# ---- design 1 ----
Figure 1. Port wiring (design 1).
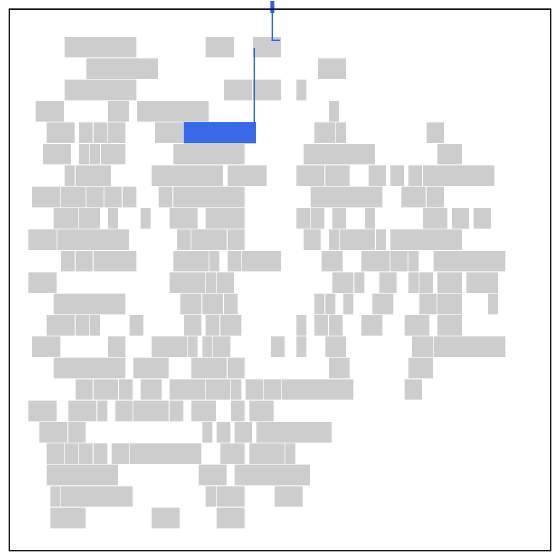

<file path="config.mk">
export PLATFORM = sky130hd
export DESIGN_NAME = game_flow_controller
export DESIGN_NICKNAME = d
export VERILOG_FILES = /design/src/rtl/game_flow_controller_pkg.sv /design/src/rtl/game_flow_controller_frame_timer.sv /design/src/rtl/game_flow_controller.sv
export SDC_FILE = /design/constraint.sdc
export NUM_CORES = 1
export LEC_CHECK = 0
export CAP_MARGIN = 20
export CORE_MARGIN = 2
export CORE_UTILIZATION = 35
export CTS_CLUSTER_SIZE = 12
export DETAILED_ROUTE_END_ITERATION = 10
export PLACE_DENSITY = 0.64
export SKIP_LAST_GASP = 1
export SLEW_MARGIN = 20
export SYNTH_ARGS = -nofsm -noshare
export SYNTH_HDL_FRONTEND = slang
export SYNTH_HIERARCHICAL = 1
export SYNTH_SLANG_ARGS = --single-unit
export TNS_END_PERCENT = 100
</file>
<file path="constraint.sdc">
create_clock -name clk -period 3.32 [get_ports clk]
set_input_delay 0.996 -clock clk [delete_from_list [all_inputs] [get_ports clk]]
set_output_delay 0.996 -clock clk [all_outputs]
set_load 0.01 [all_outputs]
</file>
<file path="src/rtl/game_flow_controller_pkg.sv">
// Shared definitions for the game flow controller: state encodings,
// dragon length commands and frame-count constants.
package game_flow_controller_pkg;

    typedef enum logic [1:0] {
        ST_IDLE     = 2'b00,
        ST_PLAY     = 2'b01,
        ST_HIT      = 2'b10,
        ST_GAMEOVER = 2'b11
    } state_e;

    localparam logic [1:0] LEN_HOLD   = 2'b00;
    localparam logic [1:0] LEN_GROW   = 2'b01;
    localparam logic [1:0] LEN_SHRINK = 2'b10;

    localparam logic [1:0] LIVES_INIT      = 2'd3;
    localparam int         INVULN_FRAMES   = 64;
    localparam int         GAMEOVER_FRAMES = 128;

    // Timer is loaded with N-1 so that the zero-check frame is the Nth one.
    localparam logic [6:0] HIT_LOAD      = 7'(INVULN_FRAMES - 1);
    localparam logic [6:0] GAMEOVER_LOAD = 7'(GAMEOVER_FRAMES - 1);

    function automatic logic [7:0] sat_inc8(input logic [7:0] val);
        if (val == 8'd255) begin
            sat_inc8 = 8'd255;
        end else begin
            sat_inc8 = val + 8'd1;
        end
    endfunction

endpackage

</file>
<file path="src/rtl/game_flow_controller_frame_timer.sv">
// 7-bit frame down counter: load has priority, decrements on request,
// holds at zero.
module frame_timer (
    input  logic       clk,
    input  logic       reset,
    input  logic       load_i,
    input  logic [6:0] load_val_i,
    input  logic       dec_i,
    output logic [6:0] count_o,
    output logic       zero_o
);

    logic [6:0] count_q;

    // Counter register.
    always_ff @(posedge clk or posedge reset) begin
        if (reset) begin
            count_q <= 7'd0;
        end else if (load_i) begin
            count_q <= load_val_i;
        end else if (dec_i && (count_q != 7'd0)) begin
            count_q <= count_q - 7'd1;
        end else begin
            count_q <= count_q;
        end
    end

    assign count_o = count_q;
    assign zero_o  = (count_q == 7'd0);

endmodule

</file>
<file path="src/rtl/game_flow_controller.sv">
// Game flow FSM: lives, score, invulnerability and game-over timing, and
// dragon length commands, all advanced only on frame_end.
module game_flow_controller
    import game_flow_controller_pkg::*;
(
    input  logic       clk,
    input  logic       reset,
    input  logic       frame_end,
    input  logic       start,
    input  logic       player_dragon_collision,
    input  logic       sword_dragon_collision,
    input  logic       sheep_dragon_collision,
    output logic [1:0] player_lives,
    output logic [1:0] length_update,
    output logic       entity_reset,
    output logic [1:0] game_state,
    output logic       hit_flash,
    output logic [7:0] score
);

    state_e     state_q, state_d;
    logic [1:0] lives_q, lives_d;
    logic [7:0] score_q, score_d;
    logic [1:0] len_q, len_d;
    logic       ent_rst_q, ent_rst_d;
    logic       flash_q, flash_d;

    logic       tmr_load_s;
    logic [6:0] tmr_val_s;
    logic       tmr_dec_s;
    logic [6:0] tmr_count_s;
    logic       tmr_zero_s;
    logic       items_en_s;
    logic       ends_game_s;

    frame_timer u_frame_timer (
        .clk        (clk),
        .reset      (reset),
        .load_i     (tmr_load_s),
        .load_val_i (tmr_val_s),
        .dec_i      (tmr_dec_s),
        .count_o    (tmr_count_s),
        .zero_o     (tmr_zero_s)
    );

    // A player hit on the last life preempts any sword/sheep event that frame.
    assign ends_game_s = player_dragon_collision && (lives_q <= 2'd1);

    // Next-state and output decode.
    always_comb begin
        state_d    = state_q;
        lives_d    = lives_q;
        score_d    = score_q;
        len_d      = LEN_HOLD;
        ent_rst_d  = 1'b0;
        tmr_load_s = 1'b0;
        tmr_val_s  = 7'd0;
        tmr_dec_s  = 1'b0;
        items_en_s = 1'b0;
        if (frame_end) begin
            case (state_q)
                ST_IDLE: begin
                    lives_d = LIVES_INIT;
                    if (start) begin
                        state_d   = ST_PLAY;
                        score_d   = 8'd0;
                        ent_rst_d = 1'b1;
                    end else begin
                        state_d = ST_IDLE;
                    end
                end
                ST_PLAY: begin
                    if (ends_game_s) begin
                        lives_d    = 2'd0;
                        tmr_load_s = 1'b1;
                        tmr_val_s  = GAMEOVER_LOAD;
                        state_d    = ST_GAMEOVER;
                    end else if (player_dragon_collision) begin
                        lives_d    = lives_q - 2'd1;
                        tmr_load_s = 1'b1;
                        tmr_val_s  = HIT_LOAD;
                        state_d    = ST_HIT;
                        items_en_s = 1'b1;
                    end else begin
                        items_en_s = 1'b1;
                    end
                end
                ST_HIT: begin
                    items_en_s = 1'b1;
                    if (tmr_zero_s) begin
                        state_d = ST_PLAY;
                    end else begin
                        tmr_dec_s = 1'b1;
                    end
                end
                ST_GAMEOVER: begin
                    if (tmr_zero_s) begin
                        state_d = ST_IDLE;
                        lives_d = LIVES_INIT;
                    end else begin
                        tmr_dec_s = 1'b1;
                    end
                end
                default: begin
                    state_d = ST_IDLE;
                end
            endcase
        end else begin
            state_d = state_q;
        end

        if (items_en_s && sword_dragon_collision) begin
            len_d   = LEN_SHRINK;
            score_d = sat_inc8(score_q);
        end else if (items_en_s && sheep_dragon_collision) begin
            len_d = LEN_GROW;
        end else begin
            len_d = LEN_HOLD;
        end

        flash_d = (state_d == ST_HIT);
    end

    // State and registered outputs.
    always_ff @(posedge clk or posedge reset) begin
        if (reset) begin
            state_q   <= ST_IDLE;
            lives_q   <= LIVES_INIT;
            score_q   <= 8'd0;
            len_q     <= LEN_HOLD;
            ent_rst_q <= 1'b0;
            flash_q   <= 1'b0;
        end else begin
            state_q   <= state_d;
            lives_q   <= lives_d;
            score_q   <= score_d;
            len_q     <= len_d;
            ent_rst_q <= ent_rst_d;
            flash_q   <= flash_d;
        end
    end

    assign player_lives  = lives_q;
    assign length_update = len_q;
    assign entity_reset  = ent_rst_q;
    assign game_state    = state_q;
    assign hit_flash     = flash_q;
    assign score         = score_q;

endmodule

</file>
# ---- design 2 ----
`config.mk`:
```
export PLATFORM = sky130hd
export DESIGN_NAME = chunked_seq_adder_flat
export DESIGN_NICKNAME = d
export VERILOG_FILES = /design/src/rtl/chunked_seq_adder_pkg.sv /design/src/rtl/chunked_seq_adder_if.sv /design/src/rtl/chunked_seq_adder_chunk_add.sv /design/src/rtl/chunked_seq_adder.sv /design/src/flat_wrapper.sv
export SDC_FILE = /design/constraint.sdc
export NUM_CORES = 1
export LEC_CHECK = 0
export CAP_MARGIN = 20
export CELL_PAD_IN_SITES_DETAIL_PLACEMENT = 1
export CELL_PAD_IN_SITES_GLOBAL_PLACEMENT = 1
export CORE_ASPECT_RATIO = 1.4
export CORE_MARGIN = 3
export CORE_UTILIZATION = 40
export DETAILED_ROUTE_END_ITERATION = 8
export PLACE_DENSITY_LB_ADDON = 0.1
export SYNTH_ARGS = -nofsm -noshare
export SYNTH_HDL_FRONTEND = slang
export SYNTH_SLANG_ARGS = --single-unit
```
`constraint.sdc`:
```
create_clock -name clk -period 3.6 [get_ports clk]
set_clock_uncertainty 0.05 [all_clocks]
set_input_delay 0.72 -clock clk [delete_from_list [all_inputs] [get_ports clk]]
set_output_delay 0.72 -clock clk [all_outputs]
set_load 0.005 [all_outputs]
```
`src/rtl/chunked_seq_adder_pkg.sv`:
```
// ---------------------------------------------------------------------------
// adder_pkg: shared types and helpers for the chunked sequential adder.
//   state_e   : controller states (IDLE, RUN, DONE)
//   mode_e    : operation select (ADD = 0, SUB = 1)
//   idx_width : bit width of the chunk index counter for a given chunk count
// ---------------------------------------------------------------------------
package adder_pkg;

  typedef enum logic [1:0] {
    IDLE = 2'd0,
    RUN  = 2'd1,
    DONE = 2'd2
  } state_e;

  typedef enum logic {
    ADD = 1'b0,
    SUB = 1'b1
  } mode_e;

  // Counter must be at least one bit wide even when a single chunk covers the word.
  function automatic int unsigned idx_width(input int unsigned nchunk);
    return (nchunk > 1) ? 32'($clog2(nchunk)) : 32'd1;
  endfunction

endpackage : adder_pkg

```
`src/rtl/chunked_seq_adder_if.sv`:
```
// ---------------------------------------------------------------------------
// chunked_seq_adder_if: request/response bundle of the chunked sequential adder.
//   Request  (master -> slave): in_valid, a, b, cin, mode, out_ready
//   Response (slave -> master): in_ready, out_valid, sum, cout, ovf
//   master modport: producer/consumer side; slave modport: adder side.
// ---------------------------------------------------------------------------
interface chunked_seq_adder_if #(
  parameter int unsigned WIDTH = 32
) ();

  logic             in_valid;
  logic             in_ready;
  logic [WIDTH-1:0] a;
  logic [WIDTH-1:0] b;
  logic             cin;
  logic             mode;
  logic             out_valid;
  logic             out_ready;
  logic [WIDTH-1:0] sum;
  logic             cout;
  logic             ovf;

  modport master (
    output in_valid, a, b, cin, mode, out_ready,
    input  in_ready, out_valid, sum, cout, ovf
  );

  modport slave (
    input  in_valid, a, b, cin, mode, out_ready,
    output in_ready, out_valid, sum, cout, ovf
  );

endinterface : chunked_seq_adder_if

```
`src/rtl/chunked_seq_adder_chunk_add.sv`:
```
// ---------------------------------------------------------------------------
// chunk_add: combinational CHUNK-bit ripple adder built from full-adder cells.
//   a, b     : chunk operands
//   cin      : carry into bit 0
//   sum_c    : chunk sum
//   cout_c   : carry out of bit CHUNK-1
//   c_msb_c  : carry into bit CHUNK-1 (overflow detection on the top chunk)
// ---------------------------------------------------------------------------
module chunk_add #(
  parameter int unsigned CHUNK = 4
) (
  input  logic [CHUNK-1:0] a,
  input  logic [CHUNK-1:0] b,
  input  logic             cin,
  output logic [CHUNK-1:0] sum_c,
  output logic             cout_c,
  output logic             c_msb_c
);

  logic [CHUNK:0] carry;

  assign carry[0] = cin;

  // One full-adder cell per bit.
  for (genvar i = 0; i < CHUNK; i++) begin : g_fa
    assign sum_c[i]   = a[i] ^ b[i] ^ carry[i];
    assign carry[i+1] = (a[i] & b[i]) | (carry[i] & (a[i] ^ b[i]));
  end

  assign cout_c  = carry[CHUNK];
  assign c_msb_c = carry[CHUNK-1];

endmodule : chunk_add

```
`src/rtl/chunked_seq_adder.sv`:
```
// ---------------------------------------------------------------------------
// chunked_seq_adder: multi-cycle WIDTH-bit adder/subtractor that processes
// CHUNK bits per clock, LSB chunk first, with the carry held in a register.
// One operation in flight; valid/ready on both request and result side.
//   clk, rst_n : clock (rising edge), asynchronous active-low reset
//   bus.slave  : in_valid/in_ready/a/b/cin/mode request,
//                out_valid/out_ready/sum/cout/ovf result (all outputs registered)
// ---------------------------------------------------------------------------
module chunked_seq_adder #(
  parameter int unsigned WIDTH = 32,
  parameter int unsigned CHUNK = 4
) (
  input logic               clk,
  input logic               rst_n,
  chunked_seq_adder_if.slave bus
);

  import adder_pkg::*;

  localparam int unsigned CHUNK_SAFE = (CHUNK < 1) ? 32'd1 : CHUNK;
  localparam int unsigned NCHUNK     = WIDTH / CHUNK_SAFE;
  localparam int unsigned IDXW       = idx_width(NCHUNK);

  // Reject parameter sets that do not tile the word into whole chunks.
  if ((CHUNK < 1) || ((WIDTH % CHUNK_SAFE) != 0)) begin : g_bad_params
    $error("chunked_seq_adder: WIDTH (%0d) must be a nonzero multiple of CHUNK (%0d)",
           WIDTH, CHUNK);
  end

  state_e                         state_q, state_d;
  logic [IDXW-1:0]                idx_q, idx_d;
  logic                           carry_q, carry_d;
  logic [NCHUNK-1:0][CHUNK-1:0]   a_q, a_d;
  logic [NCHUNK-1:0][CHUNK-1:0]   b_q, b_d;
  logic [NCHUNK-1:0][CHUNK-1:0]   sum_q, sum_d;
  logic                           cout_q, cout_d;
  logic                           ovf_q, ovf_d;
  logic                           out_valid_q, out_valid_d;
  logic                           in_ready_q, in_ready_d;

  logic [CHUNK-1:0]               chunk_sum_c;
  logic                           chunk_cout_c;
  logic                           chunk_cmsb_c;
  logic                           is_sub_c;
  logic                           last_chunk_c;

  assign is_sub_c     = (mode_e'(bus.mode) == SUB);
  assign last_chunk_c = (idx_q == IDXW'(NCHUNK - 1));

  // Datapath: the chunk selected by the index counter.
  chunk_add #(
    .CHUNK (CHUNK_SAFE)
  ) u_chunk_add (
    .a       (a_q[idx_q]),
    .b       (b_q[idx_q]),
    .cin     (carry_q),
    .sum_c   (chunk_sum_c),
    .cout_c  (chunk_cout_c),
    .c_msb_c (chunk_cmsb_c)
  );

  // State and datapath registers.
  always_ff @(posedge clk or negedge rst_n) begin
    if (!rst_n) begin
      state_q     <= IDLE;
      idx_q       <= '0;
      carry_q     <= 1'b0;
      a_q         <= '0;
      b_q         <= '0;
      sum_q       <= '0;
      cout_q      <= 1'b0;
      ovf_q       <= 1'b0;
      out_valid_q <= 1'b0;
      in_ready_q  <= 1'b1;
    end else begin
      state_q     <= state_d;
      idx_q       <= idx_d;
      carry_q     <= carry_d;
      a_q         <= a_d;
      b_q         <= b_d;
      sum_q       <= sum_d;
      cout_q      <= cout_d;
      ovf_q       <= ovf_d;
      out_valid_q <= out_valid_d;
      in_ready_q  <= in_ready_d;
    end
  end

  // Next-state and next-register logic.
  always_comb begin
    state_d     = state_q;
    idx_d       = idx_q;
    carry_d     = carry_q;
    a_d         = a_q;
    b_d         = b_q;
    sum_d       = sum_q;
    cout_d      = cout_q;
    ovf_d       = ovf_q;
    out_valid_d = out_valid_q;
    in_ready_d  = in_ready_q;

    unique case (state_q)
      IDLE: begin
        if (bus.in_valid && in_ready_q) begin
          // Subtraction is a + ~b + ~cin, so borrow-in becomes an inverted carry-in.
          a_d        = bus.a;
          b_d        = is_sub_c ? ~bus.b : bus.b;
          carry_d    = is_sub_c ? ~bus.cin : bus.cin;
          idx_d      = '0;
          in_ready_d = 1'b0;
          state_d    = RUN;
        end
      end

      RUN: begin
        sum_d[idx_q] = chunk_sum_c;
        carry_d      = chunk_cout_c;
        if (last_chunk_c) begin
          cout_d      = chunk_cout_c;
          ovf_d       = chunk_cout_c ^ chunk_cmsb_c;
          idx_d       = '0;
          out_valid_d = 1'b1;
          state_d     = DONE;
        end else begin
          idx_d = idx_q + IDXW'(1);
        end
      end

      DONE: begin
        if (bus.out_ready) begin
          out_valid_d = 1'b0;
          in_ready_d  = 1'b1;
          state_d     = IDLE;
        end
      end

      default: begin
        out_valid_d = 1'b0;
        in_ready_d  = 1'b1;
        state_d     = IDLE;
      end
    endcase
  end

  assign bus.in_ready  = in_ready_q;
  assign bus.out_valid = out_valid_q;
  assign bus.sum       = sum_q;
  assign bus.cout      = cout_q;
  assign bus.ovf       = ovf_q;

endmodule : chunked_seq_adder

```
`src/flat_wrapper.sv`:
```
// flat-port wrapper written by rule: the top's interface ports become plain ports
module chunked_seq_adder_flat import adder_pkg::*;
#(
  parameter int unsigned WIDTH = 32,
  parameter int unsigned CHUNK = 4
)
  (clk, rst_n, bus_in_valid, bus_a, bus_b, bus_cin, bus_mode, bus_out_ready, bus_in_ready, bus_out_valid, bus_sum, bus_cout, bus_ovf);
  chunked_seq_adder_if #(.WIDTH(WIDTH)) bus_i ();
  input logic clk;
  input logic rst_n;
  input wire logic [$bits(bus_i.in_valid)-1:0] bus_in_valid;
  input wire logic [$bits(bus_i.a)-1:0] bus_a;
  input wire logic [$bits(bus_i.b)-1:0] bus_b;
  input wire logic [$bits(bus_i.cin)-1:0] bus_cin;
  input wire logic [$bits(bus_i.mode)-1:0] bus_mode;
  input wire logic [$bits(bus_i.out_ready)-1:0] bus_out_ready;
  output wire logic [$bits(bus_i.in_ready)-1:0] bus_in_ready;
  output wire logic [$bits(bus_i.out_valid)-1:0] bus_out_valid;
  output wire logic [$bits(bus_i.sum)-1:0] bus_sum;
  output wire logic [$bits(bus_i.cout)-1:0] bus_cout;
  output wire logic [$bits(bus_i.ovf)-1:0] bus_ovf;
  assign bus_i.in_valid = bus_in_valid;
  assign bus_i.a = bus_a;
  assign bus_i.b = bus_b;
  assign bus_i.cin = bus_cin;
  assign bus_i.mode = bus_mode;
  assign bus_i.out_ready = bus_out_ready;
  assign bus_in_ready = bus_i.in_ready;
  assign bus_out_valid = bus_i.out_valid;
  assign bus_sum = bus_i.sum;
  assign bus_cout = bus_i.cout;
  assign bus_ovf = bus_i.ovf;
  chunked_seq_adder #(.WIDTH(WIDTH), .CHUNK(CHUNK)) u_core (.clk(clk), .rst_n(rst_n), .bus(bus_i));
endmodule
```
Figure 2. Routed clock nets over the placement (design 1).
The bar under the picture is 20 um long.
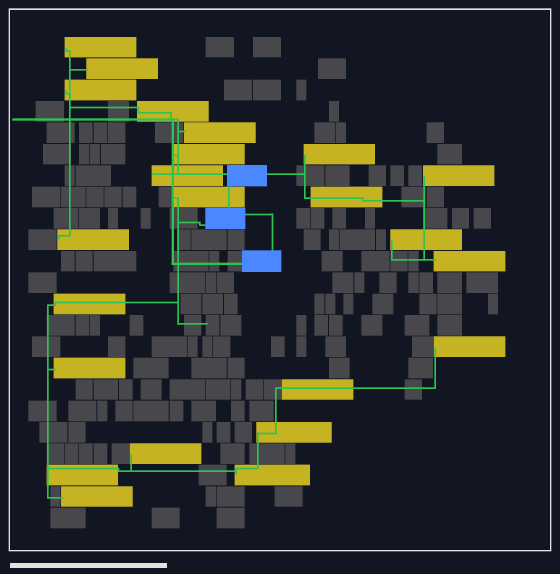
- clock wires: green (length 319 um)
- flip-flops: yellow (count 23)
- clock drivers: blue (count 3)
- routed clock nets: 4
- flops lie: all over the die
worst clock skew: 0.005675 ns
share of total power in the clock network: 15.1%
worst skew pair latency: 0.26 ns

Figure 3. Clock wiring as the flow saved it (design 1).
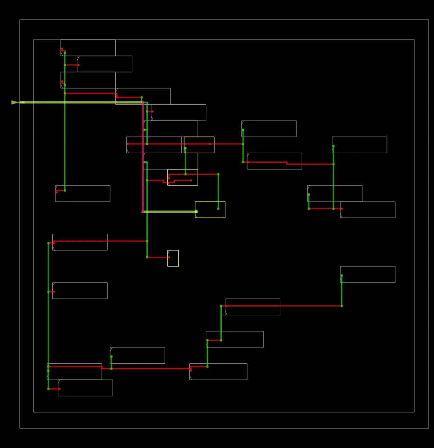
CLK BUF: 3
number of buffers created by CTS: 3
final sequential cell count: 23
power dissipated in the clock network: 175 uW

About Figure 1:
- `hit_flash`: blue (bits 1; direction output; edge top; end cells 1; buffers 1; wire 14.3 um)

==> notes.md, design 1 <==
Implementation run completed; key figures follow.

Worst setup path:
- The run gives the start point of the critical path as frame_end.
- STA classifies the critical path startpoint as an input pin.
- Per the timing report, the biggest fanout along the worst path comes to 5.
- The run puts the delay contributed by the slowest stage of the critical path at roughly 0.57 ns.
- The worst setup path is captured at a flip-flop.
- The run puts the number of buffer and inverter stages on the critical path at 2.
- The worst register-to-register path begins at u_frame_timer/count_o[0].

Outcome:
- The run finished with clean final reports.

Finish:
- Clock tree buffers and inverters occupy under 10% of the routed design's cell area.
- Leaving out buffers and inverters, the combinational logic in the layout accounts for between 800 and 900 um^2.
- The filler cells instantiated in the layout total 398.
- In the final layout, multi-input gates take up a little under half of the cell area.
- The run gives the layout multi-input combinational cell count as 117.
- The run puts the sequential fraction of total cell area at roughly 32%.

Place:
- The run puts the placed cell area at roughly 0.0017 mm^2.
- The run puts the detailed-placement wirelength estimate at approximately 2800 um.
- The run puts the post-place setup slack at 0.3782 ns.

Logic synthesis:
- A synthesized cell averages approximately 9.4 um^2.
- By count the netlist is led by dfrtp_1 (21), a21oi_1 (13), inv_1 (13).
- Sorting the synthesized cells by area gives the leading types as dfrtp_1 (36%), ha_1 (6.8%), a21oi_1 (4.4%).
- The run puts the area share of the leading cell type in the synthesized netlist at a little over a third.
- The run puts the share of synthesized area occupied by flip-flops and latches at between 30% and 40%.
- The run gives the cell type with the highest aggregate area in the netlist as dfrtp_1.
- The run puts the number of nets produced by synthesis at about 170.
- The run puts the area share of and/or/nand/nor cells after synthesis at 25.41%.

Timing:
- The final timing report lists a hold violation count of 0.
- The final critical path takes up 82.27% of the cycle.
- Per the finish-stage timing summary, setup violations number 0.

Pwr:
- The run puts the power of the sequential group at about 450 uW.
- The run puts the power dissipated in combinational cells at about 530 uW.
- The run gives the maximum ir drop on the vdd rail as 0.2151 mV.
- The report lists the power per cell area as around 650 mW/mm^2.

Global routing:
- The run puts the initial antenna violation count at 0.

Flow run:
- The run gives the max capacitance violation total as 0.

Floorplanning:
- The run gives the area of the core as between 0.004 and 0.005 mm^2.
- The chip occupies 0.004712 mm^2.

Min path:
- For the worst min-delay path, the startpoint reported by OpenROAD is score[0].

Drt:
- The run gives the average routed wire per standard cell as about 16 um.
Figure 4. Gate-type map (design 2).
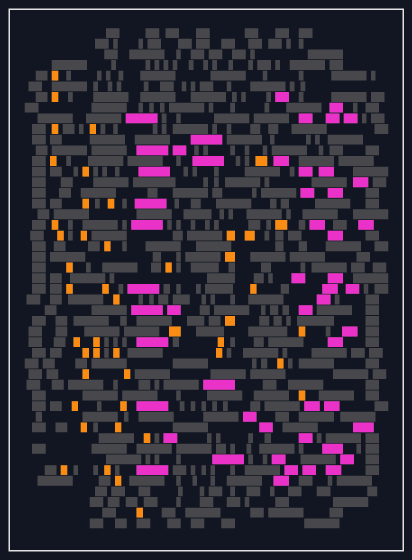
- inverting AOI/OAI gates: orange (cells 46)
- multiplexers: magenta (cells 52)
top logic cell by instance count in the layout: nand2_1
multi-input gate share of the layout cell area: 32.80%
final non-filler cell total: 713

==> notes.md, design 2 <==
Implementation run completed; key figures follow.

Floorplanning:
- The run gives the full die area as roughly 0.014 mm^2.
- The run puts the count of standard-cell rows at 47.
- The total area inside the core boundary comes to ~0.012 mm^2.
- The run gives the well tap count as about 150.

Worst setup path:
- The run gives the slack of the worst reg-to-reg path as approximately 0.22 ns.
- The run gives the startpoint type of the worst setup path as a flip-flop.
- The run gives the required time of the critical path as roughly 3.8 ns.
- The run puts the number of buffer and inverter stages on the critical path at 3.

Global routing:
- The run puts the global routing met2 resource utilization at 33.63%.
- The run gives the maximum number of pins on one net before global-route repair as between 70 and 80.
- The run gives the met3 track utilization from global routing as under 10%.
- After global routing the overflow that remains totals 0.

Finish:
- The run gives the layout overhead on the synthesized area as 30.33%.
- The run gives the layout multi-input combinational cell count as 307.
- The run gives the portion of the layout cell area used by non-clock buffers as about 18%.
- The run puts the fill cell total of the finished layout at around 1300.
- The run puts the clock tree buffer count of the final layout at 9.
- The run puts the number of logic inverters in the finished layout at 21.
- The run gives the end-of-flow core utilization as a little over half.

Pwr:
- The run gives the total power divided by cell area as ~840 mW/mm^2.
- The run gives the power of the sequential group as roughly 2100 uW.
- The run puts the leakage power of the design at roughly 0.0030 uW.
- The run gives the power in the clock group as approximately 960 uW.
- The run gives the switching part of the total power as between 30 and 40%.

Outcome:
- The run finished with clean final reports.

Min path:
- The launch point of the worst min-delay path is recorded as u_core.a_q[7].

Logic synthesis:
- The run gives the flip-flop and latch count after synthesis as around 110.
- Ranked by total cell area, the synthesized netlist is headed by dfrtp_1 (53%), nand2_1 (11%), mux4_2 (6.4%).
- The run puts the count of flip-flops with a built-in enable after synthesis at 0.
- In the synthesized netlist the dominant register cell turns out to be dfrtp_1.
- The run gives the cell area after synthesis as just under 0.005 mm^2.
- The run gives the multiplexer share of the synthesized area as around 15%.
- The run gives the area fraction in compound gates after synthesis as 5.042%.

Place:
- The run gives the post-place setup slack as roughly 0.23 ns.

Timing:
- In the final report, the number of hold violations comes to 0.
- The run puts the number of setup violations in the final report at 0.

Clock network:
- The run puts the number of CTS-inserted buffers at 9.
- The run gives the depth of the CTS H-tree as 3.
- The run puts the number of sinks driven by the clock tree at ~110.
- The longest clock path from root to sink contains 2 buffers.
- The run gives the clock network latency to the later pin of the worst-skew pair as ~0.34 ns.

Drt:
- The run puts the routed via count divided by cell count at ~5.1.
- The first detailed-routing pass took 4 iterations.
- The routed layout has around 3600 vias.

==> screenshots <==
Wiring by layer.
panel A
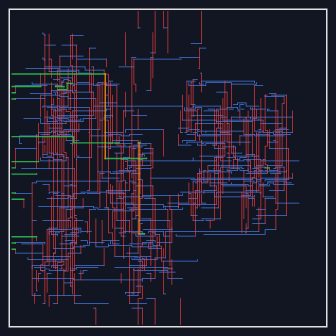
panel B
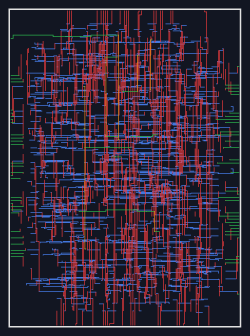
- panel B = design 2
- panel A = design 1

Key to panel B:
- metal 4: orange (wire length 197 um)
- metal 3: green (wire length 425 um)
- metal 2: red (wire length 6460 um)
- metal 1: blue (wire length 5030 um)


# ---- design 3 ----
Figure 5. Clock wiring as the flow saved it (design 3).
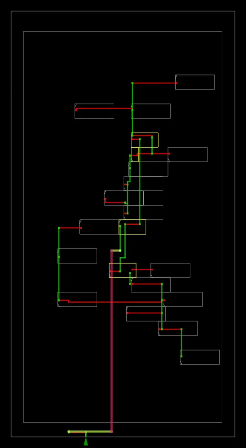

===== config.mk =====
export PLATFORM = sky130hd
export DESIGN_NAME = carry_select
export DESIGN_NICKNAME = d
export VERILOG_FILES = /design/src/rtl/carry_select.sv
export SDC_FILE = /design/constraint.sdc
export NUM_CORES = 1
export LEC_CHECK = 0
export ABC_AREA = 1
export CORE_AREA = 2 2 40 78
export CTS_CLUSTER_SIZE = 14
export DETAILED_ROUTE_END_ITERATION = 7
export DIE_AREA = 0 0 42 80
export PLACE_DENSITY = 0.74
export SLEW_MARGIN = 15
export SYNTH_ARGS = -nofsm -noshare
export SYNTH_HDL_FRONTEND = slang
export SYNTH_SLANG_ARGS = --single-unit

===== constraint.sdc =====
create_clock -name clk -period 8.45 [get_ports clk]
set_clock_uncertainty 0.05 [all_clocks]
set_input_delay 1.69 -clock clk [delete_from_list [all_inputs] [get_ports clk]]
set_output_delay 1.69 -clock clk [all_outputs]
set_load 0.05 [all_outputs]

===== src/rtl/carry_select.sv =====
// rtl/carry_select.sv - registered 16-bit carry-select adder
//
// Purpose: 16-bit unsigned adder built from BLOCK_W-bit ripple-carry blocks.
//   Block 0 ripples with carry-in 0. Every higher block precomputes its sum
//   for both carry-in values, then a 2:1 mux picks one using the selected
//   carry-out of the block below. Sum and carry are registered with
//   exactly one cycle of latency.
//
// Parameters:
//   BLOCK_W   - block width in bits; 2, 4 or 8.
//
// Ports:
//   clk       - clock; all state updates on its rising edge.
//   rst       - synchronous active-high reset; clears all outputs.
//   operand1  - addend A, 16-bit unsigned.
//   operand2  - addend B, 16-bit unsigned.
//   Cout      - registered carry out of bit 15.
//   Result    - registered modulo-2^16 sum.
//   Ovf       - registered two's-complement overflow flag.
//               Present only when CARRY_SELECT_OVF_EN is defined.
//
// Optional feature macro: CARRY_SELECT_OVF_EN

module carry_select_rca #(
  parameter int W = 4
) (
  input  logic [W-1:0] a,
  input  logic [W-1:0] b,
  input  logic         cin,
  output logic [W-1:0] s,
  output logic         cout
);

  // Each bit gets its own carry net. This keeps the chain free of
  // self-referencing vector bits.
  for (genvar i = 0; i < W; i++) begin : g_bit
    logic ci;
    logic co;
    if (i == 0) begin : g_first
      assign ci = cin;
    end else begin : g_next
      assign ci = g_bit[i-1].co;
    end
    assign s[i] = a[i] ^ b[i] ^ ci;
    assign co   = (a[i] & b[i]) | (ci & (a[i] ^ b[i]));
  end

  assign cout = g_bit[W-1].co;

endmodule

module carry_select #(
  parameter int BLOCK_W = 4
) (
  input  logic        clk,
  input  logic        rst,
  input  logic [15:0] operand1,
  input  logic [15:0] operand2,
  output logic        Cout,
  output logic [15:0] Result
`ifdef CARRY_SELECT_OVF_EN
  ,
  output logic        Ovf
`endif
);

  localparam int NB = 16 / BLOCK_W;

  logic [15:0] sum;
  logic        carry_top;

  for (genvar k = 0; k < NB; k++) begin : g_blk
    logic [BLOCK_W-1:0] blk_a;
    logic [BLOCK_W-1:0] blk_b;
    logic               csel;  // selected carry-out of this block

    assign blk_a = operand1[k*BLOCK_W +: BLOCK_W];
    assign blk_b = operand2[k*BLOCK_W +: BLOCK_W];

    if (k == 0) begin : g_base
      logic [BLOCK_W-1:0] s0;
      logic               c0;

      carry_select_rca #(.W(BLOCK_W)) u_rca (
        .a    (blk_a),
        .b    (blk_b),
        .cin  (1'b0),
        .s    (s0),
        .cout (c0)
      );

      assign sum[k*BLOCK_W +: BLOCK_W] = s0;
      assign csel = c0;
    end else begin : g_sel
      logic [BLOCK_W-1:0] s0;
      logic [BLOCK_W-1:0] s1;
      logic               c0;
      logic               c1;
      logic               cin_sel;

      carry_select_rca #(.W(BLOCK_W)) u_rca0 (
        .a    (blk_a),
        .b    (blk_b),
        .cin  (1'b0),
        .s    (s0),
        .cout (c0)
      );

      carry_select_rca #(.W(BLOCK_W)) u_rca1 (
        .a    (blk_a),
        .b    (blk_b),
        .cin  (1'b1),
        .s    (s1),
        .cout (c1)
      );

      // The carry-in for the mux comes from the block below. That carry
      // was already selected, so the critical path crosses one mux per
      // block rather than one full ripple.
      assign cin_sel = g_blk[k-1].csel;
      assign sum[k*BLOCK_W +: BLOCK_W] = cin_sel ? s1 : s0;
      assign csel = cin_sel ? c1 : c0;
    end
  end

  assign carry_top = g_blk[NB-1].csel;

  always_ff @(posedge clk) begin
    if (rst) begin
      Cout   <= 1'b0;
      Result <= 16'h0000;
    end else begin
      Cout   <= carry_top;
      Result <= sum;
    end
  end

`ifdef CARRY_SELECT_OVF_EN
  // Signed overflow: both operands share a sign, and the sum's sign differs.
  logic ovf_next;
  assign ovf_next = (operand1[15] == operand2[15]) && (sum[15] != operand1[15]);

  always_ff @(posedge clk) begin
    if (rst) begin
      Ovf <= 1'b0;
    end else begin
      Ovf <= ovf_next;
    end
  end
`endif

endmodule


# ---- design 4 ----
==> src/rtl/spi_mem_arbiter.sv <==
// Round-robin arbiter sharing one SPI memory master between the control unit and the debug port.
// Optional WAIT timeout with sticky err flag: define SPI_ARB_TIMEOUT_EN.
module spi_mem_arbiter #(
  parameter int ADDR_W  = 16,
  parameter int DATA_W  = 8,
  parameter int TIMEOUT = 1023
) (
  input  logic              clk,
  input  logic              rst,
  input  logic              cpu_req,
  input  logic              cpu_we,
  input  logic              cpu_ram,
  input  logic [ADDR_W-1:0] cpu_addr,
  input  logic [DATA_W-1:0] cpu_wdata,
  output logic              cpu_done,
  output logic [DATA_W-1:0] cpu_rdata,
  input  logic              dbg_req,
  input  logic              dbg_we,
  input  logic              dbg_ram,
  input  logic [ADDR_W-1:0] dbg_addr,
  input  logic [DATA_W-1:0] dbg_wdata,
  output logic              dbg_done,
  output logic [DATA_W-1:0] dbg_rdata,
  output logic              spi_start,
  output logic              spi_we,
  output logic              spi_ram,
  output logic [ADDR_W-1:0] spi_addr,
  output logic [DATA_W-1:0] spi_wdata,
  input  logic              spi_done,
  input  logic [DATA_W-1:0] spi_rdata,
  output logic              owner,
  output logic              busy,
  output logic              err,
  input  logic              err_clr
);

  typedef enum logic [1:0] {
    S_IDLE  = 2'd0,
    S_ISSUE = 2'd1,
    S_WAIT  = 2'd2,
    S_RESP  = 2'd3
  } state_e;

  state_e            state_q, state_d;
  logic              spi_start_q, spi_start_d;
  logic              spi_we_q, spi_we_d;
  logic              spi_ram_q, spi_ram_d;
  logic [ADDR_W-1:0] spi_addr_q, spi_addr_d;
  logic [DATA_W-1:0] spi_wdata_q, spi_wdata_d;
  logic              cpu_done_q, cpu_done_d;
  logic              dbg_done_q, dbg_done_d;
  logic [DATA_W-1:0] cpu_rdata_q, cpu_rdata_d;
  logic [DATA_W-1:0] dbg_rdata_q, dbg_rdata_d;
  logic              owner_q, owner_d;
  logic              last_served_q, last_served_d;
  logic              busy_q, busy_d;
  logic              grant_s, grant_dbg_s, finish_s, timeout_s;
  logic [DATA_W-1:0] resp_data_s;

  // Tie-break: dbg wins only if it is alone or the cpu was served last.
  assign grant_s     = cpu_req | dbg_req;
  assign grant_dbg_s = dbg_req & (~cpu_req | ~last_served_q);
  assign finish_s    = (state_q == S_WAIT) & (spi_done | timeout_s);
  assign resp_data_s = spi_done ? spi_rdata : {DATA_W{1'b1}};

`ifdef SPI_ARB_TIMEOUT_EN
  localparam int CNT_W = $clog2(TIMEOUT + 1);

  logic [CNT_W-1:0] cnt_q, cnt_d;
  logic             err_q, err_d;

  assign timeout_s = (state_q == S_WAIT) & ~spi_done & (cnt_q == CNT_W'(TIMEOUT - 1));
  assign err       = err_q;

  // Timeout counter (zero outside WAIT) and sticky error flag.
  always_comb begin
    cnt_d = CNT_W'(0);
    err_d = err_q;
    if (state_q == S_WAIT) begin
      cnt_d = cnt_q + CNT_W'(1);
    end else begin
      cnt_d = CNT_W'(0);
    end
    if (timeout_s) begin
      err_d = 1'b1;
    end else if (err_clr) begin
      err_d = 1'b0;
    end else begin
      err_d = err_q;
    end
  end

  // Timeout counter and error flag registers.
  always_ff @(posedge clk) begin
    if (rst) begin
      cnt_q <= CNT_W'(0);
      err_q <= 1'b0;
    end else begin
      cnt_q <= cnt_d;
      err_q <= err_d;
    end
  end
`else
  logic unused_s;

  assign timeout_s = 1'b0;
  assign err       = 1'b0;
  assign unused_s  = err_clr ^ (TIMEOUT < 32'sd1);
`endif

  // State and registered outputs.
  always_ff @(posedge clk) begin
    if (rst) begin
      state_q       <= S_IDLE;
      spi_start_q   <= 1'b0;
      spi_we_q      <= 1'b0;
      spi_ram_q     <= 1'b0;
      spi_addr_q    <= {ADDR_W{1'b0}};
      spi_wdata_q   <= {DATA_W{1'b0}};
      cpu_done_q    <= 1'b0;
      dbg_done_q    <= 1'b0;
      cpu_rdata_q   <= {DATA_W{1'b0}};
      dbg_rdata_q   <= {DATA_W{1'b0}};
      owner_q       <= 1'b1;
      last_served_q <= 1'b1;
      busy_q        <= 1'b0;
    end else begin
      state_q       <= state_d;
      spi_start_q   <= spi_start_d;
      spi_we_q      <= spi_we_d;
      spi_ram_q     <= spi_ram_d;
      spi_addr_q    <= spi_addr_d;
      spi_wdata_q   <= spi_wdata_d;
      cpu_done_q    <= cpu_done_d;
      dbg_done_q    <= dbg_done_d;
      cpu_rdata_q   <= cpu_rdata_d;
      dbg_rdata_q   <= dbg_rdata_d;
      owner_q       <= owner_d;
      last_served_q <= last_served_d;
      busy_q        <= busy_d;
    end
  end

  // Next-state logic.
  always_comb begin
    state_d = state_q;
    case (state_q)
      S_IDLE: begin
        if (grant_s) begin
          state_d = S_ISSUE;
        end else begin
          state_d = S_IDLE;
        end
      end
      S_ISSUE: state_d = S_WAIT;
      S_WAIT: begin
        if (finish_s) begin
          state_d = S_RESP;
        end else begin
          state_d = S_WAIT;
        end
      end
      S_RESP:  state_d = S_IDLE;
      default: state_d = S_IDLE;
    endcase
  end

  // Output/datapath next values; start and done are registered so they land in ISSUE and RESP.
  always_comb begin
    spi_start_d   = 1'b0;
    spi_we_d      = spi_we_q;
    spi_ram_d     = spi_ram_q;
    spi_addr_d    = spi_addr_q;
    spi_wdata_d   = spi_wdata_q;
    cpu_done_d    = 1'b0;
    dbg_done_d    = 1'b0;
    cpu_rdata_d   = cpu_rdata_q;
    dbg_rdata_d   = dbg_rdata_q;
    owner_d       = owner_q;
    last_served_d = last_served_q;
    busy_d        = (state_d != S_IDLE);
    case (state_q)
      S_IDLE: begin
        if (grant_s) begin
          spi_start_d = 1'b1;
          owner_d     = grant_dbg_s;
          spi_we_d    = grant_dbg_s ? dbg_we    : cpu_we;
          spi_ram_d   = grant_dbg_s ? dbg_ram   : cpu_ram;
          spi_addr_d  = grant_dbg_s ? dbg_addr  : cpu_addr;
          spi_wdata_d = grant_dbg_s ? dbg_wdata : cpu_wdata;
        end else begin
          spi_start_d = 1'b0;
        end
      end
      S_ISSUE: spi_start_d = 1'b0;
      S_WAIT: begin
        if (finish_s) begin
          cpu_done_d = ~owner_q;
          dbg_done_d = owner_q;
          if (!spi_we_q && !owner_q) begin
            cpu_rdata_d = resp_data_s;
          end else if (!spi_we_q && owner_q) begin
            dbg_rdata_d = resp_data_s;
          end else begin
            cpu_rdata_d = cpu_rdata_q;
          end
        end else begin
          cpu_done_d = 1'b0;
        end
      end
      S_RESP:  last_served_d = owner_q;
      default: spi_start_d = 1'b0;
    endcase
  end

  assign spi_start = spi_start_q;
  assign spi_we    = spi_we_q;
  assign spi_ram   = spi_ram_q;
  assign spi_addr  = spi_addr_q;
  assign spi_wdata = spi_wdata_q;
  assign cpu_done  = cpu_done_q;
  assign dbg_done  = dbg_done_q;
  assign cpu_rdata = cpu_rdata_q;
  assign dbg_rdata = dbg_rdata_q;
  assign owner     = owner_q;
  assign busy      = busy_q;

endmodule

==> config.mk <==
export PLATFORM = sky130hd
export DESIGN_NAME = spi_mem_arbiter
export DESIGN_NICKNAME = d
export VERILOG_FILES = /design/src/rtl/spi_mem_arbiter.sv
export SDC_FILE = /design/constraint.sdc
export NUM_CORES = 1
export LEC_CHECK = 0
export ABC_AREA = 1
export CELL_PAD_IN_SITES_DETAIL_PLACEMENT = 1
export CELL_PAD_IN_SITES_GLOBAL_PLACEMENT = 2
export CORE_ASPECT_RATIO = 0.7
export CORE_MARGIN = 2
export CORE_UTILIZATION = 22
export DETAILED_ROUTE_END_ITERATION = 8
export GPL_ROUTABILITY_DRIVEN = 0
export HOLD_SLACK_MARGIN = 0.02
export PLACE_DENSITY_LB_ADDON = 0.12
export SLEW_MARGIN = 25
export SYNTH_ARGS = -nofsm -noshare
export SYNTH_HDL_FRONTEND = slang
export SYNTH_SLANG_ARGS = --single-unit
==> constraint.sdc <==
create_clock -name clk -period 1.5 [get_ports clk]
set_clock_uncertainty 0.05 [all_clocks]
set_input_delay 0.225 -clock clk [delete_from_list [all_inputs] [get_ports clk]]
set_output_delay 0.225 -clock clk [all_outputs]
set_load 0.05 [all_outputs]
# ---- design 5 ----
File: config.mk
export PLATFORM = sky130hd
export DESIGN_NAME = alfa_desc
export DESIGN_NICKNAME = d
export VERILOG_FILES = /design/src/rtl/alfa_desc.sv
export SDC_FILE = /design/constraint.sdc
export NUM_CORES = 1
export LEC_CHECK = 0
export ABC_AREA = 1
export CAP_MARGIN = 20
export CELL_PAD_IN_SITES_DETAIL_PLACEMENT = 1
export CELL_PAD_IN_SITES_GLOBAL_PLACEMENT = 2
export CORE_AREA = 4 4 41 43
export DETAILED_ROUTE_END_ITERATION = 10
export DIE_AREA = 0 0 45 47
export DONT_BUFFER_PORTS = 1
export PLACE_DENSITY_LB_ADDON = 0.1
export SLEW_MARGIN = 5
export SYNTH_ARGS = -nofsm -noshare
export SYNTH_HDL_FRONTEND = slang
export SYNTH_SLANG_ARGS = --single-unit
File: constraint.sdc
create_clock -name clk -period 0.8 [get_ports clk]
set_input_delay 0.16 -clock clk [delete_from_list [all_inputs] [get_ports clk]]
set_output_delay 0.16 -clock clk [all_outputs]
set_load 0.02 [all_outputs]
File: src/rtl/alfa_desc.sv
// ----------------------------------------------------------------------------
// alfa_desc: registered 7-segment decoder that shows the letter name of a
// musical note. It sits beside the note-recognition FSM and shows the note
// currently being entered.
//
// Ports:
//   clk              rising-edge clock
//   reset            synchronous, active-high reset; blanks the display
//   tom              octave flag (0 = low, 1 = high); only changes the glyph
//                    for the no-note code (blank vs dash)
//   notas1..notas3   3-bit note code, notas1 = MSB
//                    (000 none, 001 C, 010 d, 011 E, 100 F, 101 G, 110 A, 111 b)
//   saida1..saida7   segments a..g, active-high, registered (1 cycle latency)
// ----------------------------------------------------------------------------
module alfa_desc (
    input  logic clk,
    input  logic reset,
    input  logic tom,
    input  logic notas1,
    input  logic notas2,
    input  logic notas3,
    output logic saida1,
    output logic saida2,
    output logic saida3,
    output logic saida4,
    output logic saida5,
    output logic saida6,
    output logic saida7
);

    // Segment vectors are packed {a,b,c,d,e,f,g}.
    localparam logic [6:0] SegBlank = 7'b000_0000;
    localparam logic [6:0] SegDash  = 7'b000_0001;
    localparam logic [6:0] SegC     = 7'b100_1110;
    localparam logic [6:0] SegD     = 7'b011_1101;
    localparam logic [6:0] SegE     = 7'b100_1111;
    localparam logic [6:0] SegF     = 7'b100_0111;
    localparam logic [6:0] SegG     = 7'b101_1110;
    localparam logic [6:0] SegA     = 7'b111_0111;
    localparam logic [6:0] SegB     = 7'b001_1111;

    logic [2:0] w_code;
    logic [6:0] w_seg;
    logic [6:0] r_seg;

    assign w_code = {notas1, notas2, notas3};

    always_comb begin
        w_seg = SegBlank;
        unique case (w_code)
            3'b000:  w_seg = tom ? SegDash : SegBlank;
            3'b001:  w_seg = SegC;
            3'b010:  w_seg = SegD;
            3'b011:  w_seg = SegE;
            3'b100:  w_seg = SegF;
            3'b101:  w_seg = SegG;
            3'b110:  w_seg = SegA;
            3'b111:  w_seg = SegB;
            default: w_seg = SegBlank;
        endcase
    end

    always_ff @(posedge clk) begin
        if (reset) begin
            r_seg <= SegBlank;
        end else begin
            r_seg <= w_seg;
        end
    end

    assign saida1 = r_seg[6];
    assign saida2 = r_seg[5];
    assign saida3 = r_seg[4];
    assign saida4 = r_seg[3];
    assign saida5 = r_seg[2];
    assign saida6 = r_seg[1];
    assign saida7 = r_seg[0];

endmodule


==> gallery <==
Wiring by layer.
Plate I
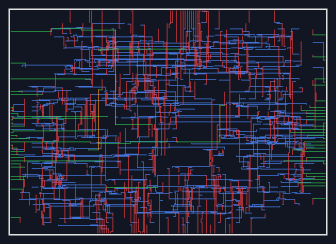
Plate II
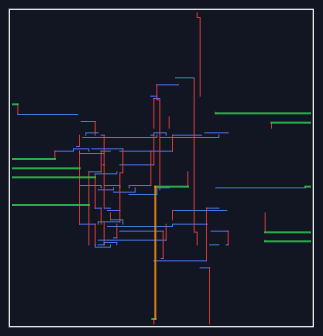
Plate III
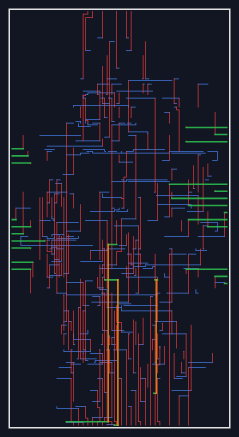
- most wire: Plate I
For design 3, see Plate III.
For design 4, see Plate I.
For design 5, see Plate II.

Key to Plate II:
- metal 4: orange (wire length 19.7 um)
- metal 1: blue (wire length 198 um)
- metal 2: red (wire length 176 um)
- metal 3: green (wire length 79.1 um)

Figure 6. Routed clock nets over the placement (design 4).
The bar under the picture is 50 um long.
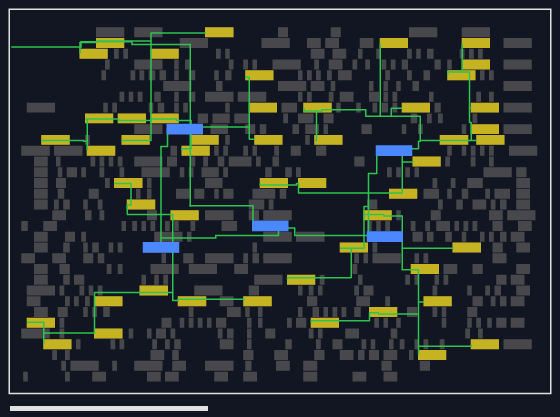
- clock drivers: blue (count 5)
- clock wires: green (length 818 um)
- flip-flops: yellow (count 50)
- flops lie: all over the die
- routed clock nets: 6

==> notes.md, design 4 <==
Implementation run completed; key figures follow.

Outcome:
- The run finished with clean final reports.

Pwr:
- The run gives the total power divided by cell area as about 1400 mW/mm^2.
- The run gives the clock network fraction of total power as a little under a fifth.
- The run gives the maximum ir drop on the vdd rail as ~0.6 mV.
- The run gives the switching part of the total power as 41.10%.

Worst setup path:
- The run gives the depth of the worst register-to-register path as 8.
- The worst register-to-register path ends at cpu_rdata[1].
- The run gives the required time of the critical path as roughly 1.6 ns.
- The run gives the critical-path maximum fanout as 9.

Min path:
- The run puts the depth of the worst hold-timing path at 5.

Finish:
- The run gives the most frequent logic cell in the layout as nand2_1.
- The run gives the number of flip-flops under the largest register name as 16.
- In the final layout, clock buffers and inverters account for a little over 3% of the cell area.

Drt:
- The run puts the met3 layer wire length in the routed design at 724 um.

Clock network:
- Clock tree synthesis inserted a total of 5 buffers.

Place:
- The run puts the detailed-placement wirelength estimate at 6995 um.

Logic synthesis:
- After technology mapping, the gate count stands at around 400.
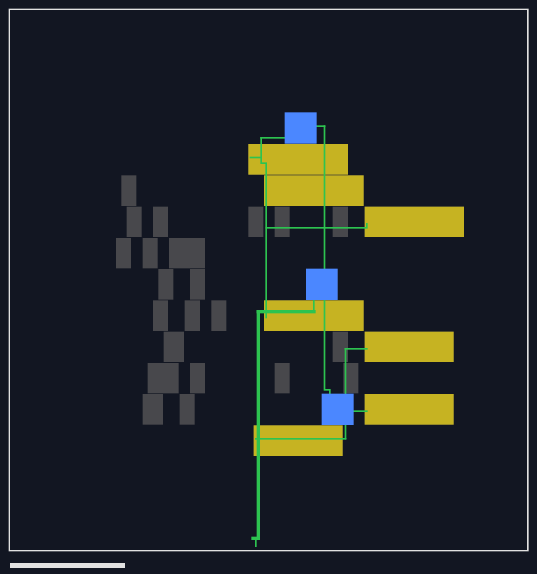
Figure 7: design 5, routed clock nets over the placement.
The bar under the picture is 10 um long.
- clock drivers: blue (count 3)
- flip-flops: yellow (count 7)
- clock wires: green (length 104 um)
- routed clock nets: 4
share of total power in the clock network: 40.5%
power dissipated in the clock network: 306 uW

==> notes.md, design 5 <==
Implementation run completed; key figures follow.

Outcome:
- The run finished with clean final reports.

Drt:
- For this run, the detailed router reports a per-instance via density of 3.745.
- Per the detail_route report, DRC violations left total 0.
- The run puts the routed wire length at 472 um.
- The iteration count recorded for the first detailed-route pass is 1.
- The run puts the average routed wire per standard cell at approximately 10 um.
- The detailed router reports a met3 wire length of a little under 80 um.
- Detailed routing placed a total of 175 um of wire on met2.

Min path:
- The run gives the destination of the worst hold path as r_seg[1].

Finish:
- In the final layout, the registers with the most flip-flops are r_seg: 7 flops.
- The run puts the share of cell area taken by multi-input logic gates at between 20% and 30%.
- The layout contains a multi-input combinational cell count of 16.
- The run puts the area occupied by registers at around 160 um^2.
- The multi-input combinational cells in the finished layout cover a total of between 70 and 80 um^2.
- The run puts the end-of-flow core utilization at a little under a quarter.
- 0 antenna diodes ended up in the layout.
- Among logic cells in the layout, the one with the most instances is nand2_1.
- Sequential cells placed in the final layout were counted as 7.
- The run gives the non-clock buffer instance count of the final layout as 0.
- The run gives the fraction of layout instances using a drive strength above 1 as approximately 38%.
- The final report gives the standard cell area, fillers excluded, as ~290 um^2.
- The run gives the number of flip-flops under the largest register name as 7.
- Per the cell usage report, the commonest logic cells after layout are nand2_1 (9), inv_1 (4), dfxtp_4 (4).

Global routing:
- The run gives the met3 track utilization from global routing as 2.682%.
- The number of global-route vias before repair came to roughly 190.
- In the global route stage, met1 resource usage came out at 6.136%.

Logic synthesis:
- For reference, XOR and XNOR gates occupy 0% of the area reported after synthesis.
- The run gives the post-synthesis chip area from yosys as between 200 and 250 um^2.
- The synthesis log from Yosys contains 0 warnings.
- For reference, full adder, half adder and majority cells occupy 0% of the area reported after synthesis.
- Averaged over all synthesized cells, the footprint is 8.222 um^2.
- The run gives the cell area after synthesis as between 200 and 250 um^2.
- The run gives the flip-flop and latch count after synthesis as 7.

Timing:
- The run puts the final-layout setup total negative slack at 0 ns.
- In this build the clock could be raised as far as 1293 MHz.
- The run puts the part of the cycle the worst path needs at ~97%.
- Setup repair after global routing could not meet its margin everywhere.

Pwr:
- The run gives the total power divided by cell area as 2572 mW/mm^2.
- The run puts the maximum ir drop on the vdd rail at between 0.3 and 0.4 mV.
- The run gives the switching part of the total power as 23.45%.

Floorplanning:
- The run puts the I/O pin count at 13.
- The run puts the starting density of the core at between 15 and 20%.
- The run puts the width of the die at approximately 45 um.
- Tap insertion was completed with 15 tapcells.

Worst setup path:
- The capture point of the critical path was reported as saida5.
- The run gives the category of the critical setup timing path as reg2out.

Clock network:
- The run gives the CTS tree as built.
- Buffers inserted during clock tree synthesis total 3.
- The run puts the depth of the CTS H-tree at 1.
- The tree is rooted in a clkbuf_4.
- The run puts the total of hold buffers inserted after clock tree synthesis at 0.

Flow run:
- The run gives the number of warnings in the stage logs as 27.
- The report counts max-capacitance violations totalling 0.

Place:
- The run puts the placed instance count at 43.
Figure 8. Routed clock nets over the placement (design 3).
The bar under the picture is 10 um long.
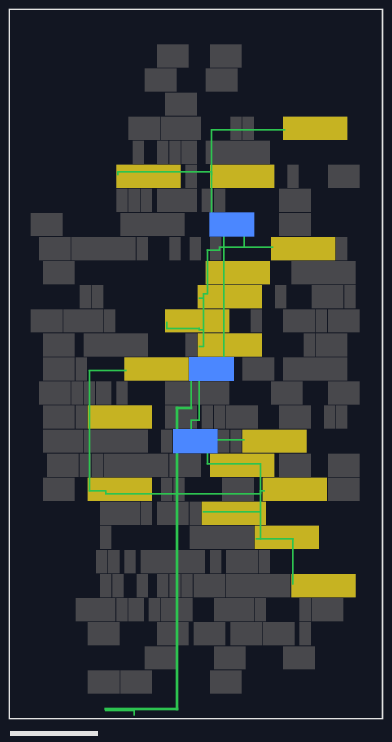
- clock drivers: blue (count 3)
- flip-flops: yellow (count 17)
- clock wires: green (length 219 um)
- routed clock nets: 4
share of total power in the clock network: 22.9%
power dissipated in the clock network: 57.9 uW

Notes on Figure 5 above:
CLK BUF: 4
count of clock tree sinks: 17
number of buffers created by CTS: 3
final sequential cell count: 17

==> notes.md, design 3 <==
Implementation run completed; key figures follow.

Outcome:
- The flow ran to the end, and the final reports show no timing, DRC or antenna violations.

Drt:
- The run gives the overall via count from detail_route as 773.
- The run puts the routed wire length at roughly 2000 um.
- The run puts the count of nets left with antenna violations after detail routing at 0.

Pwr:
- Summing internal, switching and leakage power gives ~250 uW.
- The run gives the switching part of the total power as approximately 34%.
- The run gives the fraction of power consumed by combinational cells as about 40%.
- In this run, flip-flops and latches consume roughly 37% of the power.
- The run puts the total net switching power at roughly 87 uW.
- The run puts the maximum ir drop on the vdd rail at about 0.1 mV.

Logic synthesis:
- Counting instances in the post-synthesis netlist gives the leading cell types as inv_1 (31), nor2_1 (20), dfxtp_1 (17).
- After synthesis, the largest area contributor takes up a little under two fifths of total cell area.
- The run gives the library cell with the highest instance count after synthesis as inv_1.
- For this run, the leading register cell type out of synthesis is dfxtp_1.
- The run puts the count of unique library cells instantiated by Yosys at 8.
- The run gives the cell count in the Yosys report as around 100.
- Counting flops with a built-in enable in the synthesized netlist gives 0.

Finish:
- Cells fill a little over half of the core in the end.
- The layout stage reports a final design area of approximately 0.0015 mm^2.
- The run puts the layout overhead on the synthesized area at 62.04%.
- Per the layout area report, the combinational gate area comes to roughly 450 um^2.
- Among logic cells in the layout, the one with the most instances is clkdlybuf4s50_1.
- The final layout contains 207 nets.

Clock network:
- In this run the clock root is driven by a clkbuf_8.
- The run puts the quantity of gates resized following cts at 0.
- The run gives the number of buffers inserted to repair setup after CTS as 0.

Worst setup path:
- By instance count, the cell type seen most on the critical path is fa_1.

Timing:
- The run puts the final number of max-transition violations at 0.
- Across all setup checks in the final design, the least slack found is 1.189 ns.
- The run puts the slew of the pin with the lowest slew margin at 0.5512 ns.

Place:
- The run puts the placed cell area at about 0.0014 mm^2.

Global routing:
- The run puts the number of global-route vias before repair at approximately 800.

Min path:
- STA lists the startpoint of the worst hold path as operand2[15].

# ---- design 6 ----
Figure 9. Routed clock nets over the placement (design 6).
The bar under the picture is 20 um long.
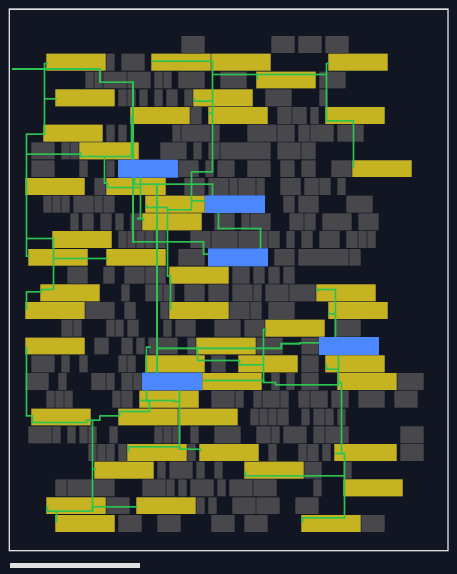

**src/rtl/imem_loader.sv**
```systemverilog
// imem_loader
//    Boot-time program loader for the single-cycle MIPS core's byte-wide,
//    big-endian instruction memory.
//
//    A length-prefixed byte stream arrives over a valid/ready handshake.
//    It consists of LEN_HI and LEN_LO (a 16-bit word count N), followed by
//    4*N data bytes. Byte k of the data is written to instruction-memory
//    address k. The core is held in reset for the whole load and is released
//    one edge after the final byte has been written.
//
// Ports
//    clk        rising-edge clock
//    rst        asynchronous, active-low reset
//    start      single-cycle pulse that begins or restarts a load
//    rx_valid   stream byte valid
//    rx_data    stream byte
//    rx_ready   loader can accept a byte (decoded from state only)
//    mem_we     instruction-memory byte write enable (registered)
//    mem_addr   instruction-memory byte address (registered)
//    mem_wdata  byte to write (registered)
//    core_rst   active-high reset to the core's PC; 1 holds the core
//    done       load complete, core running
//    err        requested length does not fit in the memory
module imem_loader #(
   parameter int MEM_BYTES = 256,
   parameter int ADDR_W    = 8
) (
   input  logic              clk,
   input  logic              rst,
   input  logic              start,
   input  logic              rx_valid,
   input  logic [7:0]        rx_data,
   output logic              rx_ready,
   output logic              mem_we,
   output logic [ADDR_W-1:0] mem_addr,
   output logic [7:0]        mem_wdata,
   output logic              core_rst,
   output logic              done,
   output logic              err
);

   typedef enum logic [2:0] {
      S_IDLE,
      S_LEN_HI,
      S_LEN_LO,
      S_DATA,
      S_DONE,
      S_ERR
   } state_t;

   localparam logic [17:0]     MEM_BYTES_W = 18'(MEM_BYTES);
   localparam logic [ADDR_W:0] CNT_ONE     = (ADDR_W+1)'(1);

   state_t            state;
   state_t            state_nxt;
   logic [15:0]       len;
   logic [ADDR_W:0]   counter;
   logic              xfer;
   logic [15:0]       len_new;
   logic [17:0]       bytes_new;
   logic [17:0]       last_idx;

   assign rx_ready  = (state == S_LEN_HI) || (state == S_LEN_LO) || (state == S_DATA);
   assign xfer      = rx_valid && rx_ready;

   // The length check is done at 18 bits so that 4*N cannot overflow.
   assign len_new   = {len[15:8], rx_data};
   assign bytes_new = {len_new, 2'b00};
   assign last_idx  = {len, 2'b00} - 18'd1;

   // State register.
   always_ff @(posedge clk or negedge rst) begin
      if (!rst) begin
         state <= S_IDLE;
      end else begin
         state <= state_nxt;
      end
   end

   // Next-state logic. start only has an effect in IDLE, DONE and ERR.
   always_comb begin
      state_nxt = state;
      case (state)
         S_IDLE:   if (start) state_nxt = S_LEN_HI;
         S_LEN_HI: if (xfer)  state_nxt = S_LEN_LO;
         S_LEN_LO: begin
            if (xfer) begin
               if (len_new == 16'd0) begin
                  state_nxt = S_DONE;
               end else if (bytes_new > MEM_BYTES_W) begin
                  state_nxt = S_ERR;
               end else begin
                  state_nxt = S_DATA;
               end
            end
         end
         S_DATA:   if (xfer && (18'(counter) == last_idx)) state_nxt = S_DONE;
         S_DONE:   if (start) state_nxt = S_LEN_HI;
         S_ERR:    if (start) state_nxt = S_LEN_HI;
         default:  state_nxt = S_IDLE;
      endcase
   end

   // Datapath and registered outputs. A byte accepted in DATA is presented
   // on mem_* for exactly the following cycle. core_rst/done lag entry into
   // DONE by one edge, so the final write always lands before the core runs.
   always_ff @(posedge clk or negedge rst) begin
      if (!rst) begin
         len       <= '0;
         counter   <= '0;
         mem_we    <= 1'b0;
         mem_addr  <= '0;
         mem_wdata <= '0;
         core_rst  <= 1'b1;
         done      <= 1'b0;
         err       <= 1'b0;
      end else begin
         mem_we <= 1'b0;
         if ((state == S_LEN_HI) && xfer) begin
            len[15:8] <= rx_data;
         end
         if ((state == S_LEN_LO) && xfer) begin
            len[7:0] <= rx_data;
            counter  <= '0;
         end
         if ((state == S_DATA) && xfer) begin
            mem_we    <= 1'b1;
            mem_addr  <= counter[ADDR_W-1:0];
            mem_wdata <= rx_data;
            counter   <= counter + CNT_ONE;
         end
         core_rst <= !((state == S_DONE) && !start);
         done     <= (state == S_DONE) && !start;
         err      <= (state_nxt == S_ERR);
      end
   end

endmodule

```
**config.mk**
```make
export PLATFORM = sky130hd
export DESIGN_NAME = imem_loader
export DESIGN_NICKNAME = d
export VERILOG_FILES = /design/src/rtl/imem_loader.sv
export SDC_FILE = /design/constraint.sdc
export NUM_CORES = 1
export LEC_CHECK = 0
export CORE_ASPECT_RATIO = 1.25
export CORE_MARGIN = 2
export CORE_UTILIZATION = 49
export CTS_BUF_LIST = sky130_fd_sc_hd__clkbuf_16
export DETAILED_ROUTE_END_ITERATION = 10
export GPL_TIMING_DRIVEN = 0
export PLACE_DENSITY_LB_ADDON = 0.3
export SLEW_MARGIN = 20
export SYNTH_ARGS = -nofsm -noshare
export SYNTH_HDL_FRONTEND = slang
export SYNTH_SLANG_ARGS = --single-unit
```
**constraint.sdc**
```tcl
create_clock -name clk -period 6.1 [get_ports clk]
set_input_delay 1.83 -clock clk [delete_from_list [all_inputs] [get_ports clk]]
set_output_delay 1.83 -clock clk [all_outputs]
set_load 0.1 [all_outputs]
```
# ---- design 7 ----
## config.mk

```make
export PLATFORM = sky130hd
export DESIGN_NAME = shift_amount_detector_flat
export DESIGN_NICKNAME = d
export VERILOG_FILES = /design/src/rtl/shift_amount_detector_if.sv /design/src/rtl/shift_amount_detector.sv /design/src/flat_wrapper.sv
export SDC_FILE = /design/constraint.sdc
export NUM_CORES = 1
export LEC_CHECK = 0
export CAP_MARGIN = 20
export CORE_MARGIN = 5
export CORE_UTILIZATION = 59
export DETAILED_ROUTE_END_ITERATION = 8
export HOLD_SLACK_MARGIN = 0.02
export PLACE_DENSITY_LB_ADDON = 0.12
export SYNTH_ARGS = -nofsm -noshare
export SYNTH_HDL_FRONTEND = slang
export SYNTH_SLANG_ARGS = --single-unit
```

## constraint.sdc

```tcl
create_clock -name clk -period 7.55 [get_ports clk]
set_input_delay 1.51 -clock clk [delete_from_list [all_inputs] [get_ports clk]]
set_output_delay 1.51 -clock clk [all_outputs]
set_load 0.1 [all_outputs]
```

## src/rtl/shift_amount_detector_if.sv

```systemverilog
// Request/result bundle for the shift-amount detector.
// The master issues searches; the slave (the detector) returns results.
interface shift_amount_detector_if #(
    parameter int WIDTH = 8,
    parameter int SW    = 3
);
    logic             start;
    logic [WIDTH-1:0] in_data;
    logic [WIDTH-1:0] out_data;
    logic             busy;
    logic             done;
    logic             found;
    logic [SW-1:0]    n;
    logic             lr;

    modport master (
        output start, in_data, out_data,
        input  busy, done, found, n, lr
    );

    modport slave (
        input  start, in_data, out_data,
        output busy, done, found, n, lr
    );
endinterface

```

## src/rtl/shift_amount_detector.sv

```systemverilog
// Sequential inverse of the logical barrel shifter: walks one (amount, direction)
// candidate per cycle and reports the first one that maps in_data onto out_data.
module shift_amount_detector #(
    parameter int WIDTH = 8,
    parameter int SW    = 3
) (
    input  logic                   clk,
    input  logic                   rst_n,
    shift_amount_detector_if.slave bus
);
    typedef enum logic [1:0] {IDLE, SEARCH, DONE} state_t;

    localparam logic [SW:0] LAST_K = (SW+1)'(2*WIDTH-2);

    state_t           state_q, state_d;
    logic [SW:0]      k_q, k_d;
    logic [WIDTH-1:0] a_q, a_d;
    logic [WIDTH-1:0] b_q, b_d;
    logic             found_q, found_d;
    logic [SW-1:0]    n_q, n_d;
    logic             lr_q, lr_d;

    // Candidate k: odd k = left by (k+1)/2, even k = right by k/2, k=0 is n=0 right.
    logic [SW:0]      k_up;
    logic [SW-1:0]    cand_n;
    logic             cand_lr;
    logic [WIDTH-1:0] cand_val;
    logic             match;

    always_comb begin
        k_up     = k_q + {{SW{1'b0}}, k_q[0]};
        cand_n   = k_up[SW:1];
        cand_lr  = k_q[0];
        cand_val = cand_lr ? (a_q << cand_n) : (a_q >> cand_n);
        match    = (cand_val == b_q);
    end

    // State register
    always_ff @(posedge clk or negedge rst_n) begin
        if (!rst_n) state_q <= IDLE;
        else        state_q <= state_d;
    end

    always_ff @(posedge clk or negedge rst_n) begin
        if (!rst_n) begin
            k_q     <= '0;
            a_q     <= '0;
            b_q     <= '0;
            found_q <= 1'b0;
            n_q     <= '0;
            lr_q    <= 1'b0;
        end else begin
            k_q     <= k_d;
            a_q     <= a_d;
            b_q     <= b_d;
            found_q <= found_d;
            n_q     <= n_d;
            lr_q    <= lr_d;
        end
    end

    // Next-state and datapath updates
    always_comb begin
        state_d = state_q;
        k_d     = k_q;
        a_d     = a_q;
        b_d     = b_q;
        found_d = found_q;
        n_d     = n_q;
        lr_d    = lr_q;
        unique case (state_q)
            IDLE: begin
                if (bus.start) begin
                    a_d     = bus.in_data;
                    b_d     = bus.out_data;
                    k_d     = '0;
                    found_d = 1'b0;
                    n_d     = '0;
                    lr_d    = 1'b0;
                    state_d = SEARCH;
                end
            end
            SEARCH: begin
                if (match) begin
                    found_d = 1'b1;
                    n_d     = cand_n;
                    lr_d    = cand_lr;
                    state_d = DONE;
                end else if (k_q == LAST_K) begin
                    found_d = 1'b0;
                    n_d     = '0;
                    lr_d    = 1'b0;
                    state_d = DONE;
                end else begin
                    k_d = k_q + 1'b1;
                end
            end
            DONE:    state_d = IDLE;
            default: state_d = IDLE;
        endcase
    end

    // Outputs
    always_comb begin
        bus.busy  = (state_q == SEARCH);
        bus.done  = (state_q == DONE);
        bus.found = found_q;
        bus.n     = n_q;
        bus.lr    = lr_q;
    end
endmodule

```

## src/flat_wrapper.sv

```systemverilog
// flat-port wrapper written by rule: the top's interface ports become plain ports
module shift_amount_detector_flat 
#(
    parameter int WIDTH = 8,
    parameter int SW    = 3
)
  (clk, rst_n, bus_start, bus_in_data, bus_out_data, bus_busy, bus_done, bus_found, bus_n, bus_lr);
  shift_amount_detector_if #(.WIDTH(WIDTH), .SW(SW)) bus_i ();
  input  logic clk;
  input  logic rst_n;
  input wire logic [$bits(bus_i.start)-1:0] bus_start;
  input wire logic [$bits(bus_i.in_data)-1:0] bus_in_data;
  input wire logic [$bits(bus_i.out_data)-1:0] bus_out_data;
  output wire logic [$bits(bus_i.busy)-1:0] bus_busy;
  output wire logic [$bits(bus_i.done)-1:0] bus_done;
  output wire logic [$bits(bus_i.found)-1:0] bus_found;
  output wire logic [$bits(bus_i.n)-1:0] bus_n;
  output wire logic [$bits(bus_i.lr)-1:0] bus_lr;
  assign bus_i.start = bus_start;
  assign bus_i.in_data = bus_in_data;
  assign bus_i.out_data = bus_out_data;
  assign bus_busy = bus_i.busy;
  assign bus_done = bus_i.done;
  assign bus_found = bus_i.found;
  assign bus_n = bus_i.n;
  assign bus_lr = bus_i.lr;
  shift_amount_detector #(.WIDTH(WIDTH), .SW(SW)) u_core (.clk(clk), .rst_n(rst_n), .bus(bus_i));
endmodule
```

Figure 10. Wiring by layer (design 6).
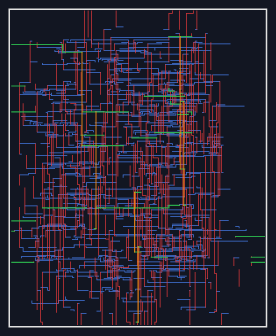
- metal 4: orange (wire length 152 um)
- metal 1: blue (wire length 2300 um)
- metal 2: red (wire length 2730 um)
- metal 3: green (wire length 173 um)

Figure 11. Clock wiring as the flow saved it (design 6).
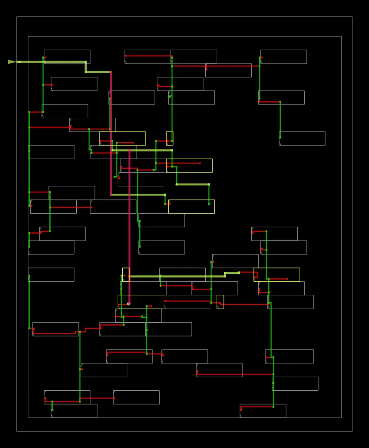
count of clock tree sinks: 48
worst clock skew: 0.004519 ns
final sequential cell count: 48
worst skew pair latency: 0.29 ns

Notes on Figure 9 above:
- clock drivers: blue (count 5)
- flip-flops: yellow (count 48)
- clock wires: green (length 590 um)
- flops lie: all over the die

==> notes.md, design 6 <==
Implementation run completed; key figures follow.

Outcome:
- The run finished with clean final reports.

Clock network:
- The run gives the number of CTS-inserted buffers as 5.
- On the reported timing paths, the clock transition at the registers reads approximately 0.060 ns.
- Per the repair_timing log after CTS, setup buffers inserted total 0.

Min path:
- For the worst min-delay path, the startpoint reported by OpenROAD is mem_wdata[5].

Finish:
- The run gives the clock tree buffer count of the final layout as 5.
- The run gives the non-clock buffer instance count of the final layout as slightly above 40.
- The run puts the clock-cell share of area at ~4.6%.
- The run gives the register with the highest flop count as len.
- The post-route utilization of the core is recorded as 62.68%.
- The run gives the post-layout net count as 308.

Global routing:
- Global routing consumed, on the met3 layer, between 4 and 5% of the routing resources.
- The run gives the global-route track usage on met1 as 26.37%.

Place:
- The run gives the placed instance count as roughly 350.
- The run puts the post-place setup slack at between 2 and 2.5 ns.

Logic synthesis:
- The run gives the share of synthesized area occupied by flip-flops and latches as between 40% and 50%.
- The run puts the gate count after technology mapping at 254.
- The run puts the multiplexer share of the synthesized area at 6.475%.
- The run gives the post-synthesis chip area from yosys as around 0.0024 mm^2.
- The run puts the area share of and/or/nand/nor cells after synthesis at 24.41%.
- The cell-mix breakdown from Yosys lists the adder-cell area share as 1.028%.
- The run gives the dominant synthesized flop cell as dfrtp_1.

Drt:
- The run gives the overall via count from detail_route as roughly 2000.
- After detailed routing, no signal wire sits above met4.
- The run puts the routed wire length at roughly 5400 um.

Worst setup path:
- STA classifies the critical path startpoint as a flip-flop.
- The run gives the endpoint of the lowest-slack register-to-register path as state[1].

Floorplanning:
- Tap insertion was completed with approximately 60 tapcells.
- The floorplan report gives the top-level pin count as 33.

Timing:
- The run gives the final-layout setup total negative slack as 0 ns.
Figure 12. Routed clock nets over the placement (design 7).
The bar under the picture is 20 um long.
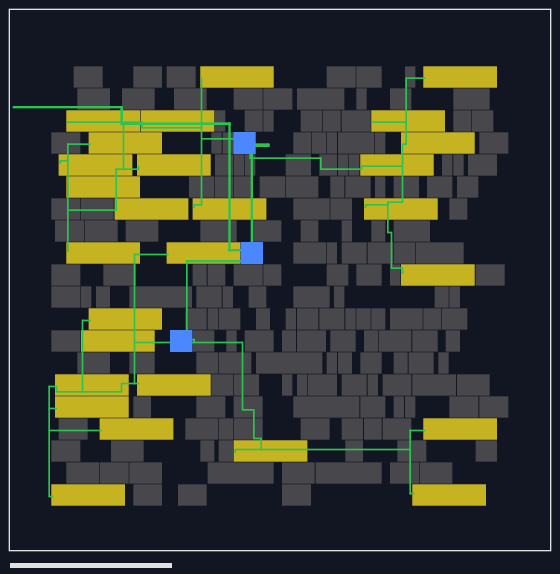
- flip-flops: yellow (count 27)
- clock wires: green (length 352 um)
- clock drivers: blue (count 3)
- routed clock nets: 4

Figure 13. Gate-type map (design 7).
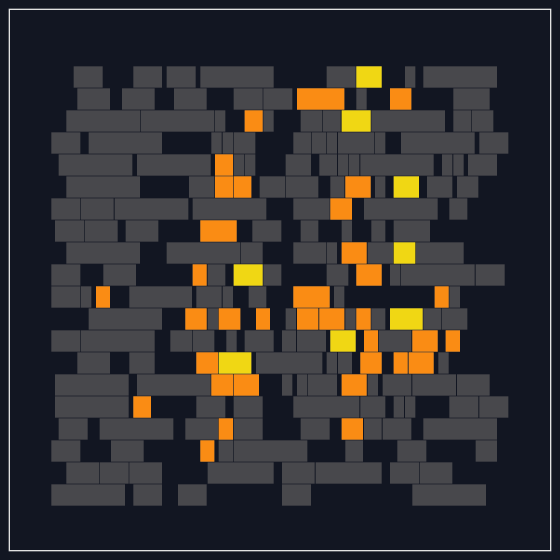
- inverting AOI/OAI gates: orange (cells 35)
- AND-OR and OR-AND gates: yellow (cells 8)

==> notes.md, design 7 <==
Implementation run completed; key figures follow.

Outcome:
- The run finished with clean final reports.

Clock network:
- Post-CTS repair ended up resizing 0 cells.
- TritonCTS built the clock tree.

Global routing:
- The run gives the maximum number of pins on one net before global-route repair as 28.
- The run puts the global routing met2 resource utilization at a little under two fifths.

Finish:
- The run gives the number of logic inverters in the finished layout as 5.
- The run gives the non-filler instance count after layout as between 200 and 250.
- The run gives the most frequent logic cell in the layout as dfrtp_1.
- The run puts the count of flip-flops and latches at 27.

Flow run:
- Per the run summary, max-cap violations total 0.
- The run puts the number of warnings in the stage logs at 27.

Place:
- The run puts the number of buffers added on ports at 25.
- At the placement stage, the worst setup path has a slack of roughly 3.5 ns.

Timing:
- The run gives the minimum clock period after layout as approximately 4.2 ns.

Drt:
- The run gives the post-route met1 wirelength as around 2000 um.

Logic synthesis:
- The run gives the proportion of register bits with asynchronous set or reset after synthesis as 100.0%.
- The run puts the gate count after technology mapping at 184.
- Of the post-synthesis cell area, the dominant cell type holds between 30% and 40%.
- The run puts the mean instance size in the synthesized netlist at about 10 um^2.
- Grouping non-sequential cells by family puts the most area in multiplexers.

Min path:
- The run gives the depth of the worst hold-timing path as 2.

Floorplanning:
- Once the floorplan was initialized, standard cells occupied 61.75% of the core.
- The run puts the area of the core at ~0.0031 mm^2.
- The run gives the full die area as 0.004456 mm^2.

Worst setup path:
- The run gives the depth of the worst register-to-register path as 10.
- The run puts the slack of the worst reg-to-reg path at around 3.4 ns.
- For the worst reg-to-reg path, the endpoint reported by OpenROAD is u_core.bus.n[0].
- The run gives the critical path endpoint as u_core.bus.n[0].

==> layout pictures side by side <==
Port wiring.
(a)
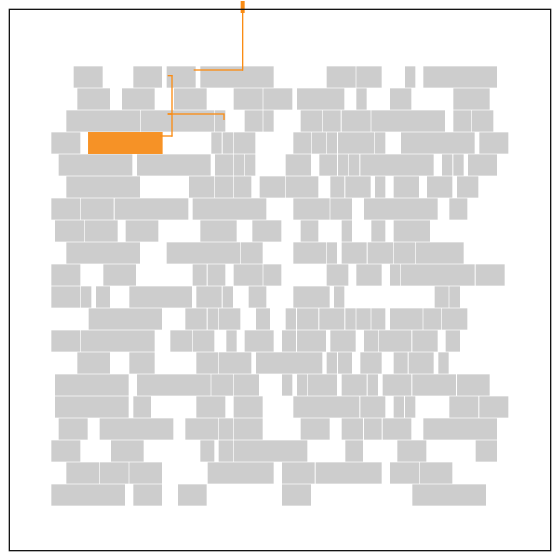
(b)
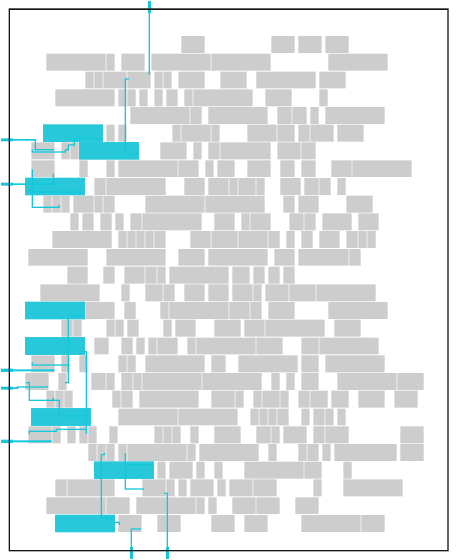
The one with the most cells is (b).
(b) comes from design 6.
(a) comes from design 7.


# ---- design 8 ----
Figure 14. Routed clock nets over the placement (design 8).
The bar under the picture is 20 um long.
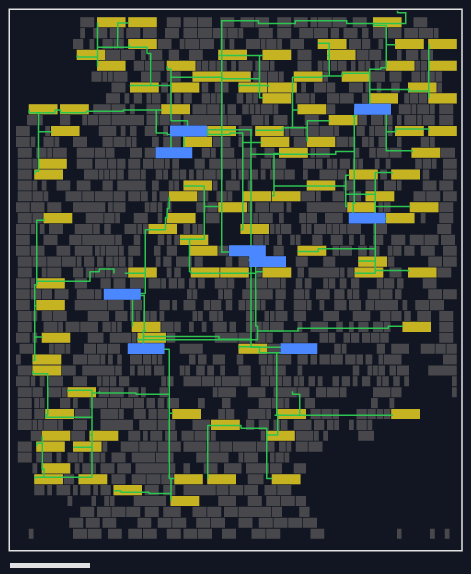

==> config.mk <==
export PLATFORM = sky130hd
export DESIGN_NAME = pc_fetch_unit
export DESIGN_NICKNAME = d
export VERILOG_FILES = /design/src/rtl/pc_fetch_unit.sv
export SDC_FILE = /design/constraint.sdc
export NUM_CORES = 1
export LEC_CHECK = 0
export CORE_ASPECT_RATIO = 1.2
export CORE_UTILIZATION = 47
export CTS_CLUSTER_SIZE = 8
export DETAILED_ROUTE_END_ITERATION = 8
export PLACE_DENSITY = 0.82
export RECOVER_POWER = 25
export SYNTH_ARGS = -nofsm -noshare
export SYNTH_HDL_FRONTEND = slang
export SYNTH_SLANG_ARGS = --single-unit
==> constraint.sdc <==
create_clock -name clk -period 4.7 [get_ports clk]
set_input_delay 1.41 -clock clk [delete_from_list [all_inputs] [get_ports clk]]
set_output_delay 1.41 -clock clk [all_outputs]
set_load 0.05 [all_outputs]
==> src/rtl/pc_fetch_unit.sv <==
// pc_fetch_unit: program counter, instruction register and fetch sequencer.
// The unit alternates FETCH (request imem, wait for ready, latch IR) and EXEC
// (present IR, wait for any data-memory stall, commit next PC).
// Optional feature macro: FETCH_ALIGN_CHECK_EN
//   defined   -> a misaligned commit target loads PC unmodified, raises fault
//                and parks the unit in HALT until reset.
//   undefined -> the target's low two bits are cleared, fault is tied low and
//                HALT is never entered.
module pc_fetch_unit (
  input  logic        clk,
  input  logic        rst_n,
  input  logic [1:0]  Branch,
  input  logic [31:0] rs_data,
  input  logic        mem_stall,
  input  logic        imem_ready,
  input  logic [31:0] imem_data,
  output logic        imem_req,
  output logic [31:0] imem_addr,
  output logic [31:0] inst_out,
  output logic        inst_valid,
  output logic [31:0] PC_out,
  output logic [31:0] PC4_out,
  output logic [31:0] inst_count,
  output logic        fault
);

  localparam int unsigned XLEN     = 32;
  localparam int unsigned IMM_W    = 16;
  localparam int unsigned JIDX_W   = 26;
  localparam int unsigned REGION_W = 4;
  localparam int unsigned SEXT_W   = XLEN - IMM_W - 2;

  localparam logic [1:0] BR_SEQ    = 2'b00;
  localparam logic [1:0] BR_OFFSET = 2'b01;
  localparam logic [1:0] BR_JUMP   = 2'b10;
  localparam logic [1:0] BR_REG    = 2'b11;

  localparam logic [XLEN-1:0] PC_STEP    = XLEN'(4);
  localparam logic [XLEN-1:0] ALIGN_MASK = ~XLEN'(3);

  typedef enum logic [1:0] {
    ST_FETCH = 2'b00,
    ST_EXEC  = 2'b01,
    ST_HALT  = 2'b10
  } state_t;

  state_t          state_q, state_d;
  logic [XLEN-1:0] pc_q, pc_d;
  logic [XLEN-1:0] ir_q, ir_d;
  logic [XLEN-1:0] cnt_q, cnt_d;
  logic            req_q, req_d;
  logic            valid_q, valid_d;

  logic [XLEN-1:0] pc_plus4;
  logic [XLEN-1:0] br_offset;
  logic [XLEN-1:0] jump_target;
  logic [XLEN-1:0] target_pc;

`ifdef FETCH_ALIGN_CHECK_EN
  logic            fault_q, fault_d;
  logic            misaligned;
`endif

  // Sequential PC and the two static target forms derived from PC and IR.
  assign pc_plus4    = pc_q + PC_STEP;
  assign br_offset   = {{SEXT_W{ir_q[IMM_W-1]}}, ir_q[IMM_W-1:0], 2'b00};
  assign jump_target = {pc_plus4[XLEN-1:XLEN-REGION_W], ir_q[JIDX_W-1:0], 2'b00};

  // Next-PC select; only consumed at the commit edge.
  always_comb begin
    target_pc = pc_plus4;
    case (Branch)
      BR_SEQ:    target_pc = pc_plus4;
      BR_OFFSET: target_pc = pc_plus4 + br_offset;
      BR_JUMP:   target_pc = jump_target;
      BR_REG:    target_pc = rs_data;
      default:   target_pc = pc_plus4;
    endcase
  end

`ifdef FETCH_ALIGN_CHECK_EN
  assign misaligned = |target_pc[1:0];
`endif

  // State register and architectural registers; reset wins over everything.
  always_ff @(posedge clk) begin
    if (!rst_n) begin
      state_q <= ST_FETCH;
      pc_q    <= '0;
      ir_q    <= '0;
      cnt_q   <= '0;
      req_q   <= 1'b1;
      valid_q <= 1'b0;
`ifdef FETCH_ALIGN_CHECK_EN
      fault_q <= 1'b0;
`endif
    end else begin
      state_q <= state_d;
      pc_q    <= pc_d;
      ir_q    <= ir_d;
      cnt_q   <= cnt_d;
      req_q   <= req_d;
      valid_q <= valid_d;
`ifdef FETCH_ALIGN_CHECK_EN
      fault_q <= fault_d;
`endif
    end
  end

  // Next-state, register updates and registered handshake outputs.
  always_comb begin
    state_d = state_q;
    pc_d    = pc_q;
    ir_d    = ir_q;
    cnt_d   = cnt_q;
    req_d   = req_q;
    valid_d = valid_q;
`ifdef FETCH_ALIGN_CHECK_EN
    fault_d = fault_q;
`endif

    case (state_q)
      ST_FETCH: begin
        if (imem_ready) begin
          ir_d    = imem_data;
          state_d = ST_EXEC;
        end
      end

      ST_EXEC: begin
        // A data access in flight freezes the instruction in place.
        if (!mem_stall) begin
`ifdef FETCH_ALIGN_CHECK_EN
          pc_d = target_pc;
          if (misaligned) begin
            fault_d = 1'b1;
            state_d = ST_HALT;
          end else begin
            cnt_d   = cnt_q + XLEN'(1);
            state_d = ST_FETCH;
          end
`else
          pc_d    = target_pc & ALIGN_MASK;
          cnt_d   = cnt_q + XLEN'(1);
          state_d = ST_FETCH;
`endif
        end
      end

      ST_HALT: begin
`ifdef FETCH_ALIGN_CHECK_EN
        state_d = ST_HALT;
`else
        state_d = ST_FETCH;
`endif
      end

      default: state_d = ST_FETCH;
    endcase

    // Handshake flags follow the state being entered so they are flop outputs.
    req_d   = (state_d == ST_FETCH);
    valid_d = (state_d == ST_EXEC);
  end

  // Output mapping; fetch address tracks PC in every state.
  assign imem_req   = req_q;
  assign inst_valid = valid_q;
  assign imem_addr  = pc_q;
  assign PC_out     = pc_q;
  assign PC4_out    = pc_plus4;
  assign inst_out   = ir_q;
  assign inst_count = cnt_q;

`ifdef FETCH_ALIGN_CHECK_EN
  assign fault = fault_q;
`else
  assign fault = 1'b0;
`endif

endmodule

# ---- design 9 ----
File: src/rtl/lusdos_nios_led_pio.sv
// rtl/lusdos_nios_led_pio.sv - Avalon-MM LED output PIO with atomic set/clear and blink engine
module lusdos_nios_led_pio #(
    parameter int                    DATA_WIDTH   = 8,
    parameter int                    PERIOD_WIDTH = 24,
    parameter logic [DATA_WIDTH-1:0] RESET_VALUE  = '0
) (
    input  logic                  clk,
    input  logic                  reset_n,
    input  logic [2:0]            address,
    input  logic                  chipselect,
    input  logic                  write_n,
    input  logic [31:0]           writedata,
    output logic [31:0]           readdata,
    output logic [DATA_WIDTH-1:0] out_port
);

    localparam logic [2:0] ADDR_DATA     = 3'd0;
    localparam logic [2:0] ADDR_MASK     = 3'd1;
    localparam logic [2:0] ADDR_PERIOD   = 3'd2;
    localparam logic [2:0] ADDR_STATUS   = 3'd3;
    localparam logic [2:0] ADDR_OUTSET   = 3'd4;
    localparam logic [2:0] ADDR_OUTCLEAR = 3'd5;

    localparam logic [PERIOD_WIDTH-1:0] PERIOD_ONE = {{(PERIOD_WIDTH-1){1'b0}}, 1'b1};

    logic [DATA_WIDTH-1:0]   data_reg;
    logic [DATA_WIDTH-1:0]   mask_reg;
    logic [PERIOD_WIDTH-1:0] period_reg;
    logic [PERIOD_WIDTH-1:0] counter;
    logic                    phase;

    logic                    wr_en;
    logic [DATA_WIDTH-1:0]   wdata;
    logic                    blink_active;
    logic                    terminal;
    logic [31:0]             rd_mux;
    logic                    unused_wdata;

    assign wr_en        = chipselect & ~write_n;
    assign wdata        = writedata[DATA_WIDTH-1:0];
    assign blink_active = (period_reg != '0) && (mask_reg != '0);
    assign terminal     = (counter == period_reg - PERIOD_ONE);
    assign unused_wdata = ^writedata[31:PERIOD_WIDTH];

    always_ff @(posedge clk or negedge reset_n) begin
        if (!reset_n) begin
            data_reg   <= RESET_VALUE;
            mask_reg   <= '0;
            period_reg <= '0;
        end else if (wr_en) begin
            case (address)
                ADDR_DATA:     data_reg   <= wdata;
                ADDR_MASK:     mask_reg   <= wdata;
                ADDR_PERIOD:   period_reg <= writedata[PERIOD_WIDTH-1:0];
                ADDR_OUTSET:   data_reg   <= data_reg | wdata;
                ADDR_OUTCLEAR: data_reg   <= data_reg & ~wdata;
                default:       ;
            endcase
        end
    end

    // A PERIOD write always restarts the interval, even on a terminal-count edge.
    always_ff @(posedge clk or negedge reset_n) begin
        if (!reset_n) begin
            counter <= '0;
            phase   <= 1'b0;
        end else if (wr_en && address == ADDR_PERIOD) begin
            counter <= '0;
            phase   <= 1'b0;
        end else if (period_reg == '0) begin
            counter <= '0;
            phase   <= 1'b0;
        end else if (terminal) begin
            counter <= '0;
            phase   <= ~phase;
        end else begin
            counter <= counter + PERIOD_ONE;
        end
    end

    always_comb begin
        rd_mux = 32'd0;
        case (address)
            ADDR_DATA:   rd_mux = 32'(data_reg);
            ADDR_MASK:   rd_mux = 32'(mask_reg);
            ADDR_PERIOD: rd_mux = 32'(period_reg);
            ADDR_STATUS: rd_mux = {30'd0, blink_active, phase};
            default:     rd_mux = 32'd0;
        endcase
    end

    always_ff @(posedge clk or negedge reset_n) begin
        if (!reset_n) begin
            readdata <= 32'd0;
            out_port <= RESET_VALUE;
        end else begin
            readdata <= rd_mux;
            out_port <= data_reg ^ (mask_reg & {DATA_WIDTH{phase}});
        end
    end

endmodule
File: config.mk
export PLATFORM = sky130hd
export DESIGN_NAME = lusdos_nios_led_pio
export DESIGN_NICKNAME = d
export VERILOG_FILES = /design/src/rtl/lusdos_nios_led_pio.sv
export SDC_FILE = /design/constraint.sdc
export NUM_CORES = 1
export LEC_CHECK = 0
export CAP_MARGIN = 20
export CORE_MARGIN = 2
export CORE_UTILIZATION = 35
export DETAILED_ROUTE_END_ITERATION = 8
export GPL_ROUTABILITY_DRIVEN = 0
export GPL_TIMING_DRIVEN = 0
export SYNTH_ARGS = -nofsm -noshare
export SYNTH_HDL_FRONTEND = slang
export SYNTH_SLANG_ARGS = --single-unit
File: constraint.sdc
create_clock -name clk -period 3.1 [get_ports clk]
set_clock_uncertainty 0.1 [all_clocks]
set_input_delay 0.62 -clock clk [delete_from_list [all_inputs] [get_ports clk]]
set_output_delay 0.62 -clock clk [all_outputs]
set_load 0.02 [all_outputs]
# ---- design 10 ----
## config.mk

```make
export PLATFORM = sky130hd
export DESIGN_NAME = word_unpacker
export DESIGN_NICKNAME = d
export VERILOG_FILES = /design/src/rtl/word_unpacker.sv
export SDC_FILE = /design/constraint.sdc
export NUM_CORES = 1
export LEC_CHECK = 0
export CAP_MARGIN = 10
export CORE_UTILIZATION = 43
export CTS_CLUSTER_DIAMETER = 120
export DETAILED_ROUTE_END_ITERATION = 8
export GPL_TIMING_DRIVEN = 0
export HOLD_SLACK_MARGIN = 0.08
export PLACE_DENSITY_LB_ADDON = 0.15
export SYNTH_ARGS = -nofsm -noshare
export SYNTH_HDL_FRONTEND = slang
export SYNTH_SLANG_ARGS = --single-unit
```

## constraint.sdc

```tcl
create_clock -name clk -period 1.5 [get_ports clk]
set_input_delay 0.45 -clock clk [delete_from_list [all_inputs] [get_ports clk]]
set_output_delay 0.45 -clock clk [all_outputs]
set_load 0.01 [all_outputs]
```

## src/rtl/word_unpacker.sv

```systemverilog
// word_unpacker: splits one NUM_LANES*LANE_W word into a LANE_W lane stream.
// Define WORD_UNPACK_KEEP_EN to add the in_keep per-lane emit mask.
module word_unpacker #(
    parameter int NUM_LANES = 4,
    parameter int LANE_W    = 8
) (
    input  logic                                         clk,
    input  logic                                         rst,
    input  logic [NUM_LANES*LANE_W-1:0]                  in_data,
`ifdef WORD_UNPACK_KEEP_EN
    input  logic [NUM_LANES-1:0]                         in_keep,
`endif
    input  logic                                         in_valid,
    output logic                                         in_ready,
    output logic [LANE_W-1:0]                            out_data,
    output logic [(NUM_LANES>1 ? $clog2(NUM_LANES):1)-1:0] out_lane,
    output logic                                         out_last,
    output logic                                         out_valid,
    input  logic                                         out_ready
);

    localparam int LW = (NUM_LANES > 1) ? $clog2(NUM_LANES) : 1;

    localparam logic [0:0] IDLE = 1'b0;
    localparam logic [0:0] SEND = 1'b1;

    logic [0:0]                  state;
    logic [NUM_LANES*LANE_W-1:0] word_q;
    logic [NUM_LANES-1:0]        keep_q;
    logic [NUM_LANES-1:0]        keep_in;
    logic [LW-1:0]               lane_q;
    logic [LW-1:0]               first_lane;
    logic [LW-1:0]               nxt_lane;
    logic                        first_found;
    logic                        nxt_found;
    logic                        fire;
    logic                        accept;
    logic                        load;

`ifdef WORD_UNPACK_KEEP_EN
    assign keep_in = in_keep;
`else
    assign keep_in = '1;
`endif

    // Lowest lane set in the incoming mask; none set means drop the word
    always_comb begin
        first_lane  = '0;
        first_found = 1'b0;
        for (int i = NUM_LANES - 1; i >= 0; i--) begin
            if (keep_in[i]) begin
                first_lane  = LW'(i);
                first_found = 1'b1;
            end
        end
    end

    // Next kept lane strictly above the current one; none means this is last
    always_comb begin
        nxt_lane  = lane_q;
        nxt_found = 1'b0;
        for (int i = NUM_LANES - 1; i >= 0; i--) begin
            if (keep_q[i] && (i > int'(lane_q))) begin
                nxt_lane  = LW'(i);
                nxt_found = 1'b1;
            end
        end
    end

    // Select the current lane out of the stored word
    always_comb begin
        out_data = '0;
        for (int i = 0; i < NUM_LANES; i++) begin
            if (lane_q == LW'(i)) begin
                out_data = word_q[i*LANE_W +: LANE_W];
            end
        end
    end

    assign out_valid = (state == SEND) && !rst;
    assign out_lane  = lane_q;
    assign out_last  = out_valid && !nxt_found;
    assign fire      = out_valid && out_ready;
    assign in_ready  = !rst && ((state == IDLE) || (fire && out_last));
    assign accept    = in_valid && in_ready;
    assign load      = accept && first_found;

    // Lane sequencing: advance, reload on the final handshake, or go idle
    always_ff @(posedge clk) begin
        if (rst) begin
            state  <= IDLE;
            word_q <= '0;
            keep_q <= '0;
            lane_q <= '0;
        end else if (fire && !out_last) begin
            lane_q <= nxt_lane;
        end else if (load) begin
            word_q <= in_data;
            keep_q <= keep_in;
            lane_q <= first_lane;
            state  <= SEND;
        end else if (fire) begin
            state  <= IDLE;
        end
    end

endmodule

```

# ---- design 11 ----
File: config.mk
export PLATFORM = sky130hd
export DESIGN_NAME = pulse_freq_meter
export DESIGN_NICKNAME = d
export VERILOG_FILES = /design/src/rtl/pulse_freq_meter_pkg.sv /design/src/rtl/pulse_freq_meter_edge_sync.sv /design/src/rtl/pulse_freq_meter.sv
export SDC_FILE = /design/constraint.sdc
export NUM_CORES = 1
export LEC_CHECK = 0
export ABC_CLOCK_PERIOD_IN_PS = 4700
export CAP_MARGIN = 10
export CORE_MARGIN = 5
export CORE_UTILIZATION = 60
export CTS_CLUSTER_SIZE = 14
export DETAILED_ROUTE_END_ITERATION = 16
export MAX_ROUTING_LAYER = met4
export PLACE_DENSITY = 0.88
export SYNTH_ARGS = -nofsm -noshare
export SYNTH_HDL_FRONTEND = slang
export SYNTH_HIERARCHICAL = 1
export SYNTH_SLANG_ARGS = --single-unit
File: constraint.sdc
create_clock -name sysclk_i -period 4.7 [get_ports sysclk_i]
set_input_delay 0.94 -clock sysclk_i [delete_from_list [all_inputs] [get_ports sysclk_i]]
set_output_delay 0.94 -clock sysclk_i [all_outputs]
set_load 0.005 [all_outputs]
File: src/rtl/pulse_freq_meter_pkg.sv
// rtl/pulse_freq_meter_pkg.sv - shared state encoding and default sizes for the pulse frequency meter
package pulse_freq_meter_pkg;

  // Default counter width; period/high-time outputs share it
  localparam int DEFAULT_CNT_W   = 24;
  // Default number of sysclk cycles without a rising edge before loss of signal
  localparam int DEFAULT_TIMEOUT = 10_000_000;
  // Default lock tolerance between consecutive period measurements
  localparam int DEFAULT_TOL     = 1;

  // WAIT_EDGE: no rise since reset. MEASURE: have a reference rise. LOST: timed out.
  typedef enum logic [1:0] {
    ST_WAIT_EDGE = 2'd0,
    ST_MEASURE   = 2'd1,
    ST_LOST      = 2'd2
  } state_e;

endpackage

File: src/rtl/pulse_freq_meter_edge_sync.sv
// rtl/pulse_freq_meter_edge_sync.sv - two-flop synchronizer with rising-edge detect
module pulse_freq_meter_edge_sync (
  input  logic clk_i,
  input  logic rst_ni,
  input  logic d_i,
  output logic s_o,
  output logic rise_o
);

  logic meta_q;
  logic sync_q;
  logic prev_q;

  // Bring the asynchronous pin into the clock domain and keep one cycle of history
  always_ff @(posedge clk_i or negedge rst_ni) begin
    if (!rst_ni) begin
      meta_q <= 1'b0;
      sync_q <= 1'b0;
      prev_q <= 1'b0;
    end else begin
      meta_q <= d_i;
      sync_q <= meta_q;
      prev_q <= sync_q;
    end
  end

  // Flops reset low, so a pin already high at reset release yields one rise
  assign s_o    = sync_q;
  assign rise_o = sync_q & ~prev_q;

endmodule

File: src/rtl/pulse_freq_meter.sv
// rtl/pulse_freq_meter.sv - measures period and high time of a pulse train with lock and loss-of-signal status
module pulse_freq_meter
  import pulse_freq_meter_pkg::*;
#(
  parameter int CNT_W   = DEFAULT_CNT_W,
  parameter int TIMEOUT = DEFAULT_TIMEOUT,
  parameter int TOL     = DEFAULT_TOL
) (
  input  logic             sysclk_i,
  input  logic             reset_ni,
  input  logic             pulse_in_i,
  output logic [CNT_W-1:0] period_o,
  output logic [CNT_W-1:0] high_time_o,
  output logic             meas_valid_o,
  output logic             locked_o,
  output logic             no_signal_o
);

  localparam logic [CNT_W-1:0] CNT_MAX      = '1;
  localparam logic [CNT_W-1:0] TIMEOUT_LAST = CNT_W'(TIMEOUT - 1);
  localparam logic [CNT_W:0]   TOL_W        = (CNT_W + 1)'(TOL);

  logic s;
  logic rise;

  state_e           state_q,       state_d;
  logic [CNT_W-1:0] period_cnt_q,  period_cnt_d;
  logic [CNT_W-1:0] high_cnt_q,    high_cnt_d;
  logic [CNT_W-1:0] period_q,      period_d;
  logic [CNT_W-1:0] high_time_q,   high_time_d;
  logic [CNT_W-1:0] prev_period_q, prev_period_d;
  logic             meas_valid_q,  meas_valid_d;
  logic             locked_q,      locked_d;

  logic [CNT_W-1:0] new_period;
  logic [CNT_W:0]   diff;
  logic [CNT_W:0]   abs_diff;
  logic             timeout_hit;
  logic             within_tol;

  pulse_freq_meter_edge_sync u_edge_sync (
    .clk_i  (sysclk_i),
    .rst_ni (reset_ni),
    .d_i    (pulse_in_i),
    .s_o    (s),
    .rise_o (rise)
  );

  // The counter holds cycles since the last rise minus one, so the period includes the rise cycle
  assign new_period  = period_cnt_q + CNT_W'(1);
  // One extra bit so a shorter new period gives a negative difference instead of wrapping
  assign diff        = {1'b0, new_period} - {1'b0, prev_period_q};
  assign abs_diff    = diff[CNT_W] ? (~diff + (CNT_W + 1)'(1)) : diff;
  assign within_tol  = (prev_period_q != '0) && (abs_diff <= TOL_W);
  // A rise on the threshold cycle is a valid measurement, so it beats the timeout
  assign timeout_hit = (period_cnt_q == TIMEOUT_LAST) && !rise;

  // Next-state for the FSM, measurement counters and result registers
  always_comb begin
    state_d       = state_q;
    period_d      = period_q;
    high_time_d   = high_time_q;
    prev_period_d = prev_period_q;
    meas_valid_d  = 1'b0;
    locked_d      = locked_q;

    if (rise) begin
      period_cnt_d = '0;
    end else if (period_cnt_q == CNT_MAX) begin
      period_cnt_d = period_cnt_q;
    end else begin
      period_cnt_d = period_cnt_q + CNT_W'(1);
    end

    if (rise) begin
      high_cnt_d = CNT_W'(1);
    end else if (s && (high_cnt_q != CNT_MAX)) begin
      high_cnt_d = high_cnt_q + CNT_W'(1);
    end else begin
      high_cnt_d = high_cnt_q;
    end

    unique case (state_q)
      ST_WAIT_EDGE: begin
        if (rise) begin
          state_d = ST_MEASURE;
        end else if (timeout_hit) begin
          state_d = ST_LOST;
        end
      end
      ST_MEASURE: begin
        if (rise) begin
          period_d      = new_period;
          high_time_d   = high_cnt_q;
          meas_valid_d  = 1'b1;
          locked_d      = within_tol;
          prev_period_d = new_period;
        end else if (timeout_hit) begin
          state_d = ST_LOST;
        end
      end
      ST_LOST: begin
        if (rise) begin
          state_d = ST_MEASURE;
        end
      end
      default: begin
        state_d = ST_WAIT_EDGE;
      end
    endcase

    // Losing the signal discards results and the lock reference together
    if (state_d == ST_LOST) begin
      period_d      = '0;
      high_time_d   = '0;
      prev_period_d = '0;
      locked_d      = 1'b0;
    end
  end

  // State, counters and results register together on every sysclk edge
  always_ff @(posedge sysclk_i or negedge reset_ni) begin
    if (!reset_ni) begin
      state_q       <= ST_WAIT_EDGE;
      period_cnt_q  <= '0;
      high_cnt_q    <= '0;
      period_q      <= '0;
      high_time_q   <= '0;
      prev_period_q <= '0;
      meas_valid_q  <= 1'b0;
      locked_q      <= 1'b0;
    end else begin
      state_q       <= state_d;
      period_cnt_q  <= period_cnt_d;
      high_cnt_q    <= high_cnt_d;
      period_q      <= period_d;
      high_time_q   <= high_time_d;
      prev_period_q <= prev_period_d;
      meas_valid_q  <= meas_valid_d;
      locked_q      <= locked_d;
    end
  end

  assign period_o     = period_q;
  assign high_time_o  = high_time_q;
  assign meas_valid_o = meas_valid_q;
  assign locked_o     = locked_q;
  assign no_signal_o  = (state_q == ST_LOST);

endmodule

Figure 15. Routed clock nets over the placement (design 10).
The bar under the picture is 20 um long.
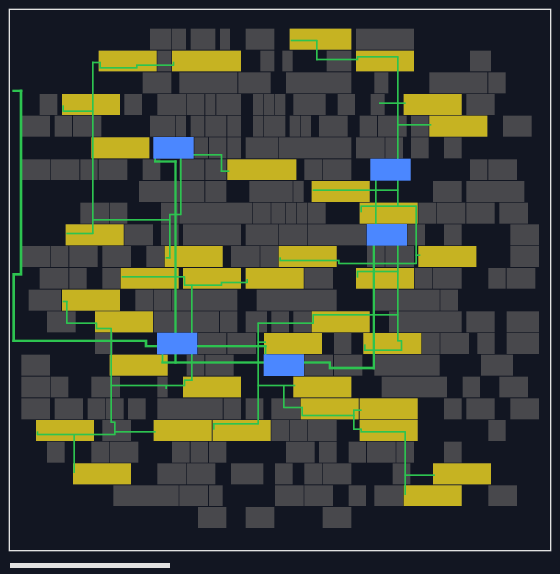
- clock wires: green (length 501 um)
- flip-flops: yellow (count 36)
- clock drivers: blue (count 5)
- routed clock nets: 6
power dissipated in the clock network: 789 uW
worst skew pair latency: 0.29 ns

Figure 16. Wiring by layer (design 10).
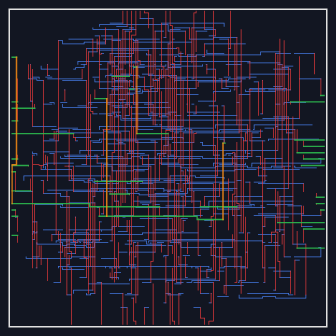
- metal 2: red (wire length 2460 um)
- metal 1: blue (wire length 2060 um)
- metal 3: green (wire length 187 um)
- metal 4: orange (wire length 88.0 um)

==> notes.md, design 10 <==
Implementation run completed; key figures follow.

Finish:
- For the completed layout, the total cell area is recorded as ~0.0027 mm^2.
- The run puts the post-layout net count at between 200 and 300.
- The most common logic cell in the final layout is nand2b_1.
- The run gives the layout overhead on the synthesized area as 45.26%.
- The multi-input combinational cells in the finished layout cover a total of between 0.001 and 0.0015 mm^2.
- The run gives the number of logic inverters in the finished layout as 3.
- The largest register by flop count is word_q.
- Per the final layout report, the fraction of cells sized above drive strength 1 comes to 23.75%.
- The run gives the leading cell category by total area as multi-input combinational cells.
- Leaving out fill and tap cells, the most frequent cells in the layout are nand2b_1 (64), dfxtp_1 (33), clkdlybuf4s50_1 (32).

Global routing:
- The run gives the initial antenna violation count as 0.
- For this run, global-route usage on met1 was measured as roughly 25%.
- The run gives the wire length of the first global-routing pass as ~7200 um.

Worst setup path:
- The worst register-to-register path has a setup slack of -0.07 ns.
- The run gives the delay contributed by the slowest stage of the critical path as around 0.53 ns.
- Per the STA report, the cell with the highest stage delay on the worst path is mux4_2.
- STA classifies the critical path endpoint as a primary output.
- The run puts the critical-path maximum fanout at 9.
- According to the timing report, the critical path is captured at out_data[2].

Logic synthesis:
- The run puts the gate count after technology mapping at around 170.
- The run gives the cell area after synthesis as 0.001849 mm^2.
- Yosys shows that the main logic family after synthesis is multiplexers.
- The largest total area in the synthesized netlist belongs to dfxtp_1.
- The run puts the count of unique library cells instantiated by Yosys at 23.
- The run puts the area share of the leading cell type in the synthesized netlist at 38.97%.
- The run gives the xor-xnor portion of the synthesized cell area as 0%.
- By count the netlist is led by nand2b_1 (64), dfxtp_1 (36), mux2i_1 (32).
- The run puts the area fraction in compound gates after synthesis at 3.315%.

Drt:
- The run gives the number of DRC violations after detailed routing as 0.
- Once detail routing completed, the nets flagged for antenna violations numbered 0.
- Detailed routing placed a total of between 2000 and 2500 um of wire on met2.
- The run puts the met3 layer wire length in the routed design at roughly 190 um.
- The run gives the routed wire length as between 4000 and 5000 um.

Pwr:
- The run gives the power of the sequential group as 1060 uW.
- The run gives the highest-power group as sequential cells.
- The run gives the total power divided by cell area as 868.5 mW/mm^2.

Timing:
- The run puts the final hold violation count at 0.
- At the pin with the least slew margin, the transition time is about 0.43 ns.
- The run gives the final worst-path setup slack as -0.4147 ns.
- The end-of-flow timing check tallies setup violations at about 40.

Clock network:
- The run gives the maximum buffer depth of the clock tree as 2.
- The run puts the number of buffers inserted to repair setup after CTS at 6.
- The root buffer cell chosen for the clock tree is clkbuf_8.
- Hold repair after CTS inserted 0 buffers.

Outcome:
- The checks that failed: negative setup slack.
- The flow ran to the end, but the final reports show violations.

Flow run:
- The run gives the number of warnings in the stage logs as 28.

Min path:
- In the hold report, the worst path ends at word_q[1].
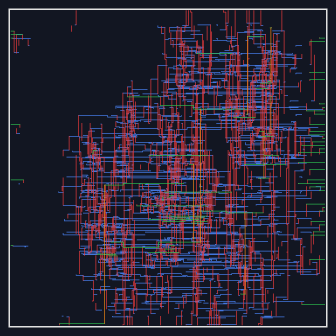
Figure 17: design 9, wiring by layer.
- metal 1: blue (wire length 5540 um)
- metal 2: red (wire length 5740 um)
- metal 4: orange (wire length 252 um)
- metal 3: green (wire length 587 um)

==> notes.md, design 9 <==
Implementation run completed; key figures follow.

Pwr:
- The run puts the power dissipated in combinational cells at approximately 1100 uW.
- The run gives the total net switching power as 1271 uW.

Timing:
- Setup repair after global routing left no endpoint under its margin.
- The final timing summary puts the cycle share of the worst path at ~96%.
- The run puts the minimum clock period after layout at approximately 3 ns.
- The run puts the final hold violation count at 0.

Logic synthesis:
- The commonest cells after synthesis are dfrtp_1 (97), nor2_1 (34), mux2_2 (33).
- The run gives the cell area after synthesis as 0.005065 mm^2.
- The run gives the area share of the leading cell type in the synthesized netlist as ~48%.
- The run puts the share of synthesized area occupied by flip-flops and latches at 47.92%.
- The run puts the post-synthesis chip area from yosys at 0.005065 mm^2.
- The run gives the count of flip-flops with a built-in enable after synthesis as 0.
- The run gives the cell type with the highest aggregate area in the netlist as dfrtp_1.

Drt:
- The run puts the met2 wire length at 5740 um.
- The run gives the number of DRC violations after detailed routing as 0.
- The run puts the count of nets left with antenna violations after detail routing at 0.
- Summed over all nets, wire length on met3 after detailed routing comes to about 600 um.
- The run puts the routed wire length at around 12000 um.

Clock network:
- The run puts the clock transition at the registers of the reported paths at ~0.070 ns.

Outcome:
- The run finished with clean final reports.

Worst setup path:
- The endpoint identified for the worst register-to-register timing path is phase.
- The timing report gives the worst reg2reg path a setup slack of about 0.14 ns.

Global routing:
- The number of global-route vias before repair is about 4000.
- The run puts the global-route track usage on met1 at a little over a fifth.

Finish:
- In the final layout, multi-input gates take up between 30% and 40% of the cell area.
- The run puts the post-route standard cell area excluding fillers at about 0.0064 mm^2.

Floorplanning:
- The run puts the starting density of the core at ~36%.
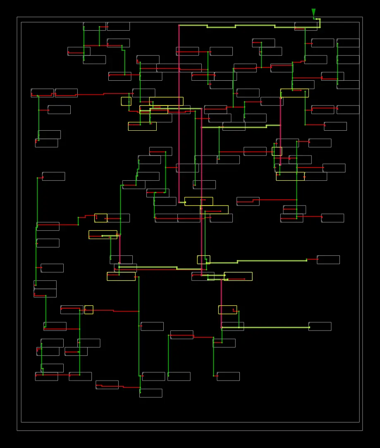
Figure 18: design 8, clock wiring as the flow saved it.
number of buffers created by CTS: 9
final sequential cell count: 98

## Picture notes: Figure 14
- flip-flops: yellow (count 98)
- clock drivers: blue (count 9)
- clock wires: green (length 1400 um)
- routed clock nets: 10
worst skew pair latency: 0.36 ns
worst clock skew: 0.008979 ns
power dissipated in the clock network: 808 uW

==> notes.md, design 8 <==
Implementation run completed; key figures follow.

Pwr:
- The run gives the total net switching power as ~620 uW.
- The run gives the highest-power group as sequential cells.
- The run puts the power dissipated in combinational cells at 364 uW.
- Power attributed to sequential cells is 869 uW.

Finish:
- The run gives the clock-cell share of area as under 10%.
- The run puts the post-layout net count at ~1200.
- Sequential cells make up 20.71% of the cell area.
- The run gives the layout overhead on the synthesized area as 36.78%.
- The final design was reported to hold multi-input combinational gates totalling 683.
- The run puts the non-clock buffer instance count of the final layout at about 240.
- Per the layout area report, the combinational fraction of cell area is a little under half.

Floorplanning:
- The die covers around 0.015 mm^2.
- The report lists the number of standard-cell rows as 48.
- Measured along the y axis, the die boundary spans between 100 and 150 um.
- The run gives the area of the core as 0.01441 mm^2.

Timing:
- The run puts the final number of max-transition violations at between 40 and 50.
- After layout, the worst setup slack is 0.2060 ns.
- OpenROAD reports that the post-layout worst path occupies 95.62% of the period.
- The run gives the final hold violation count as 0.
- The run puts the tightest hold margin at roughly 0.47 ns.
- The run gives the minimum clock period after layout as 4.494 ns.
- The final report lists the setup-violating endpoint count as 0.

Drt:
- In the log, the iteration count for the first detailed-route pass is 5.
- In the per-layer summary, the met1 wirelength comes to just under 9000 um.
- For this block, the initial DRC count from the detailed router was between 500 and 600.

Clock network:
- The run gives the total of hold buffers inserted after clock tree synthesis as 0.
- CTS placed an instance of clkbuf_16 at the clock tree root.
- The run puts the depth of the CTS H-tree at 3.
- Post-CTS repair changed the size of 0 cells.

Global routing:
- The first global-routing pass estimated 33680 um of wire.
- The run puts the number of global-route vias before repair at between 6000 and 7000.
- The run puts the global-route track usage on met1 at 34.17%.
- The run gives the peak-usage layer in the global routing report as met2.
- The run puts the maximum number of pins on one net before global-route repair at between 40 and 50.

Worst setup path:
- For reference, the critical path is captured by PC4_out[13].
- The cell sequence reported for the critical path is nand4_1 -> or3_1 -> nor2_1 -> xor2_1 -> clkdlybuf4s50_1.
- The timing report attributes the biggest portion of critical-path delay to simple AND/OR/NAND/NOR gates.
- The largest individual stage delay along the critical path comes from the cell clkdlybuf4s50_1.
- STA classifies the critical path startpoint as a flip-flop.
- The run gives the arrival time at the worst endpoint as around 3.1 ns.

Logic synthesis:
- The main area contributors are dfxtp_1 (28%), nand2_1 (7.8%), ha_1 (5.8%).
- Of the synthesized area, sequential elements account for ~28%.
- The synthesized netlist devotes between 6 and 7% of its cell area to adder and majority cells.
- The run gives the flip-flop and latch count after synthesis as about 98.
- The run puts the area share of and/or/nand/nor cells after synthesis at 22.58%.
- The run puts the area fraction in compound gates after synthesis at roughly a fifth.

Min path:
- The run puts the depth of the worst hold-timing path at 2.
- The run gives the worst min-delay path startpoint as inst_out[30].
- According to the hold report, the worst path is of the reg2reg type.

Outcome:
- The checks that failed: max-capacitance violations, max-slew violations.
- The run finished, with violations left.

Flow run:
- The tool warning count for the run is 29.
- Across the run, the number of max-cap violations was 1.

Place:
- The detailed placer reported the number of placed instances as 1214.
Figure 19. Clock wiring as the flow saved it (design 11).
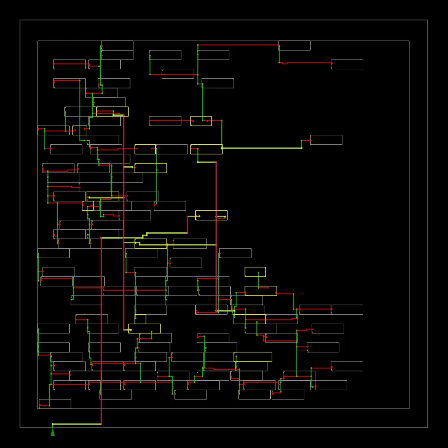
count of clock tree sinks: 103
final sequential cell count: 103
number of buffers created by CTS: 9

==> notes.md, design 11 <==
Implementation run completed; key figures follow.

Finish:
- The run puts the multi-input logic area at between 0.004 and 0.005 mm^2.
- For this run, combinational gates with multiple inputs come to between 600 and 700.
- In the final layout, excluding clock buffers the buffer count is 75.
- The run gives the layout overhead on the synthesized area as 16.68%.
- The run puts the share of cell area taken by multi-input logic gates at between 50% and 60%.

Drt:
- The run puts the violation count after the first detailed-routing iteration at 676.
- The run gives the count of nets left with antenna violations after detail routing as 0.
- The run gives the iteration tally of the first detailed-router pass as 7.

Floorplanning:
- The run gives the count of standard-cell rows as 39.
- The run puts the well tap count at approximately 140.

Outcome:
- The flow ran to the end, and the final reports show no timing, DRC or antenna violations.

Min path:
- The path with the worst hold slack has its endpoint at u_edge_sync/s_o.

Timing:
- The final timing report derives a shortest allowable period of about 4.5 ns.
- The run puts the number of setup violations in the final report at 0.

Clock network:
- Per the repair_timing log after CTS, setup buffers inserted total 0.
- The run gives the CTS tree as built.
- The run gives the depth of the CTS H-tree as 3.

Worst setup path:
- Per STA, the endpoint of the critical path is locked_o.
- The run puts the slack of the worst reg-to-reg path at 0.17 ns.
- Broken down by cell family, the worst path's largest delay share belongs to simple AND/OR/NAND/NOR gates.

Logic synthesis:
- The run gives the proportion of register bits with asynchronous set or reset after synthesis as 100.0%.
- The run gives the xor-xnor portion of the synthesized cell area as under 10%.
- The most frequently used library cell after synthesis is nand2_1.
- The cell area that synthesis handed to floorplanning was approximately 0.007 mm^2.

Global routing:
- The global routing report lists met2 layer usage as around two fifths.

Pwr:
- The run gives the internal cell power as 2620 uW.
- Of the total power, the share spent switching nets is a little under half.

Place:
- The run puts the post-place setup slack at 0.01355 ns.

==> screenshots <==
Port wiring.
picture 1
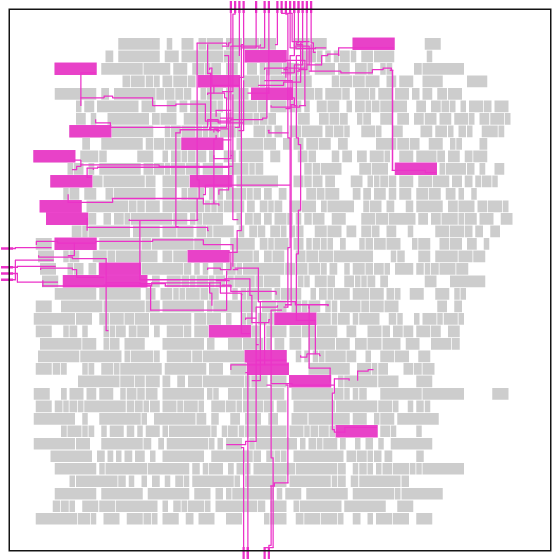
picture 2
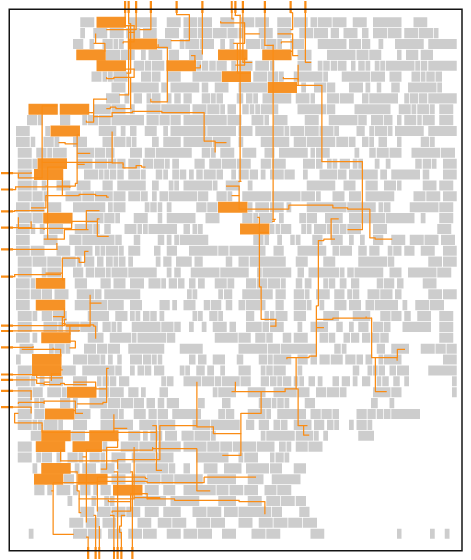
picture 3
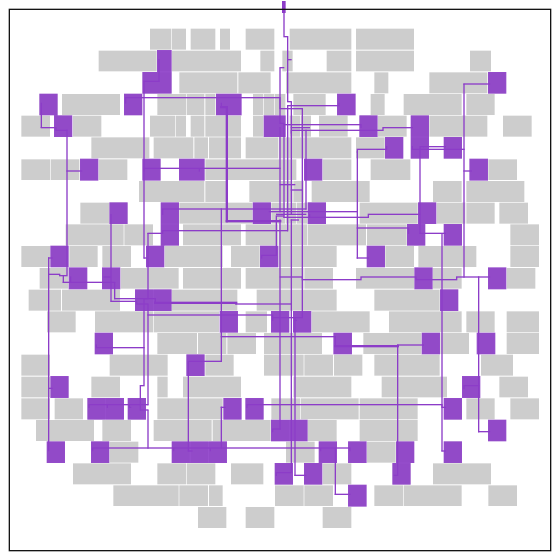
picture 4
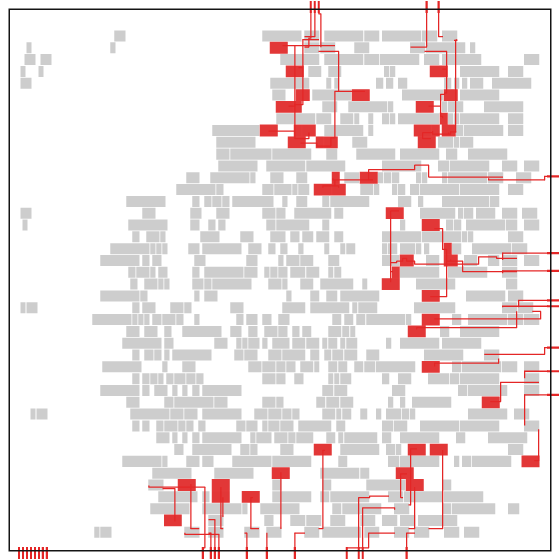
picture 2: design 8
picture 3: design 10
picture 1: design 11
picture 4: design 9
- most cells: picture 2
- fewest cells: picture 3


# ---- design 12 ----
[config.mk]
export PLATFORM = sky130hd
export DESIGN_NAME = regfile_wb_arbiter_flat
export DESIGN_NICKNAME = d
export VERILOG_FILES = /design/src/rtl/regfile_wb_arbiter_pkg.sv /design/src/rtl/regfile_wb_arbiter_if.sv /design/src/rtl/regfile_wb_arbiter_rr_arbiter.sv /design/src/rtl/regfile_wb_arbiter.sv /design/src/flat_wrapper.sv
export SDC_FILE = /design/constraint.sdc
export NUM_CORES = 1
export LEC_CHECK = 0
export CAP_MARGIN = 0
export CELL_PAD_IN_SITES_DETAIL_PLACEMENT = 1
export CELL_PAD_IN_SITES_GLOBAL_PLACEMENT = 1
export CORE_ASPECT_RATIO = 1.25
export CORE_UTILIZATION = 31
export CTS_BUF_LIST = sky130_fd_sc_hd__clkbuf_4 sky130_fd_sc_hd__clkbuf_8
export DETAILED_ROUTE_END_ITERATION = 8
export PLACE_DENSITY_LB_ADDON = 0.1
export SLEW_MARGIN = 20
export SYNTH_ARGS = -nofsm -noshare
export SYNTH_HDL_FRONTEND = slang
export SYNTH_HIERARCHICAL = 1
export SYNTH_SLANG_ARGS = --single-unit
[constraint.sdc]
create_clock -name clk -period 4.69 [get_ports clk]
set_clock_uncertainty 0.05 [all_clocks]
set_input_delay 0.7035 -clock clk [delete_from_list [all_inputs] [get_ports clk]]
set_output_delay 0.7035 -clock clk [all_outputs]
set_load 0.01 [all_outputs]
[src/rtl/regfile_wb_arbiter_pkg.sv]
// ============================================================================
//  Module   : regfile_ctrl_pkg
//  Purpose  : Shared constants and types for the register-file writeback
//             arbiter and its scoreboard.
//  Contents : ADDR_W, DATA_W, NUM_REGS, REG_ZERO, wb_req_t
//  Revision : 1.0  initial release
// ============================================================================
`default_nettype none

package regfile_ctrl_pkg;

    localparam int ADDR_W   = 5;
    localparam int DATA_W   = 32;
    localparam int NUM_REGS = 2 ** ADDR_W;
    localparam int REG_ZERO = 0;

    // One writeback request as seen by a shared write port.
    typedef struct packed {
        logic              valid;
        logic [ADDR_W-1:0] rd;
        logic [DATA_W-1:0] data;
    } wb_req_t;

endpackage

`default_nettype wire

[src/rtl/regfile_wb_arbiter_if.sv]
// ============================================================================
//  Module   : regfile_wb_arbiter_if
//  Purpose  : Bundles the writeback sources, register-file write port,
//             issue reservation and decode hazard signals.
//  Modports : slave  - arbiter side
//             master - execute/issue/decode side
//  Optional : REGFILE_WB_BYPASS_EN adds fwd_rs1_en, fwd_rs2_en, fwd_data
//  Revision : 1.0  initial release
// ============================================================================
`default_nettype none

interface regfile_wb_arbiter_if #(
    parameter int NUM_SRC = 2,
    parameter int ADDR_W  = regfile_ctrl_pkg::ADDR_W,
    parameter int DATA_W  = regfile_ctrl_pkg::DATA_W
);
    logic [NUM_SRC-1:0]        src_valid;
    logic [NUM_SRC-1:0]        src_ready;
    logic [NUM_SRC*ADDR_W-1:0] src_rd;
    logic [NUM_SRC*DATA_W-1:0] src_data;
    logic                      rf_we;
    logic [ADDR_W-1:0]         rf_waddr;
    logic [DATA_W-1:0]         rf_wdata;
    logic                      iss_valid;
    logic [ADDR_W-1:0]         iss_rd;
    logic                      iss_ready;
    logic [ADDR_W-1:0]         chk_rs1;
    logic [ADDR_W-1:0]         chk_rs2;
    logic                      hazard;
`ifdef REGFILE_WB_BYPASS_EN
    logic                      fwd_rs1_en;
    logic                      fwd_rs2_en;
    logic [DATA_W-1:0]         fwd_data;
`endif

    modport slave (
        input  src_valid, src_rd, src_data, iss_valid, iss_rd, chk_rs1, chk_rs2,
        output src_ready, rf_we, rf_waddr, rf_wdata, iss_ready, hazard
`ifdef REGFILE_WB_BYPASS_EN
        , output fwd_rs1_en, fwd_rs2_en, fwd_data
`endif
    );

    modport master (
        output src_valid, src_rd, src_data, iss_valid, iss_rd, chk_rs1, chk_rs2,
        input  src_ready, rf_we, rf_waddr, rf_wdata, iss_ready, hazard
`ifdef REGFILE_WB_BYPASS_EN
        , input fwd_rs1_en, fwd_rs2_en, fwd_data
`endif
    );

endinterface

`default_nettype wire

[src/rtl/regfile_wb_arbiter_rr_arbiter.sv]
// ============================================================================
//  Module   : rr_arbiter
//  Purpose  : Round-robin arbiter. Combinational one-hot grant; the priority
//             pointer moves to grant+1 (mod N) on every grant.
//  Ports    : clk, rst (async, active-high)
//             i_req   [N-1:0] requests
//             o_grant [N-1:0] one-hot grant, zero when nothing requests
//  Revision : 1.0  initial release
// ============================================================================
`default_nettype none

module rr_arbiter #(
    parameter int N = 2
) (
    input  wire logic         clk,
    input  wire logic         rst,
    input  wire logic [N-1:0] i_req,
    output logic      [N-1:0] o_grant
);

    localparam int c_ptr_w = (N > 1) ? $clog2(N) : 1;

    logic [c_ptr_w-1:0] r_ptr;
    logic [c_ptr_w-1:0] w_next_ptr;
    logic [N-1:0]       w_grant;
    logic               w_found;

    // Scan offsets 0..N-1 from the pointer; the first requester wins.
    always_comb begin
        w_grant    = '0;
        w_found    = 1'b0;
        w_next_ptr = r_ptr;
        for (int k = 0; k < N; k++) begin
            for (int i = 0; i < N; i++) begin
                if (!w_found && i_req[i] && (i == ((int'(r_ptr) + k) % N))) begin
                    w_grant[i] = 1'b1;
                    w_found    = 1'b1;
                    w_next_ptr = c_ptr_w'((i + 1) % N);
                end
            end
        end
    end

    always_ff @(posedge clk or posedge rst) begin
        if (rst) begin
            r_ptr <= '0;
        end else if (w_found) begin
            r_ptr <= w_next_ptr;
        end
    end

    assign o_grant = w_grant;

endmodule

`default_nettype wire

[src/rtl/regfile_wb_arbiter.sv]
// ============================================================================
//  Module   : regfile_wb_arbiter
//  Purpose  : Shares the register file write port among NUM_SRC writeback
//             sources, tracks per-register reservations and flags decode
//             operand hazards.
//  Ports    : clk, rst (async, active-high)
//             bus (regfile_wb_arbiter_if.slave):
//               src_valid/src_ready/src_rd/src_data  writeback sources
//               rf_we/rf_waddr/rf_wdata              register file WE3/A3/WD3
//               iss_valid/iss_rd/iss_ready           destination reservation
//               chk_rs1/chk_rs2/hazard               decode operand check
//  Optional : REGFILE_WB_BYPASS_EN - forwards the committing write to decode
//             (fwd_rs1_en, fwd_rs2_en, fwd_data) and removes that stall.
//  Revision : 1.0  initial release
// ============================================================================
`default_nettype none

module regfile_wb_arbiter #(
    parameter int NUM_SRC = 2,
    parameter int ADDR_W  = regfile_ctrl_pkg::ADDR_W,
    parameter int DATA_W  = regfile_ctrl_pkg::DATA_W
) (
    input  wire logic           clk,
    input  wire logic           rst,
    regfile_wb_arbiter_if.slave bus
);

    import regfile_ctrl_pkg::REG_ZERO;

    localparam int                c_num_regs = 2 ** ADDR_W;
    localparam logic [ADDR_W-1:0] c_x0       = ADDR_W'(REG_ZERO);

    logic [NUM_SRC-1:0]    w_req;
    logic [NUM_SRC-1:0]    w_grant;
    logic                  w_any;
    logic [ADDR_W-1:0]     w_sel_rd;
    logic [DATA_W-1:0]     w_sel_data;
    logic                  r_we;
    logic [ADDR_W-1:0]     r_waddr;
    logic [DATA_W-1:0]     r_wdata;
    logic [c_num_regs-1:0] r_busy;
    logic                  w_iss_ready;
    logic                  w_busy1;
    logic                  w_busy2;

    // No grants are handed out while reset is held.
    assign w_req = rst ? '0 : bus.src_valid;

    rr_arbiter #(.N(NUM_SRC)) u_arb (
        .clk     (clk),
        .rst     (rst),
        .i_req   (w_req),
        .o_grant (w_grant)
    );

    assign bus.src_ready = w_grant;
    assign w_any         = |w_grant;

    always_comb begin
        w_sel_rd   = '0;
        w_sel_data = '0;
        for (int i = 0; i < NUM_SRC; i++) begin
            if (w_grant[i]) begin
                w_sel_rd   = bus.src_rd[i*ADDR_W +: ADDR_W];
                w_sel_data = bus.src_data[i*DATA_W +: DATA_W];
            end
        end
    end

    // Write stage: a write granted to x0 is consumed but never enables WE3.
    always_ff @(posedge clk or posedge rst) begin
        if (rst) begin
            r_we    <= 1'b0;
            r_waddr <= '0;
            r_wdata <= '0;
        end else begin
            r_we <= w_any && (w_sel_rd != c_x0);
            if (w_any) begin
                r_waddr <= w_sel_rd;
                r_wdata <= w_sel_data;
            end
        end
    end

    assign bus.rf_we    = r_we;
    assign bus.rf_waddr = r_waddr;
    assign bus.rf_wdata = r_wdata;

    // A busy register is refused even while it commits: one producer at a time.
    assign w_iss_ready   = (bus.iss_rd == c_x0) || !r_busy[bus.iss_rd];
    assign bus.iss_ready = w_iss_ready;

    // Set is applied after clear so a same-edge set wins.
    always_ff @(posedge clk or posedge rst) begin
        if (rst) begin
            r_busy <= '0;
        end else begin
            if (r_we) begin
                r_busy[r_waddr] <= 1'b0;
            end
            if (bus.iss_valid && w_iss_ready && (bus.iss_rd != c_x0)) begin
                r_busy[bus.iss_rd] <= 1'b1;
            end
        end
    end

    assign w_busy1 = (bus.chk_rs1 != c_x0) && r_busy[bus.chk_rs1];
    assign w_busy2 = (bus.chk_rs2 != c_x0) && r_busy[bus.chk_rs2];

`ifdef REGFILE_WB_BYPASS_EN
    logic w_fwd1;
    logic w_fwd2;

    assign w_fwd1         = r_we && (r_waddr == bus.chk_rs1) && (bus.chk_rs1 != c_x0);
    assign w_fwd2         = r_we && (r_waddr == bus.chk_rs2) && (bus.chk_rs2 != c_x0);
    assign bus.fwd_rs1_en = w_fwd1;
    assign bus.fwd_rs2_en = w_fwd2;
    assign bus.fwd_data   = r_wdata;
    assign bus.hazard     = (w_busy1 && !w_fwd1) || (w_busy2 && !w_fwd2);
`else
    // Without forwarding, a committing register is still unreadable this cycle.
    assign bus.hazard = w_busy1 || w_busy2;
`endif

endmodule

`default_nettype wire

[src/flat_wrapper.sv]
// flat-port wrapper written by rule: the top's interface ports become plain ports
module regfile_wb_arbiter_flat import regfile_ctrl_pkg::REG_ZERO;
#(
    parameter int NUM_SRC = 2,
    parameter int ADDR_W  = regfile_ctrl_pkg::ADDR_W,
    parameter int DATA_W  = regfile_ctrl_pkg::DATA_W
)
  (clk, rst, bus_src_valid, bus_src_rd, bus_src_data, bus_iss_valid, bus_iss_rd, bus_chk_rs1, bus_chk_rs2, bus_src_ready, bus_rf_we, bus_rf_waddr, bus_rf_wdata, bus_iss_ready, bus_hazard);
  regfile_wb_arbiter_if #(.NUM_SRC(NUM_SRC), .ADDR_W(ADDR_W), .DATA_W(DATA_W)) bus_i ();
  input  wire logic clk;
  input  wire logic rst;
  input wire logic [$bits(bus_i.src_valid)-1:0] bus_src_valid;
  input wire logic [$bits(bus_i.src_rd)-1:0] bus_src_rd;
  input wire logic [$bits(bus_i.src_data)-1:0] bus_src_data;
  input wire logic [$bits(bus_i.iss_valid)-1:0] bus_iss_valid;
  input wire logic [$bits(bus_i.iss_rd)-1:0] bus_iss_rd;
  input wire logic [$bits(bus_i.chk_rs1)-1:0] bus_chk_rs1;
  input wire logic [$bits(bus_i.chk_rs2)-1:0] bus_chk_rs2;
  output wire logic [$bits(bus_i.src_ready)-1:0] bus_src_ready;
  output wire logic [$bits(bus_i.rf_we)-1:0] bus_rf_we;
  output wire logic [$bits(bus_i.rf_waddr)-1:0] bus_rf_waddr;
  output wire logic [$bits(bus_i.rf_wdata)-1:0] bus_rf_wdata;
  output wire logic [$bits(bus_i.iss_ready)-1:0] bus_iss_ready;
  output wire logic [$bits(bus_i.hazard)-1:0] bus_hazard;
  assign bus_i.src_valid = bus_src_valid;
  assign bus_i.src_rd = bus_src_rd;
  assign bus_i.src_data = bus_src_data;
  assign bus_i.iss_valid = bus_iss_valid;
  assign bus_i.iss_rd = bus_iss_rd;
  assign bus_i.chk_rs1 = bus_chk_rs1;
  assign bus_i.chk_rs2 = bus_chk_rs2;
  assign bus_src_ready = bus_i.src_ready;
  assign bus_rf_we = bus_i.rf_we;
  assign bus_rf_waddr = bus_i.rf_waddr;
  assign bus_rf_wdata = bus_i.rf_wdata;
  assign bus_iss_ready = bus_i.iss_ready;
  assign bus_hazard = bus_i.hazard;
  regfile_wb_arbiter #(.NUM_SRC(NUM_SRC), .ADDR_W(ADDR_W), .DATA_W(DATA_W)) u_core (.clk(clk), .rst(rst), .bus(bus_i));
endmodule
# ---- design 13 ----
--- src/rtl/tennis_pkg.sv ---
// -----------------------------------------------------------------------------
// tennis_pkg
//   Shared types and defaults for the court/ball controller and its players.
//   - court_state_e : rally state (IDLE, MOVE_R, MOVE_L, POINT)
//   - DIR_LEFT/RIGHT: encoding of the dir output
//   - DEF_*         : default court geometry and timing
// -----------------------------------------------------------------------------
package tennis_pkg;

  typedef enum logic [1:0] {
    IDLE   = 2'd0,
    MOVE_R = 2'd1,
    MOVE_L = 2'd2,
    POINT  = 2'd3
  } court_state_e;

  localparam logic DIR_LEFT  = 1'b0;
  localparam logic DIR_RIGHT = 1'b1;

  localparam int DEF_NUM_POS  = 8;
  localparam int DEF_TICK_DIV = 25_000_000;
  localparam int DEF_HIT_WIN  = 1;
  localparam int DEF_MIN_DIV  = 2_500_000;

endpackage

--- src/rtl/step_tick_gen.sv ---
// -----------------------------------------------------------------------------
// step_tick_gen
//   Ball step timer. Counts clk cycles and raises strobe for one cycle when
//   the count reaches period-1, then reloads to 0.
//   Ports:
//     clk, rst (async, active-high)
//     period  [PW] : cycles per step (sampled every cycle)
//     clear        : restart the step interval from 0
//     enable       : count only while high; held at 0 otherwise
//     strobe       : single-cycle step pulse
// -----------------------------------------------------------------------------
module step_tick_gen #(
  parameter int PW = 8
) (
  input  logic          clk,
  input  logic          rst,
  input  logic [PW-1:0] period,
  input  logic          clear,
  input  logic          enable,
  output logic          strobe
);

  logic [PW-1:0] count_q, count_d;

  always_comb begin
    // NOTE: every combinational output gets a default first so no path leaves
    // it unassigned, which would otherwise infer a latch.
    strobe  = enable && (count_q == period - PW'(1));
    count_d = count_q + PW'(1);
    if (clear || !enable || strobe) count_d = '0;
  end

  always_ff @(posedge clk or posedge rst) begin
    // NOTE: state flops use non-blocking assignment so every flop samples the
    // pre-edge values regardless of process ordering.
    if (rst) count_q <= '0;
    else     count_q <= count_d;
  end

endmodule

--- src/rtl/ball_court_ctrl.sv ---
// -----------------------------------------------------------------------------
// ball_court_ctrl
//   Court/ball controller for one two-player game. Serves the ball, steps it
//   across NUM_POS LEDs, opens the per-player hit windows, accepts returns and
//   resolves rallies into point pulses.
//   Ports:
//     clk, rst (async, active-high)
//     serve                : one-cycle serve pulse, honoured only in IDLE
//     return_l/return_r    : player return pulses
//     match_l/match_r      : player rally-lost indications
//     start_game           : rally live
//     hittable_l/r         : ball inside that player's hit window
//     ball_pos [NUM_POS]   : one-hot ball LED, bit 0 = left end
//     dir                  : 0 = moving left, 1 = moving right
//     point_l/point_r      : one-cycle rally-won pulses
//   All outputs are registered from the next-state values.
//   Build option: define COURT_SPEEDUP_EN to shorten the step period by 1/8 on
//   every accepted return, floored at MIN_DIV.
// -----------------------------------------------------------------------------
module ball_court_ctrl
  import tennis_pkg::*;
#(
  parameter int NUM_POS  = DEF_NUM_POS,
  parameter int TICK_DIV = DEF_TICK_DIV,
  parameter int HIT_WIN  = DEF_HIT_WIN,
  parameter int MIN_DIV  = DEF_MIN_DIV
) (
  input  logic               clk,
  input  logic               rst,
  input  logic               serve,
  input  logic               return_l,
  input  logic               return_r,
  input  logic               match_l,
  input  logic               match_r,
  output logic               start_game,
  output logic               hittable_l,
  output logic               hittable_r,
  output logic [NUM_POS-1:0] ball_pos,
  output logic               dir,
  output logic               point_l,
  output logic               point_r
);

  localparam int PW = $clog2(TICK_DIV) + 1;
  localparam int XW = $clog2(NUM_POS);

  localparam logic [XW-1:0] POS_MAX    = XW'(NUM_POS - 1);
  localparam logic [XW-1:0] WIN_R      = XW'(NUM_POS - HIT_WIN);
  localparam logic [XW-1:0] WIN_L      = XW'(HIT_WIN);
  localparam logic [PW-1:0] PERIOD_RST = PW'(TICK_DIV);

  // A floor above the reset period would make returns slow the ball down.
  if (MIN_DIV > TICK_DIV) begin : g_min_div_above_tick_div
  end

  court_state_e state_q, state_d;
  logic [XW-1:0] pos_q, pos_d;
  logic [PW-1:0] period;
  logic          strobe, clear, ret_ok, win_l, win_r, live_d;

  logic               start_game_q, start_game_d;
  logic               hittable_l_q, hittable_l_d;
  logic               hittable_r_q, hittable_r_d;
  logic [NUM_POS-1:0] ball_pos_q, ball_pos_d;
  logic               dir_q, dir_d;
  logic               point_l_q, point_l_d;
  logic               point_r_q, point_r_d;

  step_tick_gen #(.PW(PW)) u_step (
    .clk    (clk),
    .rst    (rst),
    .period (period),
    .clear  (clear),
    .enable (state_q == MOVE_R || state_q == MOVE_L),
    .strobe (strobe)
  );

  // Next state. Priority inside a live rally: match, then return, then strobe,
  // so a return landing on the terminal strobe bounces the ball.
  always_comb begin
    state_d = state_q;
    pos_d   = pos_q;
    clear   = 1'b0;
    ret_ok  = 1'b0;
    win_l   = 1'b0;
    win_r   = 1'b0;
    unique case (state_q)
      IDLE: begin
        if (serve) begin
          state_d = MOVE_R;
          pos_d   = '0;
          clear   = 1'b1;
        end
      end
      MOVE_R, MOVE_L: begin
        if (match_l || match_r) begin
          state_d = POINT;
          win_l   = match_r && !match_l;
          win_r   = match_l && !match_r;
        end else if (state_q == MOVE_R && return_r && hittable_r_q) begin
          state_d = MOVE_L;
          clear   = 1'b1;
          ret_ok  = 1'b1;
        end else if (state_q == MOVE_L && return_l && hittable_l_q) begin
          state_d = MOVE_R;
          clear   = 1'b1;
          ret_ok  = 1'b1;
        end else if (strobe) begin
          if (state_q == MOVE_R) begin
            if (pos_q == POS_MAX) begin
              state_d = POINT;
              win_l   = 1'b1;
            end else begin
              pos_d = pos_q + XW'(1);
            end
          end else begin
            if (pos_q == '0) begin
              state_d = POINT;
              win_r   = 1'b1;
            end else begin
              pos_d = pos_q - XW'(1);
            end
          end
        end
      end
      POINT: begin
        state_d = IDLE;
        pos_d   = '0;
      end
      default: state_d = IDLE;
    endcase
  end

  // Outputs decoded from the next state so they appear registered, one cycle
  // after the edge that caused them.
  always_comb begin
    live_d       = (state_d == MOVE_R) || (state_d == MOVE_L);
    start_game_d = live_d;
    hittable_r_d = (state_d == MOVE_R) && (pos_d >= WIN_R);
    hittable_l_d = (state_d == MOVE_L) && (pos_d < WIN_L);
    ball_pos_d   = live_d ? (NUM_POS'(1) << pos_d) : '0;
    dir_d        = (state_d == MOVE_R) ? DIR_RIGHT : DIR_LEFT;
    point_l_d    = win_l;
    point_r_d    = win_r;
  end

`ifdef COURT_SPEEDUP_EN
  localparam logic [PW-1:0] PERIOD_FLOOR = PW'(MIN_DIV);

  logic [PW-1:0] period_q, period_d, period_dec;

  always_comb begin
    period_dec = period_q - (period_q >> 3);
    period_d   = period_q;
    if (state_q == POINT) period_d = PERIOD_RST;
    else if (ret_ok)      period_d = (period_dec < PERIOD_FLOOR) ? PERIOD_FLOOR : period_dec;
  end

  always_ff @(posedge clk or posedge rst) begin
    if (rst) period_q <= PERIOD_RST;
    else     period_q <= period_d;
  end

  assign period = period_q;
`else
  // Fixed step rate; ret_ok only matters when the rally speeds up.
  assign period = PERIOD_RST;
  logic unused_ret_ok;
  assign unused_ret_ok = ret_ok;
`endif

  always_ff @(posedge clk or posedge rst) begin
    if (rst) begin
      state_q      <= IDLE;
      pos_q        <= '0;
      start_game_q <= 1'b0;
      hittable_l_q <= 1'b0;
      hittable_r_q <= 1'b0;
      ball_pos_q   <= '0;
      dir_q        <= 1'b0;
      point_l_q    <= 1'b0;
      point_r_q    <= 1'b0;
    end else begin
      state_q      <= state_d;
      pos_q        <= pos_d;
      start_game_q <= start_game_d;
      hittable_l_q <= hittable_l_d;
      hittable_r_q <= hittable_r_d;
      ball_pos_q   <= ball_pos_d;
      dir_q        <= dir_d;
      point_l_q    <= point_l_d;
      point_r_q    <= point_r_d;
    end
  end

  assign start_game = start_game_q;
  assign hittable_l = hittable_l_q;
  assign hittable_r = hittable_r_q;
  assign ball_pos   = ball_pos_q;
  assign dir        = dir_q;
  assign point_l    = point_l_q;
  assign point_r    = point_r_q;

endmodule
--- config.mk ---
export PLATFORM = sky130hd
export DESIGN_NAME = ball_court_ctrl
export DESIGN_NICKNAME = d
export VERILOG_FILES = /design/src/rtl/tennis_pkg.sv /design/src/rtl/step_tick_gen.sv /design/src/rtl/ball_court_ctrl.sv
export SDC_FILE = /design/constraint.sdc
export NUM_CORES = 1
export LEC_CHECK = 0
export ABC_AREA = 1
export CAP_MARGIN = 20
export CORE_ASPECT_RATIO = 1.4
export CORE_MARGIN = 10
export CORE_UTILIZATION = 55
export CTS_CLUSTER_SIZE = 24
export DETAILED_ROUTE_END_ITERATION = 12
export PLACE_DENSITY = 0.74
export SYNTH_ARGS = -nofsm -noshare
export SYNTH_HDL_FRONTEND = slang
export SYNTH_SLANG_ARGS = --single-unit
--- constraint.sdc ---
create_clock -name clk -period 2.9 [get_ports clk]
set_input_delay 0.725 -clock clk [delete_from_list [all_inputs] [get_ports clk]]
set_output_delay 0.725 -clock clk [all_outputs]
set_load 0.01 [all_outputs]
# ---- design 14 ----
**config.mk**
```make
export PLATFORM = sky130hd
export DESIGN_NAME = alu_seq_core
export DESIGN_NICKNAME = d
export VERILOG_FILES = /design/src/rtl/alu_pkg.sv /design/src/rtl/alu_muldiv_iter.sv /design/src/rtl/alu_seq_core.sv
export SDC_FILE = /design/constraint.sdc
export NUM_CORES = 1
export LEC_CHECK = 0
export ABC_AREA = 1
export CORE_AREA = 2 2 128 99
export CTS_CLUSTER_DIAMETER = 150
export DETAILED_ROUTE_END_ITERATION = 6
export DIE_AREA = 0 0 130 101
export SLEW_MARGIN = 10
export SYNTH_ARGS = -nofsm -noshare
export SYNTH_HDL_FRONTEND = slang
export SYNTH_SLANG_ARGS = --single-unit
```
**constraint.sdc**
```tcl
create_clock -name clk -period 2.3 [get_ports clk]
set_input_delay 0.23 -clock clk [delete_from_list [all_inputs] [get_ports clk]]
set_output_delay 0.23 -clock clk [all_outputs]
set_load 0.005 [all_outputs]
```
**src/rtl/alu_pkg.sv**
```systemverilog
// Shared types for the sequential ALU: op codes and FSM state encoding.
package alu_pkg;

  localparam int OP_W = 3;

  typedef enum logic [OP_W-1:0] {
    ALU_ADD    = 3'd0,
    ALU_SUB    = 3'd1,
    ALU_MUL    = 3'd2,
    ALU_DIV    = 3'd3,
    ALU_SHL    = 3'd4,
    ALU_SHR    = 3'd5,
    ALU_PASS_A = 3'd6,
    ALU_RSVD   = 3'd7
  } alu_op_e;

  typedef enum logic [1:0] {
    S_IDLE,
    S_MUL,
    S_DIV,
    S_DONE
  } state_e;

endpackage

```
**src/rtl/alu_muldiv_iter.sv**
```systemverilog
// Iterative datapath: shift-add multiply (mode=0) or restoring divide (mode=1),
// one bit per step on a {hi, lo} accumulator. hi_nxt/lo_nxt expose the value
// the current step produces so the caller can register it on the final step.
module alu_muldiv_iter #(
  parameter int WIDTH = 8
) (
  input  logic             clk,
  input  logic             rst,
  input  logic             load,
  input  logic             step,
  input  logic             mode,
  input  logic [WIDTH-1:0] a_in,
  input  logic [WIDTH-1:0] b_in,
  output logic [WIDTH-1:0] hi_nxt,
  output logic [WIDTH-1:0] lo_nxt,
  output logic             last
);

  localparam int CW = (WIDTH > 1) ? $clog2(WIDTH) : 1;
  localparam logic [CW-1:0] LAST_CNT = CW'(WIDTH - 1);

  logic [WIDTH-1:0] hi_q, hi_d, lo_q, lo_d;
  logic [CW-1:0]    cnt_q, cnt_d;
  logic [WIDTH:0]   sum, rem_sh, trial;

  assign last = (cnt_q == LAST_CNT);

  // One multiply or divide iteration applied to the current accumulator
  always_comb begin
    sum    = '0;
    rem_sh = '0;
    trial  = '0;
    hi_nxt = hi_q;
    lo_nxt = lo_q;
    if (!mode) begin
      sum    = {1'b0, hi_q} + (lo_q[0] ? {1'b0, b_in} : '0);
      hi_nxt = sum[WIDTH:1];
      lo_nxt = {sum[0], lo_q[WIDTH-1:1]};
    end else begin
      rem_sh = {hi_q, lo_q[WIDTH-1]};
      trial  = rem_sh - {1'b0, b_in};
      if (!trial[WIDTH]) begin
        hi_nxt = trial[WIDTH-1:0];
        lo_nxt = {lo_q[WIDTH-2:0], 1'b1};
      end else begin
        hi_nxt = rem_sh[WIDTH-1:0];
        lo_nxt = {lo_q[WIDTH-2:0], 1'b0};
      end
    end
  end

  // Accumulator and iteration counter update
  always_comb begin
    hi_d  = hi_q;
    lo_d  = lo_q;
    cnt_d = cnt_q;
    if (load) begin
      hi_d  = '0;
      lo_d  = a_in;
      cnt_d = '0;
    end else if (step) begin
      hi_d  = hi_nxt;
      lo_d  = lo_nxt;
      cnt_d = cnt_q + 1'b1;
    end
  end

  // Accumulator registers
  always_ff @(posedge clk or posedge rst) begin
    if (rst) begin
      hi_q  <= '0;
      lo_q  <= '0;
      cnt_q <= '0;
    end else begin
      hi_q  <= hi_d;
      lo_q  <= lo_d;
      cnt_q <= cnt_d;
    end
  end

endmodule

```
**src/rtl/alu_seq_core.sv**
```systemverilog
// Multi-cycle ALU: start/busy/done handshake, single-cycle ops resolved on the
// accepting edge, MUL/DIV delegated to the iterative datapath.
module alu_seq_core
  import alu_pkg::*;
#(
  parameter int WIDTH = 8,
  parameter int SHW   = $clog2(WIDTH) + 1
) (
  input  logic             clk,
  input  logic             rst,
  input  logic             start,
  input  logic [2:0]       op,
  input  logic             a_sel,
  input  logic [WIDTH-1:0] din_a,
  input  logic [WIDTH-1:0] din_b,
  input  logic [WIDTH-1:0] din,
  output logic             busy,
  output logic             done,
  output logic [WIDTH-1:0] result,
  output logic [WIDTH-1:0] result_hi,
  output logic             zero,
  output logic             carry,
  output logic             ovf,
  output logic             dz
);

  localparam logic [WIDTH-1:0] W_LIM = WIDTH'(WIDTH);

  state_e           state_q, state_d;
  alu_op_e          op_q, op_d;
  logic [WIDTH-1:0] b_q, b_d;
  logic [WIDTH-1:0] result_q, result_d, result_hi_q, result_hi_d;
  logic             zero_q, zero_d, carry_q, carry_d, ovf_q, ovf_d, dz_q, dz_d;

  logic [WIDTH-1:0] a_in;
  logic [WIDTH:0]   add_sum;
  logic             shift_oob;
  logic [WIDTH-1:0] res_sc;
  logic             carry_sc;
  logic             load, step, last;
  logic [WIDTH-1:0] md_hi, md_lo;

  assign a_in = a_sel ? din_b : din_a;

  alu_muldiv_iter #(.WIDTH(WIDTH)) u_muldiv (
    .clk    (clk),
    .rst    (rst),
    .load   (load),
    .step   (step),
    .mode   (op_q == ALU_DIV),
    .a_in   (a_in),
    .b_in   (b_q),
    .hi_nxt (md_hi),
    .lo_nxt (md_lo),
    .last   (last)
  );

  // Single-cycle op results from the live inputs on the accepting edge
  always_comb begin
    add_sum   = {1'b0, a_in} + {1'b0, din};
    shift_oob = (din >= W_LIM);
    res_sc    = '0;
    carry_sc  = 1'b0;
    case (alu_op_e'(op))
      ALU_ADD: begin
        res_sc   = add_sum[WIDTH-1:0];
        carry_sc = add_sum[WIDTH];
      end
      ALU_SUB: begin
        res_sc   = a_in - din;
        carry_sc = (a_in < din);
      end
      ALU_SHL:    res_sc = shift_oob ? '0 : (a_in << din[SHW-1:0]);
      ALU_SHR:    res_sc = shift_oob ? '0 : (a_in >> din[SHW-1:0]);
      ALU_PASS_A: res_sc = a_in;
      default:    res_sc = '0;
    endcase
  end

  // FSM next state, operand capture and result/flag update on DONE entry
  always_comb begin
    state_d     = state_q;
    op_d        = op_q;
    b_d         = b_q;
    load        = 1'b0;
    step        = 1'b0;
    result_d    = result_q;
    result_hi_d = result_hi_q;
    zero_d      = zero_q;
    carry_d     = carry_q;
    ovf_d       = ovf_q;
    dz_d        = dz_q;
    case (state_q)
      S_IDLE: begin
        if (start) begin
          op_d = alu_op_e'(op);
          b_d  = din;
          load = 1'b1;
          case (alu_op_e'(op))
            ALU_MUL: state_d = S_MUL;
            ALU_DIV: begin
              if (din != '0) begin
                state_d = S_DIV;
              end else begin
                state_d     = S_DONE;
                result_d    = '1;
                result_hi_d = a_in;
                zero_d      = 1'b0;
                carry_d     = 1'b0;
                ovf_d       = 1'b0;
                dz_d        = 1'b1;
              end
            end
            default: begin
              state_d     = S_DONE;
              result_d    = res_sc;
              result_hi_d = '0;
              zero_d      = (res_sc == '0);
              carry_d     = carry_sc;
              ovf_d       = 1'b0;
              dz_d        = 1'b0;
            end
          endcase
        end
      end
      S_MUL, S_DIV: begin
        step = 1'b1;
        if (last) begin
          state_d     = S_DONE;
          result_d    = md_lo;
          result_hi_d = md_hi;
          zero_d      = (md_lo == '0);
          carry_d     = 1'b0;
          ovf_d       = (state_q == S_MUL) && (md_hi != '0);
          dz_d        = 1'b0;
        end
      end
      S_DONE:  state_d = S_IDLE;
      default: state_d = S_IDLE;
    endcase
  end

  // State, captured operands and registered outputs
  always_ff @(posedge clk or posedge rst) begin
    if (rst) begin
      state_q     <= S_IDLE;
      op_q        <= ALU_ADD;
      b_q         <= '0;
      result_q    <= '0;
      result_hi_q <= '0;
      zero_q      <= 1'b0;
      carry_q     <= 1'b0;
      ovf_q       <= 1'b0;
      dz_q        <= 1'b0;
    end else begin
      state_q     <= state_d;
      op_q        <= op_d;
      b_q         <= b_d;
      result_q    <= result_d;
      result_hi_q <= result_hi_d;
      zero_q      <= zero_d;
      carry_q     <= carry_d;
      ovf_q       <= ovf_d;
      dz_q        <= dz_d;
    end
  end

  assign busy      = (state_q != S_IDLE);
  assign done      = (state_q == S_DONE);
  assign result    = result_q;
  assign result_hi = result_hi_q;
  assign zero      = zero_q;
  assign carry     = carry_q;
  assign ovf       = ovf_q;
  assign dz        = dz_q;

endmodule
```

==> notes/layouts.md <==
Pictures saved along the way, in no particular order.

Wiring by layer.
shot_01.png
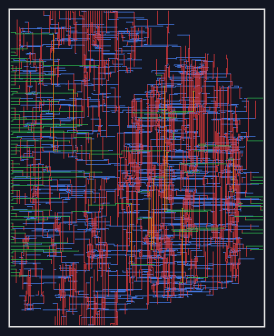
shot_02.png
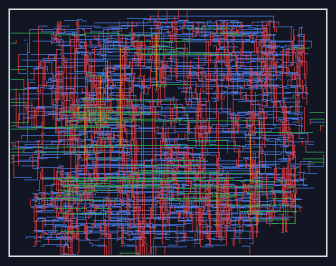
shot_03.png
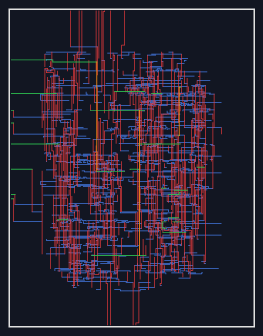
- shot_03.png = design 13
- shot_01.png = design 12
- shot_02.png = design 14
- most wire: shot_02.png

Key to shot_01.png:
- metal 3: green (wire length 1170 um)
- metal 1: blue (wire length 5580 um)
- metal 2: red (wire length 7250 um)
- metal 4: orange (wire length 303 um)

Figure 20. Port wiring (design 12).
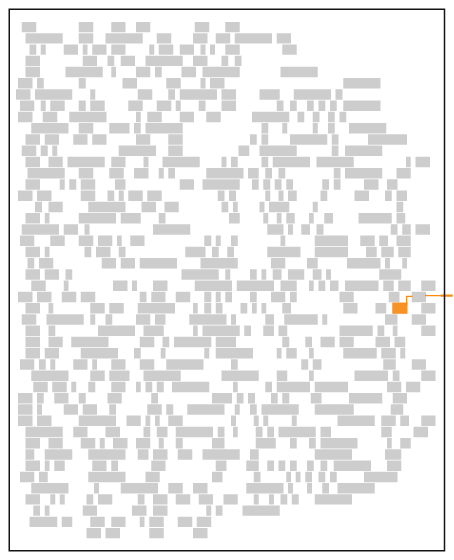
- `bus_hazard`: orange (bits 1; direction output; edge right; end cells 1; buffers 1; wire 7.50 um)

==> notes.md, design 12 <==
Implementation run completed; key figures follow.

Outcome:
- The run finished with clean final reports.

Drt:
- The run gives the post-route met1 wirelength as between 5000 and 6000 um.
- Once iteration 0 of detailed routing completed, the report listed roughly 130 DRC markers.
- The run gives the count of nets left with antenna violations after detail routing as 0.

Finish:
- Per the layout report, the design carries 5 non-clock inverters.
- The run gives the non-clock buffer instance count of the final layout as ~140.
- The run gives the area occupied by registers as around 0.0018 mm^2.
- The most common logic cells in the final layout are clkdlybuf4s50_1 (135), o21ai_0 (99), nand2_1 (73).

Logic synthesis:
- The run gives the biggest combinational cell group after synthesis as multiplexers.
- After Yosys synthesis, AND-OR and OR-AND compound gates account for between 10% and 20% of the synthesized area.
- By count the netlist is led by o21ai_0 (99), nand2_1 (73), dfrtp_1 (71).
- The run gives the share of synthesized area occupied by flip-flops and latches as 43.31%.
- Synthesis inferred a little over 70 register bits.
- The run puts the area share of the leading cell type in the synthesized netlist at approximately 43%.

Place:
- The run gives the post-place setup slack as a little under 0.5 ns.

Clock network:
- The run puts the number of buffers inserted to repair setup after CTS at 0.
- The run puts the clock transition at the registers of the reported paths at ~0.07 ns.

Floorplanning:
- The run puts the die outline height at between 100 and 150 um.

Timing:
- Setup repair after global routing left no endpoint under its margin.
- In the finished design, the share of the clock period the worst path needs comes to approximately nine tenths.
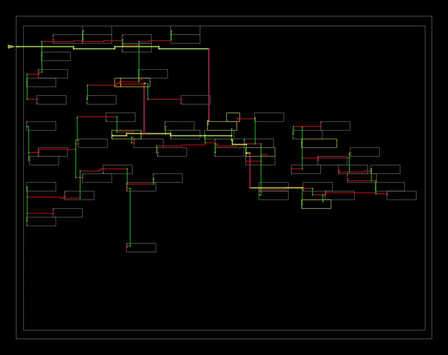
Figure 21: design 14, clock wiring as the flow saved it.
worst clock skew: 0.01457 ns
power dissipated in the clock network: 884 uW
CLK BUF: 5

Figure 22. Routed clock nets over the placement (design 14).
The bar under the picture is 50 um long.
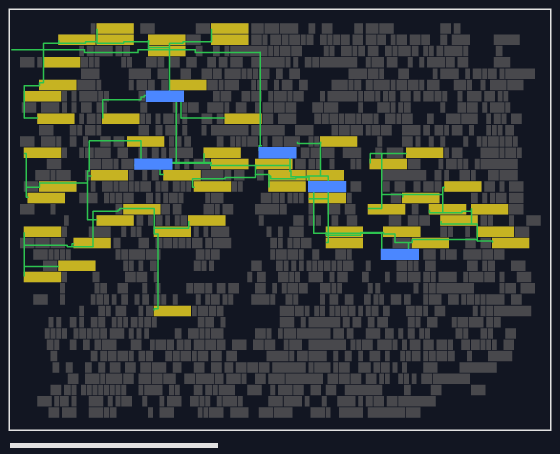
- clock wires: green (length 711 um)
- clock drivers: blue (count 5)
- flip-flops: yellow (count 52)
- routed clock nets: 6

==> notes.md, design 14 <==
Implementation run completed; key figures follow.

Logic synthesis:
- The run puts the cell count in the Yosys report at ~800.
- Per Yosys stat, the portion of area used by sequential elements is 25.92%.
- The main area contributors are dfrtp_1 (26%), nand2_1 (17%), nand3_1 (9.8%).
- For reference, full adder, half adder and majority cells occupy 11.32% of the area reported after synthesis.
- The run gives the cell type with the highest aggregate area in the netlist as dfrtp_1.
- The run gives the area share of the leading cell type in the synthesized netlist as 25.92%.
- The netlist uses 45 different library cells.
- Summing all multiplexer cells gives an area fraction of 0%.
- The run puts the post-synthesis chip area from yosys at around 0.005 mm^2.
- The run puts the count of yosys warnings during synthesis at 0.
- The run puts the number of nets produced by synthesis at 855.
- The run puts the cell area after synthesis at 0.005020 mm^2.

Outcome:
- The final reports fail on negative setup slack.
- The run finished, with violations left.

Pwr:
- The run puts the fraction of power consumed by combinational cells at around 73%.
- Registers are responsible for 17.4% of the overall power.
- Summing internal, switching and leakage power gives ~9300 uW.
- Combinational power for this build is roughly 6800 uW.
- Looking at the power breakdown, the clock network takes 9.5% of the total.
- The run puts the internal cell power at just under 5000 uW.
- The run puts the power of the sequential group at around 1600 uW.

Floorplanning:
- According to the I/O placement log, the pin count is approximately 53.
- For this floorplan the total number of well-tap instances is between 150 and 200.
- The run puts the count of standard-cell rows at 35.

Worst setup path:
- In this design, the critical path's most frequently occurring cell is nand2_4.
- The kind of cell with the highest combined delay along the critical path is simple AND/OR/NAND/NOR gates.
- The most critical setup path has its startpoint at u_muldiv.lo_q[7].
- The run gives the critical-path maximum fanout as 8.
- The capture point of the worst register-to-register path is recorded as ovf.

Clock network:
- CTS reports a maximum clock tree buffer depth of 2.
- The run gives the quantity of gates resized following cts as 44.
- Clock-pin slew was measured on the worst setup and hold paths at about 0.080 ns.
- The run gives the number of sinks driven by the clock tree as between 50 and 60.
- The run gives the CTS tree as built.

Timing:
- At the pin with the least slew margin, the transition time is around 0.56 ns.
- Setup slack on the critical path of the routed design comes to -0.09506 ns.
- The run gives the number of setup violations in the final report as 9.

Place:
- OpenSTA, run right after detailed placement, puts the worst setup slack at -0.7504 ns.
- The run gives the placed instance count as 1119.
- The run puts the global placement routability congestion at between 1 and 1.5.
- The run puts the placed cell area at about 0.0067 mm^2.

Finish:
- The run gives the number of logic inverters in the finished layout as 111.
- The run gives the fill cell total of the finished layout as 1137.
- The post-route netlist has 30.06% of its cells at a drive strength greater than 1.
- The run puts the share of cell area taken by multi-input logic gates at about 49%.

Global routing:
- The run puts the initial antenna violation count at 0.

Drt:
- The run gives the routed wire length as 19200 um.
- The run puts the met3 layer wire length in the routed design at roughly 1800 um.
- The run puts the met2 wire length at between 7000 and 8000 um.
Figure 23. Port wiring (design 13).
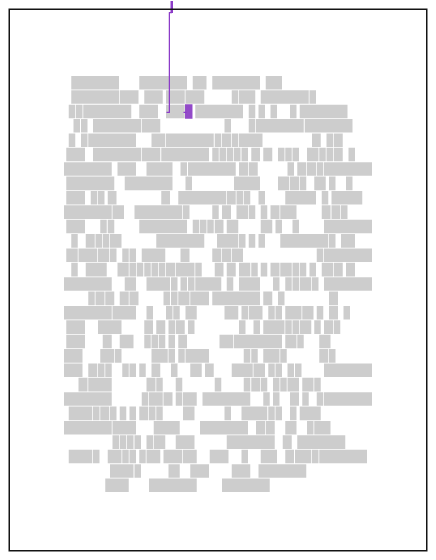
- `rst`: purple (bits 1; direction input; edge top; end cells 1; buffers 1; wire 20.5 um)

Figure 24. Gate-type map (design 13).
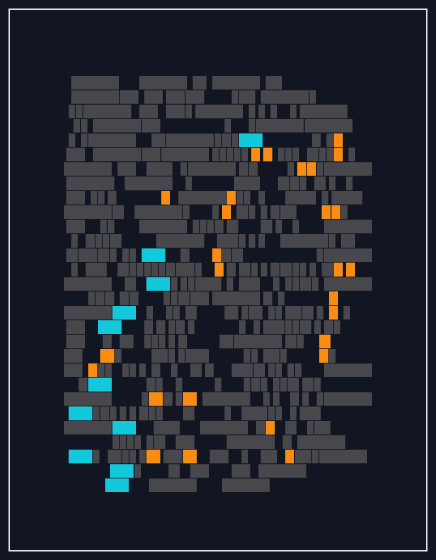
- adder and majority cells: cyan (cells 11)
- inverting AOI/OAI gates: orange (cells 27)

==> notes.md, design 13 <==
Implementation run completed; key figures follow.

Finish:
- The run gives the count of inserted antenna diode cells as 0.
- The run puts the portion of the layout cell area used by non-clock buffers at roughly 7.6%.

Outcome:
- The run finished with clean final reports.

Worst setup path:
- By startpoint and endpoint, the worst setup path is classified as reg2reg.
- The run puts the delay contributed by the slowest stage of the critical path at 0.40 ns.
- According to the timing report, the arrival time at the worst endpoint equals between 2 and 3 ns.
- The OpenROAD report gives the critical path a required time of around 3.1 ns.

Pwr:
- The run puts the sequential cell fraction of total power at between 30% and 40%.
- The power report lists the sequential group at 737 uW.
- The run gives the maximum ir drop on the vdd rail as roughly 0.61 mV.
- The run gives the leakage power of the design as 0.001387 uW.
- The run puts the power dissipated in combinational cells at slightly above 800 uW.

Clock network:
- After clock tree synthesis, the flow added hold-fix buffers numbering 0.
- CTS saw about 45 sinks.
- The run puts the clock network latency to the later pin of the worst-skew pair at ~0.31 ns.

Floorplanning:
- The run puts the full die area at 0.008037 mm^2.
- The flow inserted 62 tap cells.

Global routing:
- The run puts the initial antenna violation count at 0.
- The run gives the aggregate global-route resource usage as 16.06%.

Place:
- The run gives the global placement routability congestion as roughly 0.86.
- The run gives the number of buffers added on ports as 20.

Timing:
- The run puts the number of setup violations in the final report at 0.
- The run gives the final hold violation count as 0.

Drt:
- In this run the remaining antenna-violating nets after routing total 0.
- The run gives the overall via count from detail_route as 2287.


## Gallery

Clock wiring as the flow saved it.
image #1
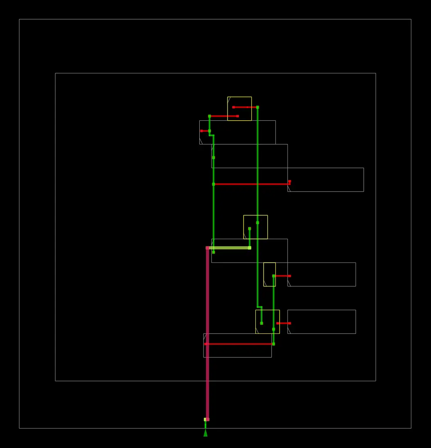
image #2
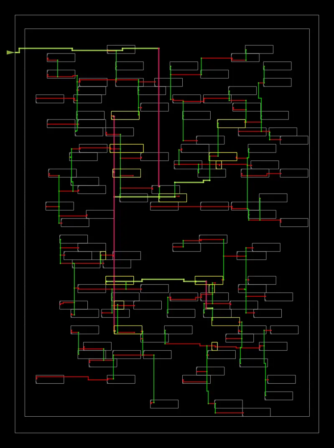
image #3
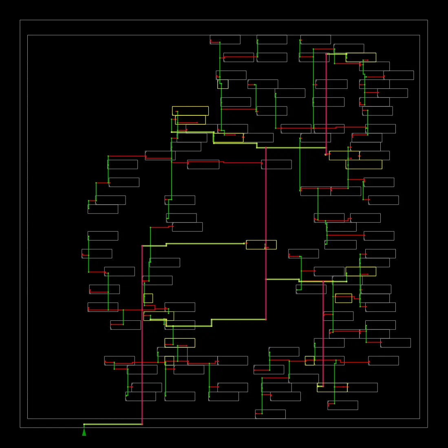
image #4
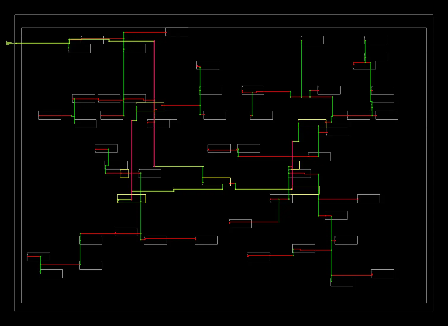
image #5
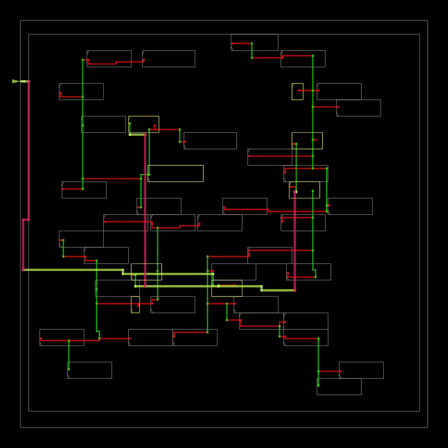
image #6
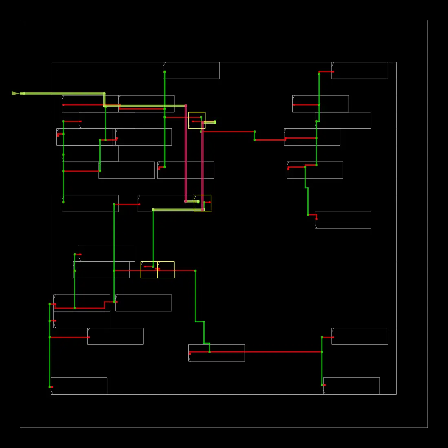
- fewest sequential cells: image #1
For design 2, see image #2.
For design 4, see image #4.
For design 10, see image #5.
For design 5, see image #1.
For design 7, see image #6.
For design 9, see image #3.


==> screenshots <==
Port wiring.
panel A
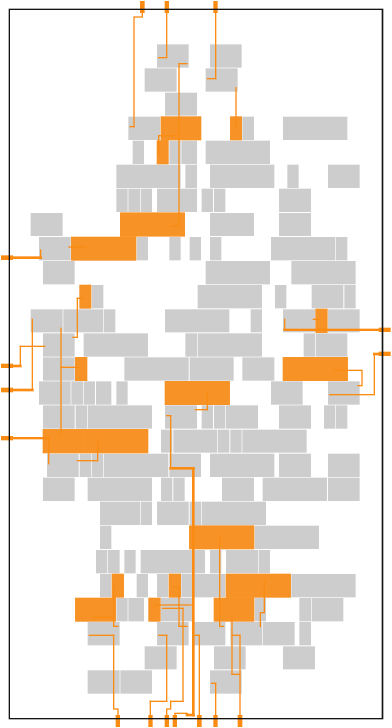
panel B
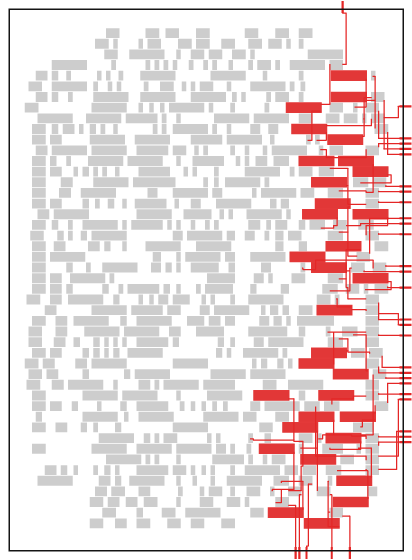
panel C
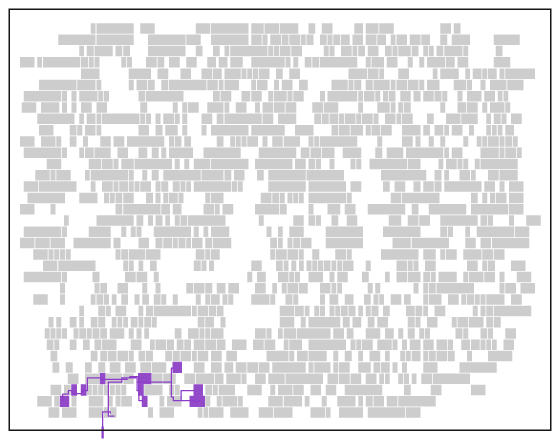
panel D
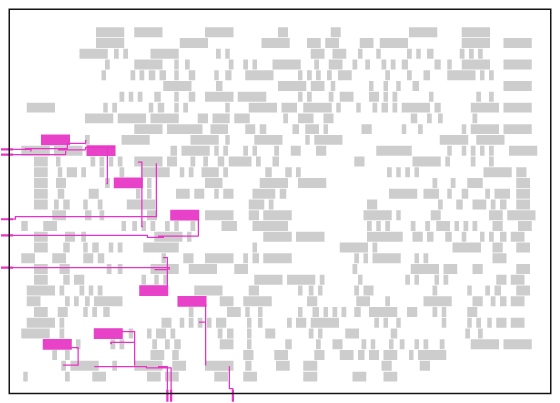
panel E
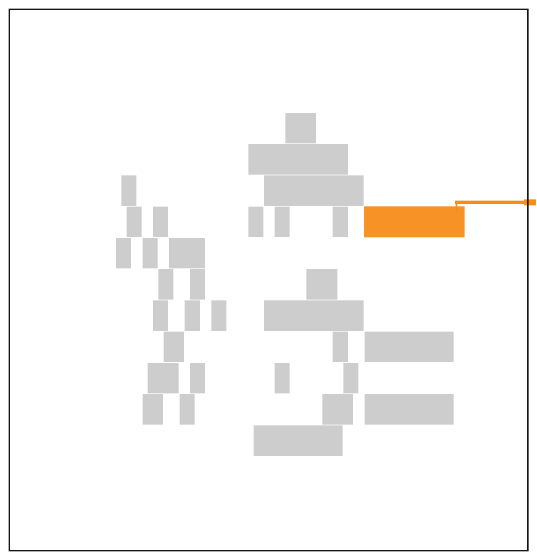
Panel E comes from design 5.
Panel B comes from design 2.
Panel D comes from design 4.
Panel C comes from design 14.
Panel A comes from design 3.
- most cells: panel C
- fewest cells: panel E

No activity file was given, so power comes from the tool's default toggle rates.
